# step_count_ctrl

### Clock wires, drivers and flops, step_count_ctrl

Bar = 20 um.
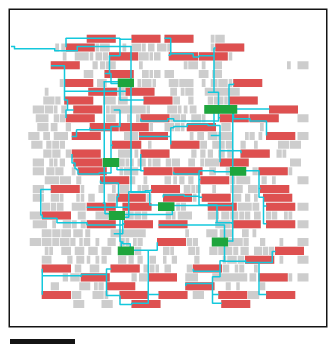

## src/rtl/step_count_ctrl.sv

```systemverilog
// Button-driven step counter: synchronizes and debounces the press, adds STEP with wrap
// past LIMIT, and runs a shift-add-3 conversion that feeds latched BCD digits to the display.
module step_count_ctrl #(
  parameter int WIDTH           = 8,
  parameter int STEP            = 10,
  parameter int LIMIT           = 150,
  parameter int DEBOUNCE_CYCLES = 500000
) (
  input  logic             clk,
  input  logic             reset,
  input  logic             select_button,
  output logic [WIDTH-1:0] count,
  output logic [3:0]       bcd_centenas,
  output logic [3:0]       bcd_decenas,
  output logic [3:0]       bcd_unidades,
  output logic             bcd_valid,
  output logic             busy,
  output logic             count_reached,
  output logic [4:0]       led
);
  localparam int DBW = $clog2(DEBOUNCE_CYCLES + 1);
  localparam int CW  = $clog2(WIDTH + 1);
  localparam int SW  = WIDTH + 12;
  localparam logic [WIDTH:0]   STEP_W  = (WIDTH + 1)'(STEP);
  localparam logic [WIDTH:0]   LIMIT_W = (WIDTH + 1)'(LIMIT);
  localparam logic [DBW-1:0]   DEB_END = DBW'(DEBOUNCE_CYCLES - 1);
  localparam logic [CW-1:0]    CONV_END = CW'(WIDTH - 1);

  typedef enum logic [1:0] {IDLE, ADD, CONV, LOAD} state_t;
  state_t state, next_state;

  logic             sync1, sync2, deb_level, press;
  logic [DBW-1:0]   deb_cnt;
  logic             pending, next_pending;
  logic [CW-1:0]    conv_cnt;
  logic             conv_last;
  logic [SW-1:0]    shreg, shreg_next;
  logic [WIDTH:0]   sum;
  logic [WIDTH-1:0] add_count;
  logic [4:0]       add_led;

  // The press pulse fires only on the debounced 0->1 change, one cycle wide.
  always_ff @(posedge clk or posedge reset) begin
    if (reset) begin
      sync1     <= 1'b0;
      sync2     <= 1'b0;
      deb_level <= 1'b0;
      deb_cnt   <= '0;
      press     <= 1'b0;
    end else begin
      sync1 <= select_button;
      sync2 <= sync1;
      press <= 1'b0;
      if (sync2 == deb_level) begin
        deb_cnt <= '0;
      end else if (deb_cnt == DEB_END) begin
        deb_cnt   <= '0;
        deb_level <= sync2;
        press     <= sync2;
      end else begin
        deb_cnt <= deb_cnt + 1'b1;
      end
    end
  end

  always_comb begin
    sum = {1'b0, count} + STEP_W;
    if (sum > LIMIT_W) begin
      add_count = '0;
      add_led   = '0;
    end else begin
      add_count = sum[WIDTH-1:0];
      add_led   = (led == 5'd31) ? led : led + 5'd1;
    end
  end

  always_comb begin
    shreg_next = shreg;
    for (int i = 0; i < 3; i++) begin
      if (shreg[WIDTH + 4*i +: 4] >= 4'd5)
        shreg_next[WIDTH + 4*i +: 4] = shreg[WIDTH + 4*i +: 4] + 4'd3;
    end
    shreg_next = shreg_next << 1;
  end

  assign conv_last = (conv_cnt == CONV_END);
  assign busy      = (state != IDLE);

  always_ff @(posedge clk or posedge reset) begin
    if (reset) begin
      state   <= IDLE;
      pending <= 1'b0;
    end else begin
      state   <= next_state;
      pending <= next_pending;
    end
  end

  // A press arriving in any busy state, LOAD included, is parked in the one-deep pending slot.
  always_comb begin
    next_state   = state;
    next_pending = pending;
    case (state)
      IDLE: if (press || pending) begin
        next_state   = ADD;
        next_pending = 1'b0;
      end
      ADD:  next_state = CONV;
      CONV: if (conv_last) next_state = LOAD;
      LOAD: next_state = IDLE;
      default: next_state = IDLE;
    endcase
    if (press && (state != IDLE) && !pending)
      next_pending = 1'b1;
  end

  // Digits latch on the final shift so they and bcd_valid are both visible during LOAD.
  always_ff @(posedge clk or posedge reset) begin
    if (reset) begin
      count         <= '0;
      led           <= '0;
      count_reached <= 1'b0;
      shreg         <= '0;
      conv_cnt      <= '0;
      bcd_centenas  <= '0;
      bcd_decenas   <= '0;
      bcd_unidades  <= '0;
      bcd_valid     <= 1'b0;
    end else begin
      bcd_valid <= 1'b0;
      case (state)
        ADD: begin
          count         <= add_count;
          led           <= add_led;
          count_reached <= (add_count == LIMIT_W[WIDTH-1:0]);
          shreg         <= {12'd0, add_count};
          conv_cnt      <= '0;
        end
        CONV: begin
          shreg    <= shreg_next;
          conv_cnt <= conv_cnt + 1'b1;
          if (conv_last) begin
            bcd_centenas <= shreg_next[SW-1 -: 4];
            bcd_decenas  <= shreg_next[SW-5 -: 4];
            bcd_unidades <= shreg_next[SW-9 -: 4];
            bcd_valid    <= 1'b1;
          end
        end
        default: ;
      endcase
    end
  end

endmodule

```

## config.mk

```make
export PLATFORM = sky130hd
export DESIGN_NAME = step_count_ctrl
export DESIGN_NICKNAME = d
export VERILOG_FILES = /design/src/rtl/step_count_ctrl.sv
export SDC_FILE = /design/constraint.sdc
export NUM_CORES = 1
export LEC_CHECK = 0
export CAP_MARGIN = 10
export CORE_MARGIN = 5
export CORE_UTILIZATION = 50
export CTS_CLUSTER_SIZE = 28
export DETAILED_ROUTE_END_ITERATION = 8
export MAX_ROUTING_LAYER = met4
export PLACE_DENSITY = 0.7
export SLEW_MARGIN = 20
export SYNTH_ARGS = -nofsm -noshare
export SYNTH_HDL_FRONTEND = slang
export SYNTH_SLANG_ARGS = --single-unit
export TNS_END_PERCENT = 1
```

## constraint.sdc

```tcl
create_clock -name clk -period 5.3 [get_ports clk]
set_clock_uncertainty 0.15 [all_clocks]
set_input_delay 1.06 -clock clk [delete_from_list [all_inputs] [get_ports clk]]
set_output_delay 1.06 -clock clk [all_outputs]
set_load 0.03 [all_outputs]
```

# pattern_sequencer

`config.mk`:
```
export PLATFORM = sky130hd
export DESIGN_NAME = pattern_sequencer
export DESIGN_NICKNAME = d
export VERILOG_FILES = /design/src/rtl/pattern_sequencer.sv
export SDC_FILE = /design/constraint.sdc
export NUM_CORES = 1
export LEC_CHECK = 0
export CORE_UTILIZATION = 55
export DETAILED_ROUTE_END_ITERATION = 10
export PLACE_DENSITY = 0.73
export SYNTH_ARGS = -nofsm -noshare
export SYNTH_HDL_FRONTEND = slang
export SYNTH_SLANG_ARGS = --single-unit
```
`constraint.sdc`:
```
create_clock -name clk -period 4.29 [get_ports clk]
set_input_delay 1.287 -clock clk [delete_from_list [all_inputs] [get_ports clk]]
set_output_delay 1.287 -clock clk [all_outputs]
set_load 0.005 [all_outputs]
```
`src/rtl/pattern_sequencer.sv`:
```
// -----------------------------------------------------------------------------
// pattern_sequencer
//
// Programmable multi-channel LED pattern player. A small register-array memory
// holds DEPTH steps, each an LED on/off vector plus a duration in base ticks.
// A shared prescaler produces the base tick. Steps 0..last_idx are played a
// programmed number of passes (loops) or forever (loops == 0).
//
// Ports:
//   clk       - single clock
//   rst_n     - asynchronous active-low reset
//   wr_en     - pattern memory write strobe (allowed in any state)
//   wr_addr   - pattern memory write address
//   wr_data   - entry, packed {leds[NUM_CH-1:0], dur[DUR_W-1:0]}
//   last_idx  - index of the final step, sampled at start
//   loops     - number of passes (0 = forever), sampled at start
//   start     - single-cycle start request (ignored while playing)
//   stop      - single-cycle abort request (wins over start)
//   led       - registered LED drive
//   busy      - high while playing
//   step_idx  - registered index of the step being shown
//   done      - one-cycle pulse on normal completion
// -----------------------------------------------------------------------------
module pattern_sequencer #(
    parameter int TICK_DIV = 12_500_000,
    parameter int NUM_CH   = 4,
    parameter int DEPTH    = 32,
    parameter int DUR_W    = 4,
    parameter int LOOP_W   = 8,
    parameter int IDX_W    = $clog2(DEPTH)
) (
    input  logic                    clk,
    input  logic                    rst_n,
    input  logic                    wr_en,
    input  logic [IDX_W-1:0]        wr_addr,
    input  logic [NUM_CH+DUR_W-1:0] wr_data,
    input  logic [IDX_W-1:0]        last_idx,
    input  logic [LOOP_W-1:0]       loops,
    input  logic                    start,
    input  logic                    stop,
    output logic [NUM_CH-1:0]       led,
    output logic                    busy,
    output logic [IDX_W-1:0]        step_idx,
    output logic                    done
);

    localparam int PRE_W = $clog2(TICK_DIV);
    localparam logic [PRE_W-1:0] PRE_MAX  = PRE_W'(TICK_DIV - 1);
    localparam logic [IDX_W-1:0] LAST_MAX = IDX_W'(DEPTH - 1);

    localparam logic [0:0] S_IDLE = 1'b0;
    localparam logic [0:0] S_RUN  = 1'b1;

    logic [NUM_CH+DUR_W-1:0] r_mem [DEPTH];

    logic [0:0]        r_state;
    logic [NUM_CH-1:0] r_led;
    logic [IDX_W-1:0]  r_idx;
    logic [IDX_W-1:0]  r_last;
    logic [LOOP_W-1:0] r_loops;
    logic [LOOP_W-1:0] r_pass;
    logic [PRE_W-1:0]  r_pre;
    logic [DUR_W-1:0]  r_tcnt;
    logic [DUR_W-1:0]  r_dur;
    logic              r_done;

    logic                    w_wr_ok;
    logic [IDX_W-1:0]        w_last_clamp;
    logic [IDX_W-1:0]        w_rd_addr;
    logic [NUM_CH+DUR_W-1:0] w_entry;
    logic [NUM_CH-1:0]       w_leds;
    logic [DUR_W-1:0]        w_dur;
    logic [DUR_W-1:0]        w_dur_last;
    logic                    w_tick;
    logic                    w_step_end;
    logic [LOOP_W-1:0]       w_pass_nxt;

    // Address range only needs guarding when DEPTH is not a power of two;
    // otherwise every index is a valid entry and no clamp logic is built.
    if ((1 << IDX_W) == DEPTH) begin : g_pow2
        assign w_wr_ok      = wr_en;
        assign w_last_clamp = last_idx;
    end else begin : g_clamp
        assign w_wr_ok      = wr_en && (wr_addr <= LAST_MAX);
        assign w_last_clamp = (last_idx > LAST_MAX) ? LAST_MAX : last_idx;
    end

    // Pattern memory: no reset, written in any state. The read below sees the
    // pre-write contents when a write and a load hit the same address.
    always_ff @(posedge clk) begin
        if (w_wr_ok) begin
            r_mem[wr_addr] <= wr_data;
        end
    end

    // Entry that would be loaded on this edge: the next step, or entry 0 when
    // starting from IDLE or wrapping after the last step.
    assign w_rd_addr = (r_state == S_RUN && r_idx != r_last) ? r_idx + 1'b1 : '0;
    assign w_entry   = r_mem[w_rd_addr];
    assign w_leds    = w_entry[NUM_CH+DUR_W-1:DUR_W];
    assign w_dur     = w_entry[DUR_W-1:0];

    // A zero duration behaves as one tick.
    assign w_dur_last = (r_dur == '0) ? '0 : r_dur - 1'b1;
    assign w_tick     = (r_pre == PRE_MAX);
    assign w_step_end = w_tick && (r_tcnt == w_dur_last);
    assign w_pass_nxt = r_pass + 1'b1;

    always_ff @(posedge clk or negedge rst_n) begin
        if (!rst_n) begin
            r_state <= S_IDLE;
            r_led   <= '0;
            r_idx   <= '0;
            r_last  <= '0;
            r_loops <= '0;
            r_pass  <= '0;
            r_pre   <= '0;
            r_tcnt  <= '0;
            r_dur   <= '0;
            r_done  <= 1'b0;
        end else begin
            r_done <= 1'b0;
            if (r_state == S_IDLE) begin
                if (start && !stop) begin
                    r_state <= S_RUN;
                    r_last  <= w_last_clamp;
                    r_loops <= loops;
                    r_led   <= w_leds;
                    r_dur   <= w_dur;
                    r_idx   <= '0;
                    r_pre   <= '0;
                    r_tcnt  <= '0;
                    r_pass  <= '0;
                end
            end else begin
                if (stop) begin
                    r_state <= S_IDLE;
                    r_led   <= '0;
                    r_idx   <= '0;
                end else begin
                    // Prescaler free-runs while playing; a step always begins
                    // right after a wrap, so step lengths are exact multiples.
                    r_pre <= w_tick ? '0 : r_pre + 1'b1;
                    if (w_step_end) begin
                        r_tcnt <= '0;
                        if (r_idx != r_last || r_loops == '0) begin
                            r_led <= w_leds;
                            r_dur <= w_dur;
                            r_idx <= w_rd_addr;
                        end else begin
                            r_pass <= w_pass_nxt;
                            if (w_pass_nxt == r_loops) begin
                                r_state <= S_IDLE;
                                r_led   <= '0;
                                r_idx   <= '0;
                                r_done  <= 1'b1;
                            end else begin
                                r_led <= w_leds;
                                r_dur <= w_dur;
                                r_idx <= w_rd_addr;
                            end
                        end
                    end else if (w_tick) begin
                        r_tcnt <= r_tcnt + 1'b1;
                    end
                end
            end
        end
    end

    assign led      = r_led;
    assign busy     = (r_state == S_RUN);
    assign step_idx = r_idx;
    assign done     = r_done;

endmodule
```
# lfsr_prng_gen

File: src/rtl/lfsr_prng_gen.sv
// Galois LFSR pseudo-random generator with a bounded "pick" engine that draws
// values in 0..RANGE-1 by rejection sampling, falling back to a folded value.
module lfsr_prng_gen #(
  parameter int unsigned      WIDTH     = 16,
  parameter logic [WIDTH-1:0] INIT_SEED = 16'hACE1,
  parameter logic [WIDTH-1:0] TAPS      = 16'hB400,
  parameter int unsigned      OUT_W     = 4,
  parameter int unsigned      RANGE     = 9,
  parameter int unsigned      MAX_TRIES = 8,
  parameter int unsigned      NO_REPEAT = 1
) (
  input  logic             clk,
  input  logic             rst,
  input  logic             en,
  input  logic             seed_load,
  input  logic             use_ext_seed,
  input  logic [WIDTH-1:0] ext_seed,
  input  logic             req,
  output logic [WIDTH-1:0] random,
  output logic [OUT_W-1:0] pick,
  output logic             pick_valid,
  output logic             busy
);

  typedef enum logic {IDLE = 1'b0, BUSY = 1'b1} state_e;

  localparam logic [OUT_W:0]   RANGE_EXT = (OUT_W + 1)'(RANGE);
  localparam logic [OUT_W-1:0] RANGE_LO  = OUT_W'(RANGE);
  localparam logic [OUT_W-1:0] RANGE_M1  = OUT_W'(RANGE - 1);
  localparam logic [7:0]       LAST_TRY  = 8'(MAX_TRIES - 1);

  state_e           fsm_q, fsm_d;
  logic [WIDTH-1:0] lfsr_q, lfsr_d;
  logic [OUT_W-1:0] pick_q, pick_d;
  logic             vld_q, vld_d;
  logic             last_valid_q, last_valid_d;
  logic [7:0]       tries_q, tries_d;

  logic [WIDTH-1:0] seed_sel;
  logic [OUT_W-1:0] cand;
  logic             reject;
  logic             step;

  function automatic logic [WIDTH-1:0] lfsr_step(input logic [WIDTH-1:0] s);
    return s[0] ? ((s >> 1) ^ TAPS) : (s >> 1);
  endfunction

  // Zero-extend so RANGE == 2^OUT_W compares correctly (never out of range).
  function automatic logic out_of_range(input logic [OUT_W-1:0] c);
    return ({1'b0, c} >= RANGE_EXT);
  endfunction

  function automatic logic [OUT_W-1:0] fallback(input logic [OUT_W-1:0] c,
                                                input logic [OUT_W-1:0] last,
                                                input logic             lv);
    logic [OUT_W-1:0] f;
    f = out_of_range(c) ? (c - RANGE_LO) : c;
    if ((NO_REPEAT != 0) && lv && (f == last))
      f = (f == RANGE_M1) ? '0 : (f + 1'b1);
    return f;
  endfunction

  always_comb begin
    seed_sel = use_ext_seed ? ext_seed : INIT_SEED;
    if (seed_sel == '0)
      seed_sel = INIT_SEED;

    cand   = lfsr_q[OUT_W-1:0];
    reject = out_of_range(cand) ||
             ((NO_REPEAT != 0) && last_valid_q && (cand == pick_q));
    step   = ((fsm_q == IDLE) && en) || (fsm_q == BUSY);

    lfsr_d       = step ? lfsr_step(lfsr_q) : lfsr_q;
    fsm_d        = fsm_q;
    pick_d       = pick_q;
    vld_d        = 1'b0;
    last_valid_d = last_valid_q;
    tries_d      = tries_q;

    if (seed_load) begin
      lfsr_d  = seed_sel;
      fsm_d   = IDLE;
      tries_d = '0;
    end else if (fsm_q == IDLE) begin
      if (req) begin
        fsm_d   = BUSY;
        tries_d = '0;
      end
    end else if (!reject || (tries_q == LAST_TRY)) begin
      pick_d       = reject ? fallback(cand, pick_q, last_valid_q) : cand;
      vld_d        = 1'b1;
      last_valid_d = 1'b1;
      fsm_d        = IDLE;
      tries_d      = '0;
    end else begin
      tries_d = tries_q + 8'd1;
    end
  end

  always_ff @(posedge clk) begin
    if (rst) begin
      lfsr_q       <= INIT_SEED;
      fsm_q        <= IDLE;
      pick_q       <= '0;
      vld_q        <= 1'b0;
      last_valid_q <= 1'b0;
      tries_q      <= '0;
    end else begin
      lfsr_q       <= lfsr_d;
      fsm_q        <= fsm_d;
      pick_q       <= pick_d;
      vld_q        <= vld_d;
      last_valid_q <= last_valid_d;
      tries_q      <= tries_d;
    end
  end

  assign random     = lfsr_q;
  assign pick       = pick_q;
  assign pick_valid = vld_q;
  assign busy       = (fsm_q == BUSY);

endmodule

File: config.mk
export PLATFORM = sky130hd
export DESIGN_NAME = lfsr_prng_gen
export DESIGN_NICKNAME = d
export VERILOG_FILES = /design/src/rtl/lfsr_prng_gen.sv
export SDC_FILE = /design/constraint.sdc
export NUM_CORES = 1
export LEC_CHECK = 0
export CAP_MARGIN = 10
export CORE_UTILIZATION = 51
export CTS_BUF_LIST = sky130_fd_sc_hd__clkbuf_4 sky130_fd_sc_hd__clkbuf_8
export DETAILED_ROUTE_END_ITERATION = 16
export GPL_ROUTABILITY_DRIVEN = 0
export PLACE_DENSITY = 0.83
export SLEW_MARGIN = 20
export SYNTH_ARGS = -nofsm -noshare
export SYNTH_HDL_FRONTEND = slang
export SYNTH_SLANG_ARGS = --single-unit
File: constraint.sdc
create_clock -name clk -period 3.1 [get_ports clk]
set_clock_uncertainty 0.05 [all_clocks]
set_input_delay 0.465 -clock clk [delete_from_list [all_inputs] [get_ports clk]]
set_output_delay 0.465 -clock clk [all_outputs]
set_load 0.005 [all_outputs]
### Clock wires, drivers and flops, lfsr_prng_gen

Bar = 20 um.
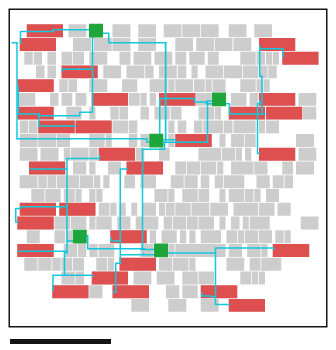
[cyan] clock wires | length: 442 um
[green] cells driving clock nets | count: 5
[red] flip-flops | count: 31
routed clock nets: 6
flops lie: all over the die

==> Changelog: implementation, lfsr_prng_gen <==
## Implementation

* Synth Instances at 232
* Core Region at 3420 um^2
* Insertion Delay late pin at 0.34 ns
* Area grow syn2layout at 28.7%
* XOR/XNOR Area Share at 4.68%
* Seq cells at 31
* Final worst slack at 0.390 ns
* Initial antenna violation count at 0
* Die Wd at 62.6 um
* Status: finished clean
* Commonest Layout Cell: clkdlybuf4s50_1
* DR vias at 1920
* RR Endpoint: pick[2]
* Storage element area at 621 um^2
* Logic share of the area at 48.5%
* # setup viols final at 0
* Unique cell types at 54
==> lfsr_prng_gen: metal layers <==
metal  routed length [um]  global-route usage [%]  vias to the layer above
li1                     -                       -                      960
met1                 2260                    35.0                      909
met2                 2210                    39.7                       43
met3                  171                    6.02                        8
met4                   66                    9.88                        0
met5                    0                       0                        -
==> lfsr_prng_gen: worst register-to-register path, cell delays in order, from the launching register on <==
cell and delay [ns]:
dfxtp_1 0.48, inv_1 0.12, ha_1 0.28, and4b_2 0.27, a21oi_1 0.25, mux2_2 0.43
a2111oi_4 0.39, a21o_2 0.18, o311ai_0 0.13
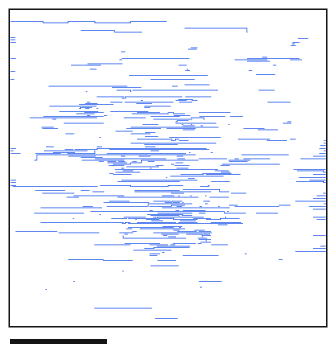
*M3 wires, pattern_sequencer*
Bar = 50 um.
share of all routed wire: 11%
main direction: horizontal
longest straight run: 68.8 um
nets with wire on the layer: 210

==> Changelog: implementation, pattern_sequencer <==
## Implementation

* Status: finished clean
* Synth Seq Share at 65.4%
* Post-DP HPWL at 24300 um
* P_sw at 1800 uW
* Die Y at 163 um
* DRC viols at 0
* Commonest flop: edfxtp_1
* Post_cts resized at 0
* Clk. pwr at 2930 uW
* # setup viols final at 0
* Die Wd at 163 um
* Storage element area at 9290 um^2
* Worst Setup EP: led[0]
* Most frequent cells in the layout: edfxtp_1 (256), nor2_1 (99), nand2_1 (88)
* Power Combinational at 776 uW
* Synthesized flop and latch total at 320
* I/O Buffers at 41
* Synth Area in Adders at 0.353%
* Final Skew at 0.0131 ns
* Final worst slack at 0.818 ns
* Post-Syn Area at 14200 um^2
* PD cells at 454 nW/um^2
* Clock Power Share at 39.9%
* Post-synth ARST share at 20.0%
* Crit path max fanout at 9
* Setup TNS at 0 ns
* CTS Hold Bufs at 0
* Post-Synth AOI/OAI Area at 14.6%
* CP startpoint: r_last[4]
==> pattern_sequencer: critical path: stages (launching register included) <==
cell and delay (ns):
dfrtp_1 0.50, xnor2_1 0.86, nor2_1 0.27, nor2_1 0.52
buf_4 0.28, o21ai_0 0.10, nor3_1 0.58, o41ai_1 0.18
==> pattern_sequencer: flip-flops by register name, indices dropped and copies added (netlist names) <==
register	count
r_pre	24
busy	1
r_loops	8
r_last	5
done	1
r_tcnt	4
r_dur	4
r_pass	8
led	4
r_mem	256
step_idx	5
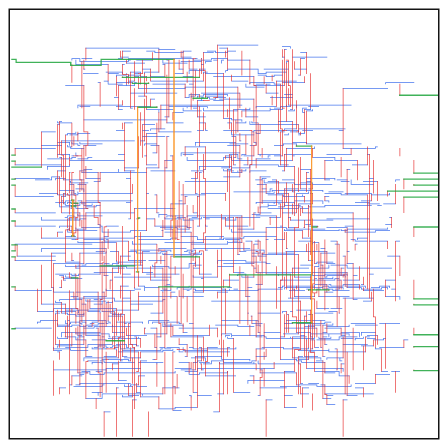
*Metal layers overlaid, step_count_ctrl*
[blue] met1 | wire length: 3620 um
[red] met2 | wire length: 3120 um
[green] met3 | wire length: 231 um
[orange] met4 | wire length: 131 um

Notes on 'Clock wires, drivers and flops' of step_count_ctrl above:
[red] flip-flops | count: 77
[green] cells driving clock nets | count: 9
[cyan] clock wires | length: 989 um
flops lie: all over the die
routed clock nets: 10

==> Changelog: implementation, step_count_ctrl <==
## Implementation

* Status: finished clean
* Final std cells w/o fill at 518
* Synthesized flop and latch total at 77
* Met3 WL at 230 um
* Layout cells sized above 1 at 7.16%
* I/O Buffers at 30
* Top layer in use: met4
* Pins over their slew limit at 0
* Total Power at 1200 uW
* Insertion Delay late pin at 0.34 ns
* ANT cells at 0
* Yosys synthesis chip area at 3800 um^2
* Post-Synth AOI/OAI Area at 15.3%
* Worst-Margin Slew at 0.980 ns
* Yosys top cell by instances: dfrtp_1
* Hold Fails Final Rpt at 0
* Tmin final at 2.99 ns
* Synth Area in Adders at 4.93%
* Simple-Gate Fraction of Synth Area at 15.8%
* CTS buffer count at 9
* Synth Instances at 388
* Post-synth ARST share at 100%
* Reg2reg setup slack at 2.84 ns
* Final worst slack at 2.31 ns
* RR Endpoint: bcd_unidades[0]
* Gr ovfl total at 0
* Vias in the first global route at 2825
* Met1 WL at 3620 um
* Clock sink total at 77
* Setup Crit Path Kind: reg -> out
* Cycle use final at 56.4%
* Comb_multi_in at 266
* LEAKAGE at 0.00192 uW
* Reg2reg path depth at 4
* Top cells by count: dfrtp_1 (77), nand2_1 (34), nor2_1 (32), a21oi_1 (28), inv_1 (28)
* PD cells at 272 nW/um^2
* H-tree Lvls at 3
* Met1 GRT Util at 22.3%
* CTS Hold Bufs at 0
* Max-slew headroom at 34.7%
step_count_ctrl: power breakdown:
group / internal (uW) / total, uW / switching, uW
combinational: 4.54 / 20.1 / 15.5
sequential: 589 / 592 / 2.31
clock: 373 / 590 / 217
step_count_ctrl: critical path: stages, from the launching register on:
cell and delay [ns]:
dfrtp_1 0.37, inv_1 0.07, ha_1 0.22, inv_1 0.10, clkdlybuf4s50_1 0.68
step_count_ctrl: state kept, by name, indices dropped and copies added (netlist names), 2 cells and up:
name          cells
bcd_centenas      4
bcd_decenas       4
bcd_unidades      4
conv_cnt          4
count             8
deb_cnt          19
led               5
shreg            20
state             2

==> gallery <==
Close-up of the layout.
picture 1
Window x 29 to 69, y 9 to 49 um. Cells in grey, sequential cells in the stronger grey; small squares are vias.
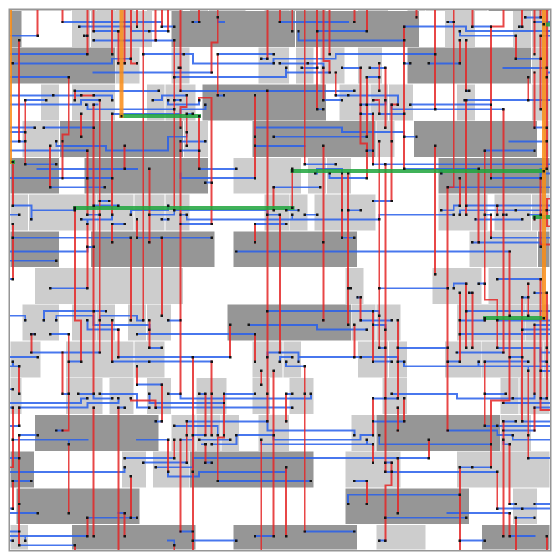
picture 2
Window x 61 to 101, y 29 to 69 um. Cells in grey, sequential cells in the stronger grey; small squares are vias.
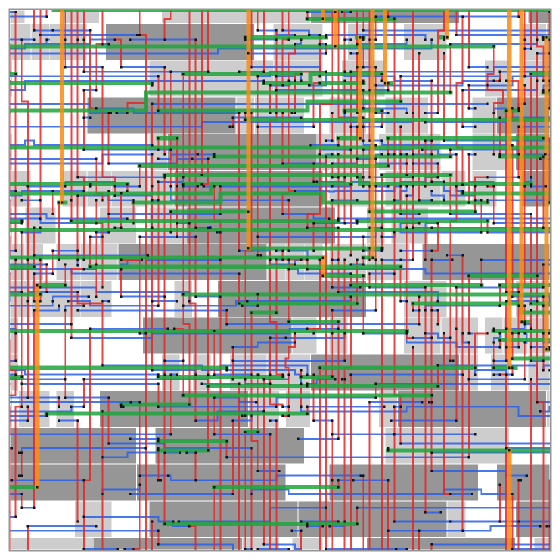
picture 3
Window x 11 to 51, y 0 to 40 um. Cells in grey, sequential cells in the stronger grey; small squares are vias.
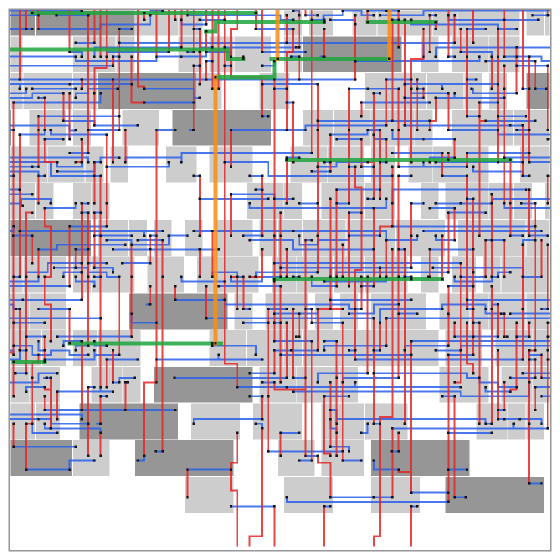
lfsr_prng_gen -> picture 3
step_count_ctrl -> picture 1
pattern_sequencer -> picture 2

Key to picture 2:
[red] met2
[blue] met1
[orange] met4
[green] met3
sequential cells in the window: 19
cells with their middle in the window: 92
most frequent: edfxtp_1 (19), nor2_1 (15), a21oi_1 (12)
netlist names of flops here include: `r_mem` (19)


# ws2812_rx

`src/rtl/ws2812_pkg.sv`:
```
// Shared WS2812 definitions: receiver FSM states, pixel width and default line timing.
// Used by the receiver, the transmitter and the pixel data source.
package ws2812_pkg;

  typedef enum logic [1:0] {
    SYNC,
    IDLE,
    HIGH,
    LOW
  } rx_state_e;

  localparam int WS_W_DATA     = 24;
  localparam int WS_T_THRESH   = 60;
  localparam int WS_T_HIGH_MIN = 15;
  localparam int WS_T_HIGH_MAX = 120;
  localparam int WS_T_RESET    = 5000;

  function automatic logic majority3(input logic a, input logic b, input logic c);
    return (a & b) | (a & c) | (b & c);
  endfunction

endpackage

```
`src/rtl/ws2812_rx_edge.sv`:
```
// Line conditioning for the WS2812 receiver: 2-flop synchronizer, optional 3-sample
// majority filter (WS2812_RX_GLITCH_FILTER_EN) and rise/fall detection on the result.
module ws2812_rx_edge
  import ws2812_pkg::*;
(
  input  logic clk,
  input  logic rst_n,
  input  logic din,
  output logic level,
  output logic rise,
  output logic fall
);

  logic [1:0] sync_reg;
  logic       line;
  logic       line_d_reg;

  always_ff @(posedge clk or negedge rst_n) begin
    if (!rst_n) begin
      sync_reg <= '0;
    end else begin
      sync_reg <= {sync_reg[0], din};
    end
  end

`ifdef WS2812_RX_GLITCH_FILTER_EN
  // Majority over the current and two previous samples, registered: single-cycle
  // pulses never reach the FSM, clean edges arrive two cycles later.
  logic [1:0] hist_reg;
  logic       filt_reg;

  always_ff @(posedge clk or negedge rst_n) begin
    if (!rst_n) begin
      hist_reg <= '0;
      filt_reg <= 1'b0;
    end else begin
      hist_reg <= {hist_reg[0], sync_reg[1]};
      filt_reg <= majority3(sync_reg[1], hist_reg[0], hist_reg[1]);
    end
  end

  assign line = filt_reg;
`else
  assign line = sync_reg[1];
`endif

  always_ff @(posedge clk or negedge rst_n) begin
    if (!rst_n) begin
      line_d_reg <= 1'b0;
    end else begin
      line_d_reg <= line;
    end
  end

  assign level = line;
  assign rise  = line & ~line_d_reg;
  assign fall  = ~line & line_d_reg;

endmodule

```
`src/rtl/ws2812_rx.sv`:
```
// WS2812 serial receiver: decodes high-pulse widths into 24-bit pixels, tracks the pixel
// index within a frame and flags protocol errors. Optional glitch filter: WS2812_RX_GLITCH_FILTER_EN.
module ws2812_rx
  import ws2812_pkg::*;
#(
  parameter int W_ADDR     = 6,
  parameter int W_DATA     = WS_W_DATA,
  parameter int T_THRESH   = WS_T_THRESH,
  parameter int T_HIGH_MIN = WS_T_HIGH_MIN,
  parameter int T_HIGH_MAX = WS_T_HIGH_MAX,
  parameter int T_RESET    = WS_T_RESET
) (
  input  logic              clk,
  input  logic              rst_n,
  input  logic              din,
  output logic              pix_valid,
  output logic [W_DATA-1:0] pix_data,
  output logic [W_ADDR-1:0] pix_addr,
  output logic              frame_done,
  output logic              err,
  output logic              busy
);

  localparam int CW = $clog2(T_RESET + 1);
  localparam int BW = $clog2(W_DATA + 1);

  localparam logic [CW-1:0] CNT_MAX    = '1;
  localparam logic [CW-1:0] RESET_CNT  = CW'(T_RESET);
  localparam logic [CW-1:0] THRESH_CNT = CW'(T_THRESH);
  localparam logic [CW-1:0] HMIN_CNT   = CW'(T_HIGH_MIN);
  localparam logic [CW-1:0] HOVER_CNT  = CW'(T_HIGH_MAX + 1);
  localparam logic [BW-1:0] LAST_BIT   = BW'(W_DATA - 1);

  logic level, rise, fall;

  ws2812_rx_edge u_edge (
    .clk   (clk),
    .rst_n (rst_n),
    .din   (din),
    .level (level),
    .rise  (rise),
    .fall  (fall)
  );

  rx_state_e         state_reg, state_next;
  logic [CW-1:0]     cnt_reg, cnt_next, cnt_inc;
  logic [BW-1:0]     bit_cnt_reg, bit_cnt_next;
  logic [W_DATA-1:0] shift_reg, shift_next;
  logic [W_ADDR-1:0] addr_reg, addr_next;
  logic [W_DATA-1:0] pix_data_reg, pix_data_next;
  logic [W_ADDR-1:0] pix_addr_reg, pix_addr_next;
  logic              pix_valid_reg, pix_valid_next;
  logic              frame_done_reg, frame_done_next;
  logic              err_reg, err_next;
  logic              busy_reg, busy_next;

  // Saturating increment; width counts never wrap back into the legal range.
  assign cnt_inc = (cnt_reg == CNT_MAX) ? cnt_reg : cnt_reg + 1'b1;

  always_comb begin
    state_next      = state_reg;
    cnt_next        = cnt_reg;
    bit_cnt_next    = bit_cnt_reg;
    shift_next      = shift_reg;
    addr_next       = addr_reg;
    pix_data_next   = pix_data_reg;
    pix_addr_next   = pix_addr_reg;
    pix_valid_next  = 1'b0;
    frame_done_next = 1'b0;
    err_next        = 1'b0;

    case (state_reg)
      SYNC: begin
        if (level) begin
          cnt_next = '0;
        end else begin
          cnt_next = cnt_inc;
          if (cnt_inc >= RESET_CNT) begin
            state_next = IDLE;
            cnt_next   = '0;
          end
        end
      end

      IDLE: begin
        if (rise) begin
          state_next = HIGH;
          cnt_next   = CW'(1);
        end
      end

      HIGH: begin
        if (fall) begin
          // The falling-edge cycle is the first low cycle of the gap.
          state_next = LOW;
          cnt_next   = CW'(1);
          if (cnt_reg < HMIN_CNT) begin
            err_next     = 1'b1;
            bit_cnt_next = '0;
          end else begin
            shift_next = {shift_reg[W_DATA-2:0], (cnt_reg >= THRESH_CNT)};
            if (bit_cnt_reg == LAST_BIT) begin
              bit_cnt_next   = '0;
              pix_valid_next = 1'b1;
              pix_data_next  = shift_next;
              pix_addr_next  = addr_reg;
              addr_next      = addr_reg + 1'b1;
            end else begin
              bit_cnt_next = bit_cnt_reg + 1'b1;
            end
          end
        end else begin
          cnt_next = cnt_inc;
          if (cnt_inc >= HOVER_CNT) begin
            // Stuck-high line: abandon the frame and wait for a full latch gap.
            err_next     = 1'b1;
            bit_cnt_next = '0;
            addr_next    = '0;
            state_next   = SYNC;
            cnt_next     = '0;
          end
        end
      end

      LOW: begin
        if (rise) begin
          state_next = HIGH;
          cnt_next   = CW'(1);
        end else begin
          cnt_next = cnt_inc;
          if (cnt_inc >= RESET_CNT) begin
            state_next      = IDLE;
            cnt_next        = '0;
            frame_done_next = 1'b1;
            err_next        = (bit_cnt_reg != '0);
            bit_cnt_next    = '0;
            addr_next       = '0;
            pix_addr_next   = '0;
          end
        end
      end

      default: begin
        state_next = SYNC;
        cnt_next   = '0;
      end
    endcase

    busy_next = (state_next == HIGH) || (state_next == LOW);
  end

  always_ff @(posedge clk or negedge rst_n) begin
    if (!rst_n) begin
      state_reg      <= SYNC;
      cnt_reg        <= '0;
      bit_cnt_reg    <= '0;
      shift_reg      <= '0;
      addr_reg       <= '0;
      pix_data_reg   <= '0;
      pix_addr_reg   <= '0;
      pix_valid_reg  <= 1'b0;
      frame_done_reg <= 1'b0;
      err_reg        <= 1'b0;
      busy_reg       <= 1'b0;
    end else begin
      state_reg      <= state_next;
      cnt_reg        <= cnt_next;
      bit_cnt_reg    <= bit_cnt_next;
      shift_reg      <= shift_next;
      addr_reg       <= addr_next;
      pix_data_reg   <= pix_data_next;
      pix_addr_reg   <= pix_addr_next;
      pix_valid_reg  <= pix_valid_next;
      frame_done_reg <= frame_done_next;
      err_reg        <= err_next;
      busy_reg       <= busy_next;
    end
  end

  assign pix_valid  = pix_valid_reg;
  assign pix_data   = pix_data_reg;
  assign pix_addr   = pix_addr_reg;
  assign frame_done = frame_done_reg;
  assign err        = err_reg;
  assign busy       = busy_reg;

endmodule

```
`config.mk`:
```
export PLATFORM = sky130hd
export DESIGN_NAME = ws2812_rx
export DESIGN_NICKNAME = d
export VERILOG_FILES = /design/src/rtl/ws2812_pkg.sv /design/src/rtl/ws2812_rx_edge.sv /design/src/rtl/ws2812_rx.sv
export SDC_FILE = /design/constraint.sdc
export NUM_CORES = 1
export LEC_CHECK = 0
export CAP_MARGIN = 20
export CORE_UTILIZATION = 45
export CTS_CLUSTER_DIAMETER = 120
export DETAILED_ROUTE_END_ITERATION = 8
export SETUP_SLACK_MARGIN = 0.05
export SYNTH_ARGS = -nofsm -noshare
export SYNTH_HDL_FRONTEND = slang
export SYNTH_HIERARCHICAL = 1
export SYNTH_SLANG_ARGS = --single-unit
```
`constraint.sdc`:
```
create_clock -name clk -period 2.98 [get_ports clk]
set_input_delay 0.298 -clock clk [delete_from_list [all_inputs] [get_ports clk]]
set_output_delay 0.298 -clock clk [all_outputs]
set_load 0.01 [all_outputs]
```
# logic_sequencer

`src/rtl/logic_sequencer.sv`:
```
// Command sequencer in front of an external combinational logic unit: accepts a command, issues it, captures the result.
// Optional result chaining (alu_a sourced from the last result) is enabled by defining LOGIC_SEQUENCER_CHAIN_EN.
module logic_sequencer (
    input  logic       clk,
    input  logic       rst,
    input  logic       cmd_valid,
    output logic       cmd_ready,
    input  logic [7:0] cmd_a,
    input  logic [7:0] cmd_b,
    input  logic [3:0] cmd_op,
    output logic [7:0] alu_a,
    output logic [7:0] alu_b,
    output logic [3:0] alu_opcode,
    input  logic [7:0] alu_y,
    output logic       res_valid,
    input  logic       res_ready,
    output logic [7:0] res_data,
    output logic       res_zero,
    output logic [7:0] op_count
);

    localparam logic [1:0] S_IDLE  = 2'd0;
    localparam logic [1:0] S_ISSUE = 2'd1;
    localparam logic [1:0] S_RESP  = 2'd2;

    logic [1:0] state_q, state_d;
    logic [7:0] alu_a_q, alu_a_d;
    logic [7:0] alu_b_q, alu_b_d;
    logic [3:0] alu_opcode_q, alu_opcode_d;
    logic       res_valid_q, res_valid_d;
    logic [7:0] res_data_q, res_data_d;
    logic       res_zero_q, res_zero_d;
    logic [7:0] op_count_q, op_count_d;
    logic [7:0] a_src;
    logic       cmd_hs;
    logic       res_hs;

    assign cmd_ready = (state_q == S_IDLE) || ((state_q == S_RESP) && res_ready);
    assign cmd_hs    = cmd_valid && cmd_ready;
    assign res_hs    = res_valid_q && res_ready;

`ifdef LOGIC_SEQUENCER_CHAIN_EN
    logic [7:0] chain_q, chain_d;

    // Forward the result completing this cycle so a back-to-back chained command sees it.
    assign chain_d = res_hs ? res_data_q : chain_q;
    assign a_src   = cmd_op[2] ? chain_d : cmd_a;

    always_ff @(posedge clk) begin
        if (rst) begin
            chain_q <= 8'h00;
        end else begin
            chain_q <= chain_d;
        end
    end
`else
    assign a_src = cmd_a;
`endif

    always_comb begin
        state_d      = state_q;
        alu_a_d      = alu_a_q;
        alu_b_d      = alu_b_q;
        alu_opcode_d = alu_opcode_q;
        res_valid_d  = res_valid_q;
        res_data_d   = res_data_q;
        res_zero_d   = res_zero_q;
        op_count_d   = op_count_q;
        case (state_q)
            S_IDLE: begin
            end
            S_ISSUE: begin
                res_data_d  = alu_y;
                res_zero_d  = (alu_y == 8'h00);
                res_valid_d = 1'b1;
                state_d     = S_RESP;
            end
            S_RESP: begin
                if (res_hs) begin
                    res_valid_d = 1'b0;
                    op_count_d  = op_count_q + 8'd1;
                    state_d     = S_IDLE;
                end
            end
            default: begin
                res_valid_d = 1'b0;
                state_d     = S_IDLE;
            end
        endcase
        // A command accepted in RESP overrides the return to IDLE.
        if (cmd_hs) begin
            alu_a_d      = a_src;
            alu_b_d      = cmd_b;
            alu_opcode_d = cmd_op;
            state_d      = S_ISSUE;
        end
    end

    always_ff @(posedge clk) begin
        if (rst) begin
            state_q      <= S_IDLE;
            alu_a_q      <= 8'h00;
            alu_b_q      <= 8'h00;
            alu_opcode_q <= 4'h0;
            res_valid_q  <= 1'b0;
            res_data_q   <= 8'h00;
            res_zero_q   <= 1'b1;
            op_count_q   <= 8'h00;
        end else begin
            state_q      <= state_d;
            alu_a_q      <= alu_a_d;
            alu_b_q      <= alu_b_d;
            alu_opcode_q <= alu_opcode_d;
            res_valid_q  <= res_valid_d;
            res_data_q   <= res_data_d;
            res_zero_q   <= res_zero_d;
            op_count_q   <= op_count_d;
        end
    end

    assign alu_a      = alu_a_q;
    assign alu_b      = alu_b_q;
    assign alu_opcode = alu_opcode_q;
    assign res_valid  = res_valid_q;
    assign res_data   = res_data_q;
    assign res_zero   = res_zero_q;
    assign op_count   = op_count_q;

endmodule

```
`config.mk`:
```
export PLATFORM = sky130hd
export DESIGN_NAME = logic_sequencer
export DESIGN_NICKNAME = d
export VERILOG_FILES = /design/src/rtl/logic_sequencer.sv
export SDC_FILE = /design/constraint.sdc
export NUM_CORES = 1
export LEC_CHECK = 0
export CAP_MARGIN = 5
export CORE_MARGIN = 1.5
export CORE_UTILIZATION = 30
export CTS_CLUSTER_SIZE = 20
export DETAILED_ROUTE_END_ITERATION = 12
export PLACE_DENSITY = 0.68
export SLEW_MARGIN = 20
export SYNTH_ARGS = -nofsm -noshare
export SYNTH_HDL_FRONTEND = slang
export SYNTH_SLANG_ARGS = --single-unit
```
`constraint.sdc`:
```
create_clock -name clk -period 4.85 [get_ports clk]
set_clock_uncertainty 0.15 [all_clocks]
set_input_delay 0.485 -clock clk [delete_from_list [all_inputs] [get_ports clk]]
set_output_delay 0.485 -clock clk [all_outputs]
set_load 0.03 [all_outputs]
```
### Placed standard cells, logic_sequencer

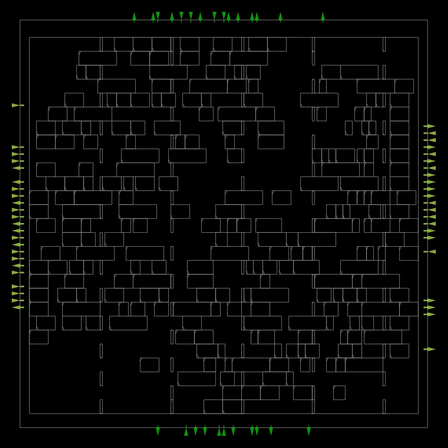
# Taps: 72
final std cells w/o fill: 324
Site Rows: 27
Seq area share: 31.3%

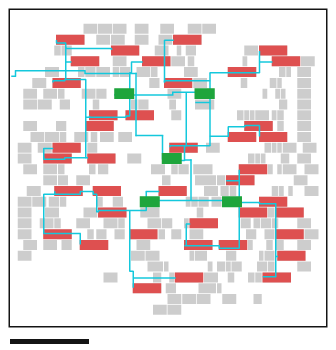
*Clock wires, drivers and flops, logic_sequencer*
Bar = 20 um.
[green] cells driving clock nets | count: 5
[cyan] clock wires | length: 505 um
[red] flip-flops | count: 40
routed clock nets: 6

==> Changelog: implementation, logic_sequencer <==
## Implementation

* Post-Synthesis Net Count at 226
* XOR/XNOR Area Share at 0.498%
* Core Region at 5570 um^2
* Met3 WL at 323 um
* Max-slew headroom at 45.5%
* Tool Warnings at 26
* Layout cells sized above 1 at 6.75%
* Crit end category: output pin
* Largest net degree at the start of global routing at 43
* Final core utilization at 45.9%
* Vias in the first global route at 1460
* MaxCap Viol Count at 0
* Cell type with the largest total area: dfxtp_1
* CTS buffer count at 5
* Commonest flop: dfxtp_1
* Status: finished clean
* Worst-Margin Slew at 0.816 ns
* Initial Util at 31.5%
* CP required at 4.22 ns
* Area grow syn2layout at 45.7%
* Cell family with most CP delay: buffers and inverters
* Nets at 285
* Max rail drop VDD at 125 uV
* Met2 usage at 20.9%
* Fmax at 329 MHz
* Synth Instances at 193
* Avg Cell Area, Syn at 9.11 um^2
* Slowest library cell on the worst path: nor2b_4
* Largest cells by area: dfxtp_1 (46%), o31ai_1 (10%), a21oi_1 (10%)
* Biggest Area Class: logic gates
* Top layer in use: met4
* Clk root buf: clkbuf_8
logic_sequencer: worst paths after layout:
check | startpoint | end | slack (ns) | depth (start not counted)
setup / recovery | res_ready | cmd_ready | 1.81 | 4
hold / removal | res_data[2] | res_data[2] | 0.30 | 2
setup reg to reg | state_q[0] | op_count[7] | 2.99 | 3
hold reg to reg | res_data[2] | res_data[2] | 0.30 | 2
logic_sequencer: power by group:
group / switching [uW] / internal, uW / total [uW]
logic: 71.7 / 66.3 / 138
registers: 10.2 / 344 / 355
clock network: 107 / 127 / 233
total: 189 / 537 / 726
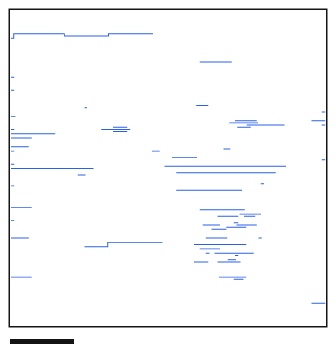
*M3 wires, ws2812_rx*
Bar = 20 um.
main direction: horizontal
longest straight run: 37.7 um
share of all routed wire: 4.7%

==> Changelog: implementation, ws2812_rx <==
## Implementation

* Status: finished clean
* Cell type with the largest total area: dfrtp_1
* Final core utilization at 54.7%
* PD cells at 406 nW/um^2
* # setup viols final at 0
* Area grow syn2layout at 15.1%
* Hold path startpoint: u_edge/sync_reg[0]
* Final std cells w/o fill at 577
* WHS Endpoint: u_edge/sync_reg[1]
* Placed cell areas at 4650 um^2
* LEAKAGE at 0.00227 uW
* Post-route cell area at 4860 um^2
* Total Power at 1970 uW
* Synth warn at 6
* Synth Seq Share at 50.3%
* Vias in the first global route at 3108
* Power Combinational at 66.9 uW
* Worst-Margin Slew at 0.653 ns
* Internal power at 1490 uW
* Pins over their slew limit at 0
* WP buf/inv at 0
* Clock sink total at 85
* Yosys top cell by instances: nand2_1
* Hold depth at 0
* Worst-path cell chain: ha_2 > and3_2 > nand4_1 > mux2i_1 > o2111ai_1 > o211ai_2 > o211ai_4 > and3_1 > a211o_1
* Top cells by count: nand2_1 (102), dfrtp_1 (85), nor2_1 (28), mux2_2 (23), nand3_1 (21)
* Pre-Repair DR Iteration Count at 4
* Total I/O pin count at 37
* Synth Area in Adders at 1.48%
* DRC viols at 0
* Leading power group: registers
* Longest Clk Path Bufs at 2
* Switching share of power at 24.6%
* CP required at 3.22 ns
* Core Region at 8890 um^2
* Commonest flop: dfrtp_1
* H-tree Lvls at 3
* Setup TNS at 0 ns
* Die Y at 98.9 um
* Cycle use final at 91.3%
* Reg2Reg Launch Point: cnt_reg[0]
-- ws2812_rx: routing by layer --
| layer | GRT usage (%) | vias up | part of all wire, % |
|---|---|---|---|
| met3 | 3.83 | 15 | 4.7 |
| li1 | - | 1566 | - |
| met5 | 0 | - | 0 |
| met4 | 6.89 | 0 | 1.9 |
| met2 | 32.3 | 91 | 46 |
| met1 | 28.7 | 1571 | 48 |
-- ws2812_rx: area by class of cell --
cell class	count	area [um^2]
fillers	782	4030
well taps	108	135
repair buffers	47	443
clock buffers	10	128
clock inverters	6	46.3
multi-input cells	307	1930
inverters	14	52.6
flip-flops and latches	85	2130

# tia_phase_ctl

### Wire density map, tia_phase_ctl

The die is cut into 11 by 12 equal tiles; dark purple is low, yellow is high, scaled to the fullest tile. Values are wire area over tile area, all layers added.
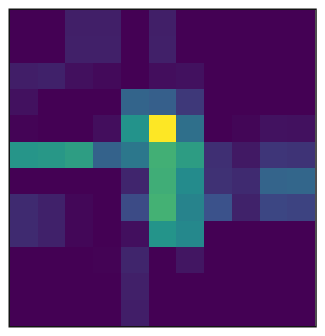

==> src/rtl/tia_phase_pkg.sv <==
// Shared constants for the TIA two-phase clock sequencer: one-hot phase state
// indices, counter width/default terminal value, and small state helpers.
package tia_phase_pkg;

   localparam int PHASE_CLKS     = 4;
   localparam int HCOUNT_W       = 6;
   localparam int HCOUNT_MAX_DEF = 56;
   localparam int HCOUNT_MAX_LIM = (1 << HCOUNT_W) - 1;

   // Bit positions inside the one-hot phase register.
   localparam int ST_G2 = 0;
   localparam int ST_P1 = 1;
   localparam int ST_G1 = 2;
   localparam int ST_P2 = 3;

   typedef logic [PHASE_CLKS-1:0] phase_t;

   function automatic phase_t ph_bit(input int idx);
      phase_t v;
      v      = '0;
      v[idx] = 1'b1;
      return v;
   endfunction

   localparam phase_t PH_G2 = ph_bit(ST_G2);
   localparam phase_t PH_P1 = ph_bit(ST_P1);
   localparam phase_t PH_G1 = ph_bit(ST_G1);
   localparam phase_t PH_P2 = ph_bit(ST_P2);

endpackage

==> src/rtl/tia_phase_hcount.sv <==
// Horizontal phase counter: counts completed phase cycles, wraps at HCOUNT_MAX.
// Registered outputs; hwrap is a single-clk pulse on the wrapping increment.
module tia_phase_hcount
   import tia_phase_pkg::*;
#(
   parameter int HCOUNT_MAX = HCOUNT_MAX_DEF
) (
   input  logic                clk,
   input  logic                rst_n,
   input  logic                inc,
   input  logic                clr,
   output logic [HCOUNT_W-1:0] hcount,
   output logic                hwrap
);

   localparam logic [HCOUNT_W-1:0] MAX_V = HCOUNT_W'(HCOUNT_MAX);

   generate
      if (HCOUNT_MAX > HCOUNT_MAX_LIM || HCOUNT_MAX < 0) begin : g_bad_max
         $error("tia_phase_hcount: HCOUNT_MAX out of range");
      end
   endgenerate

   logic [HCOUNT_W-1:0] hcount_d, hcount_q;
   logic                hwrap_d, hwrap_q;

   // clr wins over inc so a restart never produces a wrap pulse.
   always_comb begin
      hcount_d = hcount_q;
      hwrap_d  = 1'b0;
      if (clr) begin
         hcount_d = '0;
      end else if (inc) begin
         if (hcount_q == MAX_V) begin
            hcount_d = '0;
            hwrap_d  = 1'b1;
         end else begin
            hcount_d = hcount_q + HCOUNT_W'(1);
         end
      end
   end

   always_ff @(posedge clk or negedge rst_n) begin
      if (!rst_n) begin
         hcount_q <= '0;
         hwrap_q  <= 1'b0;
      end else begin
         hcount_q <= hcount_d;
         hwrap_q  <= hwrap_d;
      end
   end

   assign hcount = hcount_q;
   assign hwrap  = hwrap_q;

endmodule

==> src/rtl/tia_phase_ctl.sv <==
// Two-phase non-overlapping s1/s2 sequencer (color clock / 4) with hold and resync.
// Optional horizontal counter built only when TIA_PHASE_CTL_HCOUNT_EN is defined.
module tia_phase_ctl
   import tia_phase_pkg::*;
#(
   parameter int HCOUNT_MAX = HCOUNT_MAX_DEF
) (
   input  logic                clk,
   input  logic                rst_n,
   input  logic                rsync,
   input  logic                hold_req,
   output logic                s1,
   output logic                s2,
   output logic                hold_ack,
   output logic [HCOUNT_W-1:0] hcount,
   output logic                hwrap
);

   generate
      if (HCOUNT_MAX > HCOUNT_MAX_LIM || HCOUNT_MAX < 0) begin : g_bad_max
         $error("tia_phase_ctl: HCOUNT_MAX must fit in 6 bits");
      end
   endgenerate

   phase_t state_d, state_q;
   logic   hold_ack_d, hold_ack_q;

   always_ff @(posedge clk or negedge rst_n) begin
      if (!rst_n) begin
         state_q    <= PH_G2;
         hold_ack_q <= 1'b0;
      end else begin
         state_q    <= state_d;
         hold_ack_q <= hold_ack_d;
      end
   end

   // hold_ack mirrors "next state is G2 and hold requested", so it asserts on
   // the G2 entry edge when hold_req is already up during P2.
   always_comb begin
      state_d    = PH_G2;
      hold_ack_d = 1'b0;
      if (rsync) begin
         state_d = PH_G2;
      end else if (!$onehot(state_q)) begin
         state_d = PH_G2;
      end else if (state_q[ST_G2]) begin
         if (hold_req) begin
            state_d    = PH_G2;
            hold_ack_d = 1'b1;
         end else begin
            state_d = PH_P1;
         end
      end else if (state_q[ST_P1]) begin
         state_d = PH_G1;
      end else if (state_q[ST_G1]) begin
         state_d = PH_P2;
      end else begin
         state_d    = PH_G2;
         hold_ack_d = hold_req;
      end
   end

   // Strobes are raw state flop bits: no decode, so no glitch or overlap.
   always_comb begin
      s1       = state_q[ST_P1];
      s2       = state_q[ST_P2];
      hold_ack = hold_ack_q;
   end

`ifdef TIA_PHASE_CTL_HCOUNT_EN
   logic hc_inc;

   assign hc_inc = (state_q == PH_P2) && !rsync;

   tia_phase_hcount #(
      .HCOUNT_MAX (HCOUNT_MAX)
   ) u_hcount (
      .clk    (clk),
      .rst_n  (rst_n),
      .inc    (hc_inc),
      .clr    (rsync),
      .hcount (hcount),
      .hwrap  (hwrap)
   );
`else
   assign hcount = '0;
   assign hwrap  = 1'b0;
`endif

endmodule

==> config.mk <==
export PLATFORM = sky130hd
export DESIGN_NAME = tia_phase_ctl
export DESIGN_NICKNAME = d
export VERILOG_FILES = /design/src/rtl/tia_phase_pkg.sv /design/src/rtl/tia_phase_hcount.sv /design/src/rtl/tia_phase_ctl.sv
export SDC_FILE = /design/constraint.sdc
export NUM_CORES = 1
export LEC_CHECK = 0
export CAP_MARGIN = 40
export CORE_AREA = 10 10 47 49
export CTS_CLUSTER_SIZE = 24
export DETAILED_ROUTE_END_ITERATION = 12
export DIE_AREA = 0 0 57 59
export GPL_TIMING_DRIVEN = 1
export PLACE_DENSITY = 0.52
export SETUP_SLACK_MARGIN = 0.1
export SLEW_MARGIN = 20
export SYNTH_ARGS = -nofsm -noshare
export SYNTH_HDL_FRONTEND = slang
export SYNTH_SLANG_ARGS = --single-unit
export TNS_END_PERCENT = 1
==> constraint.sdc <==
create_clock -name clk -period 6.4 [get_ports clk]
set_input_delay 1.28 -clock clk [delete_from_list [all_inputs] [get_ports clk]]
set_output_delay 1.28 -clock clk [all_outputs]
set_load 0.02 [all_outputs]
# vedic_seq_mult

[src/rtl/vedic_seq_mult.sv]
// Iterative unsigned WIDTH x WIDTH multiplier. Each cycle, a row of 2x2 Vedic cells
// multiplies a by one 2-bit digit of b. Optional early termination: VEDIC_EARLY_TERM_EN.

module vedic_cell_2x2 (
  input  logic [1:0] a,
  input  logic [1:0] b,
  output logic [3:0] p
);
  logic c1;
  always_comb begin
    c1   = (a[1] & b[0]) & (a[0] & b[1]);
    p[0] = a[0] & b[0];
    p[1] = (a[1] & b[0]) ^ (a[0] & b[1]);
    p[2] = (a[1] & b[1]) ^ c1;
    p[3] = (a[1] & b[1]) & c1;
  end
endmodule

module vedic_seq_mult #(
  parameter int WIDTH = 32,
  parameter int CNT_W = 5
) (
  input  logic                 clk,
  input  logic                 rst_n,
  input  logic                 in_valid,
  output logic                 in_ready,
  input  logic [WIDTH-1:0]     a,
  input  logic [WIDTH-1:0]     b,
  output logic                 out_valid,
  input  logic                 out_ready,
  output logic [2*WIDTH-1:0]   product,
  output logic                 busy
);
  localparam int NUM_LANES = WIDTH / 2;

  typedef enum logic [1:0] {IDLE, BUSY, DONE} state_t;

  state_t                        state, state_nxt;
  logic [WIDTH-1:0]              a_q, b_q;
  logic [2*WIDTH-1:0]            acc_q, acc_nxt, row_sh, product_q;
  logic [CNT_W-1:0]              j_q;
  logic [CNT_W:0]                dig_sh;
  logic [1:0]                    b_dig;
  logic [NUM_LANES-1:0][3:0]     cell_p;
  logic [WIDTH+1:0]              row;
  logic                          accept, last_dig, finish;

  assign dig_sh = {j_q, 1'b0};
  assign b_dig  = 2'(b_q >> dig_sh);
  assign accept = in_valid && in_ready;

  // one 2x2 cell per 2-bit slice of a, all sharing the current digit of b
  for (genvar g = 0; g < NUM_LANES; g++) begin : g_lane
    vedic_cell_2x2 u_cell (
      .a (a_q[2*g +: 2]),
      .b (b_dig),
      .p (cell_p[g])
    );
  end

  always_comb begin
    row = '0;
    for (int k = 0; k < NUM_LANES; k++)
      row = row + ((WIDTH+2)'(cell_p[k]) << (2*k));
  end

  assign row_sh  = (2*WIDTH)'(row) << dig_sh;
  assign acc_nxt = acc_q + row_sh;
  assign last_dig = (j_q == CNT_W'(NUM_LANES-1));

`ifdef VEDIC_EARLY_TERM_EN
  // stop once every digit of b above the current one is zero
  logic rest_zero;
  assign rest_zero = ((b_q >> dig_sh) >> 2) == '0;
  assign finish    = last_dig || rest_zero;
`else
  assign finish    = last_dig;
`endif

  // state register
  always_ff @(posedge clk or negedge rst_n) begin
    if (!rst_n) state <= IDLE;
    else        state <= state_nxt;
  end

  // next-state logic
  always_comb begin
    state_nxt = state;
    case (state)
      IDLE:    if (accept) state_nxt = BUSY;
      BUSY:    if (finish) state_nxt = DONE;
      DONE:    if (out_ready) state_nxt = IDLE;
      default: state_nxt = IDLE;
    endcase
  end

  // outputs decoded from state
  always_comb begin
    in_ready  = 1'b0;
    busy      = 1'b0;
    out_valid = 1'b0;
    case (state)
      IDLE:    in_ready  = 1'b1;
      BUSY:    busy      = 1'b1;
      DONE:    out_valid = 1'b1;
      default: in_ready  = 1'b0;
    endcase
  end

  always_ff @(posedge clk or negedge rst_n) begin
    if (!rst_n) begin
      a_q       <= '0;
      b_q       <= '0;
      acc_q     <= '0;
      j_q       <= '0;
      product_q <= '0;
    end else begin
      if (accept) begin
        a_q   <= a;
        b_q   <= b;
        acc_q <= '0;
        j_q   <= '0;
      end else if (state == BUSY) begin
        acc_q <= acc_nxt;
        j_q   <= j_q + 1'b1;
        if (finish) product_q <= acc_nxt;
      end
    end
  end

  assign product = product_q;

endmodule

[config.mk]
export PLATFORM = sky130hd
export DESIGN_NAME = vedic_seq_mult
export DESIGN_NICKNAME = d
export VERILOG_FILES = /design/src/rtl/vedic_seq_mult.sv
export SDC_FILE = /design/constraint.sdc
export NUM_CORES = 1
export LEC_CHECK = 0
export ABC_AREA = 1
export CAP_MARGIN = 20
export CELL_PAD_IN_SITES_DETAIL_PLACEMENT = 1
export CELL_PAD_IN_SITES_GLOBAL_PLACEMENT = 2
export CORE_UTILIZATION = 36
export DETAILED_ROUTE_END_ITERATION = 12
export GPL_TIMING_DRIVEN = 0
export PLACE_DENSITY = 0.95
export SLEW_MARGIN = 40
export SYNTH_ARGS = -nofsm -noshare
export SYNTH_HDL_FRONTEND = slang
export SYNTH_SLANG_ARGS = --single-unit
[constraint.sdc]
create_clock -name clk -period 9.65 [get_ports clk]
set_input_delay 0.965 -clock clk [delete_from_list [all_inputs] [get_ports clk]]
set_output_delay 0.965 -clock clk [all_outputs]
set_load 0.02 [all_outputs]
# rs232_fifo_transmitter

==> config.mk <==
export PLATFORM = sky130hd
export DESIGN_NAME = rs232_fifo_transmitter
export DESIGN_NICKNAME = d
export VERILOG_FILES = /design/src/rtl/rs232_fifo_transmitter.sv
export SDC_FILE = /design/constraint.sdc
export NUM_CORES = 1
export LEC_CHECK = 0
export CAP_MARGIN = 20
export CORE_ASPECT_RATIO = 0.7
export CORE_MARGIN = 4
export CORE_UTILIZATION = 40
export DETAILED_ROUTE_END_ITERATION = 6
export PLACE_DENSITY = 0.64
export SYNTH_ARGS = -nofsm -noshare
export SYNTH_HDL_FRONTEND = slang
export SYNTH_SLANG_ARGS = --single-unit
==> constraint.sdc <==
create_clock -name clk -period 7.8 [get_ports clk]
set_input_delay 0.78 -clock clk [delete_from_list [all_inputs] [get_ports clk]]
set_output_delay 0.78 -clock clk [all_outputs]
set_load 0.005 [all_outputs]
==> src/rtl/rs232_fifo_transmitter.sv <==
// rs232_fifo_transmitter: pops FIFO words and sends them as UART frames,
// least-significant byte first, with optional parity and 1 or 2 stop bits.
module rs232_fifo_transmitter #(
   parameter int CLK_FREQ_HZ = 50000000,
   parameter int BAUD_RATE   = 115200,
   parameter int DATA_WIDTH  = 32,
   parameter int PARITY_MODE = 0,
   parameter int STOP_BITS   = 1
) (
   input  logic                  clk,
   input  logic                  rst_n,
   input  logic                  enable,
   input  logic                  fifo_ready,
   input  logic                  fifo_empty,
   output logic                  fifo_pop,
   input  logic [DATA_WIDTH-1:0] fifo_data,
   output logic                  tx,
   output logic                  busy,
   output logic                  word_done
);
   localparam int BAUD_DIV = CLK_FREQ_HZ / BAUD_RATE;
   localparam int BYTES    = DATA_WIDTH / 8;
   localparam int BW       = (BYTES > 1) ? $clog2(BYTES) : 1;
   localparam int CW       = ($clog2(BAUD_DIV) > 16) ? $clog2(BAUD_DIV) : 16;

   localparam logic [CW-1:0] BAUD_LAST = CW'(BAUD_DIV - 1);
   localparam logic [BW-1:0] BYTE_LAST = BW'(BYTES - 1);
   localparam logic [2:0]    STOP_LAST = 3'(STOP_BITS - 1);

   typedef enum logic [2:0] {
      S_IDLE, S_POP, S_LOAD, S_START, S_DATA, S_PARITY, S_STOP
   } state_t;

   state_t                r_state, w_state_nxt;
   logic [CW-1:0]         r_baud, w_baud_nxt;
   logic [2:0]            r_bit, w_bit_nxt;
   logic [BW-1:0]         r_byte, w_byte_nxt;
   logic [DATA_WIDTH-1:0] r_word, w_word_nxt;
   logic                  r_tx, r_pop, r_busy, r_done;
   logic                  w_tx_nxt, w_pop_nxt, w_busy_nxt, w_done_nxt;
   logic                  w_baud_end;
   logic [7:0]            w_cur;

   assign w_baud_end = (r_baud == BAUD_LAST);

   always_ff @(posedge clk) begin
      if (!rst_n) begin
         r_state <= S_IDLE;
         r_baud  <= '0;
         r_bit   <= '0;
         r_byte  <= '0;
         r_word  <= '0;
         r_tx    <= 1'b1;
         r_pop   <= 1'b0;
         r_busy  <= 1'b0;
         r_done  <= 1'b0;
      end else begin
         r_state <= w_state_nxt;
         r_baud  <= w_baud_nxt;
         r_bit   <= w_bit_nxt;
         r_byte  <= w_byte_nxt;
         r_word  <= w_word_nxt;
         r_tx    <= w_tx_nxt;
         r_pop   <= w_pop_nxt;
         r_busy  <= w_busy_nxt;
         r_done  <= w_done_nxt;
      end
   end

   always_comb begin
      w_state_nxt = r_state;
      w_baud_nxt  = r_baud;
      w_bit_nxt   = r_bit;
      w_byte_nxt  = r_byte;
      w_word_nxt  = r_word;
      unique case (r_state)
         S_IDLE: begin
            if (enable && fifo_ready && !fifo_empty) w_state_nxt = S_POP;
         end
         S_POP: w_state_nxt = S_LOAD;
         S_LOAD: begin
            w_word_nxt  = fifo_data;
            w_byte_nxt  = '0;
            w_baud_nxt  = '0;
            w_bit_nxt   = '0;
            w_state_nxt = S_START;
         end
         S_START: begin
            if (w_baud_end) begin
               w_baud_nxt  = '0;
               w_bit_nxt   = '0;
               w_state_nxt = S_DATA;
            end else begin
               w_baud_nxt = r_baud + 1'b1;
            end
         end
         S_DATA: begin
            if (w_baud_end) begin
               w_baud_nxt = '0;
               if (r_bit == 3'd7) begin
                  w_bit_nxt   = '0;
                  w_state_nxt = (PARITY_MODE != 0) ? S_PARITY : S_STOP;
               end else begin
                  w_bit_nxt = r_bit + 1'b1;
               end
            end else begin
               w_baud_nxt = r_baud + 1'b1;
            end
         end
         S_PARITY: begin
            if (w_baud_end) begin
               w_baud_nxt  = '0;
               w_state_nxt = S_STOP;
            end else begin
               w_baud_nxt = r_baud + 1'b1;
            end
         end
         S_STOP: begin
            // r_bit counts stop bits here
            if (w_baud_end) begin
               w_baud_nxt = '0;
               if (r_bit == STOP_LAST) begin
                  w_bit_nxt = '0;
                  if (r_byte == BYTE_LAST) begin
                     w_byte_nxt  = '0;
                     w_state_nxt = S_IDLE;
                  end else begin
                     w_byte_nxt  = r_byte + 1'b1;
                     w_state_nxt = S_START;
                  end
               end else begin
                  w_bit_nxt = r_bit + 1'b1;
               end
            end else begin
               w_baud_nxt = r_baud + 1'b1;
            end
         end
         default: w_state_nxt = S_IDLE;
      endcase
   end

   // Outputs are derived from next state so the registers line up with it
   always_comb begin
      w_cur      = 8'(w_word_nxt >> {w_byte_nxt, 3'b000});
      w_pop_nxt  = (w_state_nxt == S_POP);
      w_busy_nxt = (w_state_nxt != S_IDLE);
      w_done_nxt = (w_state_nxt == S_STOP) && (w_baud_nxt == BAUD_LAST) &&
                   (w_bit_nxt == STOP_LAST) && (w_byte_nxt == BYTE_LAST);
      w_tx_nxt   = 1'b1;
      unique case (w_state_nxt)
         S_START:  w_tx_nxt = 1'b0;
         S_DATA:   w_tx_nxt = w_cur[w_bit_nxt];
         S_PARITY: w_tx_nxt = (^w_cur) ^ (PARITY_MODE == 1);
         default:  w_tx_nxt = 1'b1;
      endcase
   end

   assign fifo_pop  = r_pop;
   assign tx        = r_tx;
   assign busy      = r_busy;
   assign word_done = r_done;

endmodule

# ahb_dec_mux

--- src/rtl/ahb_dec_mux.sv ---
// AHB address decoder and data-phase read mux with a built-in default slave.
// The address-phase hsel is decoded from haddr[31:24]; the data-phase select is
// registered whenever hready is high.
module ahb_dec_mux #(
    parameter int                NSLV     = 2,
    parameter int                DW       = 32,
    parameter logic [8*NSLV-1:0] SLV_BASE = {8'hB0, 8'hA0}
) (
    input  logic                       clk,
    input  logic                       reset_n,
    input  logic [31:0]                haddr,
    input  logic [1:0]                 htrans,
    output logic [NSLV-1:0]            hsel,
    input  logic [NSLV*DW-1:0]         hrdata_s,
    input  logic [NSLV-1:0]            hreadyout_s,
    input  logic [NSLV-1:0]            hresp_s,
    output logic [DW-1:0]              hrdata,
    output logic                       hready,
    output logic                       hresp,
    output logic [$clog2(NSLV+1)-1:0]  dsel
);

    localparam int SW = $clog2(NSLV + 1);

    typedef enum logic [1:0] {
        DS_IDLE = 2'd0,
        DS_ERR1 = 2'd1,
        DS_ERR2 = 2'd2
    } ds_state_t;

    logic [NSLV-1:0] match;
    logic [NSLV-1:0] hsel_c;
    logic [SW-1:0]   dec_idx;
    logic            unmapped;
    logic            active_err;
    logic [SW-1:0]   dsel_reg;
    ds_state_t       state_reg;
    ds_state_t       state_next;
    logic            ds_ready;
    logic            ds_resp;
    logic            unused_bits;

    // Only the region tag and the NONSEQ/SEQ bit take part in decoding.
    assign unused_bits = ^{haddr[23:0], htrans[0]};

    genvar gi;
    generate
        for (gi = 0; gi < NSLV; gi++) begin : g_match
            assign match[gi] = (haddr[31:24] == SLV_BASE[8*gi +: 8]);
        end
    endgenerate

    // Descending scan so that the lowest matching index is the one that sticks.
    always_comb begin
        hsel_c  = '0;
        dec_idx = SW'(NSLV);
        for (int i = NSLV - 1; i >= 0; i--) begin
            if (match[i]) begin
                hsel_c    = '0;
                hsel_c[i] = 1'b1;
                dec_idx   = SW'(i);
            end
        end
    end

    assign hsel       = hsel_c;
    assign unmapped   = ~|match;
    assign active_err = hready & unmapped & htrans[1];

    always_ff @(posedge clk or negedge reset_n) begin
        if (!reset_n) begin
            state_reg <= DS_IDLE;
            dsel_reg  <= SW'(NSLV);
        end else begin
            state_reg <= state_next;
            if (hready) begin
                dsel_reg <= dec_idx;
            end
        end
    end

    // Default slave: two-cycle ERROR response to active unmapped transfers.
    always_comb begin
        state_next = state_reg;
        ds_ready   = 1'b1;
        ds_resp    = 1'b0;
        case (state_reg)
            DS_IDLE: begin
                if (active_err) state_next = DS_ERR1;
            end
            DS_ERR1: begin
                ds_ready   = 1'b0;
                ds_resp    = 1'b1;
                state_next = DS_ERR2;
            end
            DS_ERR2: begin
                ds_resp    = 1'b1;
                state_next = active_err ? DS_ERR1 : DS_IDLE;
            end
            default: state_next = DS_IDLE;
        endcase
    end

    always_comb begin
        hrdata = '0;
        hready = ds_ready;
        hresp  = ds_resp;
        for (int i = 0; i < NSLV; i++) begin
            if (dsel_reg == SW'(i)) begin
                hrdata = hrdata_s[DW*i +: DW];
                hready = hreadyout_s[i];
                hresp  = hresp_s[i];
            end
        end
    end

    assign dsel = dsel_reg;

endmodule

--- config.mk ---
export PLATFORM = sky130hd
export DESIGN_NAME = ahb_dec_mux
export DESIGN_NICKNAME = d
export VERILOG_FILES = /design/src/rtl/ahb_dec_mux.sv
export SDC_FILE = /design/constraint.sdc
export NUM_CORES = 1
export LEC_CHECK = 0
export CAP_MARGIN = 20
export CORE_MARGIN = 2
export CORE_UTILIZATION = 23
export CTS_CLUSTER_DIAMETER = 120
export DETAILED_ROUTE_END_ITERATION = 10
export PLACE_DENSITY = 0.88
export SYNTH_ARGS = -nofsm -noshare
export SYNTH_HDL_FRONTEND = slang
export SYNTH_SLANG_ARGS = --single-unit
--- constraint.sdc ---
create_clock -name clk -period 4 [get_ports clk]
set_input_delay 1.2 -clock clk [delete_from_list [all_inputs] [get_ports clk]]
set_output_delay 1.2 -clock clk [all_outputs]
set_load 0.01 [all_outputs]
### Close-up of the layout, ahb_dec_mux

Window x 12 to 52, y 0 to 40 um. Cells in grey, sequential cells in the stronger grey; small squares are vias.
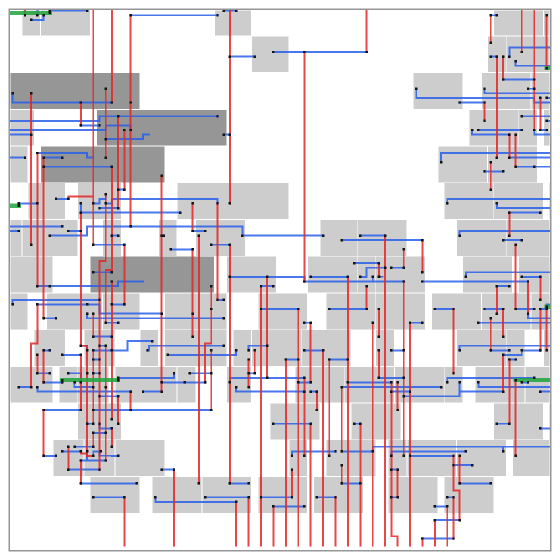
[blue] met1
[green] met3
[red] met2
sequential cells in the window: 4
netlist names of flops here include: `dsel` (2), `state_reg` (2)
cells with their middle in the window: 88
most frequent: clkdlybuf4s50_1 (36), mux2i_1 (12), nor2_1 (11)

==> Changelog: implementation, ahb_dec_mux <==
## Implementation

* Worst hold path type: reg -> reg
* Initial antenna violation count at 0
* Hold depth at 1
* Pins over their slew limit at 0
* Clock sink total at 4
* Synth Instances at 104
* Largest net degree at the start of global routing at 24
* Most frequent cells in the layout: clkdlybuf4s50_1 (116), mux2i_1 (34), nor2_1 (34)
* Iteration-0 DRC Markers at 36
* DRC viols at 0
* Cycle use final at 97.5%
* WP buf/inv at 2
* Vias per cell at 4.49
* Crit end category: output pin
* GRT Total Usage at 15.6%
* Reg2Reg Launch Point: dsel[0]
* Synth warn at 0
* Die Y at 63.1 um
* Fillers at 305
* Post-route cell area at 2040 um^2
* CP startpoint: haddr[31]
* Largest stage delay on the critical path at 0.54 ns
* Worst setup SP type: input port
* I/O Buffers at 116
* CTS Hold Bufs at 0
* Die Wd at 63.1 um
* Worst-Margin Slew at 0.328 ns
* Clk slew on worst S/H paths at 0.04 ns
* Commonest flop: dfrtp_1
* Post-Synthesis Net Count at 212
* Total I/O pin count at 142
* Status: finished clean
==> ahb_dec_mux: area by class of cell <==
type	instances	area share, %
repair buffers	120	58.4
multi-input cells	88	31.9
flip-flops and latches	4	5.03
well taps	46	2.82
clock buffers	4	1.29
inverters	3	0.552
==> ahb_dec_mux: per-layer routing <==
layer  routed length (um)  track usage [%]
met1                 1320             17.9
met2                 1520             28.2
met3                  332             3.93
met4                   11             4.44
met5                    0                0
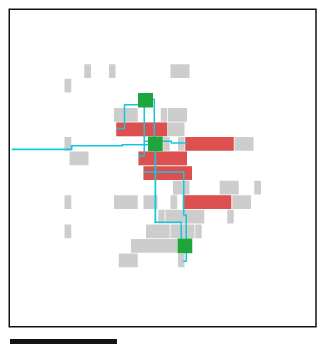
*Clock wires, drivers and flops, tia_phase_ctl*
Bar = 20 um.
[green] cells driving clock nets | count: 3
[red] flip-flops | count: 5
[cyan] clock wires | length: 116 um
flops lie: middle
routed clock nets: 4

About 'Wire density map' of tia_phase_ctl:
tiles over half the peak: 7.6%
fullest tile: 0.29
mean over tiles: 0.030
nearly empty tiles: 56%
emptiest ninth of the die: top right
densest ninth of the die: middle

==> Changelog: implementation, tia_phase_ctl <==
## Implementation

* Seq area share at 30.5%
* Yosys synthesis chip area at 338 um^2
* CTS Hold Bufs at 0
* Setup Crit Path Kind: reg -> out
* Most frequent cells in the layout: conb_1 (7), clkdlybuf4s50_1 (6), inv_1 (5)
* Fillers at 155
* Signal buf overhead at 14.5%
* Vias in the first global route at 229
* Core Region at 1400 um^2
* Tool Warnings at 27
* Die Y at 59 um
* Max reg flops at 4
* Hold path startpoint: state_q[2]
* Synth warn at 0
* Worst-path cell chain: clkdlybuf4s50_1
* Commonest Layout Cell: conb_1
* Worst Setup EP: s1
* Final worst slack at 3.82 ns
* Placed cell areas at 388 um^2
* Site Rows at 14
* Cell family with most CP delay: buffers and inverters
* Top area contributor share at 29.6%
* ANT cells at 0
* Die Wd at 57 um
* Setup TNS at 0 ns
* GRT Total Usage at 3.91%
* First-pass GRT wire length at 945 um
* Post-route cell area at 414 um^2
* Fmax at 387 MHz
* Longest Clk Path Bufs at 2
* Biggest Area Class: logic gates
* DR vias at 213
* Status: finished clean
* Gr ovfl total at 0
* Iteration-0 DRC Markers at 4
* Cycle use final at 40.3%
-- tia_phase_ctl: logic make-up (layout without fill, tap and decap cells) --
kind of cell / after synthesis / in the layout / share of synthesized area, %
buf+inv: 12 / 15 / 21.1
simple gates: 6 / 6 / 17.8
flops: 5 / 5 / 37.4
fa+ha+maj: 4 / 4 / 17.0
compound gates: 2 / 2 / 5.56
other cells: 1 / 7 / 1.11
-- tia_phase_ctl: per-layer routing --
metal / wire length [um] / part of all wire [%] / global-route usage (%)
met2: 248 / 42 / 4.65
met3: 76 / 13 / 3.65
met1: 244 / 42 / 3.73
met4: 14 / 2.4 / 4.03
met5: 0 / 0 / 0
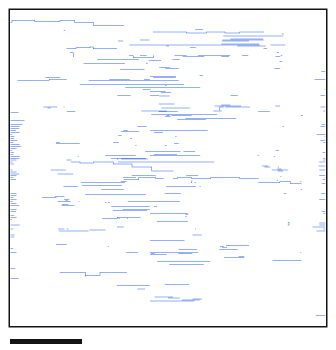
*M3 wires, vedic_seq_mult*
Bar = 50 um.
wire length on this layer: 2980 um
main direction: horizontal
longest straight run: 89.7 um
share of all routed wire: 4.4%
nets with wire on the layer: 217

==> Changelog: implementation, vedic_seq_mult <==
## Implementation

* Pins over their slew limit at 0
* Largest cells by area: dfrtp_1 (30%), nand2_1 (17%), ha_1 (9.4%)
* Gr ovfl total at 0
* Die area at 47600 um^2
* Clk slew on worst S/H paths at 0.08 ns
* Final wirelength at 68000 um
* Logic area at 10500 um^2
* MaxCap Viol Count at 0
* Post_cts resized at 0
* Post-Synth AOI/OAI Area at 17.0%
* Cycle use final at 85.1%
* Seq cells at 199
* Reg2reg setup slack at 1.44 ns
* Fillers at 5920
* Setup TNS at 0 ns
* Synth Area in Adders at 9.68%
* Nets at 2867
* Drt wl/cell at 20.7 um
* CP required at 10.10 ns
* Hold slack at 0.390 ns
* Storage element area at 4980 um^2
* CTS Hold Bufs at 0
* Core Region at 45800 um^2
* Status: finished clean
* XOR/XNOR Area Share at 3.05%
* Post-route cell area at 19600 um^2
* Most frequent cells in the layout: nand2_1 (770), inv_1 (248), nor2_1 (225)
* Clk root buf: clkbuf_16
* Tool Warnings at 26
* Total I/O pin count at 135
* Routed Antenna Nets at 0
-- vedic_seq_mult: per-layer routing --
metal | GRT usage, % | up-vias | share of wire, %
met5 | 0 | - | 0.019
met4 | 8.51 | 2 | 2.3
met3 | 4.33 | 79 | 4.4
met2 | 45.9 | 421 | 44
met1 | 41.8 | 8657 | 49
li1 | - | 8554 | -
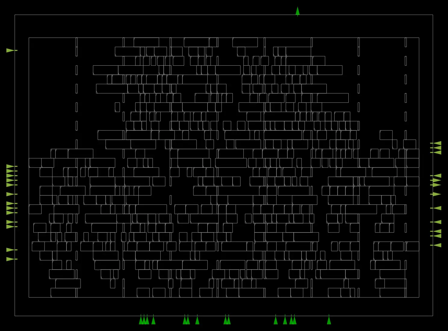
*Placed standard cells, rs232_fifo_transmitter*
Site Rows: 28
final core utilization: 51.0%
final std cells w/o fill: 628
Seq cells: 60
Seq area share: 27.0%

==> Changelog: implementation, rs232_fifo_transmitter <==
## Implementation

* Cell total in the yosys stat output at 475
* Biggest Area Class: logic gates
* Final worst slack at 3.66 ns
* Avg Cell Area, Syn at 7.76 um^2
* Die Wd at 123 um
* Synth Seq Share at 32.6%
* Worst-path cell chain: or4_1 > or4_4 > or3_1 > and4_1 > a2111oi_0 > a211o_2 > xnor2_1 > xnor2_1 > xnor3_1 > a21oi_2
* Post-Synthesis Net Count at 518
* Commonest Layout Cell: nand2_1
* CTS Hold Bufs at 0
* Vias in the first global route at 3346
* Synth warn at 0
* Status: finished clean
* Worst setup SP type: flop
* Layout cells sized above 1 at 7.48%
* Inverters at 6
* Top area contributor share at 32.6%
* Largest cells by area: dfxtp_1 (33%), nand2_1 (11%), a21boi_0 (6.9%)
* Post-Synth AOI/OAI Area at 22.4%
-- rs232_fifo_transmitter: worst paths after layout --
kind / end / from / slack (ns) / depth (start not counted)
worst max register to register: tx / r_baud[3] / 3.66 / 10
worst min-delay path: r_word[9] / r_word[9] / 0.46 / 2
worst min register to register: r_word[9] / r_word[9] / 0.46 / 2
worst max-delay path: tx / r_baud[3] / 3.66 / 10
-- rs232_fifo_transmitter: registers in the layout (all words and copies together), names as in the netlist --
name       count
busy           1
word_done      1
r_bit          3
fifo_pop       1
r_byte         2
r_state        3
r_baud        16
r_word        32
tx             1

==> screenshots <==
Metal layers overlaid.
panel A
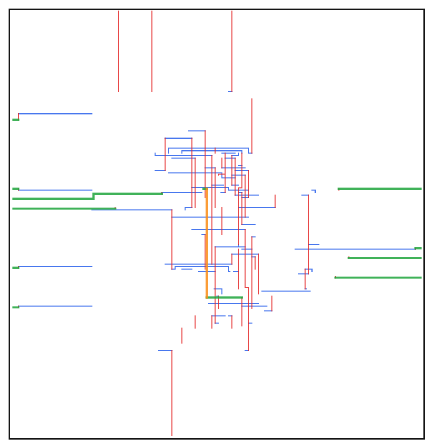
panel B
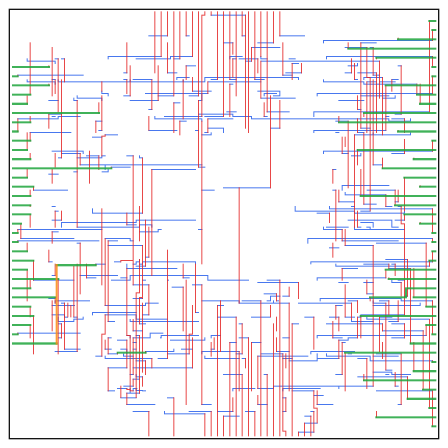
panel C
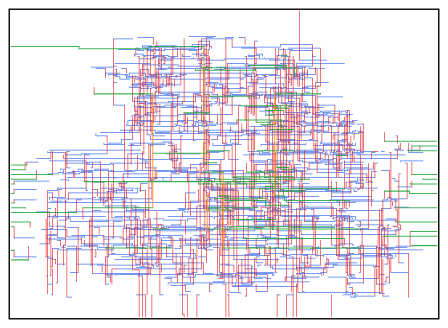
panel D
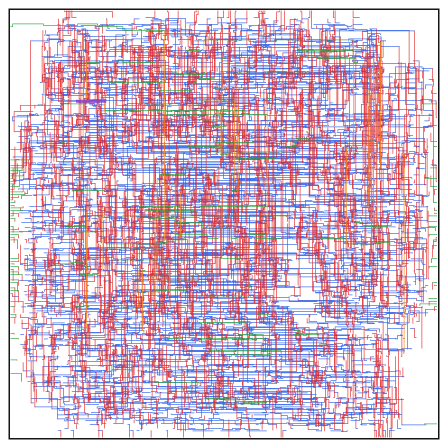
panel C: rs232_fifo_transmitter
panel D: vedic_seq_mult
panel A: tia_phase_ctl
panel B: ahb_dec_mux


# alu_serial_arbiter_flat

`src/rtl/alu_serial_arbiter_if.sv`:
```
// Requester/response bus between host agents (master) and alu_serial_arbiter (slave).
interface alu_serial_arbiter_if #(
    parameter int N_REQ = 2
);
    logic [N_REQ-1:0]    req_valid;
    logic [N_REQ-1:0]    req_ready;
    logic [32*N_REQ-1:0] req_a;
    logic [32*N_REQ-1:0] req_b;
    logic [3*N_REQ-1:0]  req_op;
    logic [N_REQ-1:0]    rsp_valid;
    logic [31:0]         rsp_c;
    logic [7:0]          rsp_status;
    logic                rsp_err;

    modport master (
        output req_valid, req_a, req_b, req_op,
        input  req_ready, rsp_valid, rsp_c, rsp_status, rsp_err
    );

    modport slave (
        input  req_valid, req_a, req_b, req_op,
        output req_ready, rsp_valid, rsp_c, rsp_status, rsp_err
    );
endinterface

```
`src/rtl/alu_serial_arbiter.sv`:
```
// Round-robin front end sharing one serial ALU (11-bit sin/sout packets) among N_REQ requesters.
// Optional macro RSP_CRC_CHECK_EN: verify crc3 carried in the response ctl byte.
module alu_serial_arbiter #(
    parameter int N_REQ   = 2,
    parameter int TIMEOUT = 255
) (
    input  logic                clk,
    input  logic                rst,
    alu_serial_arbiter_if.slave bus,
    output logic                sin,
    input  logic                sout
);
    // state | meaning
    // IDLE  | arbitrate among req_valid, sin idle high
    // SEND  | shift the 99-bit command frame onto sin
    // WAIT  | wait for the first response start bit, timeout armed
    // RECV  | deserialize response packets, gap timeout armed between packets
    // DONE  | one-cycle rsp_valid pulse to the granted requester
    typedef enum logic [2:0] {IDLE, SEND, WAIT, RECV, DONE} state_t;

    localparam int PW         = (N_REQ > 1) ? $clog2(N_REQ) : 1;
    localparam int TW         = $clog2(TIMEOUT + 1);
    localparam int FRAME_BITS = 99;

    function automatic logic [3:0] crc4_calc(input logic [67:0] d);
        logic [3:0] c;
        logic       fb;
        c = '0;
        for (int i = 67; i >= 0; i--) begin
            fb = c[3] ^ d[i];
            c  = {c[2:0], 1'b0} ^ {2'b00, fb, fb};
        end
        return c;
    endfunction

`ifdef RSP_CRC_CHECK_EN
    function automatic logic [2:0] crc3_calc(input logic [36:0] d);
        logic [2:0] c;
        logic       fb;
        c = '0;
        for (int i = 36; i >= 0; i--) begin
            fb = c[2] ^ d[i];
            c  = {c[1:0], 1'b0} ^ {1'b0, fb, fb};
        end
        return c;
    endfunction
`endif

    state_t        state;
    logic [PW-1:0] ptr;
    logic [PW-1:0] g_q;
    logic [31:0]   a_q;
    logic [31:0]   b_q;
    logic [2:0]    op_q;
    logic [6:0]    bit_cnt;
    logic [TW-1:0] tmr;
    logic          in_pkt;
    logic [3:0]    rx_cnt;
    logic [8:0]    rx_sh;
    logic [2:0]    pkt_idx;
    logic [31:0]   c_acc;

    logic          gnt_any;
    logic [PW-1:0] gnt_idx;

    always_comb begin
        int cand;
        cand    = 0;
        gnt_any = 1'b0;
        gnt_idx = '0;
        for (int i = 1; i <= N_REQ; i++) begin
            cand = int'(ptr) + i;
            if (cand >= N_REQ) cand = cand - N_REQ;
            if (!gnt_any && bus.req_valid[cand[PW-1:0]]) begin
                gnt_any = 1'b1;
                gnt_idx = cand[PW-1:0];
            end
        end
    end

    // frame[k] is the k-th bit on the line: 8 data packets (B then A, MSB byte first) and one ctl packet
    logic [3:0]            crc4;
    logic [71:0]           tx_bytes;
    logic [FRAME_BITS-1:0] frame;

    always_comb begin
        crc4     = crc4_calc({b_q, a_q, 1'b1, op_q});
        tx_bytes = {b_q, a_q, 1'b0, op_q, crc4};
        frame    = '1;
        for (int p = 0; p < 9; p++) begin
            frame[11*p]     = 1'b0;
            frame[11*p + 1] = (p == 8);
            for (int j = 0; j < 8; j++)
                frame[11*p + 2 + j] = tx_bytes[71 - 8*p - j];
        end
    end

    task automatic post_rsp(input logic err, input logic [7:0] status, input logic [31:0] c);
        bus.rsp_err        <= err;
        bus.rsp_status     <= status;
        bus.rsp_c          <= c;
        bus.rsp_valid[g_q] <= 1'b1;
        state              <= DONE;
    endtask

    always_ff @(posedge clk) begin
        if (rst) begin
            state          <= IDLE;
            sin            <= 1'b1;
            ptr            <= PW'(N_REQ - 1);
            g_q            <= '0;
            a_q            <= '0;
            b_q            <= '0;
            op_q           <= '0;
            bit_cnt        <= '0;
            tmr            <= '0;
            in_pkt         <= 1'b0;
            rx_cnt         <= '0;
            rx_sh          <= '0;
            pkt_idx        <= '0;
            c_acc          <= '0;
            bus.req_ready  <= '0;
            bus.rsp_valid  <= '0;
            bus.rsp_c      <= '0;
            bus.rsp_status <= '0;
            bus.rsp_err    <= 1'b0;
        end else begin
            bus.req_ready <= '0;
            bus.rsp_valid <= '0;
            case (state)
                IDLE: begin
                    sin <= 1'b1;
                    if (gnt_any) begin
                        a_q                    <= bus.req_a[32*gnt_idx +: 32];
                        b_q                    <= bus.req_b[32*gnt_idx +: 32];
                        op_q                   <= bus.req_op[3*gnt_idx +: 3];
                        g_q                    <= gnt_idx;
                        ptr                    <= gnt_idx;
                        bus.req_ready[gnt_idx] <= 1'b1;
                        // the first start bit leaves with the grant, so SEND spans exactly 99 cycles
                        sin                    <= 1'b0;
                        bit_cnt                <= 7'd1;
                        state                  <= SEND;
                    end
                end
                SEND: begin
                    if (bit_cnt == 7'(FRAME_BITS)) begin
                        sin   <= 1'b1;
                        tmr   <= TW'(TIMEOUT);
                        state <= WAIT;
                    end else begin
                        sin     <= frame[bit_cnt];
                        bit_cnt <= bit_cnt + 7'd1;
                    end
                end
                WAIT: begin
                    if (!sout) begin
                        in_pkt  <= 1'b1;
                        rx_cnt  <= 4'd1;
                        pkt_idx <= '0;
                        state   <= RECV;
                    end else if (tmr == TW'(1)) begin
                        post_rsp(1'b1, 8'hFF, 32'h0);
                    end else begin
                        tmr <= tmr - TW'(1);
                    end
                end
                RECV: begin
                    if (in_pkt) begin
                        if (rx_cnt == 4'd10) begin
                            in_pkt  <= 1'b0;
                            tmr     <= TW'(TIMEOUT);
                            pkt_idx <= pkt_idx + 3'd1;
                            if (!sout) begin
                                post_rsp(1'b1, 8'hFE, 32'h0);
                            end else if (rx_sh[8]) begin
                                if (pkt_idx == 3'd0) begin
                                    post_rsp(1'b1, rx_sh[7:0], 32'h0);
                                end else if (pkt_idx == 3'd4) begin
`ifdef RSP_CRC_CHECK_EN
                                    if (crc3_calc({c_acc, 1'b0, rx_sh[6:3]}) != rx_sh[2:0])
                                        post_rsp(1'b1, 8'hFD, c_acc);
                                    else
                                        post_rsp(1'b0, rx_sh[7:0], c_acc);
`else
                                    post_rsp(1'b0, rx_sh[7:0], c_acc);
`endif
                                end else begin
                                    post_rsp(1'b1, 8'hFE, 32'h0);
                                end
                            end else if (pkt_idx == 3'd4) begin
                                post_rsp(1'b1, 8'hFE, 32'h0);
                            end else begin
                                c_acc <= {c_acc[23:0], rx_sh[7:0]};
                            end
                        end else begin
                            rx_sh  <= {rx_sh[7:0], sout};
                            rx_cnt <= rx_cnt + 4'd1;
                        end
                    end else if (!sout) begin
                        in_pkt <= 1'b1;
                        rx_cnt <= 4'd1;
                    end else if (tmr == TW'(1)) begin
                        post_rsp(1'b1, 8'hFF, 32'h0);
                    end else begin
                        tmr <= tmr - TW'(1);
                    end
                end
                DONE: begin
                    sin   <= 1'b1;
                    state <= IDLE;
                end
                default: state <= IDLE;
            endcase
        end
    end
endmodule
```
`src/flat_wrapper.sv`:
```
// flat-port wrapper written by rule: the top's interface ports become plain ports
module alu_serial_arbiter_flat 
#(
    parameter int N_REQ   = 2,
    parameter int TIMEOUT = 255
)
  (clk, rst, sin, sout, bus_req_valid, bus_req_a, bus_req_b, bus_req_op, bus_req_ready, bus_rsp_valid, bus_rsp_c, bus_rsp_status, bus_rsp_err);
  alu_serial_arbiter_if #(.N_REQ(N_REQ)) bus_i ();
  input  logic clk;
  input  logic rst;
  output logic sin;
  input  logic sout;
  input wire logic [$bits(bus_i.req_valid)-1:0] bus_req_valid;
  input wire logic [$bits(bus_i.req_a)-1:0] bus_req_a;
  input wire logic [$bits(bus_i.req_b)-1:0] bus_req_b;
  input wire logic [$bits(bus_i.req_op)-1:0] bus_req_op;
  output wire logic [$bits(bus_i.req_ready)-1:0] bus_req_ready;
  output wire logic [$bits(bus_i.rsp_valid)-1:0] bus_rsp_valid;
  output wire logic [$bits(bus_i.rsp_c)-1:0] bus_rsp_c;
  output wire logic [$bits(bus_i.rsp_status)-1:0] bus_rsp_status;
  output wire logic [$bits(bus_i.rsp_err)-1:0] bus_rsp_err;
  assign bus_i.req_valid = bus_req_valid;
  assign bus_i.req_a = bus_req_a;
  assign bus_i.req_b = bus_req_b;
  assign bus_i.req_op = bus_req_op;
  assign bus_req_ready = bus_i.req_ready;
  assign bus_rsp_valid = bus_i.rsp_valid;
  assign bus_rsp_c = bus_i.rsp_c;
  assign bus_rsp_status = bus_i.rsp_status;
  assign bus_rsp_err = bus_i.rsp_err;
  alu_serial_arbiter #(.N_REQ(N_REQ), .TIMEOUT(TIMEOUT)) u_core (.clk(clk), .rst(rst), .bus(bus_i), .sin(sin), .sout(sout));
endmodule
```
`config.mk`:
```
export PLATFORM = sky130hd
export DESIGN_NAME = alu_serial_arbiter_flat
export DESIGN_NICKNAME = d
export VERILOG_FILES = /design/src/rtl/alu_serial_arbiter_if.sv /design/src/rtl/alu_serial_arbiter.sv /design/src/flat_wrapper.sv
export SDC_FILE = /design/constraint.sdc
export NUM_CORES = 1
export LEC_CHECK = 0
export ABC_AREA = 0
export CAP_MARGIN = 10
export CORE_MARGIN = 1.5
export CORE_UTILIZATION = 60
export CTS_BUF_LIST = sky130_fd_sc_hd__clkbuf_4 sky130_fd_sc_hd__clkbuf_8 sky130_fd_sc_hd__clkbuf_16
export DETAILED_ROUTE_END_ITERATION = 12
export DONT_BUFFER_PORTS = 1
export PLACE_DENSITY_LB_ADDON = 0.05
export SETUP_SLACK_MARGIN = 0.15
export SYNTH_ARGS = -nofsm -noshare
export SYNTH_HDL_FRONTEND = slang
export SYNTH_SLANG_ARGS = --single-unit
```
`constraint.sdc`:
```
create_clock -name clk -period 6.5 [get_ports clk]
set_input_delay 0.65 -clock clk [delete_from_list [all_inputs] [get_ports clk]]
set_output_delay 0.65 -clock clk [all_outputs]
set_load 0.01 [all_outputs]
```
# kpn_fifo_channel

===== src/rtl/kpn_pkg.sv =====
// Shared definitions for the KPN datapath: token width, default channel
// depth and the token type used by the multiplier and adder channels.
package kpn_pkg;

  localparam int KPN_TOKEN_WIDTH        = 32;
  localparam int KPN_FIFO_DEPTH_DEFAULT = 8;

  typedef logic [KPN_TOKEN_WIDTH-1:0] kpn_token_t;

endpackage


===== src/rtl/kpn_fifo_mem.sv =====
// Token storage for kpn_fifo_channel: DEPTH x DATA_WIDTH array with one
// synchronous write port and one synchronous read port. The read register
// doubles as the channel's data_out, so it is the only part that is reset;
// the array itself is left unreset so it maps onto block RAM.
module kpn_fifo_mem
  import kpn_pkg::*;
#(
  parameter int DATA_WIDTH = KPN_TOKEN_WIDTH,
  parameter int DEPTH      = KPN_FIFO_DEPTH_DEFAULT,
  parameter int ADDR_WIDTH = $clog2(DEPTH)
) (
  input  logic                  clk,
  input  logic                  rst,
  input  logic                  we,
  input  logic [ADDR_WIDTH-1:0] waddr,
  input  logic [DATA_WIDTH-1:0] wdata,
  input  logic                  re,
  input  logic [ADDR_WIDTH-1:0] raddr,
  output logic [DATA_WIDTH-1:0] rdata
);

  logic [DATA_WIDTH-1:0] mem [DEPTH];

  // Write port: store the token on an accepted write.
  always_ff @(posedge clk) begin
    if (we) begin
      mem[waddr] <= wdata;
    end
  end

  // Read port: load the addressed token on an accepted read, hold otherwise.
  always_ff @(posedge clk or posedge rst) begin
    if (rst) begin
      rdata <= '0;
    end else if (re) begin
      rdata <= mem[raddr];
    end
  end

endmodule


===== src/rtl/kpn_fifo_channel.sv =====
// Bounded FIFO channel between KPN processes with blocking semantics:
// the producer stalls on full, the consumer stalls on empty, and no token
// is lost or duplicated. Optional sticky overflow/underflow flags are
// compiled in with KPN_FIFO_ERR_FLAGS_EN.
module kpn_fifo_channel
  import kpn_pkg::*;
#(
  parameter int DATA_WIDTH = KPN_TOKEN_WIDTH,
  parameter int DEPTH      = KPN_FIFO_DEPTH_DEFAULT,
  localparam int ADDR_WIDTH = $clog2(DEPTH)
) (
  input  logic                  clk,
  input  logic                  reset,
  input  logic                  wr,
  input  logic [DATA_WIDTH-1:0] data_in,
  output logic                  full,
  input  logic                  rd,
  output logic [DATA_WIDTH-1:0] data_out,
  output logic                  empty,
  output logic [ADDR_WIDTH:0]   count
`ifdef KPN_FIFO_ERR_FLAGS_EN
  ,
  output logic                  overflow,
  output logic                  underflow
`endif
);

  // One extra pointer bit distinguishes full from empty when the low
  // address bits coincide.
  logic [ADDR_WIDTH:0] wr_ptr;
  logic [ADDR_WIDTH:0] rd_ptr;
  logic                wr_en;
  logic                rd_en;

  // Blocked requests are simply not accepted; at full only the read can
  // proceed and at empty only the write can, so there is no fall-through.
  assign wr_en = wr & ~full;
  assign rd_en = rd & ~empty;

  // Status comes straight from the registered pointers.
  assign empty = (wr_ptr == rd_ptr);
  assign full  = (wr_ptr[ADDR_WIDTH] != rd_ptr[ADDR_WIDTH]) &&
                 (wr_ptr[ADDR_WIDTH-1:0] == rd_ptr[ADDR_WIDTH-1:0]);
  assign count = wr_ptr - rd_ptr;

  // Pointer advance on accepted transfers; wraps modulo 2*DEPTH.
  always_ff @(posedge clk or posedge reset) begin
    if (reset) begin
      wr_ptr <= '0;
      rd_ptr <= '0;
    end else begin
      if (wr_en) wr_ptr <= wr_ptr + 1'b1;
      if (rd_en) rd_ptr <= rd_ptr + 1'b1;
    end
  end

`ifdef KPN_FIFO_ERR_FLAGS_EN
  // Sticky error flags: record any request made against a blocking boundary.
  always_ff @(posedge clk or posedge reset) begin
    if (reset) begin
      overflow  <= 1'b0;
      underflow <= 1'b0;
    end else begin
      if (wr & full)  overflow  <= 1'b1;
      if (rd & empty) underflow <= 1'b1;
    end
  end
`endif

  kpn_fifo_mem #(
    .DATA_WIDTH (DATA_WIDTH),
    .DEPTH      (DEPTH),
    .ADDR_WIDTH (ADDR_WIDTH)
  ) u_mem (
    .clk   (clk),
    .rst   (reset),
    .we    (wr_en),
    .waddr (wr_ptr[ADDR_WIDTH-1:0]),
    .wdata (data_in),
    .re    (rd_en),
    .raddr (rd_ptr[ADDR_WIDTH-1:0]),
    .rdata (data_out)
  );

endmodule


===== config.mk =====
export PLATFORM = sky130hd
export DESIGN_NAME = kpn_fifo_channel
export DESIGN_NICKNAME = d
export VERILOG_FILES = /design/src/rtl/kpn_pkg.sv /design/src/rtl/kpn_fifo_mem.sv /design/src/rtl/kpn_fifo_channel.sv
export SDC_FILE = /design/constraint.sdc
export NUM_CORES = 1
export LEC_CHECK = 0
export ABC_AREA = 1
export CAP_MARGIN = 10
export CORE_MARGIN = 5
export CORE_UTILIZATION = 40
export CTS_CLUSTER_SIZE = 12
export DETAILED_ROUTE_END_ITERATION = 7
export PLACE_DENSITY_LB_ADDON = 0.08
export SYNTH_ARGS = -nofsm -noshare
export SYNTH_HDL_FRONTEND = slang
export SYNTH_SLANG_ARGS = --single-unit

===== constraint.sdc =====
create_clock -name clk -period 3.72 [get_ports clk]
set_input_delay 0.93 -clock clk [delete_from_list [all_inputs] [get_ports clk]]
set_output_delay 0.93 -clock clk [all_outputs]
set_load 0.05 [all_outputs]

# keypad_digit_source

### config.mk
export PLATFORM = sky130hd
export DESIGN_NAME = keypad_digit_source
export DESIGN_NICKNAME = d
export VERILOG_FILES = /design/src/rtl/keypad_digit_source.sv
export SDC_FILE = /design/constraint.sdc
export NUM_CORES = 1
export LEC_CHECK = 0
export CAP_MARGIN = 20
export CORE_MARGIN = 3
export CORE_UTILIZATION = 50
export CTS_CLUSTER_DIAMETER = 150
export DETAILED_ROUTE_END_ITERATION = 10
export PLACE_DENSITY = 0.68
export SETUP_SLACK_MARGIN = 0.15
export SLEW_MARGIN = 25
export SYNTH_ARGS = -nofsm -noshare
export SYNTH_HDL_FRONTEND = slang
export SYNTH_SLANG_ARGS = --single-unit
### constraint.sdc
create_clock -name i_clk -period 3.9 [get_ports i_clk]
set_clock_uncertainty 0.1 [all_clocks]
set_input_delay 0.39 -clock i_clk [delete_from_list [all_inputs] [get_ports i_clk]]
set_output_delay 0.39 -clock i_clk [all_outputs]
set_load 0.03 [all_outputs]
### src/rtl/keypad_digit_source.sv
// keypad_digit_source
//
// Scans a 4x4 active-low matrix keypad, debounces presses and releases, and maps
// keys 0-9 to a 4-bit digit with an enable. Key 'A' clears the enable. Every other
// key runs through the same press/release sequence but has no effect. A new
// selection is kept as pending and is only copied to the display outputs on a
// frame-start pulse, so the shown digit never changes in the middle of a frame.
//
// Parameters:
//   SCAN_DIV     cycles each column is driven before its rows are sampled (>= 4)
//   DEB_CYCLES   consecutive stable cycles needed to accept a press or a release
//
// Ports:
//   i_clk          system clock
//   i_reset        synchronous, active-high reset
//   i_rows         keypad rows, active-low, asynchronous to i_clk
//   i_frame_start  one-cycle pulse at the start of vertical blanking
//   o_cols         column drive, exactly one bit low
//   o_digit        committed digit 0-9
//   o_digit_en     1 = show digit, 0 = show instruction text
//   o_key_strobe   one-cycle pulse when a mapped key is accepted

module keypad_digit_source #(
    parameter logic [15:0] SCAN_DIV   = 16'd1000,
    parameter logic [19:0] DEB_CYCLES = 20'd100000
) (
    input  logic       i_clk,
    input  logic       i_reset,
    input  logic [3:0] i_rows,
    input  logic       i_frame_start,
    output logic [3:0] o_cols,
    output logic [3:0] o_digit,
    output logic       o_digit_en,
    output logic       o_key_strobe
);

    typedef enum logic [1:0] {
        StScan,
        StDebounce,
        StHeld,
        StRelease
    } state_e;

    state_e      r_state;
    logic [3:0]  r_rows_meta;
    logic [3:0]  r_rows_s;
    logic [1:0]  r_col;
    logic [1:0]  r_row;
    logic [15:0] r_scan_cnt;
    logic [19:0] r_deb_cnt;
    logic [3:0]  r_pend_digit;
    logic        r_pend_en;
    logic [3:0]  r_cols;
    logic [3:0]  r_digit;
    logic        r_digit_en;
    logic        r_key_strobe;

    logic        w_any_low;
    logic [1:0]  w_low_row;
    logic        w_tracked_high;
    logic [3:0]  w_key_idx;
    logic        w_map_valid;
    logic [3:0]  w_map_digit;
    logic        w_map_en;

    assign w_any_low      = ~&r_rows_s;
    assign w_tracked_high = r_rows_s[r_row];
    assign w_key_idx      = {r_row, r_col};

    // Lowest-index low row wins when several rows are pressed in one column.
    always_comb begin
        w_low_row = 2'd3;
        if (!r_rows_s[0]) begin
            w_low_row = 2'd0;
        end else if (!r_rows_s[1]) begin
            w_low_row = 2'd1;
        end else if (!r_rows_s[2]) begin
            w_low_row = 2'd2;
        end
    end

    // Key map indexed by {row, col}; unmapped keys leave pending untouched.
    always_comb begin
        w_map_valid = 1'b1;
        w_map_digit = 4'd0;
        w_map_en    = 1'b1;
        case (w_key_idx)
            4'd0:    w_map_digit = 4'd1;
            4'd1:    w_map_digit = 4'd2;
            4'd2:    w_map_digit = 4'd3;
            4'd3:    w_map_en    = 1'b0;   // 'A' clears the display
            4'd4:    w_map_digit = 4'd4;
            4'd5:    w_map_digit = 4'd5;
            4'd6:    w_map_digit = 4'd6;
            4'd8:    w_map_digit = 4'd7;
            4'd9:    w_map_digit = 4'd8;
            4'd10:   w_map_digit = 4'd9;
            4'd13:   w_map_digit = 4'd0;
            default: w_map_valid = 1'b0;
        endcase
    end

    always_ff @(posedge i_clk) begin
        if (i_reset) begin
            r_state      <= StScan;
            r_rows_meta  <= 4'hF;
            r_rows_s     <= 4'hF;
            r_col        <= 2'd0;
            r_row        <= 2'd0;
            r_scan_cnt   <= 16'd0;
            r_deb_cnt    <= 20'd0;
            r_pend_digit <= 4'd0;
            r_pend_en    <= 1'b0;
            r_cols       <= 4'b1110;
            r_digit      <= 4'd0;
            r_digit_en   <= 1'b0;
            r_key_strobe <= 1'b0;
        end else begin
            r_rows_meta  <= i_rows;
            r_rows_s     <= r_rows_meta;
            // Column drive trails r_col by one cycle.
            r_cols       <= ~(4'b0001 << r_col);
            r_key_strobe <= 1'b0;

            // Uses the pending value from before this edge, so an accept on the
            // same cycle lands on the following frame.
            if (i_frame_start) begin
                r_digit    <= r_pend_digit;
                r_digit_en <= r_pend_en;
            end

            case (r_state)
                StScan: begin
                    if (r_scan_cnt == SCAN_DIV - 16'd1) begin
                        r_scan_cnt <= 16'd0;
                        if (w_any_low) begin
                            r_row     <= w_low_row;
                            r_deb_cnt <= 20'd0;
                            r_state   <= StDebounce;
                        end else begin
                            r_col <= r_col + 2'd1;
                        end
                    end else begin
                        r_scan_cnt <= r_scan_cnt + 16'd1;
                    end
                end
                StDebounce: begin
                    if (w_tracked_high) begin
                        // Bounce: rescan the same column from the start.
                        r_scan_cnt <= 16'd0;
                        r_state    <= StScan;
                    end else if (r_deb_cnt == DEB_CYCLES - 20'd1) begin
                        if (w_map_valid) begin
                            r_pend_digit <= w_map_digit;
                            r_pend_en    <= w_map_en;
                            r_key_strobe <= 1'b1;
                        end
                        r_state <= StHeld;
                    end else begin
                        r_deb_cnt <= r_deb_cnt + 20'd1;
                    end
                end
                StHeld: begin
                    if (w_tracked_high) begin
                        r_deb_cnt <= 20'd0;
                        r_state   <= StRelease;
                    end
                end
                StRelease: begin
                    if (!w_tracked_high) begin
                        r_state <= StHeld;
                    end else if (r_deb_cnt == DEB_CYCLES - 20'd1) begin
                        r_col      <= r_col + 2'd1;
                        r_scan_cnt <= 16'd0;
                        r_state    <= StScan;
                    end else begin
                        r_deb_cnt <= r_deb_cnt + 20'd1;
                    end
                end
                default: r_state <= StScan;
            endcase
        end
    end

    assign o_cols       = r_cols;
    assign o_digit      = r_digit;
    assign o_digit_en   = r_digit_en;
    assign o_key_strobe = r_key_strobe;

endmodule

### M3 wires, keypad_digit_source

Bar = 20 um.
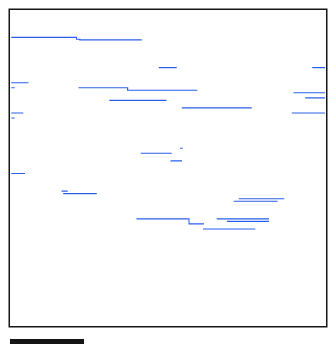
wire length on this layer: 246 um
longest straight run: 18.6 um
nets with wire on the layer: 20
main direction: horizontal
share of all routed wire: 3.8%

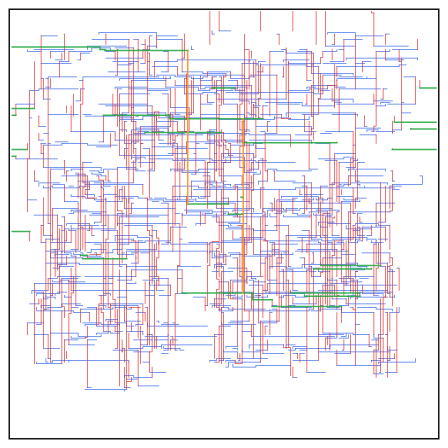
*Metal layers overlaid, keypad_digit_source*
[blue] met1 | wire length: 3130 um
[green] met3 | wire length: 246 um
[red] met2 | wire length: 3060 um
[orange] met4 | wire length: 65.3 um

==> Changelog: implementation, keypad_digit_source <==
## Implementation

* Avg Cell Area, Syn at 8.77 um^2
* Place WS at 1.30 ns
* Vias in the first global route at 2377
* Clock-cell share of area at 6.43%
* Inverters at 12
* Synth warn at 0
* Setup TNS at 0 ns
* Setup bufs post-CTS at 0
* Die Wd at 85.2 um
* GRT Total Usage at 18.9%
* WP buf/inv at 0
* Top area contributor share at 41.5%
* Total Power at 1560 uW
* Final std cells w/o fill at 455
* Comb_multi_in at 270
* Synth Area in Adders at 3.99%
* Layout cells sized above 1 at 9.74%
* H-tree Lvls at 3
* # Taps at 75
* Total I/O pin count at 17
* Final wirelength at 6500 um
* Worst Setup EP: r_deb_cnt[18]
* Largest cells by area: dfxtp_1 (41%), nor2_1 (4.8%), ha_1 (4.0%)
* Longest Clk Path Bufs at 2
* DRC viols at 0
* Reg2reg setup slack at 1.22 ns
* Drt wl/cell at 14.3 um
* Die area at 7270 um^2
* Unique cell types at 53
* ANT cells at 0
* Commonest flop: dfxtp_1
* Critical path depth in cells at 6
* Reg with most FFs: r_deb_cnt
* Status: finished clean
* Hold Fails Final Rpt at 0
* DR vias at 2607
* Core Region at 5990 um^2
* Insertion Delay late pin at 0.34 ns
* Mux area share at 4.54%
* Cell family with most CP delay: multiplexers
* Worst setup SP type: flop
* WHS Endpoint: r_rows_s[3]
* Max-slew headroom at 46.1%
* Largest net degree at the start of global routing at 32
* Fillers at 541
==> keypad_digit_source: report_power, final <==
part / internal [uW] / switching (uW) / leakage (uW)
Sequential: 685 / 19.6 / 0.000526
Combinational: 71.8 / 144 / 0.000623
Clock: 378 / 267 / 0.000105
Total: 1130 / 430 / 0.00125
==> keypad_digit_source: routing by layer <==
layer	track usage [%]	vias up	wire, um
met5	0	-	0
li1	-	1329	-
met3	5.83	6	246
met2	29.2	39	3060
met1	25.3	1233	3130
met4	5.47	0	65
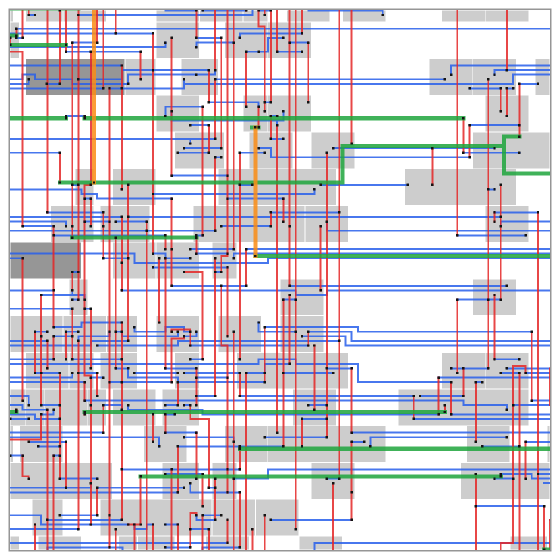
*Close-up of the layout, alu_serial_arbiter_flat*
Window x 43 to 83, y 18 to 58 um. Cells in grey, sequential cells in the stronger grey; small squares are vias.
[blue] met1
[red] met2
[orange] met4
[green] met3
netlist names of flops here include: `u_core.b_q` (1), `u_core.bit_cnt` (1)
cells with their middle in the window: 65
sequential cells in the window: 2
most frequent: xnor2_1 (29)

==> Changelog: implementation, alu_serial_arbiter_flat <==
## Implementation

* Max rail drop VDD at 414 uV
* DR vias at 7211
* Clk. pwr at 1090 uW
* Largest net degree at the start of global routing at 183
* Setup bufs post-CTS at 0
* Storage element area at 3640 um^2
* CTS buffer count at 17
* LEAKAGE at 0.00345 uW
* Clock Power Share at 22.0%
* Worst-path cell chain: xor2_2 > xnor3_2 > xnor3_1 > xnor3_2 > xnor3_1 > xnor2_1 > mux2i_1 > xnor2_1 > a211oi_1 > o32a_2
* Status: finished clean
* RR Endpoint: u_core.sin
* Leading power group: combinational cells
* Place WS at 2.96 ns
* Area grow syn2layout at 6.93%
* Reg2Reg Launch Point: u_core.b_q[29]
* Top cells by count: dfxtp_1 (182), nor2_1 (149), nand2_1 (112), xnor2_1 (83), a211oi_1 (76)
* Post_cts resized at 0
* Final Skew at 0.0122 ns
* Clock sink total at 182
* P_sw at 1760 uW
* Clk root buf: clkbuf_16
* Gr ovfl total at 0
* Final worst slack at 2.90 ns
* Initial antenna violation count at 0
* Yosys synthesis chip area at 9110 um^2
* Internal power at 3210 uW
* Signal buf overhead at 0.539%
* Commonest Layout Cell: dfxtp_1
* Tmin final at 3.60 ns
* Clk slew on worst S/H paths at 0.08 ns
* Switching share of power at 35.3%
* Power Combinational at 2530 uW
* Total Power at 4970 uW
* Unique cell types at 54
* Cell type with the largest total area: dfxtp_1
* Hold depth at 1
* Seq cells at 182
* Hold Fails Final Rpt at 0
* GRT Total Usage at 27.9%
[alu_serial_arbiter_flat: logic make-up after synthesis]
group           after synthesis  share of synthesized area [%]
mux                          84                           10.7
buf+inv                      91                           3.89
simple gates                337                           15.6
xor+xnor                    110                           12.7
compound gates              224                           16.2
flops                       182                           40.0
fa+ha+maj                     7                          0.961
[alu_serial_arbiter_flat: layer usage]
metal / share of wire (%) / track usage (%)
met3: 6.4 / 5.14
met4: 0.79 / 6.29
met2: 45 / 42.3
met1: 48 / 41.4
met5: 0 / 0
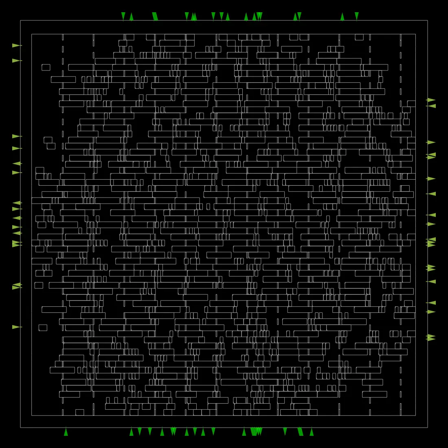
*Placed standard cells, kpn_fifo_channel*
final core utilization: 48.2%
Seq area share: 61.0%
final std cells w/o fill: 1524

==> Changelog: implementation, kpn_fifo_channel <==
## Implementation

* Tmin final at 3.23 ns
* Initial antenna violation count at 0
* Reg2Reg Launch Point: rd_ptr[0]
* Logic area at 2840 um^2
* Slowest library cell on the worst path: dfrtp_4
* CTS buffer count at 34
* Cell family with most CP delay: adder cells
* Clk. pwr at 3210 uW
* GRT Total Usage at 15.9%
* Setup TNS at 0 ns
* Die area at 33500 um^2
* Largest cells by area: edfxtp_1 (64%), nand2_1 (14%), dfrtp_1 (8.4%)
* First-pass GRT wire length at 42100 um
* P_sw at 4760 uW
* Final worst slack at 0.490 ns
* Iteration-0 DRC Markers at 460
* Hold Fails Final Rpt at 0
* Critical path depth in cells at 4
* WHS Endpoint: u_mem.rdata[16]
* Core Region at 29600 um^2
* Largest net degree at the start of global routing at 79
* Crit end category: output pin
* Biggest Area Class: sequential cells
* Max rail drop VDD at 594 uV
* GP Congestion at 0.688
* Worst hold path type: reg -> reg
* Pre-Repair DR Iteration Count at 4
* Area grow syn2layout at 19.0%
* Comb power frac at 37.5%
* Top area contributor share at 64.2%
* Clock Power Share at 25.8%
* Longest Clk Path Bufs at 3
* Status: finished clean
-- kpn_fifo_channel: registers in the layout (all words and copies together), names as in the netlist --
register	cells
wr_ptr	4
u_mem.rdata	32
u_mem.mem	256
rd_ptr	4
-- kpn_fifo_channel: metal layers --
| metal | routed length [um] | GRT usage [%] |
|---|---|---|
| met1 | 12300 | 22.1 |
| met2 | 12800 | 26.5 |
| met3 | 950 | 2.42 |
| met4 | 587 | 4.20 |
| met5 | 0 | 0 |

# mem_access_seq

### M3 wires, mem_access_seq

Bar = 50 um.
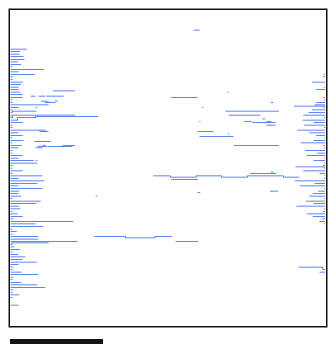

`src/rtl/mem_access_seq.sv`:
```
// mem_access_seq: single-outstanding load/store sequencer between the
// multicycle control FSM and the memory port. It generates byte enables and
// lane-shifted store data, extends load data, rejects misaligned or
// illegal-size requests without touching memory, and aborts accesses that
// wait too long for mem_resp.
//
// Optional build macro: MEM_ACCESS_STATS_EN
//   defined   -> stat_accesses / stat_stalls are live 32-bit wrapping counters
//   undefined -> both stat ports tie to 0 and no counter logic exists
module mem_access_seq #(
  parameter int XLEN    = 32,
  parameter int ADDR_W  = 32,
  parameter int TIMEOUT = 255
) (
  input  logic              clk,
  input  logic              rst,
  input  logic              req_valid,
  output logic              req_ready,
  input  logic              req_write,
  input  logic [2:0]        req_funct3,
  input  logic [ADDR_W-1:0] req_addr,
  input  logic [XLEN-1:0]   req_wdata,
  output logic              rsp_valid,
  output logic [XLEN-1:0]   rsp_rdata,
  output logic [1:0]        rsp_cause,
  output logic              mem_read,
  output logic              mem_write,
  output logic [ADDR_W-1:0] mem_address,
  output logic [XLEN/8-1:0] mem_byte_enable,
  output logic [XLEN-1:0]   mem_wdata,
  input  logic [XLEN-1:0]   mem_rdata,
  input  logic              mem_resp,
  output logic [31:0]       stat_accesses,
  output logic [31:0]       stat_stalls
);

  localparam int NB  = XLEN / 8;
  localparam int OFS = $clog2(NB);
  // Wait counter only needs to reach TIMEOUT-1; the abort fires on that cycle.
  localparam int CW  = (TIMEOUT > 0) ? $clog2(TIMEOUT + 1) : 1;
  localparam logic [CW-1:0] TO_LAST = CW'((TIMEOUT > 0) ? TIMEOUT - 1 : 0);
  localparam logic [1:0]    OFS2    = 2'(OFS);

  localparam logic [1:0] C_OK      = 2'd0;
  localparam logic [1:0] C_MISAL   = 2'd1;
  localparam logic [1:0] C_ILLEGAL = 2'd2;
  localparam logic [1:0] C_TIMEOUT = 2'd3;

  typedef enum logic [1:0] {
    S_IDLE   = 2'd0,
    S_ACCESS = 2'd1,
    S_RESP   = 2'd2
  } state_t;

  state_t r_state;
  state_t w_state_next;

  // Captured request and response registers
  logic              r_write;
  logic [2:0]        r_funct3;
  logic [ADDR_W-1:0] r_addr;
  logic [XLEN-1:0]   r_wdata;
  logic [XLEN-1:0]   r_rdata;
  logic [1:0]        r_cause;
  logic [CW-1:0]     r_cnt;

  // Request decode (evaluated on the live request fields)
  logic [1:0] w_req_size;
  logic [2:0] w_req_amask;
  logic       w_req_illegal;
  logic       w_req_misal;
  logic       w_req_err;
  logic       w_accept;
  logic       w_timeout;

  // Datapath from the captured request
  logic [1:0]        w_size;
  logic [OFS-1:0]    w_off;
  logic [NB-1:0]     w_be;
  logic [XLEN-1:0]   w_wdata_sh;
  logic [ADDR_W-1:0] w_addr_aligned;
  logic [XLEN-1:0]   w_rdata_sh;
  logic [XLEN-1:0]   w_keep;
  logic              w_sign;
  logic [XLEN-1:0]   w_load_ext;

  assign w_req_size = req_funct3[1:0];
  assign w_accept   = req_valid && (r_state == S_IDLE);

  // Alignment mask for the requested size: addr bits that must be zero
  always_comb begin
    w_req_amask = 3'b000;
    case (w_req_size)
      2'd0:    w_req_amask = 3'b000;
      2'd1:    w_req_amask = 3'b001;
      2'd2:    w_req_amask = 3'b011;
      default: w_req_amask = 3'b111;
    endcase
  end

  // Size check wins over alignment; funct3=111 has no legal meaning
  assign w_req_illegal = (w_req_size > OFS2) || (req_funct3 == 3'b111);
  assign w_req_misal   = (req_addr[2:0] & w_req_amask) != 3'b000;
  assign w_req_err     = w_req_illegal || w_req_misal;

  // Abort on the TIMEOUT-th ACCESS cycle without mem_resp (never if TIMEOUT=0)
  assign w_timeout = (TIMEOUT != 0) && (r_cnt == TO_LAST);

  assign w_size         = r_funct3[1:0];
  assign w_off          = r_addr[OFS-1:0];
  assign w_addr_aligned = {r_addr[ADDR_W-1:OFS], {OFS{1'b0}}};
  assign w_wdata_sh     = r_wdata << {w_off, 3'b000};
  assign w_rdata_sh     = mem_rdata >> {w_off, 3'b000};

  // Byte lane gi is enabled when it falls inside [off, off + bytes)
  for (genvar gi = 0; gi < NB; gi++) begin : g_be
    assign w_be[gi] = (32'(gi) >= 32'(w_off)) &&
                      (32'(gi) < (32'(w_off) + (32'd1 << w_size)));
  end

  // Bits kept from the shifted load word: the low 8 << size bits
  for (genvar gi = 0; gi < XLEN; gi++) begin : g_keep
    assign w_keep[gi] = 32'(gi) < (32'd8 << w_size);
  end

  // Sign bit of the extracted load value
  always_comb begin
    w_sign = 1'b0;
    case (w_size)
      2'd0:    w_sign = w_rdata_sh[7];
      2'd1:    w_sign = w_rdata_sh[15];
      2'd2:    w_sign = w_rdata_sh[31];
      default: w_sign = w_rdata_sh[XLEN-1];
    endcase
  end

  assign w_load_ext = (w_rdata_sh & w_keep) |
                      ((w_sign && !r_funct3[2]) ? ~w_keep : '0);

  // State register
  always_ff @(posedge clk or posedge rst) begin
    if (rst) r_state <= S_IDLE;
    else     r_state <= w_state_next;
  end

  // Next-state logic
  always_comb begin
    w_state_next = r_state;
    case (r_state)
      S_IDLE: begin
        if (req_valid) w_state_next = w_req_err ? S_RESP : S_ACCESS;
      end
      S_ACCESS: begin
        if (mem_resp || w_timeout) w_state_next = S_RESP;
      end
      S_RESP:  w_state_next = S_IDLE;
      default: w_state_next = S_IDLE;
    endcase
  end

  // Output decode: strobes and lanes only in ACCESS, response only in RESP
  always_comb begin
    req_ready       = 1'b0;
    rsp_valid       = 1'b0;
    rsp_rdata       = '0;
    rsp_cause       = C_OK;
    mem_read        = 1'b0;
    mem_write       = 1'b0;
    mem_address     = '0;
    mem_byte_enable = '0;
    mem_wdata       = '0;
    case (r_state)
      S_IDLE: req_ready = 1'b1;
      S_ACCESS: begin
        mem_read        = !r_write;
        mem_write       = r_write;
        mem_address     = w_addr_aligned;
        mem_byte_enable = w_be;
        mem_wdata       = w_wdata_sh;
      end
      S_RESP: begin
        rsp_valid = 1'b1;
        rsp_rdata = r_rdata;
        rsp_cause = r_cause;
      end
      default: ;
    endcase
  end

  // Request capture and response data/cause update
  always_ff @(posedge clk or posedge rst) begin
    if (rst) begin
      r_write  <= 1'b0;
      r_funct3 <= 3'd0;
      r_addr   <= '0;
      r_wdata  <= '0;
      r_rdata  <= '0;
      r_cause  <= C_OK;
    end else if (w_accept) begin
      r_write  <= req_write;
      r_funct3 <= req_funct3;
      r_addr   <= req_addr;
      r_wdata  <= req_wdata;
      r_rdata  <= '0;
      r_cause  <= w_req_illegal ? C_ILLEGAL : (w_req_misal ? C_MISAL : C_OK);
    end else if (r_state == S_ACCESS) begin
      if (mem_resp) begin
        r_rdata <= r_write ? '0 : w_load_ext;
        r_cause <= C_OK;
      end else if (w_timeout) begin
        r_cause <= C_TIMEOUT;
      end
    end
  end

  // Wait counter: cleared at accept, counts ACCESS cycles without mem_resp
  always_ff @(posedge clk or posedge rst) begin
    if (rst) begin
      r_cnt <= '0;
    end else if (w_accept) begin
      r_cnt <= '0;
    end else if ((r_state == S_ACCESS) && !mem_resp) begin
      r_cnt <= r_cnt + 1'b1;
    end
  end

`ifdef MEM_ACCESS_STATS_EN
  logic [31:0] r_stat_accesses;
  logic [31:0] r_stat_stalls;

  // Completed-access and stall counters, wrapping at 2^32
  always_ff @(posedge clk or posedge rst) begin
    if (rst) begin
      r_stat_accesses <= 32'd0;
      r_stat_stalls   <= 32'd0;
    end else if (r_state == S_ACCESS) begin
      if (mem_resp) r_stat_accesses <= r_stat_accesses + 32'd1;
      else          r_stat_stalls   <= r_stat_stalls + 32'd1;
    end
  end

  assign stat_accesses = r_stat_accesses;
  assign stat_stalls   = r_stat_stalls;
`else
  assign stat_accesses = 32'd0;
  assign stat_stalls   = 32'd0;
`endif

endmodule
```
`config.mk`:
```
export PLATFORM = sky130hd
export DESIGN_NAME = mem_access_seq
export DESIGN_NICKNAME = d
export VERILOG_FILES = /design/src/rtl/mem_access_seq.sv
export SDC_FILE = /design/constraint.sdc
export NUM_CORES = 1
export LEC_CHECK = 0
export ABC_AREA = 1
export CAP_MARGIN = 40
export CELL_PAD_IN_SITES_DETAIL_PLACEMENT = 0
export CELL_PAD_IN_SITES_GLOBAL_PLACEMENT = 1
export CORE_MARGIN = 3
export CORE_UTILIZATION = 25
export CTS_CLUSTER_DIAMETER = 50
export DETAILED_ROUTE_END_ITERATION = 7
export PLACE_DENSITY = 0.74
export SLEW_MARGIN = 20
export SYNTH_ARGS = -nofsm -noshare
export SYNTH_HDL_FRONTEND = slang
export SYNTH_SLANG_ARGS = --single-unit
```
`constraint.sdc`:
```
create_clock -name clk -period 10.6 [get_ports clk]
set_clock_uncertainty 0.15 [all_clocks]
set_input_delay 2.12 -clock clk [delete_from_list [all_inputs] [get_ports clk]]
set_output_delay 2.12 -clock clk [all_outputs]
set_load 0.02 [all_outputs]
```
# cpu_sequencer

### src/rtl/cpu_pkg.sv
// Shared state encoding, opcode constants and ALU op codes for the CPU control sequencer.
// The TRAP state is only present when CPU_SEQ_TRAP_EN is defined.
package cpu_pkg;

    typedef enum logic [3:0] {
        ST_IDLE,
        ST_LOAD,
        ST_FETCH,
        ST_DECODE,
        ST_EXEC,
        ST_MEM,
        ST_WB,
        ST_HALT
`ifdef CPU_SEQ_TRAP_EN
        , ST_TRAP
`endif
    } state_e;

    localparam logic [6:0] OPC_LW   = 7'h03;
    localparam logic [6:0] OPC_ADDI = 7'h13;
    localparam logic [6:0] OPC_SW   = 7'h23;
    localparam logic [6:0] OPC_R    = 7'h33;
    localparam logic [6:0] OPC_BR   = 7'h63;
    localparam logic [6:0] OPC_JAL  = 7'h6F;

    localparam logic [2:0] ALU_ADD = 3'b010;
    localparam logic [2:0] ALU_SUB = 3'b110;
    localparam logic [2:0] ALU_AND = 3'b000;
    localparam logic [2:0] ALU_OR  = 3'b001;

    typedef enum logic [2:0] {
        CLS_R,
        CLS_ADDI,
        CLS_JAL,
        CLS_LW,
        CLS_SW,
        CLS_BR,
        CLS_BAD
    } ins_class_e;

    typedef struct packed {
        logic [6:0] opcode;
        logic [2:0] funct3;
        logic       bit30;
    } ins_fields_t;

endpackage

### src/rtl/cpu_seq_decode.sv
// Combinational decode of the latched instruction fields into an instruction
// class, the ALU op code and the ALU operand select.
module cpu_seq_decode
    import cpu_pkg::*;
(
    input  ins_fields_t fields_i,
    output ins_class_e  cls_o,
    output logic [2:0]  alu_op_o,
    output logic        alu_src_o
);

    always_comb begin
        // NOTE: every output gets a default first so no latch is inferred.
        cls_o     = CLS_BAD;
        alu_op_o  = ALU_ADD;
        alu_src_o = 1'b1;
        case (fields_i.opcode)
            OPC_LW:   cls_o = CLS_LW;
            OPC_SW:   cls_o = CLS_SW;
            OPC_ADDI: cls_o = CLS_ADDI;
            OPC_JAL:  cls_o = CLS_JAL;
            OPC_BR: begin
                cls_o     = CLS_BR;
                alu_src_o = 1'b0;
            end
            OPC_R: begin
                cls_o     = CLS_R;
                alu_src_o = 1'b0;
                case (fields_i.funct3)
                    3'b000:  alu_op_o = fields_i.bit30 ? ALU_SUB : ALU_ADD;
                    3'b111:  alu_op_o = ALU_AND;
                    3'b110:  alu_op_o = ALU_OR;
                    default: alu_op_o = ALU_ADD;
                endcase
            end
            default: ;
        endcase
    end

endmodule

### src/rtl/cpu_sequencer.sv
// Multi-cycle CPU control sequencer: FSM, retired-instruction counter and class register.
// Define CPU_SEQ_TRAP_EN to trap on unrecognised opcodes instead of retiring them as NOPs.
module cpu_sequencer
    import cpu_pkg::*;
#(
    parameter logic [31:0] ENTRY_POINT = 32'h28,
    parameter int          INS_LIMIT   = 43
) (
    input  logic        clk,
    input  logic        rst_n,
    input  logic        start,
    input  logic [31:0] ins,
    output logic        RegWrite,
    output logic        ALUSrc,
    output logic        MemRead,
    output logic        MemWrite,
    output logic        Mem2Reg,
    output logic [2:0]  op,
    output logic        INT,
    output logic [31:0] entryPoint,
    output logic        pc_en,
    output logic        ir_en,
    output logic        busy,
    output logic        done,
    output logic [15:0] retired,
    output logic        trap
);

    localparam logic [15:0] LIMIT = 16'(INS_LIMIT);

    state_e      state_q, state_d;
    ins_fields_t fields_q, fields_d;
    logic [15:0] retired_q, retired_d;
    logic [15:0] retired_inc;
    ins_class_e  cls;
    logic [2:0]  alu_op;
    logic        alu_src;
    logic        retire;
    logic        unused_ins;

    assign unused_ins  = ^{ins[31], ins[29:15], ins[11:7]};
    assign entryPoint  = ENTRY_POINT;
    assign retired     = retired_q;
    assign retired_inc = retired_q + 16'd1;

    cpu_seq_decode u_decode (
        .fields_i  (fields_q),
        .cls_o     (cls),
        .alu_op_o  (alu_op),
        .alu_src_o (alu_src)
    );

    always_ff @(posedge clk or negedge rst_n) begin
        if (!rst_n) begin
            state_q   <= ST_IDLE;
            fields_q  <= '0;
            retired_q <= '0;
        end else begin
            state_q   <= state_d;
            fields_q  <= fields_d;
            retired_q <= retired_d;
        end
    end

    // Outputs decode from the state register alone, so reset clears them at once.
    always_comb begin
        state_d   = state_q;
        fields_d  = fields_q;
        retired_d = retired_q;
        retire    = 1'b0;
        RegWrite  = 1'b0;
        ALUSrc    = 1'b0;
        MemRead   = 1'b0;
        MemWrite  = 1'b0;
        Mem2Reg   = 1'b0;
        op        = '0;
        INT       = 1'b0;
        pc_en     = 1'b0;
        ir_en     = 1'b0;
        busy      = 1'b1;
        done      = 1'b0;

        case (state_q)
            ST_IDLE: begin
                busy = 1'b0;
                if (start) state_d = ST_LOAD;
            end
            ST_LOAD: begin
                pc_en   = 1'b1;
                INT     = 1'b1;
                state_d = ST_FETCH;
            end
            ST_FETCH: begin
                ir_en   = 1'b1;
                state_d = ST_DECODE;
            end
            ST_DECODE: begin
                fields_d = '{opcode: ins[6:0], funct3: ins[14:12], bit30: ins[30]};
                state_d  = ST_EXEC;
            end
            ST_EXEC: begin
                ALUSrc = alu_src;
                op     = alu_op;
                case (cls)
                    CLS_LW, CLS_SW:           state_d = ST_MEM;
                    CLS_R, CLS_ADDI, CLS_JAL: state_d = ST_WB;
                    CLS_BR:                   retire  = 1'b1;
`ifdef CPU_SEQ_TRAP_EN
                    default:                  state_d = ST_TRAP;
`else
                    default:                  retire  = 1'b1;
`endif
                endcase
            end
            ST_MEM: begin
                ALUSrc   = alu_src;
                op       = alu_op;
                MemRead  = (cls == CLS_LW);
                MemWrite = (cls == CLS_SW);
                if (cls == CLS_LW) state_d = ST_WB;
                else               retire  = 1'b1;
            end
            ST_WB: begin
                ALUSrc   = alu_src;
                op       = alu_op;
                RegWrite = 1'b1;
                Mem2Reg  = (cls == CLS_LW);
                retire   = 1'b1;
            end
            ST_HALT: begin
                busy = 1'b0;
                done = 1'b1;
            end
`ifdef CPU_SEQ_TRAP_EN
            ST_TRAP: busy = 1'b0;
`endif
            default: state_d = ST_IDLE;
        endcase

        // The retiring cycle advances the PC and decides between the next fetch and halt.
        if (retire) begin
            pc_en     = 1'b1;
            retired_d = retired_inc;
            state_d   = (retired_inc == LIMIT) ? ST_HALT : ST_FETCH;
        end
    end

`ifdef CPU_SEQ_TRAP_EN
    assign trap = (state_q == ST_TRAP);
`else
    assign trap = 1'b0;
`endif

endmodule

### config.mk
export PLATFORM = sky130hd
export DESIGN_NAME = cpu_sequencer
export DESIGN_NICKNAME = d
export VERILOG_FILES = /design/src/rtl/cpu_pkg.sv /design/src/rtl/cpu_seq_decode.sv /design/src/rtl/cpu_sequencer.sv
export SDC_FILE = /design/constraint.sdc
export NUM_CORES = 1
export LEC_CHECK = 0
export CAP_MARGIN = 15
export CORE_MARGIN = 2
export CORE_UTILIZATION = 42
export CTS_CLUSTER_DIAMETER = 80
export DETAILED_ROUTE_END_ITERATION = 12
export GPL_TIMING_DRIVEN = 0
export PLACE_DENSITY_LB_ADDON = 0.2
export SLEW_MARGIN = 20
export SYNTH_ARGS = -nofsm -noshare
export SYNTH_HDL_FRONTEND = slang
export SYNTH_SLANG_ARGS = --single-unit
### constraint.sdc
create_clock -name clk -period 2.8 [get_ports clk]
set_clock_uncertainty 0.05 [all_clocks]
set_input_delay 0.56 -clock clk [delete_from_list [all_inputs] [get_ports clk]]
set_output_delay 0.56 -clock clk [all_outputs]
set_load 0.02 [all_outputs]
# starfield_seq

$ cat config.mk
export PLATFORM = sky130hd
export DESIGN_NAME = starfield_seq
export DESIGN_NICKNAME = d
export VERILOG_FILES = /design/src/rtl/starfield_seq.sv
export SDC_FILE = /design/constraint.sdc
export NUM_CORES = 1
export LEC_CHECK = 0
export CORE_MARGIN = 4
export CORE_UTILIZATION = 51
export CTS_CLUSTER_DIAMETER = 200
export DETAILED_ROUTE_END_ITERATION = 10
export PLACE_DENSITY = 0.77
export SLEW_MARGIN = 20
export SYNTH_ARGS = -nofsm -noshare
export SYNTH_HDL_FRONTEND = slang
export SYNTH_SLANG_ARGS = --single-unit
$ cat constraint.sdc
create_clock -name clk -period 2.58 [get_ports clk]
set_input_delay 0.516 -clock clk [delete_from_list [all_inputs] [get_ports clk]]
set_output_delay 0.516 -clock clk [all_outputs]
set_load 0.03 [all_outputs]
$ cat src/rtl/starfield_seq.sv
// starfield_seq: per-frame sequencer for a starfield pixel LFSR.
// At each frame start it loads the pixel LFSR with the current seed and
// enables it on every painted pixel. After the full paint area has been
// covered it steps the seed 'speed' times, which scrolls the field.
// Optional feature macro: STARFIELD_SEQ_FRAMECNT_EN adds a 16-bit frame_cnt
// output that counts LOAD cycles and wraps from 16'hFFFF to 0.
module starfield_seq #(
  parameter int                LFSRW    = 17,
  parameter logic [LFSRW-1:0]  TAPS     = 17'h02000,
  parameter int                SPEEDW   = 8,
  parameter logic [LFSRW-1:0]  SEED_DEF = 17'h00001
) (
  input  logic              clk,
  input  logic              rst,
  input  logic              frame_start,
  input  logic              paint,
  input  logic              run,
  input  logic [SPEEDW-1:0] speed,
  output logic              lfsr_en,
  output logic              lfsr_load,
  output logic [LFSRW-1:0]  lfsr_seed,
  output logic              busy,
  output logic              overrun
`ifdef STARFIELD_SEQ_FRAMECNT_EN
  ,
  output logic [15:0]       frame_cnt
`endif
);

  typedef enum logic [2:0] {
    S_IDLE,
    S_LOAD,
    S_PAINT,
    S_ADVANCE,
    S_WAIT
  } state_t;

  // Last pixel index of the paint area (2^LFSRW - 1).
  localparam logic [LFSRW-1:0] PIX_LAST = '1;

  state_t              state_reg, state_next;
  logic [LFSRW-1:0]    seed_reg, seed_next;
  logic [LFSRW-1:0]    pix_cnt_reg, pix_cnt_next;
  logic [SPEEDW-1:0]   step_cnt_reg, step_cnt_next;
  logic                lfsr_en_reg, lfsr_en_next;
  logic                lfsr_load_reg, lfsr_load_next;
  logic [LFSRW-1:0]    lfsr_seed_reg, lfsr_seed_next;
  logic                busy_reg, busy_next;
  logic                overrun_reg, overrun_next;

  // Seed step: rotate left by one, XOR the feedback mask when the MSB
  // was set, and fall back to SEED_DEF if the result would lock up at 0.
  logic [LFSRW-1:0]    seed_rot;
  logic [LFSRW-1:0]    seed_fb;
  logic [LFSRW-1:0]    seed_stepped;

  genvar gi;
  generate
    for (gi = 0; gi < LFSRW; gi++) begin : g_rot
      if (gi == 0) begin : g_wrap
        assign seed_rot[gi] = seed_reg[LFSRW-1];
      end else begin : g_shift
        assign seed_rot[gi] = seed_reg[gi-1];
      end
    end
  endgenerate

  assign seed_fb      = seed_rot ^ (seed_reg[LFSRW-1] ? TAPS : '0);
  assign seed_stepped = (seed_fb == '0) ? SEED_DEF : seed_fb;

  // Next-state and next-output logic; every register holds by default.
  always_comb begin
    state_next     = state_reg;
    seed_next      = seed_reg;
    pix_cnt_next   = pix_cnt_reg;
    step_cnt_next  = step_cnt_reg;
    overrun_next   = overrun_reg;
    lfsr_seed_next = lfsr_seed_reg;

    case (state_reg)
      S_IDLE, S_WAIT: begin
        if (frame_start) begin
          state_next = run ? S_LOAD : S_IDLE;
        end
      end

      S_LOAD: begin
        pix_cnt_next = '0;
        if (frame_start) begin
          overrun_next = 1'b1;
          state_next   = run ? S_LOAD : S_IDLE;
        end else begin
          state_next = S_PAINT;
        end
      end

      S_PAINT: begin
        if (frame_start) begin
          overrun_next = 1'b1;
          state_next   = run ? S_LOAD : S_IDLE;
        end else if (paint) begin
          pix_cnt_next = pix_cnt_reg + 1'b1;
          if (pix_cnt_reg == PIX_LAST) begin
            if (speed == '0) begin
              state_next = run ? S_WAIT : S_IDLE;
            end else begin
              // Speed is captured here so later changes cannot stretch
              // or shorten the advance phase of this frame.
              step_cnt_next = speed;
              state_next    = S_ADVANCE;
            end
          end
        end
      end

      S_ADVANCE: begin
        if (frame_start) begin
          // Remaining steps are dropped; the seed keeps its current value.
          overrun_next = 1'b1;
          state_next   = run ? S_LOAD : S_IDLE;
        end else begin
          seed_next     = seed_stepped;
          step_cnt_next = step_cnt_reg - 1'b1;
          if (step_cnt_reg == {{(SPEEDW-1){1'b0}}, 1'b1}) begin
            state_next = run ? S_WAIT : S_IDLE;
          end
        end
      end

      default: begin
        state_next = S_IDLE;
      end
    endcase

    // The seed presented to the pixel LFSR is latched on entry to LOAD.
    if (state_next == S_LOAD) begin
      lfsr_seed_next = seed_reg;
    end

    lfsr_load_next = (state_next == S_LOAD);
    // Pixel enable is paint delayed by one cycle, suppressed when a load
    // strobe is issued in the same cycle so the two never collide.
    lfsr_en_next   = (state_reg == S_PAINT) && paint && (state_next != S_LOAD);
    busy_next      = (state_next == S_LOAD) || (state_next == S_PAINT) ||
                     (state_next == S_ADVANCE);
  end

  // State and output registers; reset acts immediately, not at a clock edge.
  always_ff @(posedge clk or posedge rst) begin
    if (rst) begin
      state_reg     <= S_IDLE;
      seed_reg      <= SEED_DEF;
      pix_cnt_reg   <= '0;
      step_cnt_reg  <= '0;
      lfsr_en_reg   <= 1'b0;
      lfsr_load_reg <= 1'b0;
      lfsr_seed_reg <= SEED_DEF;
      busy_reg      <= 1'b0;
      overrun_reg   <= 1'b0;
    end else begin
      state_reg     <= state_next;
      seed_reg      <= seed_next;
      pix_cnt_reg   <= pix_cnt_next;
      step_cnt_reg  <= step_cnt_next;
      lfsr_en_reg   <= lfsr_en_next;
      lfsr_load_reg <= lfsr_load_next;
      lfsr_seed_reg <= lfsr_seed_next;
      busy_reg      <= busy_next;
      overrun_reg   <= overrun_next;
    end
  end

  assign lfsr_en   = lfsr_en_reg;
  assign lfsr_load = lfsr_load_reg;
  assign lfsr_seed = lfsr_seed_reg;
  assign busy      = busy_reg;
  assign overrun   = overrun_reg;

`ifdef STARFIELD_SEQ_FRAMECNT_EN
  logic [15:0] frame_cnt_reg;

  // Frame counter: bumps alongside every LOAD cycle, wrapping naturally.
  always_ff @(posedge clk or posedge rst) begin
    if (rst) begin
      frame_cnt_reg <= '0;
    end else if (state_next == S_LOAD) begin
      frame_cnt_reg <= frame_cnt_reg + 16'd1;
    end
  end

  assign frame_cnt = frame_cnt_reg;
`endif

endmodule
### Placed standard cells, mem_access_seq

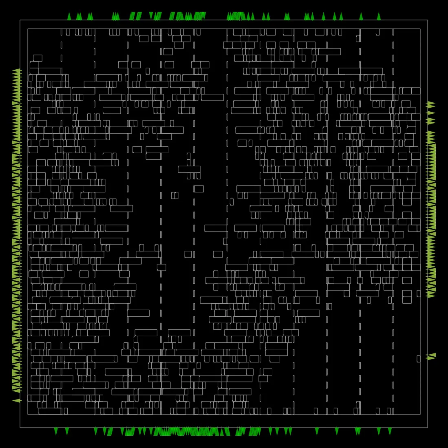
Seq area share: 30.6%
Site Rows: 59
Core Region: 26200 um^2
Fillers: 2785
Seq cells: 112

About 'M3 wires' of mem_access_seq:
longest straight run: 35.6 um
wire length on this layer: 1460 um

==> Changelog: implementation, mem_access_seq <==
## Implementation

* Status: finished clean
* P_sw at 1120 uW
* Signal buf overhead at 24.3%
* Clk. pwr at 369 uW
* Hold slack at 0.334 ns
* Clk root buf: clkbuf_16
* Worst hold path type: reg -> reg
* Cycle use final at 52.3%
* XOR/XNOR Area Share at 0.131%
* Critical path depth in cells at 11
* Insertion Delay late pin at 0.37 ns
* Reg2Reg Launch Point: r_state[1]
* Longest Clk Path Bufs at 2
* Avg Cell Area, Syn at 7.06 um^2
* Clk slew on worst S/H paths at 0.09 ns
* Simple-Gate Fraction of Synth Area at 27.4%
* Crit path max fanout at 42
* Area grow syn2layout at 36.9%
* Initial antenna violation count at 0
* CLK BUF at 9
* Top layer in use: met4
* DR vias at 6216
* Placed Instances at 1446
mem_access_seq: synth_stat cells, types with 3 or more instances:
cell type,instances
clkbuf_1,19
nor2_1,144
o32ai_1,15
inv_2,8
buf_2,25
dfrtp_1,112
o22ai_1,8
o211ai_1,7
inv_1,102
buf_6,4
buf_4,67
ha_1,4
nand2_4,3
nand2_1,272
nor3_1,4
nand3_1,26
a21oi_1,30
o21ai_0,74
nand2_2,3
mem_access_seq: state kept, by name, indices dropped and copies added (netlist names):
name and cells:
r_addr 32, r_cause 2, r_cnt 8, r_funct3 3, r_rdata 32, r_state 2
r_wdata 32, r_write 1
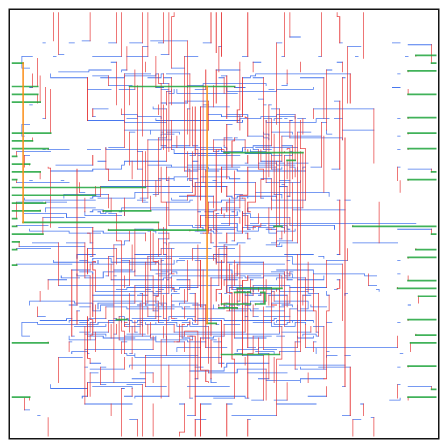
*Metal layers overlaid, cpu_sequencer*
[green] met3 | wire length: 324 um
[red] met2 | wire length: 2190 um
[orange] met4 | wire length: 69.4 um
[blue] met1 | wire length: 2320 um

==> Changelog: implementation, cpu_sequencer <==
## Implementation

* Status: finished clean
* Gr ovfl total at 0
* CP startpoint: fields_q[10]
* Clock-cell share of area at 3.84%
* Logic share of the area at 41.5%
* Reg2reg path depth at 7
* GRT Total Usage at 18.5%
* Cell family with most CP delay: simple AND/OR/NAND/NOR gates
* I/O Buffers at 42
* RR Endpoint: state_q[0]
* Inverters at 2
* Comb_multi_in at 186
* Layout cells sized above 1 at 22.7%
* Worst hold path type: in -> async
* Max rail drop VDD at 413 uV
* Reg2reg setup slack at 0.30 ns
* Commonest Layout Cell: clkdlybuf4s50_1
* First-pass GRT wire length at 7960 um
* Die Wd at 74.9 um
* Insertion Delay late pin at 0.28 ns
* Unique cell types at 50
* H-tree Lvls at 2
* Post-route cell area at 2860 um^2
* GP Congestion at 0.869
* Iteration-0 DRC Markers at 142
* Die area at 5620 um^2
* Fillers at 448
* DR vias at 1880
* DRC viols at 0
* Synth Instances at 235
==> cpu_sequencer: power by group <==
group | internal, uW | leakage [uW] | total [uW] | switching [uW]
logic | 510 | 0.000897 | 1100 | 586
registers | 578 | 0.000378 | 791 | 213
clock network | 248 | 0.0000575 | 416 | 168
total | 1340 | 0.00133 | 2300 | 968
==> cpu_sequencer: registers in the layout (all words and copies together) (netlist names) <==
name / count
state_q: 3
fields_q: 11
retired: 16
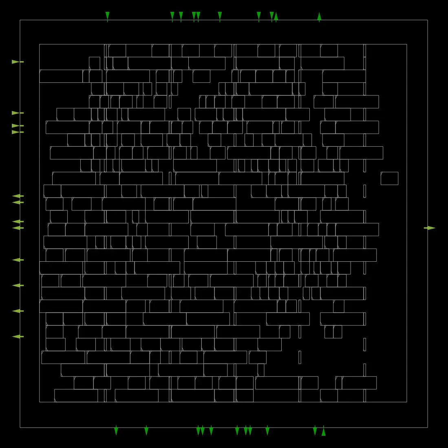
*Placed standard cells, starfield_seq*
Core Region: 5960 um^2
Seq cells: 66
Seq area share: 43.9%
final std cells w/o fill: 392
Fillers: 480

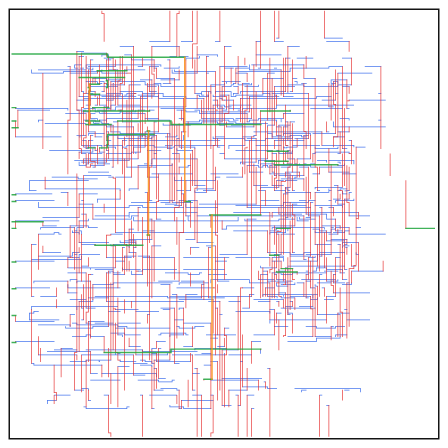
*Metal layers overlaid, starfield_seq*
[blue] met1 | wire length: 2940 um
[green] met3 | wire length: 241 um
[red] met2 | wire length: 3110 um
[orange] met4 | wire length: 91.8 um

==> Changelog: implementation, starfield_seq <==
## Implementation

* Final wirelength at 6380 um
* Synth Area in Adders at 1.58%
* CP startpoint: pix_cnt_reg[7]
* GRT Total Usage at 18.9%
* Synth Instances at 275
* Post-route cell area at 3770 um^2
* Die Wd at 86.8 um
* Initial antenna violation count at 0
* Status: finished clean
* DR vias at 2310
* Final core utilization at 63.3%
* Crit path max fanout at 8
* First-pass GRT wire length at 11000 um
* Pre-Repair DR Iteration Count at 4
* Synth warn at 0
* Top area contributor share at 50.6%
* Clk root buf: clkbuf_8
* Most frequent cells in the layout: dfrtp_1 (64), mux2_2 (33), clkdlybuf4s50_1 (33)
* Placed cell areas at 3570 um^2
* Top cells by count: dfrtp_1 (64), mux2_2 (33), nand2_1 (17), o21ai_0 (13), a21oi_1 (12)
* H-tree Lvls at 3
* Die Y at 86.8 um
* Yosys synthesis chip area at 3160 um^2
* Drt wl/cell at 16.3 um
* Comb area leader: simple AND/OR/NAND/NOR gates
* Setup TNS at 0 ns
* CTS tree: done
* Tool Warnings at 27
* Hold slack at 0.469 ns
* Commonest Layout Cell: dfrtp_1
* Largest stage delay on the critical path at 0.43 ns
* Worst hold path type: reg -> reg
* Setup bufs post-CTS at 0
* Number of flops mapped to enable cells by yosys at 0
* Largest cells by area: dfrtp_1 (51%), mux2_2 (12%), o21ai_0 (2.1%)
* Post-synth ARST share at 100%
* GP Congestion at 0.923
* # setup viols final at 0
* Fmax at 419 MHz
* Final worst slack at 0.196 ns
* CTS Hold Bufs at 0
* Total I/O pin count at 34
* Cell total in the yosys stat output at 275
* Clock sink total at 66
* Cell family with most CP delay: simple AND/OR/NAND/NOR gates
starfield_seq: area by class of cell:
class                           instances  area, um^2
Clock buffer                            9         124
Clock inverter                          7        70.1
Fill cell                             480        2190
Inverter                               11        41.3
Multi-Input combinational cell        184        1390
Sequential cell                        66        1650
Tap cell                               75        93.8
Timing Repair Buffer                   40         395
starfield_seq: power by group:
group	switching [uW]	internal, uW
logic	268	233
clock network	404	444
registers	120	1180
total	793	1860
starfield_seq: layer usage:
metal  share of wire, %  GRT usage (%)
met4                1.4           6.94
met2                 49           29.1
met3                3.8           5.13
met5                  0              0
met1                 46           25.5

# hazard_ctrl

===== config.mk =====
export PLATFORM = sky130hd
export DESIGN_NAME = hazard_ctrl
export DESIGN_NICKNAME = d
export VERILOG_FILES = /design/src/rtl/hazard_ctrl_pkg.sv /design/src/rtl/hazard_ctrl_fields.sv /design/src/rtl/hazard_ctrl.sv
export SDC_FILE = /design/constraint.sdc
export NUM_CORES = 1
export LEC_CHECK = 0
export ABC_AREA = 1
export CAP_MARGIN = 20
export CORE_ASPECT_RATIO = 0.8
export CORE_MARGIN = 8
export CORE_UTILIZATION = 28
export DETAILED_ROUTE_END_ITERATION = 16
export PLACE_DENSITY = 0.52
export SYNTH_ARGS = -nofsm -noshare
export SYNTH_HDL_FRONTEND = slang
export SYNTH_SLANG_ARGS = --single-unit

===== constraint.sdc =====
create_clock -name clk -period 3.43 [get_ports clk]
set_input_delay 0.5145 -clock clk [delete_from_list [all_inputs] [get_ports clk]]
set_output_delay 0.5145 -clock clk [all_outputs]
set_load 0.005 [all_outputs]

===== src/rtl/hazard_ctrl_pkg.sv =====
// Shared constants for the hazard controller: RV32 opcodes, the bubble word,
// forward-select encodings and the source-vs-producer hit test.
package hazard_ctrl_pkg;

    localparam logic [6:0] OPC_OP     = 7'b0110011;
    localparam logic [6:0] OPC_OP_IMM = 7'b0010011;
    localparam logic [6:0] OPC_LOAD   = 7'b0000011;
    localparam logic [6:0] OPC_STORE  = 7'b0100011;
    localparam logic [6:0] OPC_BRANCH = 7'b1100011;
    localparam logic [6:0] OPC_LUI    = 7'b0110111;
    localparam logic [6:0] OPC_AUIPC  = 7'b0010111;
    localparam logic [6:0] OPC_JAL    = 7'b1101111;
    localparam logic [6:0] OPC_JALR   = 7'b1100111;

    localparam logic [31:0] NOP_WORD = 32'h0000_0013;

    localparam logic [1:0] FWD_RF = 2'b00;
    localparam logic [1:0] FWD_M  = 2'b01;
    localparam logic [1:0] FWD_W  = 2'b10;

    function automatic logic src_hit(input logic use_s, input logic [4:0] rs,
                                     input logic wr, input logic [4:0] rd);
        return use_s && wr && (rs == rd);
    endfunction

endpackage


===== src/rtl/hazard_ctrl_fields.sv =====
// Combinational decode of one shadow instruction word into the register
// fields and the writes/use1/use2 flags used by the hazard comparators.
module hazard_fields
    import hazard_ctrl_pkg::*;
(
    input  logic [31:0] inst_i,
    output logic [4:0]  rd_o,
    output logic [4:0]  rs1_o,
    output logic [4:0]  rs2_o,
    output logic        writes_o,
    output logic        use1_o,
    output logic        use2_o
);

    logic [6:0] opc;
    logic       unused_bits;

    assign opc         = inst_i[6:0];
    assign rd_o        = inst_i[11:7];
    assign rs1_o       = inst_i[19:15];
    assign rs2_o       = inst_i[24:20];
    assign unused_bits = ^{inst_i[31:25], inst_i[14:12]};

    always_comb begin
        writes_o = 1'b0;
        use1_o   = 1'b1;
        use2_o   = 1'b0;
        case (opc)
            OPC_OP, OPC_OP_IMM, OPC_LOAD, OPC_LUI,
            OPC_AUIPC, OPC_JAL, OPC_JALR: writes_o = (rd_o != 5'd0);
            default:                      writes_o = 1'b0;
        endcase
        if (opc == OPC_LUI || opc == OPC_AUIPC || opc == OPC_JAL)
            use1_o = 1'b0;
        if (opc == OPC_OP || opc == OPC_STORE || opc == OPC_BRANCH)
            use2_o = 1'b1;
    end

endmodule


===== src/rtl/hazard_ctrl.sv =====
// 5-stage pipeline hazard controller: shadow D/X/M/W words, stall/flush
// control, operand forwarding and perf counters. Build macro: HAZARD_CTRL_FORWARD_EN.
module hazard_ctrl
    import hazard_ctrl_pkg::*;
#(
    parameter int          CNT_W     = 16,
    parameter logic [31:0] NOP_INST  = NOP_WORD,
    parameter int          STALL_MAX = 3
) (
    input  logic             clk,
    input  logic             reset,
    input  logic [31:0]      inst_f,
    input  logic             br_taken_x,
    output logic             stall_f,
    output logic             bubble_x,
    output logic             flush_d,
    output logic [1:0]       fwd_a_sel,
    output logic [1:0]       fwd_b_sel,
    output logic             fwd_d_a,
    output logic             fwd_d_b,
    output logic [CNT_W-1:0] stall_cnt,
    output logic [CNT_W-1:0] flush_cnt,
    output logic             err
);

    localparam int RUN_W = $clog2(STALL_MAX + 2);

    logic [31:0]      inst_d_q, inst_x_q, inst_m_q, inst_w_q;
    logic [CNT_W-1:0] stall_cnt_q, stall_cnt_d, flush_cnt_q, flush_cnt_d;
    logic [RUN_W-1:0] run_q, run_d;
    logic             err_q, err_d;

    // Stage index: 0 = D, 1 = X, 2 = M, 3 = W
    logic [31:0] stage_inst [4];
    logic [4:0]  rd [4];
    logic [4:0]  rs1 [4];
    logic [4:0]  rs2 [4];
    logic [3:0]  wr, use1, use2;
    logic        hazard, unused_fields;

    assign stage_inst[0] = inst_d_q;
    assign stage_inst[1] = inst_x_q;
    assign stage_inst[2] = inst_m_q;
    assign stage_inst[3] = inst_w_q;

    genvar gi;
    generate
        for (gi = 0; gi < 4; gi++) begin : g_fields
            hazard_fields u_fields (
                .inst_i   (stage_inst[gi]),
                .rd_o     (rd[gi]),
                .rs1_o    (rs1[gi]),
                .rs2_o    (rs2[gi]),
                .writes_o (wr[gi]),
                .use1_o   (use1[gi]),
                .use2_o   (use2[gi])
            );
        end
    endgenerate

    assign unused_fields = ^{wr[0], use1[3:1], use2[3:1], rd[0],
                             rs1[2], rs1[3], rs2[2], rs2[3]};

    function automatic logic hits(input int c, input int p);
        return src_hit(use1[c], rs1[c], wr[p], rd[p]) |
               src_hit(use2[c], rs2[c], wr[p], rd[p]);
    endfunction

`ifdef HAZARD_CTRL_FORWARD_EN
    assign hazard = (inst_x_q[6:0] == OPC_LOAD) && hits(0, 1);

    always_comb begin
        fwd_a_sel = FWD_RF;
        fwd_b_sel = FWD_RF;
        if (src_hit(use1[1], rs1[1], wr[2], rd[2]))      fwd_a_sel = FWD_M;
        else if (src_hit(use1[1], rs1[1], wr[3], rd[3])) fwd_a_sel = FWD_W;
        if (src_hit(use2[1], rs2[1], wr[2], rd[2]))      fwd_b_sel = FWD_M;
        else if (src_hit(use2[1], rs2[1], wr[3], rd[3])) fwd_b_sel = FWD_W;
    end

    assign fwd_d_a = src_hit(use1[0], rs1[0], wr[3], rd[3]);
    assign fwd_d_b = src_hit(use2[0], rs2[0], wr[3], rd[3]);
`else
    // Without forwarding D must wait until every in-flight producer has retired.
    assign hazard    = hits(0, 1) | hits(0, 2) | hits(0, 3);
    assign fwd_a_sel = FWD_RF;
    assign fwd_b_sel = FWD_RF;
    assign fwd_d_a   = 1'b0;
    assign fwd_d_b   = 1'b0;
`endif

    assign stall_f  = hazard & ~br_taken_x;
    assign bubble_x = stall_f | br_taken_x;
    assign flush_d  = br_taken_x;

    always_comb begin
        stall_cnt_d = stall_cnt_q;
        flush_cnt_d = flush_cnt_q;
        run_d       = '0;
        err_d       = err_q;
        if (stall_f && stall_cnt_q != '1) stall_cnt_d = stall_cnt_q + CNT_W'(1);
        if (br_taken_x && flush_cnt_q != '1) flush_cnt_d = flush_cnt_q + CNT_W'(1);
        if (stall_f) begin
            run_d = (run_q == RUN_W'(STALL_MAX + 1)) ? run_q : run_q + RUN_W'(1);
            if (run_q >= RUN_W'(STALL_MAX)) err_d = 1'b1;
        end
    end

    always_ff @(posedge clk) begin
        if (reset) begin
            inst_d_q    <= NOP_INST;
            inst_x_q    <= NOP_INST;
            inst_m_q    <= NOP_INST;
            inst_w_q    <= NOP_INST;
            stall_cnt_q <= '0;
            flush_cnt_q <= '0;
            run_q       <= '0;
            err_q       <= 1'b0;
        end else begin
            inst_m_q <= inst_x_q;
            inst_w_q <= inst_m_q;
            if (br_taken_x) begin
                inst_d_q <= NOP_INST;
                inst_x_q <= NOP_INST;
            end else if (stall_f) begin
                inst_x_q <= NOP_INST;
            end else begin
                inst_d_q <= inst_f;
                inst_x_q <= inst_d_q;
            end
            stall_cnt_q <= stall_cnt_d;
            flush_cnt_q <= flush_cnt_d;
            run_q       <= run_d;
            err_q       <= err_d;
        end
    end

    assign stall_cnt = stall_cnt_q;
    assign flush_cnt = flush_cnt_q;
    assign err       = err_q;

endmodule


# tthbif_rf

**src/rtl/tthbif_rf.sv**
```systemverilog
// UART-command register file for TT-HBIF lanes: per-lane tap selects, lane mode
// (loopback / PRBS7 / const0 / const1) and a self-synchronising PRBS7 checker.
module tthbif_rf #(
    parameter int NUM_LANES = 1
) (
    input  logic                   clk_i,
    input  logic                   rst_ni,
    input  logic                   en_i,
    input  logic                   rx_valid_i,
    input  logic [7:0]             rx_data_i,
    input  logic                   tx_ready_i,
    output logic                   tx_valid_o,
    output logic [7:0]             tx_data_o,
    output logic [2*NUM_LANES-1:0] comb_tap_sel_o,
    output logic [2*NUM_LANES-1:0] flop_tap_sel_o,
    input  logic [NUM_LANES-1:0]   lane_rx_i,
    output logic [NUM_LANES-1:0]   lane_tx_o
);

    typedef enum logic [1:0] {
        ST_IDLE  = 2'd0,
        ST_WDATA = 2'd1,
        ST_RESP  = 2'd2
    } state_e;

    localparam logic [1:0] MODE_LOOP   = 2'd0;
    localparam logic [1:0] MODE_PRBS   = 2'd1;
    localparam logic [1:0] MODE_ZERO   = 2'd2;
    localparam logic [6:0] LFSR_SEED   = 7'h7F;
    localparam logic [6:0] ADDR_NLANES = 7'h7F;
    localparam logic [7:0] NUM_LANES_B = 8'(NUM_LANES);

    // x^7+x^6+1: shift left, feed back bit6^bit5.
    function automatic logic [6:0] prbs7_next(input logic [6:0] s);
        return {s[5:0], s[6] ^ s[5]};
    endfunction

    // With hist[0] the newest bit, b[n] = b[n-6] ^ b[n-7].
    function automatic logic prbs7_predict(input logic [6:0] h);
        return h[6] ^ h[5];
    endfunction

    state_e                 state_q, state_d;
    logic [6:0]             wr_addr_q, wr_addr_d;
    logic                   tx_valid_q, tx_valid_d;
    logic [7:0]             tx_data_q, tx_data_d;
    logic                   wr_fire_s;
    logic [6:0]             rd_addr_s;
    logic [7:0]             rd_data_s;
    logic [8*NUM_LANES-1:0] lane_rd_s;

    assign rd_addr_s  = rx_data_i[6:0];
    assign tx_valid_o = tx_valid_q;
    assign tx_data_o  = tx_data_q;

    // Read-data mux for the address carried by the current command byte.
    always_comb begin
        rd_data_s = 8'h00;
        if (rd_addr_s == ADDR_NLANES) begin
            rd_data_s = NUM_LANES_B;
        end else begin
            for (int i = 0; i < NUM_LANES; i++) begin
                rd_data_s = rd_data_s |
                    ((rd_addr_s[6:2] == 5'(i)) ? lane_rd_s[8*i +: 8] : 8'h00);
            end
        end
    end

    // Command FSM next-state and response capture.
    always_comb begin
        state_d    = state_q;
        wr_addr_d  = wr_addr_q;
        tx_valid_d = tx_valid_q;
        tx_data_d  = tx_data_q;
        wr_fire_s  = 1'b0;
        if (!en_i) begin
            state_d    = ST_IDLE;
            tx_valid_d = 1'b0;
        end else begin
            case (state_q)
                ST_IDLE: begin
                    if (rx_valid_i) begin
                        if (rx_data_i[7]) begin
                            wr_addr_d = rx_data_i[6:0];
                            state_d   = ST_WDATA;
                        end else begin
                            tx_data_d  = rd_data_s;
                            tx_valid_d = 1'b1;
                            state_d    = ST_RESP;
                        end
                    end else begin
                        state_d = ST_IDLE;
                    end
                end
                ST_WDATA: begin
                    if (rx_valid_i) begin
                        wr_fire_s = 1'b1;
                        state_d   = ST_IDLE;
                    end else begin
                        state_d = ST_WDATA;
                    end
                end
                ST_RESP: begin
                    // Bytes arriving here are intentionally dropped.
                    if (tx_valid_q && tx_ready_i) begin
                        tx_valid_d = 1'b0;
                        state_d    = ST_IDLE;
                    end else begin
                        state_d = ST_RESP;
                    end
                end
                default: begin
                    state_d    = ST_IDLE;
                    tx_valid_d = 1'b0;
                end
            endcase
        end
    end

    // Command FSM state and response registers.
    always_ff @(posedge clk_i or negedge rst_ni) begin
        if (!rst_ni) begin
            state_q    <= ST_IDLE;
            wr_addr_q  <= 7'h00;
            tx_valid_q <= 1'b0;
            tx_data_q  <= 8'h00;
        end else begin
            state_q    <= state_d;
            wr_addr_q  <= wr_addr_d;
            tx_valid_q <= tx_valid_d;
            tx_data_q  <= tx_data_d;
        end
    end

    for (genvar gi = 0; gi < NUM_LANES; gi++) begin : g_lane
        logic [5:0] ctrl_q, ctrl_d;
        logic [6:0] lfsr_q, lfsr_d;
        logic [6:0] hist_q, hist_d;
        logic [2:0] fill_q, fill_d;
        logic [3:0] good_q, good_d;
        logic       lock_q, lock_d;
        logic [7:0] err_q, err_d;
        logic       hit_s, ctrl_we_s, clr_we_s, mode_chg_s, eval_s, bit_err_s;
        logic       tx_bit_s;
        logic [7:0] rd_s;

        assign hit_s      = wr_fire_s && (wr_addr_q[6:2] == 5'(gi));
        assign ctrl_we_s  = hit_s && (wr_addr_q[1:0] == 2'd0);
        assign clr_we_s   = hit_s && (wr_addr_q[1:0] == 2'd1);
        assign mode_chg_s = ctrl_we_s && (rx_data_i[5:4] != ctrl_q[5:4]);
        // A mode change restarts the history fill, so that edge is not evaluated.
        assign eval_s     = (fill_q == 3'd7) && !mode_chg_s;
        assign bit_err_s  = eval_s && (prbs7_predict(hist_q) != lane_rx_i[gi]);

        // Lane control, generator, checker and error-counter next state.
        always_comb begin
            ctrl_d = ctrl_q;
            lfsr_d = lfsr_q;
            hist_d = {hist_q[5:0], lane_rx_i[gi]};
            fill_d = fill_q;
            good_d = good_q;
            lock_d = lock_q;
            err_d  = err_q;
            if (ctrl_we_s) begin
                ctrl_d = rx_data_i[5:0];
            end else begin
                ctrl_d = ctrl_q;
            end
            if (mode_chg_s) begin
                lfsr_d = LFSR_SEED;
                fill_d = 3'd0;
                good_d = 4'd0;
                lock_d = 1'b0;
            end else begin
                if (ctrl_q[5:4] == MODE_PRBS) begin
                    lfsr_d = prbs7_next(lfsr_q);
                end else begin
                    lfsr_d = lfsr_q;
                end
                if (fill_q != 3'd7) begin
                    fill_d = fill_q + 3'd1;
                end else begin
                    fill_d = fill_q;
                end
                // good_q saturates at 15; the 16th clean bit sets lock.
                if (bit_err_s) begin
                    good_d = 4'd0;
                    lock_d = 1'b0;
                end else if (eval_s) begin
                    if (good_q == 4'd15) begin
                        lock_d = 1'b1;
                    end else begin
                        good_d = good_q + 4'd1;
                    end
                end else begin
                    good_d = good_q;
                    lock_d = lock_q;
                end
            end
            if (clr_we_s) begin
                err_d = 8'h00;
            end else if (bit_err_s && (ctrl_q[5:4] == MODE_PRBS) && (err_q != 8'hFF)) begin
                err_d = err_q + 8'h01;
            end else begin
                err_d = err_q;
            end
        end

        // Lane state registers.
        always_ff @(posedge clk_i or negedge rst_ni) begin
            if (!rst_ni) begin
                ctrl_q <= 6'h0F;
                lfsr_q <= LFSR_SEED;
                hist_q <= 7'h00;
                fill_q <= 3'd0;
                good_q <= 4'd0;
                lock_q <= 1'b0;
                err_q  <= 8'h00;
            end else begin
                ctrl_q <= ctrl_d;
                lfsr_q <= lfsr_d;
                hist_q <= hist_d;
                fill_q <= fill_d;
                good_q <= good_d;
                lock_q <= lock_d;
                err_q  <= err_d;
            end
        end

        // Lane output select; loopback is a deliberate combinational bypass.
        always_comb begin
            case (ctrl_q[5:4])
                MODE_LOOP: tx_bit_s = lane_rx_i[gi];
                MODE_PRBS: tx_bit_s = lfsr_q[6];
                MODE_ZERO: tx_bit_s = 1'b0;
                default:   tx_bit_s = 1'b1;
            endcase
        end

        // Per-lane register read view.
        always_comb begin
            case (rd_addr_s[1:0])
                2'd0:    rd_s = {2'b00, ctrl_q};
                2'd1:    rd_s = err_q;
                2'd2:    rd_s = {7'h00, lock_q};
                default: rd_s = 8'h00;
            endcase
        end

        assign lane_tx_o[gi]             = tx_bit_s;
        assign comb_tap_sel_o[2*gi +: 2] = ctrl_q[1:0];
        assign flop_tap_sel_o[2*gi +: 2] = ctrl_q[3:2];
        assign lane_rd_s[8*gi +: 8]      = rd_s;
    end

endmodule

```
**config.mk**
```make
export PLATFORM = sky130hd
export DESIGN_NAME = tthbif_rf
export DESIGN_NICKNAME = d
export VERILOG_FILES = /design/src/rtl/tthbif_rf.sv
export SDC_FILE = /design/constraint.sdc
export NUM_CORES = 1
export LEC_CHECK = 0
export CORE_AREA = 4 4 82 84
export DETAILED_ROUTE_END_ITERATION = 10
export DIE_AREA = 0 0 86 88
export PLACE_DENSITY = 0.7
export SETUP_SLACK_MARGIN = 0.1
export SYNTH_ARGS = -nofsm -noshare
export SYNTH_HDL_FRONTEND = slang
export SYNTH_SLANG_ARGS = --single-unit
export TNS_END_PERCENT = 30
```
**constraint.sdc**
```tcl
create_clock -name clk_i -period 1.55 [get_ports clk_i]
set_input_delay 0.31 -clock clk_i [delete_from_list [all_inputs] [get_ports clk_i]]
set_output_delay 0.31 -clock clk_i [all_outputs]
set_load 0.01 [all_outputs]
```
# tm1637_rx

===== src/rtl/tm1637_rx.sv =====
// Responder for the two-wire TM1637-style bus: synchronises and filters SCL/SDA,
// detects START/STOP, deserialises LSB-first bytes and drives the 9th-clock ACK.
`timescale 1ns/1ps
module tm1637_rx #(
    parameter int FILTER_LEN = 3,
    parameter bit ACK_ENABLE = 1'b1
) (
    input  logic       clk,
    input  logic       rst,
    input  logic       scl_in,
    input  logic       sda_in,
    output logic       sda_en,
    output logic       sda_out,
    output logic [7:0] rx_data,
    output logic       rx_valid,
    output logic       rx_first,
    output logic       start_det,
    output logic       stop_det,
    output logic       frame_err,
    output logic       busy
);
    typedef enum logic [2:0] {IDLE, BIT, ACK_WAIT, ACK_HI, ACK_END} state_t;

    localparam logic [3:0] FL_M1 = 4'(FILTER_LEN - 1);

    logic [1:0]      scl_sync_q, sda_sync_q;
    logic [1:0]      line_s;
    logic [1:0]      filt_q, filt_d;
    logic [1:0][3:0] fcnt_q, fcnt_d;

    state_t     state_q, state_d;
    logic [2:0] bcnt_q, bcnt_d;
    logic [7:0] shift_q, shift_d;
    logic [7:0] rx_data_q, rx_data_d;
    logic       rx_valid_q, rx_valid_d;
    logic       rx_first_q, rx_first_d;
    logic       first_q, first_d;
    logic       start_q, start_d;
    logic       stop_q, stop_d;
    logic       ferr_q, ferr_d;
    logic       busy_q, busy_d;
    logic       en_q, en_d;

    logic scl_prev, scl_cur, sda_prev, sda_cur;
    logic scl_rise, scl_fall, start_ev, stop_ev;

    // Index 1 = SCL, index 0 = SDA
    assign line_s = {scl_sync_q[1], sda_sync_q[1]};

    always_comb begin
        filt_d = filt_q;
        fcnt_d = fcnt_q;
        for (int i = 0; i < 2; i++) begin
            if (line_s[i] == filt_q[i]) begin
                fcnt_d[i] = 4'd0;
            end else if (fcnt_q[i] == FL_M1) begin
                filt_d[i] = line_s[i];
                fcnt_d[i] = 4'd0;
            end else begin
                fcnt_d[i] = fcnt_q[i] + 4'd1;
            end
        end
    end

    // Edges compare the registered filter value with the one about to load,
    // so an event registers on the same clock the filter flips.
    assign scl_prev = filt_q[1];
    assign scl_cur  = filt_d[1];
    assign sda_prev = filt_q[0];
    assign sda_cur  = filt_d[0];
    assign scl_rise = !scl_prev && scl_cur;
    assign scl_fall = scl_prev && !scl_cur;
    assign start_ev = scl_prev && scl_cur && sda_prev && !sda_cur;
    assign stop_ev  = scl_prev && scl_cur && !sda_prev && sda_cur;

    always_comb begin
        state_d    = state_q;
        bcnt_d     = bcnt_q;
        shift_d    = shift_q;
        rx_data_d  = rx_data_q;
        rx_valid_d = 1'b0;
        rx_first_d = 1'b0;
        first_d    = first_q;
        start_d    = 1'b0;
        stop_d     = 1'b0;
        ferr_d     = 1'b0;
        busy_d     = busy_q;
        en_d       = en_q;
        if (start_ev) begin
            en_d    = 1'b0;
            bcnt_d  = 3'd0;
            first_d = 1'b1;
            start_d = 1'b1;
            busy_d  = 1'b1;
            ferr_d  = (state_q == BIT) && (bcnt_q != 3'd0);
            state_d = BIT;
        end else if (stop_ev) begin
            en_d    = 1'b0;
            stop_d  = 1'b1;
            busy_d  = 1'b0;
            ferr_d  = (state_q == BIT) && (bcnt_q != 3'd0);
            state_d = IDLE;
        end else begin
            case (state_q)
                BIT: if (scl_rise) begin
                    shift_d[bcnt_q] = sda_prev;
                    bcnt_d = bcnt_q + 3'd1;
                    if (bcnt_q == 3'd7) begin
                        rx_data_d  = shift_d;
                        rx_valid_d = 1'b1;
                        rx_first_d = first_q;
                        first_d    = 1'b0;
                        state_d    = ACK_WAIT;
                    end
                end
                ACK_WAIT: if (scl_fall) begin
                    en_d    = ACK_ENABLE;
                    state_d = ACK_HI;
                end
                ACK_HI: if (scl_rise) state_d = ACK_END;
                ACK_END: if (scl_fall) begin
                    en_d    = 1'b0;
                    bcnt_d  = 3'd0;
                    state_d = BIT;
                end
                default: ;
            endcase
        end
    end

    always_ff @(posedge clk or negedge rst) begin
        if (!rst) begin
            scl_sync_q <= 2'b11;
            sda_sync_q <= 2'b11;
            filt_q     <= 2'b11;
            fcnt_q     <= '0;
            state_q    <= IDLE;
            bcnt_q     <= 3'd0;
            shift_q    <= 8'd0;
            rx_data_q  <= 8'd0;
            rx_valid_q <= 1'b0;
            rx_first_q <= 1'b0;
            first_q    <= 1'b0;
            start_q    <= 1'b0;
            stop_q     <= 1'b0;
            ferr_q     <= 1'b0;
            busy_q     <= 1'b0;
            en_q       <= 1'b0;
        end else begin
            scl_sync_q <= {scl_sync_q[0], scl_in};
            sda_sync_q <= {sda_sync_q[0], sda_in};
            filt_q     <= filt_d;
            fcnt_q     <= fcnt_d;
            state_q    <= state_d;
            bcnt_q     <= bcnt_d;
            shift_q    <= shift_d;
            rx_data_q  <= rx_data_d;
            rx_valid_q <= rx_valid_d;
            rx_first_q <= rx_first_d;
            first_q    <= first_d;
            start_q    <= start_d;
            stop_q     <= stop_d;
            ferr_q     <= ferr_d;
            busy_q     <= busy_d;
            en_q       <= en_d;
        end
    end

    assign sda_en    = en_q;
    assign sda_out   = 1'b0;
    assign rx_data   = rx_data_q;
    assign rx_valid  = rx_valid_q;
    assign rx_first  = rx_first_q;
    assign start_det = start_q;
    assign stop_det  = stop_q;
    assign frame_err = ferr_q;
    assign busy      = busy_q;
endmodule


===== config.mk =====
export PLATFORM = sky130hd
export DESIGN_NAME = tm1637_rx
export DESIGN_NICKNAME = d
export VERILOG_FILES = /design/src/rtl/tm1637_rx.sv
export SDC_FILE = /design/constraint.sdc
export NUM_CORES = 1
export LEC_CHECK = 0
export ABC_AREA = 0
export ABC_CLOCK_PERIOD_IN_PS = 2240
export CELL_PAD_IN_SITES_DETAIL_PLACEMENT = 0
export CELL_PAD_IN_SITES_GLOBAL_PLACEMENT = 1
export CORE_MARGIN = 2
export CORE_UTILIZATION = 44
export DETAILED_ROUTE_END_ITERATION = 6
export GPL_ROUTABILITY_DRIVEN = 0
export MAX_ROUTING_LAYER = met4
export PLACE_DENSITY_LB_ADDON = 0.1
export SETUP_SLACK_MARGIN = 0.5
export SLEW_MARGIN = 20
export SYNTH_ARGS = -nofsm -noshare
export SYNTH_HDL_FRONTEND = slang
export SYNTH_SLANG_ARGS = --single-unit

===== constraint.sdc =====
create_clock -name clk -period 2.24 [get_ports clk]
set_clock_uncertainty 0.05 [all_clocks]
set_input_delay 0.336 -clock clk [delete_from_list [all_inputs] [get_ports clk]]
set_output_delay 0.336 -clock clk [all_outputs]
set_load 0.02 [all_outputs]

# seq_subtractor_12bit

<file path="src/rtl/seq_subtractor_12bit.sv">
// Multi-cycle unsigned subtractor: diff = (ain - bin) mod 2^WIDTH.
// Works through STEP bits per BUSY cycle, LSB-first, and ripples the borrow
// from each slice into the next. Valid/ready handshake on input and output.
//
// Ports:
//   clk, rst        rising-edge clock, synchronous active-high reset
//   in_valid/ready  operand handshake; in_ready is high only in IDLE
//   ain, bin        minuend / subtrahend, unsigned
//   out_valid/ready result handshake; out_valid is high only in DONE
//   diff            (ain - bin) mod 2^WIDTH
//   borrow          1 iff ain < bin
//   zero            1 iff diff == 0
module seq_subtractor_12bit #(
  parameter int unsigned WIDTH = 12,
  parameter int unsigned STEP  = 3
) (
  input  logic             clk,
  input  logic             rst,
  input  logic             in_valid,
  output logic             in_ready,
  input  logic [WIDTH-1:0] ain,
  input  logic [WIDTH-1:0] bin,
  output logic             out_valid,
  input  logic             out_ready,
  output logic [WIDTH-1:0] diff,
  output logic             borrow,
  output logic             zero
);

  localparam int unsigned NSTEP = WIDTH / STEP;
  localparam int unsigned StepW = (NSTEP > 1) ? $clog2(NSTEP) : 1;
  localparam logic [StepW-1:0] LastStep = StepW'(NSTEP - 1);

  typedef enum logic [1:0] {StIdle, StBusy, StDone} state_e;

  state_e             state_q, state_d;
  logic [StepW-1:0]   step_q, step_d;
  logic [WIDTH-1:0]   a_q, a_d;
  logic [WIDTH-1:0]   b_q, b_d;
  logic               br_q, br_d;
  logic [WIDTH-1:0]   diff_q, diff_d;
  logic               borrow_q, borrow_d;
  logic               zero_q, zero_d;

  logic [STEP-1:0]    a_sl, b_sl;
  logic [STEP:0]      sl_res;
  logic [WIDTH-1:0]   diff_slc;

  // Slice arithmetic for the current step index.
  always_comb begin
    a_sl     = a_q[step_q*STEP +: STEP];
    b_sl     = b_q[step_q*STEP +: STEP];
    // Extra top bit catches the borrow out of this slice.
    sl_res   = {1'b0, a_sl} - {1'b0, b_sl} - {{STEP{1'b0}}, br_q};
    diff_slc = diff_q;
    diff_slc[step_q*STEP +: STEP] = sl_res[STEP-1:0];
  end

  always_comb begin
    state_d  = state_q;
    step_d   = step_q;
    a_d      = a_q;
    b_d      = b_q;
    br_d     = br_q;
    diff_d   = diff_q;
    borrow_d = borrow_q;
    zero_d   = zero_q;
    unique case (state_q)
      StIdle: begin
        if (in_valid) begin
          a_d     = ain;
          b_d     = bin;
          br_d    = 1'b0;
          step_d  = '0;
          state_d = StBusy;
        end
      end
      StBusy: begin
        diff_d = diff_slc;
        br_d   = sl_res[STEP];
        step_d = step_q + 1'b1;
        if (step_q == LastStep) begin
          // Zero test uses the merged vector so the final slice counts.
          borrow_d = sl_res[STEP];
          zero_d   = (diff_slc == '0);
          step_d   = '0;
          state_d  = StDone;
        end
      end
      StDone: begin
        if (out_ready) begin
          state_d = StIdle;
        end
      end
      default: state_d = StIdle;
    endcase
  end

  always_ff @(posedge clk) begin
    if (rst) begin
      state_q  <= StIdle;
      step_q   <= '0;
      a_q      <= '0;
      b_q      <= '0;
      br_q     <= 1'b0;
      diff_q   <= '0;
      borrow_q <= 1'b0;
      zero_q   <= 1'b0;
    end else begin
      state_q  <= state_d;
      step_q   <= step_d;
      a_q      <= a_d;
      b_q      <= b_d;
      br_q     <= br_d;
      diff_q   <= diff_d;
      borrow_q <= borrow_d;
      zero_q   <= zero_d;
    end
  end

  // Handshake outputs decode the state register only.
  assign in_ready  = (state_q == StIdle);
  assign out_valid = (state_q == StDone);
  assign diff      = diff_q;
  assign borrow    = borrow_q;
  assign zero      = zero_q;

endmodule
</file>
<file path="config.mk">
export PLATFORM = sky130hd
export DESIGN_NAME = seq_subtractor_12bit
export DESIGN_NICKNAME = d
export VERILOG_FILES = /design/src/rtl/seq_subtractor_12bit.sv
export SDC_FILE = /design/constraint.sdc
export NUM_CORES = 1
export LEC_CHECK = 0
export ABC_CLOCK_PERIOD_IN_PS = 8130
export CELL_PAD_IN_SITES_DETAIL_PLACEMENT = 0
export CELL_PAD_IN_SITES_GLOBAL_PLACEMENT = 1
export CORE_UTILIZATION = 41
export CTS_BUF_LIST = sky130_fd_sc_hd__clkbuf_4 sky130_fd_sc_hd__clkbuf_8
export CTS_CLUSTER_DIAMETER = 100
export DETAILED_ROUTE_END_ITERATION = 8
export HOLD_SLACK_MARGIN = 0.05
export PLACE_DENSITY = 0.88
export SLEW_MARGIN = 30
export SYNTH_ARGS = -nofsm -noshare
export SYNTH_HDL_FRONTEND = slang
export SYNTH_SLANG_ARGS = --single-unit
</file>
<file path="constraint.sdc">
create_clock -name clk -period 8.13 [get_ports clk]
set_input_delay 1.626 -clock clk [delete_from_list [all_inputs] [get_ports clk]]
set_output_delay 1.626 -clock clk [all_outputs]
set_load 0.01 [all_outputs]
</file>
### Placed standard cells, tthbif_rf

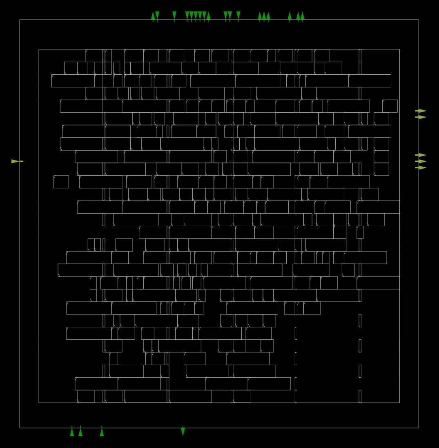
Seq cells: 54
# Taps: 75

==> Changelog: implementation, tthbif_rf <==
## Implementation

* WP buf/inv at 0
* Logic area at 1380 um^2
* Clk slew on worst S/H paths at 0.09 ns
* Final Skew at 0.00525 ns
* Comb_multi_in at 156
* Final wirelength at 5680 um
* Hold slack at 0.290 ns
* Post-DP HPWL at 4020 um
* Biggest Area Class: logic gates
* Failing checks: setup timing
* # setup viols final at 11
* Vias per cell at 5.23
* CP required at 1.79 ns
* Placed cell areas at 3260 um^2
* Reg2reg setup slack at -0.1 ns
* Status: finished, violations left
* Synth Area in Adders at 1.92%
* Synthesized flop and latch total at 54
* I/O Buffers at 27
* Cell family with most CP delay: simple AND/OR/NAND/NOR gates
* Non-CTS buffers at 80
* First-pass GRT wire length at 9320 um
* Setup bufs post-CTS at 5
* Drt wl/cell at 15.1 um
* CTS buffer count at 5
* Core Region at 5920 um^2
* Top layer in use: met4
* Longest Clk Path Bufs at 2
* Post-route cell area at 3670 um^2
* Post-Synthesis Net Count at 241
* Final worst slack at -0.0964 ns
* Signal buf overhead at 19.3%
[tthbif_rf: state kept, by name, indices dropped and copies added (netlist names)]
register       count
wr_addr_q          7
g_lane.hist_q      7
tx_data_o          8
g_lane.lock_q      1
state_q            2
g_lane.lfsr_q      7
g_lane.err_q       8
g_lane.ctrl_q      6
g_lane.good_q      4
g_lane.fill_q      3
tx_valid_o         1
[tthbif_rf: report_power, final]
part	total [uW]	internal, uW	leakage [uW]	switching [uW]
Sequential	1840	1670	0.000666	174
Clock	922	484	0.0000524	438
Combinational	990	549	0.000915	441
Total	3750	2700	0.00163	1050
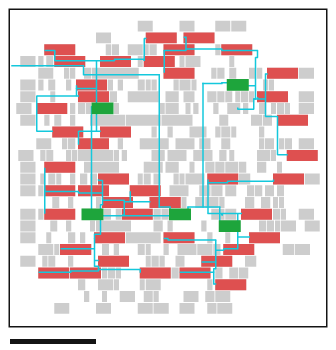
*Clock wires, drivers and flops, seq_subtractor_12bit*
Bar = 20 um.
[red] flip-flops | count: 43
[cyan] clock wires | length: 518 um
[green] cells driving clock nets | count: 5
flops lie: all over the die

==> Changelog: implementation, seq_subtractor_12bit <==
## Implementation

* Status: finished clean
* Tool Warnings at 31
* Met1 GRT Util at 23.8%
* RSZ-0062 raised after global routing: false
* Core Region at 4790 um^2
* Gr ovfl total at 0
* GP Congestion at 0.866
* Comb power frac at 18.7%
* Die Wd at 73.1 um
* Setup Crit Path Kind: reg -> reg
* Total Power at 491 uW
* I/O Buffers at 43
* WHS Endpoint: a_q[9]
* Crit path max fanout at 17
* Worst setup SP type: flop
* Cell family with most CP delay: adder cells
* Unique cell types at 37
* Cycle use final at 38.8%
* Inverters at 14
* Internal power at 357 uW
* Clock-cell share of area at 4.37%
* PD cells at 185 nW/um^2
* Seq area share at 32.4%
seq_subtractor_12bit: kinds of logic (layout without fill, tap and decap cells):
kind of cell    Yosys count  count (layout)  share of synthesized area [%]
simple gates            109             109                           23.4
buf+inv                  28              67                           5.31
mux                       6               6                           6.52
compound gates           56              56                           15.2
fa+ha+maj                10              10                           6.76
xor+xnor                  3               3                           1.27
flops                    43              43                           41.5
seq_subtractor_12bit: sequential cells by signal (all words and copies together) (netlist names):
| name | count |
|---|---|
| borrow | 1 |
| diff | 12 |
| state_q | 2 |
| a_q | 12 |
| br_q | 1 |
| zero | 1 |
| step_q | 2 |
| b_q | 12 |
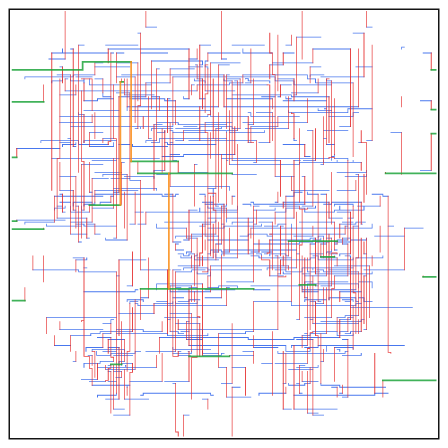
*Metal layers overlaid, tm1637_rx*
[blue] met1 | wire length: 2250 um
[red] met2 | wire length: 2240 um
[orange] met4 | wire length: 57.8 um
[green] met3 | wire length: 129 um

==> Changelog: implementation, tm1637_rx <==
## Implementation

* Max-slew headroom at 57.6%
* Gr ovfl total at 0
* Cell total in the yosys stat output at 201
* CP Data Arrival Time at 1.96 ns
* Cycle use final at 82.1%
* Clock-cell share of area at 3.39%
* Seq area share at 40.7%
* Inverters at 10
* Place WS at 0.311 ns
* Pre-Repair DR Iteration Count at 4
* Commonest flop: dfrtp_1
* Status: finished clean
* Unique cell types at 50
* Power Combinational at 781 uW
* DR vias at 1628
* Largest stage delay on the critical path at 0.43 ns
* Final std cells w/o fill at 292
* Post-DP HPWL at 2790 um
* Core Region at 4660 um^2
* Placed Instances at 265
* Insertion Delay late pin at 0.29 ns
* H-tree Lvls at 2
==> tm1637_rx: final timing paths <==
| check | startpoint | to | slack, ns | cells past startpoint |
|---|---|---|---|---|
| min reg2reg | sda_sync_q[0] | sda_sync_q[1] | 0.31 | 0 |
| max | state_q[2] | shift_q[6] | 0.40 | 4 |
| max reg2reg | state_q[2] | shift_q[6] | 0.40 | 4 |
| min | rst | fcnt_q[6] | 0.009 | 1 |
| max in group asynchronous | rst | shift_q[2] | 1.55 | 2 |
| min in group clk | sda_sync_q[0] | sda_sync_q[1] | 0.31 | 0 |
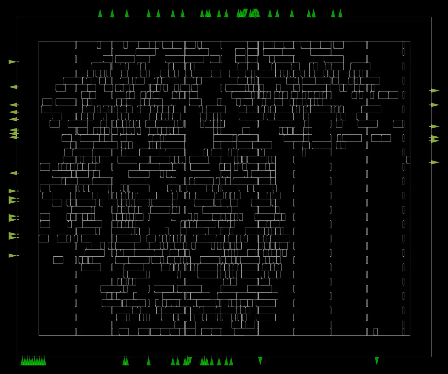
*Placed standard cells, hazard_ctrl*
Core Region: 15700 um^2
Seq area share: 34.1%
Fillers: 1728
Seq cells: 94

==> Changelog: implementation, hazard_ctrl <==
## Implementation

* Worst setup SP type: flop
* Synth warn at 0
* Largest net degree at the start of global routing at 43
* Hold path startpoint: inst_d_q[11]
* Logic share of the area at 38.5%
* Status: finished clean
* ANT cells at 0
* Inverters at 86
* Clock sink total at 94
* Top cells by count: nand2_1 (167), dfxtp_1 (94), inv_1 (84), nor2_1 (77), a21oi_1 (50)
* Non-CTS buffers at 63
* Worst hold path type: reg -> reg
* Hold depth at 2
* Cell type with the largest total area: dfxtp_1
* Largest cells by area: dfxtp_1 (42%), nand2_1 (14%), inv_1 (7.1%)
* Clk root buf: clkbuf_16
* Pre-Repair DR Iteration Count at 4
* Vias per cell at 4.36
* Simple-Gate Fraction of Synth Area at 30.3%
* Cell total in the yosys stat output at 636
* Die Wd at 157 um
* Crit path max fanout at 20
* Hold Fails Final Rpt at 0
* DRC viols at 0
* Reg2Reg Launch Point: stall_cnt[0]
* Post-DP HPWL at 8230 um
* Routed Antenna Nets at 0
-- hazard_ctrl: kinds of logic (layout without fill, tap and decap cells) --
group,count (synthesis),count (layout)
adder cells (fa/ha/maj),5,5
XOR/XNOR,32,32
flip-flops,94,94
other,1,6
AND/OR/NAND/NOR,317,318
AND-OR/OR-AND,75,75
buffers and inverters,112,165
-- hazard_ctrl: worst min-delay path, delay by kind of cell, from the launching register on --
kind | cells | cell delay [ns]
and+or+nand+nor | 1 | 0.03
DFF | 1 | 0.31
buffers and inverters | 1 | 0.04

==> layout pictures side by side <==
Close-up of the layout.
image #1
Window x 23 to 63, y 6 to 46 um. Cells in grey, sequential cells in the stronger grey; small squares are vias.
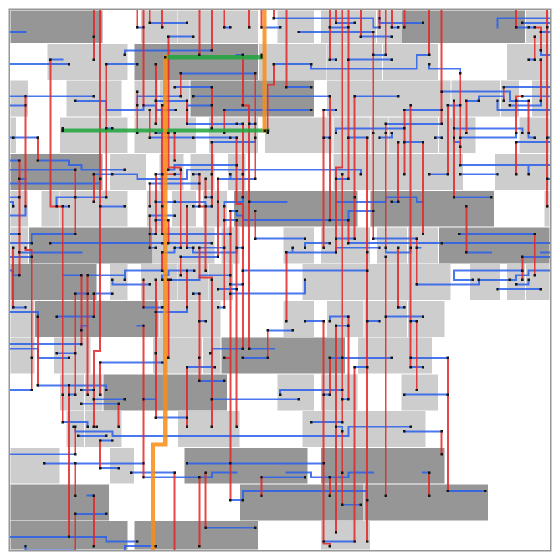
image #2
Window x 59 to 99, y 19 to 59 um. Cells in grey, sequential cells in the stronger grey; small squares are vias.
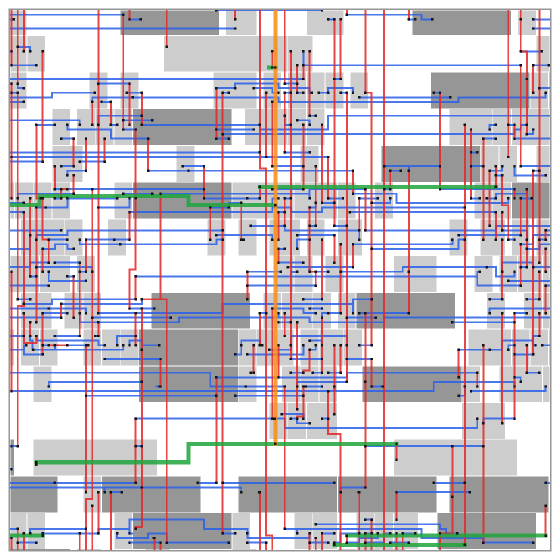
image #3
Window x 17 to 57, y 2 to 42 um. Cells in grey, sequential cells in the stronger grey; small squares are vias.
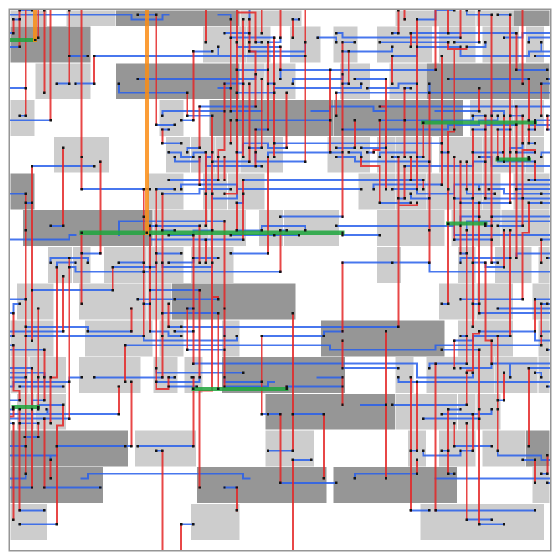
image #4
Window x 17 to 57, y 2 to 42 um. Cells in grey, sequential cells in the stronger grey; small squares are vias.
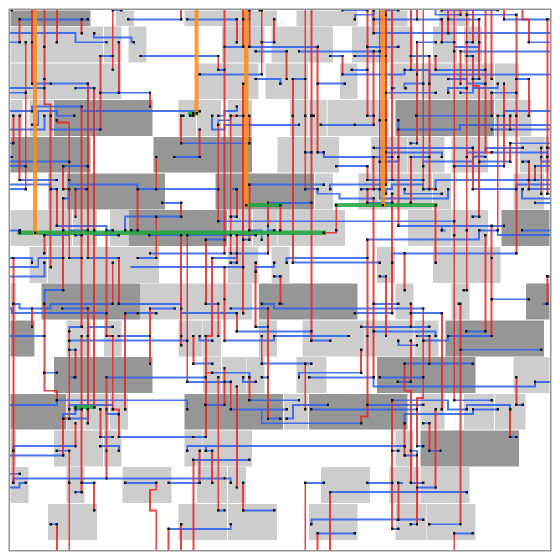
tm1637_rx: image #3
seq_subtractor_12bit: image #4
tthbif_rf: image #1
hazard_ctrl: image #2



==> notes/layouts.md <==
Pictures saved along the way, in no particular order.

Placed standard cells.
shot_01.png
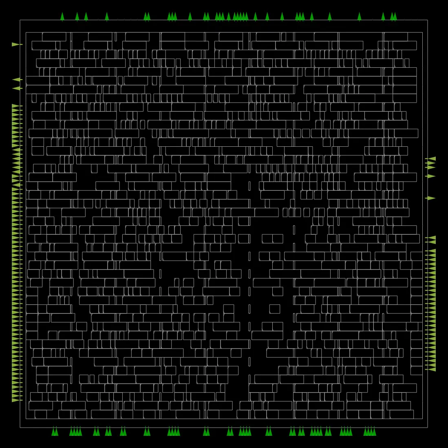
shot_02.png
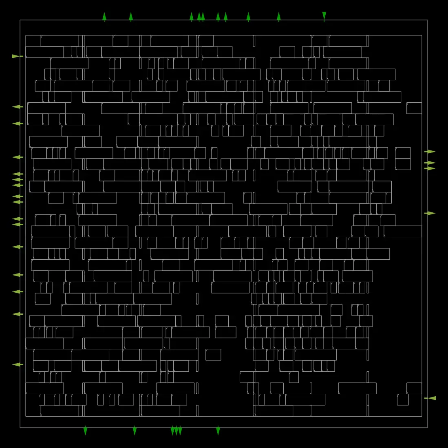
shot_03.png
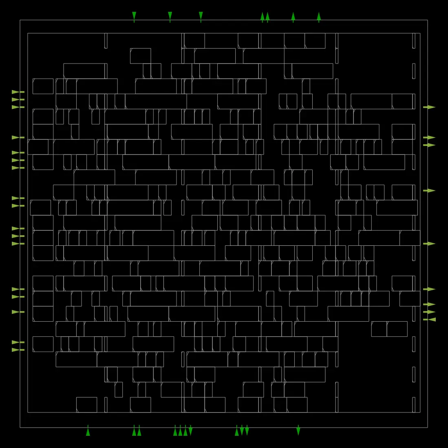
shot_04.png
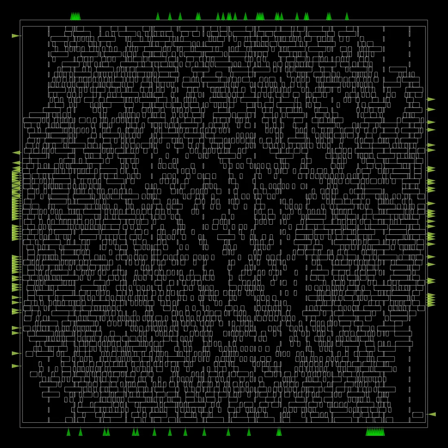
shot_05.png
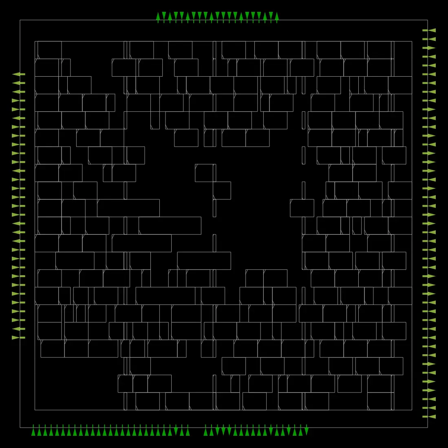
shot_06.png
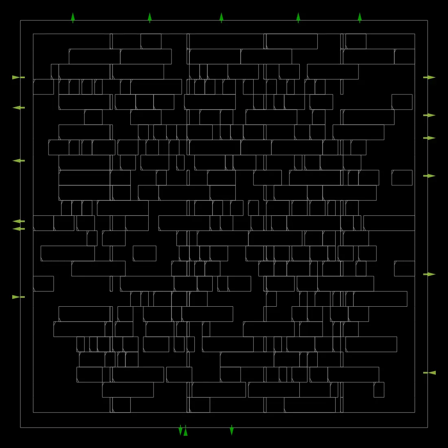
| from | picture |
|---|---|
| tm1637_rx | shot_06.png |
| alu_serial_arbiter_flat | shot_01.png |
| ws2812_rx | shot_02.png |
| seq_subtractor_12bit | shot_03.png |
| vedic_seq_mult | shot_04.png |
| ahb_dec_mux | shot_05.png |
Of these, lowest utilization: shot_04.png
Of these, fewest sequential cells: shot_05.png


==> screenshots <==
Close-up of the layout.
(a)
Window x 20 to 60, y 4 to 44 um. Cells in grey, sequential cells in the stronger grey; small squares are vias.
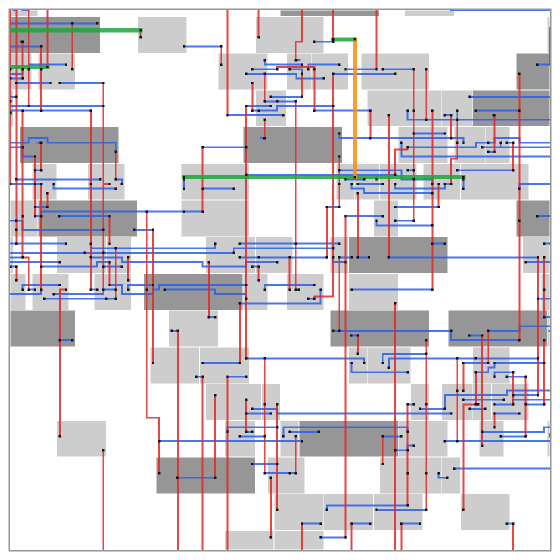
(b)
Window x 89 to 129, y 45 to 85 um. Cells in grey, sequential cells in the stronger grey; small squares are vias.
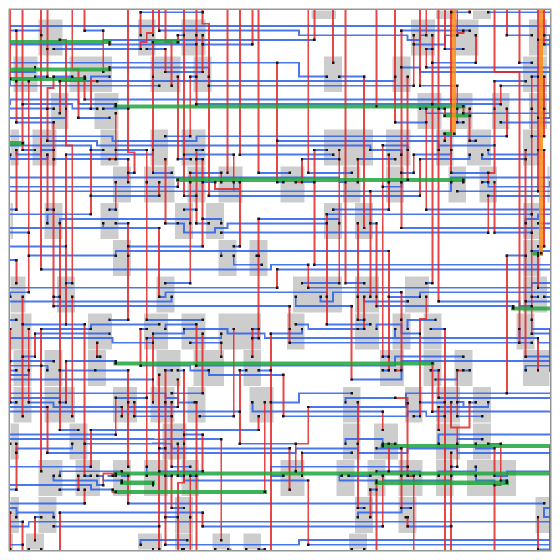
(c)
Window x 23 to 63, y 6 to 46 um. Cells in grey, sequential cells in the stronger grey; small squares are vias.
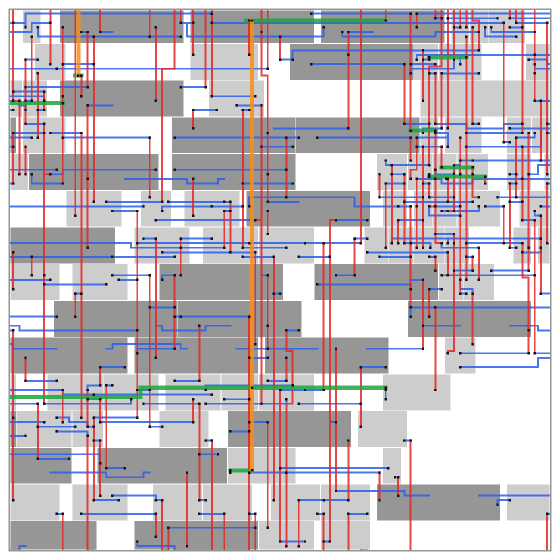
(d)
Window x 41 to 81, y 6 to 46 um. Cells in grey, sequential cells in the stronger grey; small squares are vias.
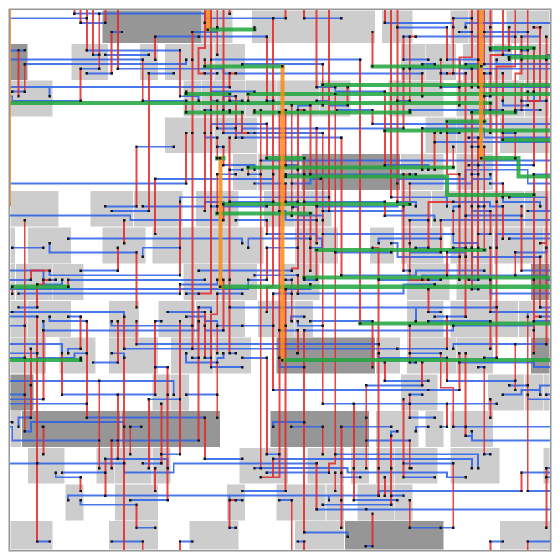
(e)
Window x 17 to 57, y 2 to 42 um. Cells in grey, sequential cells in the stronger grey; small squares are vias.
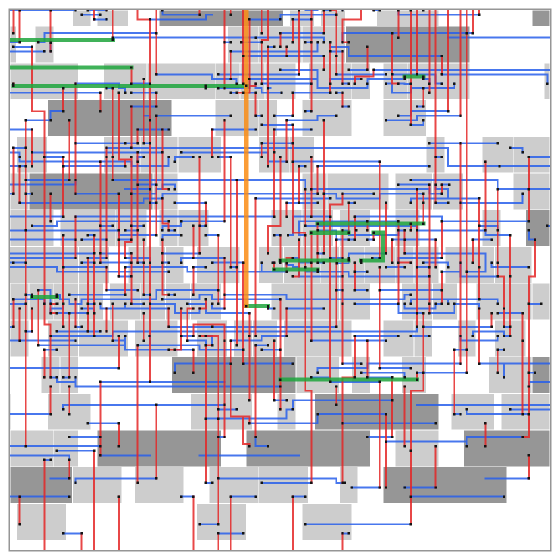
(f)
Window x 71 to 111, y 35 to 75 um. Cells in grey, sequential cells in the stronger grey; small squares are vias.
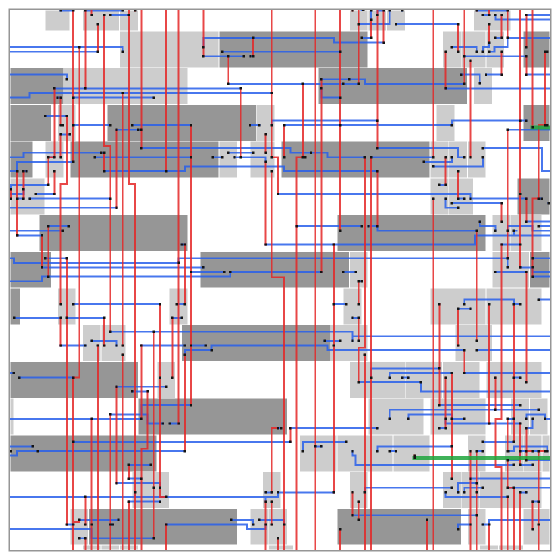
| from | picture |
|---|---|
| vedic_seq_mult | (b) |
| starfield_seq | (c) |
| cpu_sequencer | (e) |
| rs232_fifo_transmitter | (d) |
| kpn_fifo_channel | (f) |
| logic_sequencer | (a) |

Key to (d):
[green] met3
[orange] met4
[blue] met1
[red] met2
most frequent: nand2_1 (15)
cells with their middle in the window: 114
netlist names of flops here include: `r_word` (6), `tx` (1)
sequential cells in the window: 7

Power figures rest on the tool's default switching activity, not on a simulated workload.
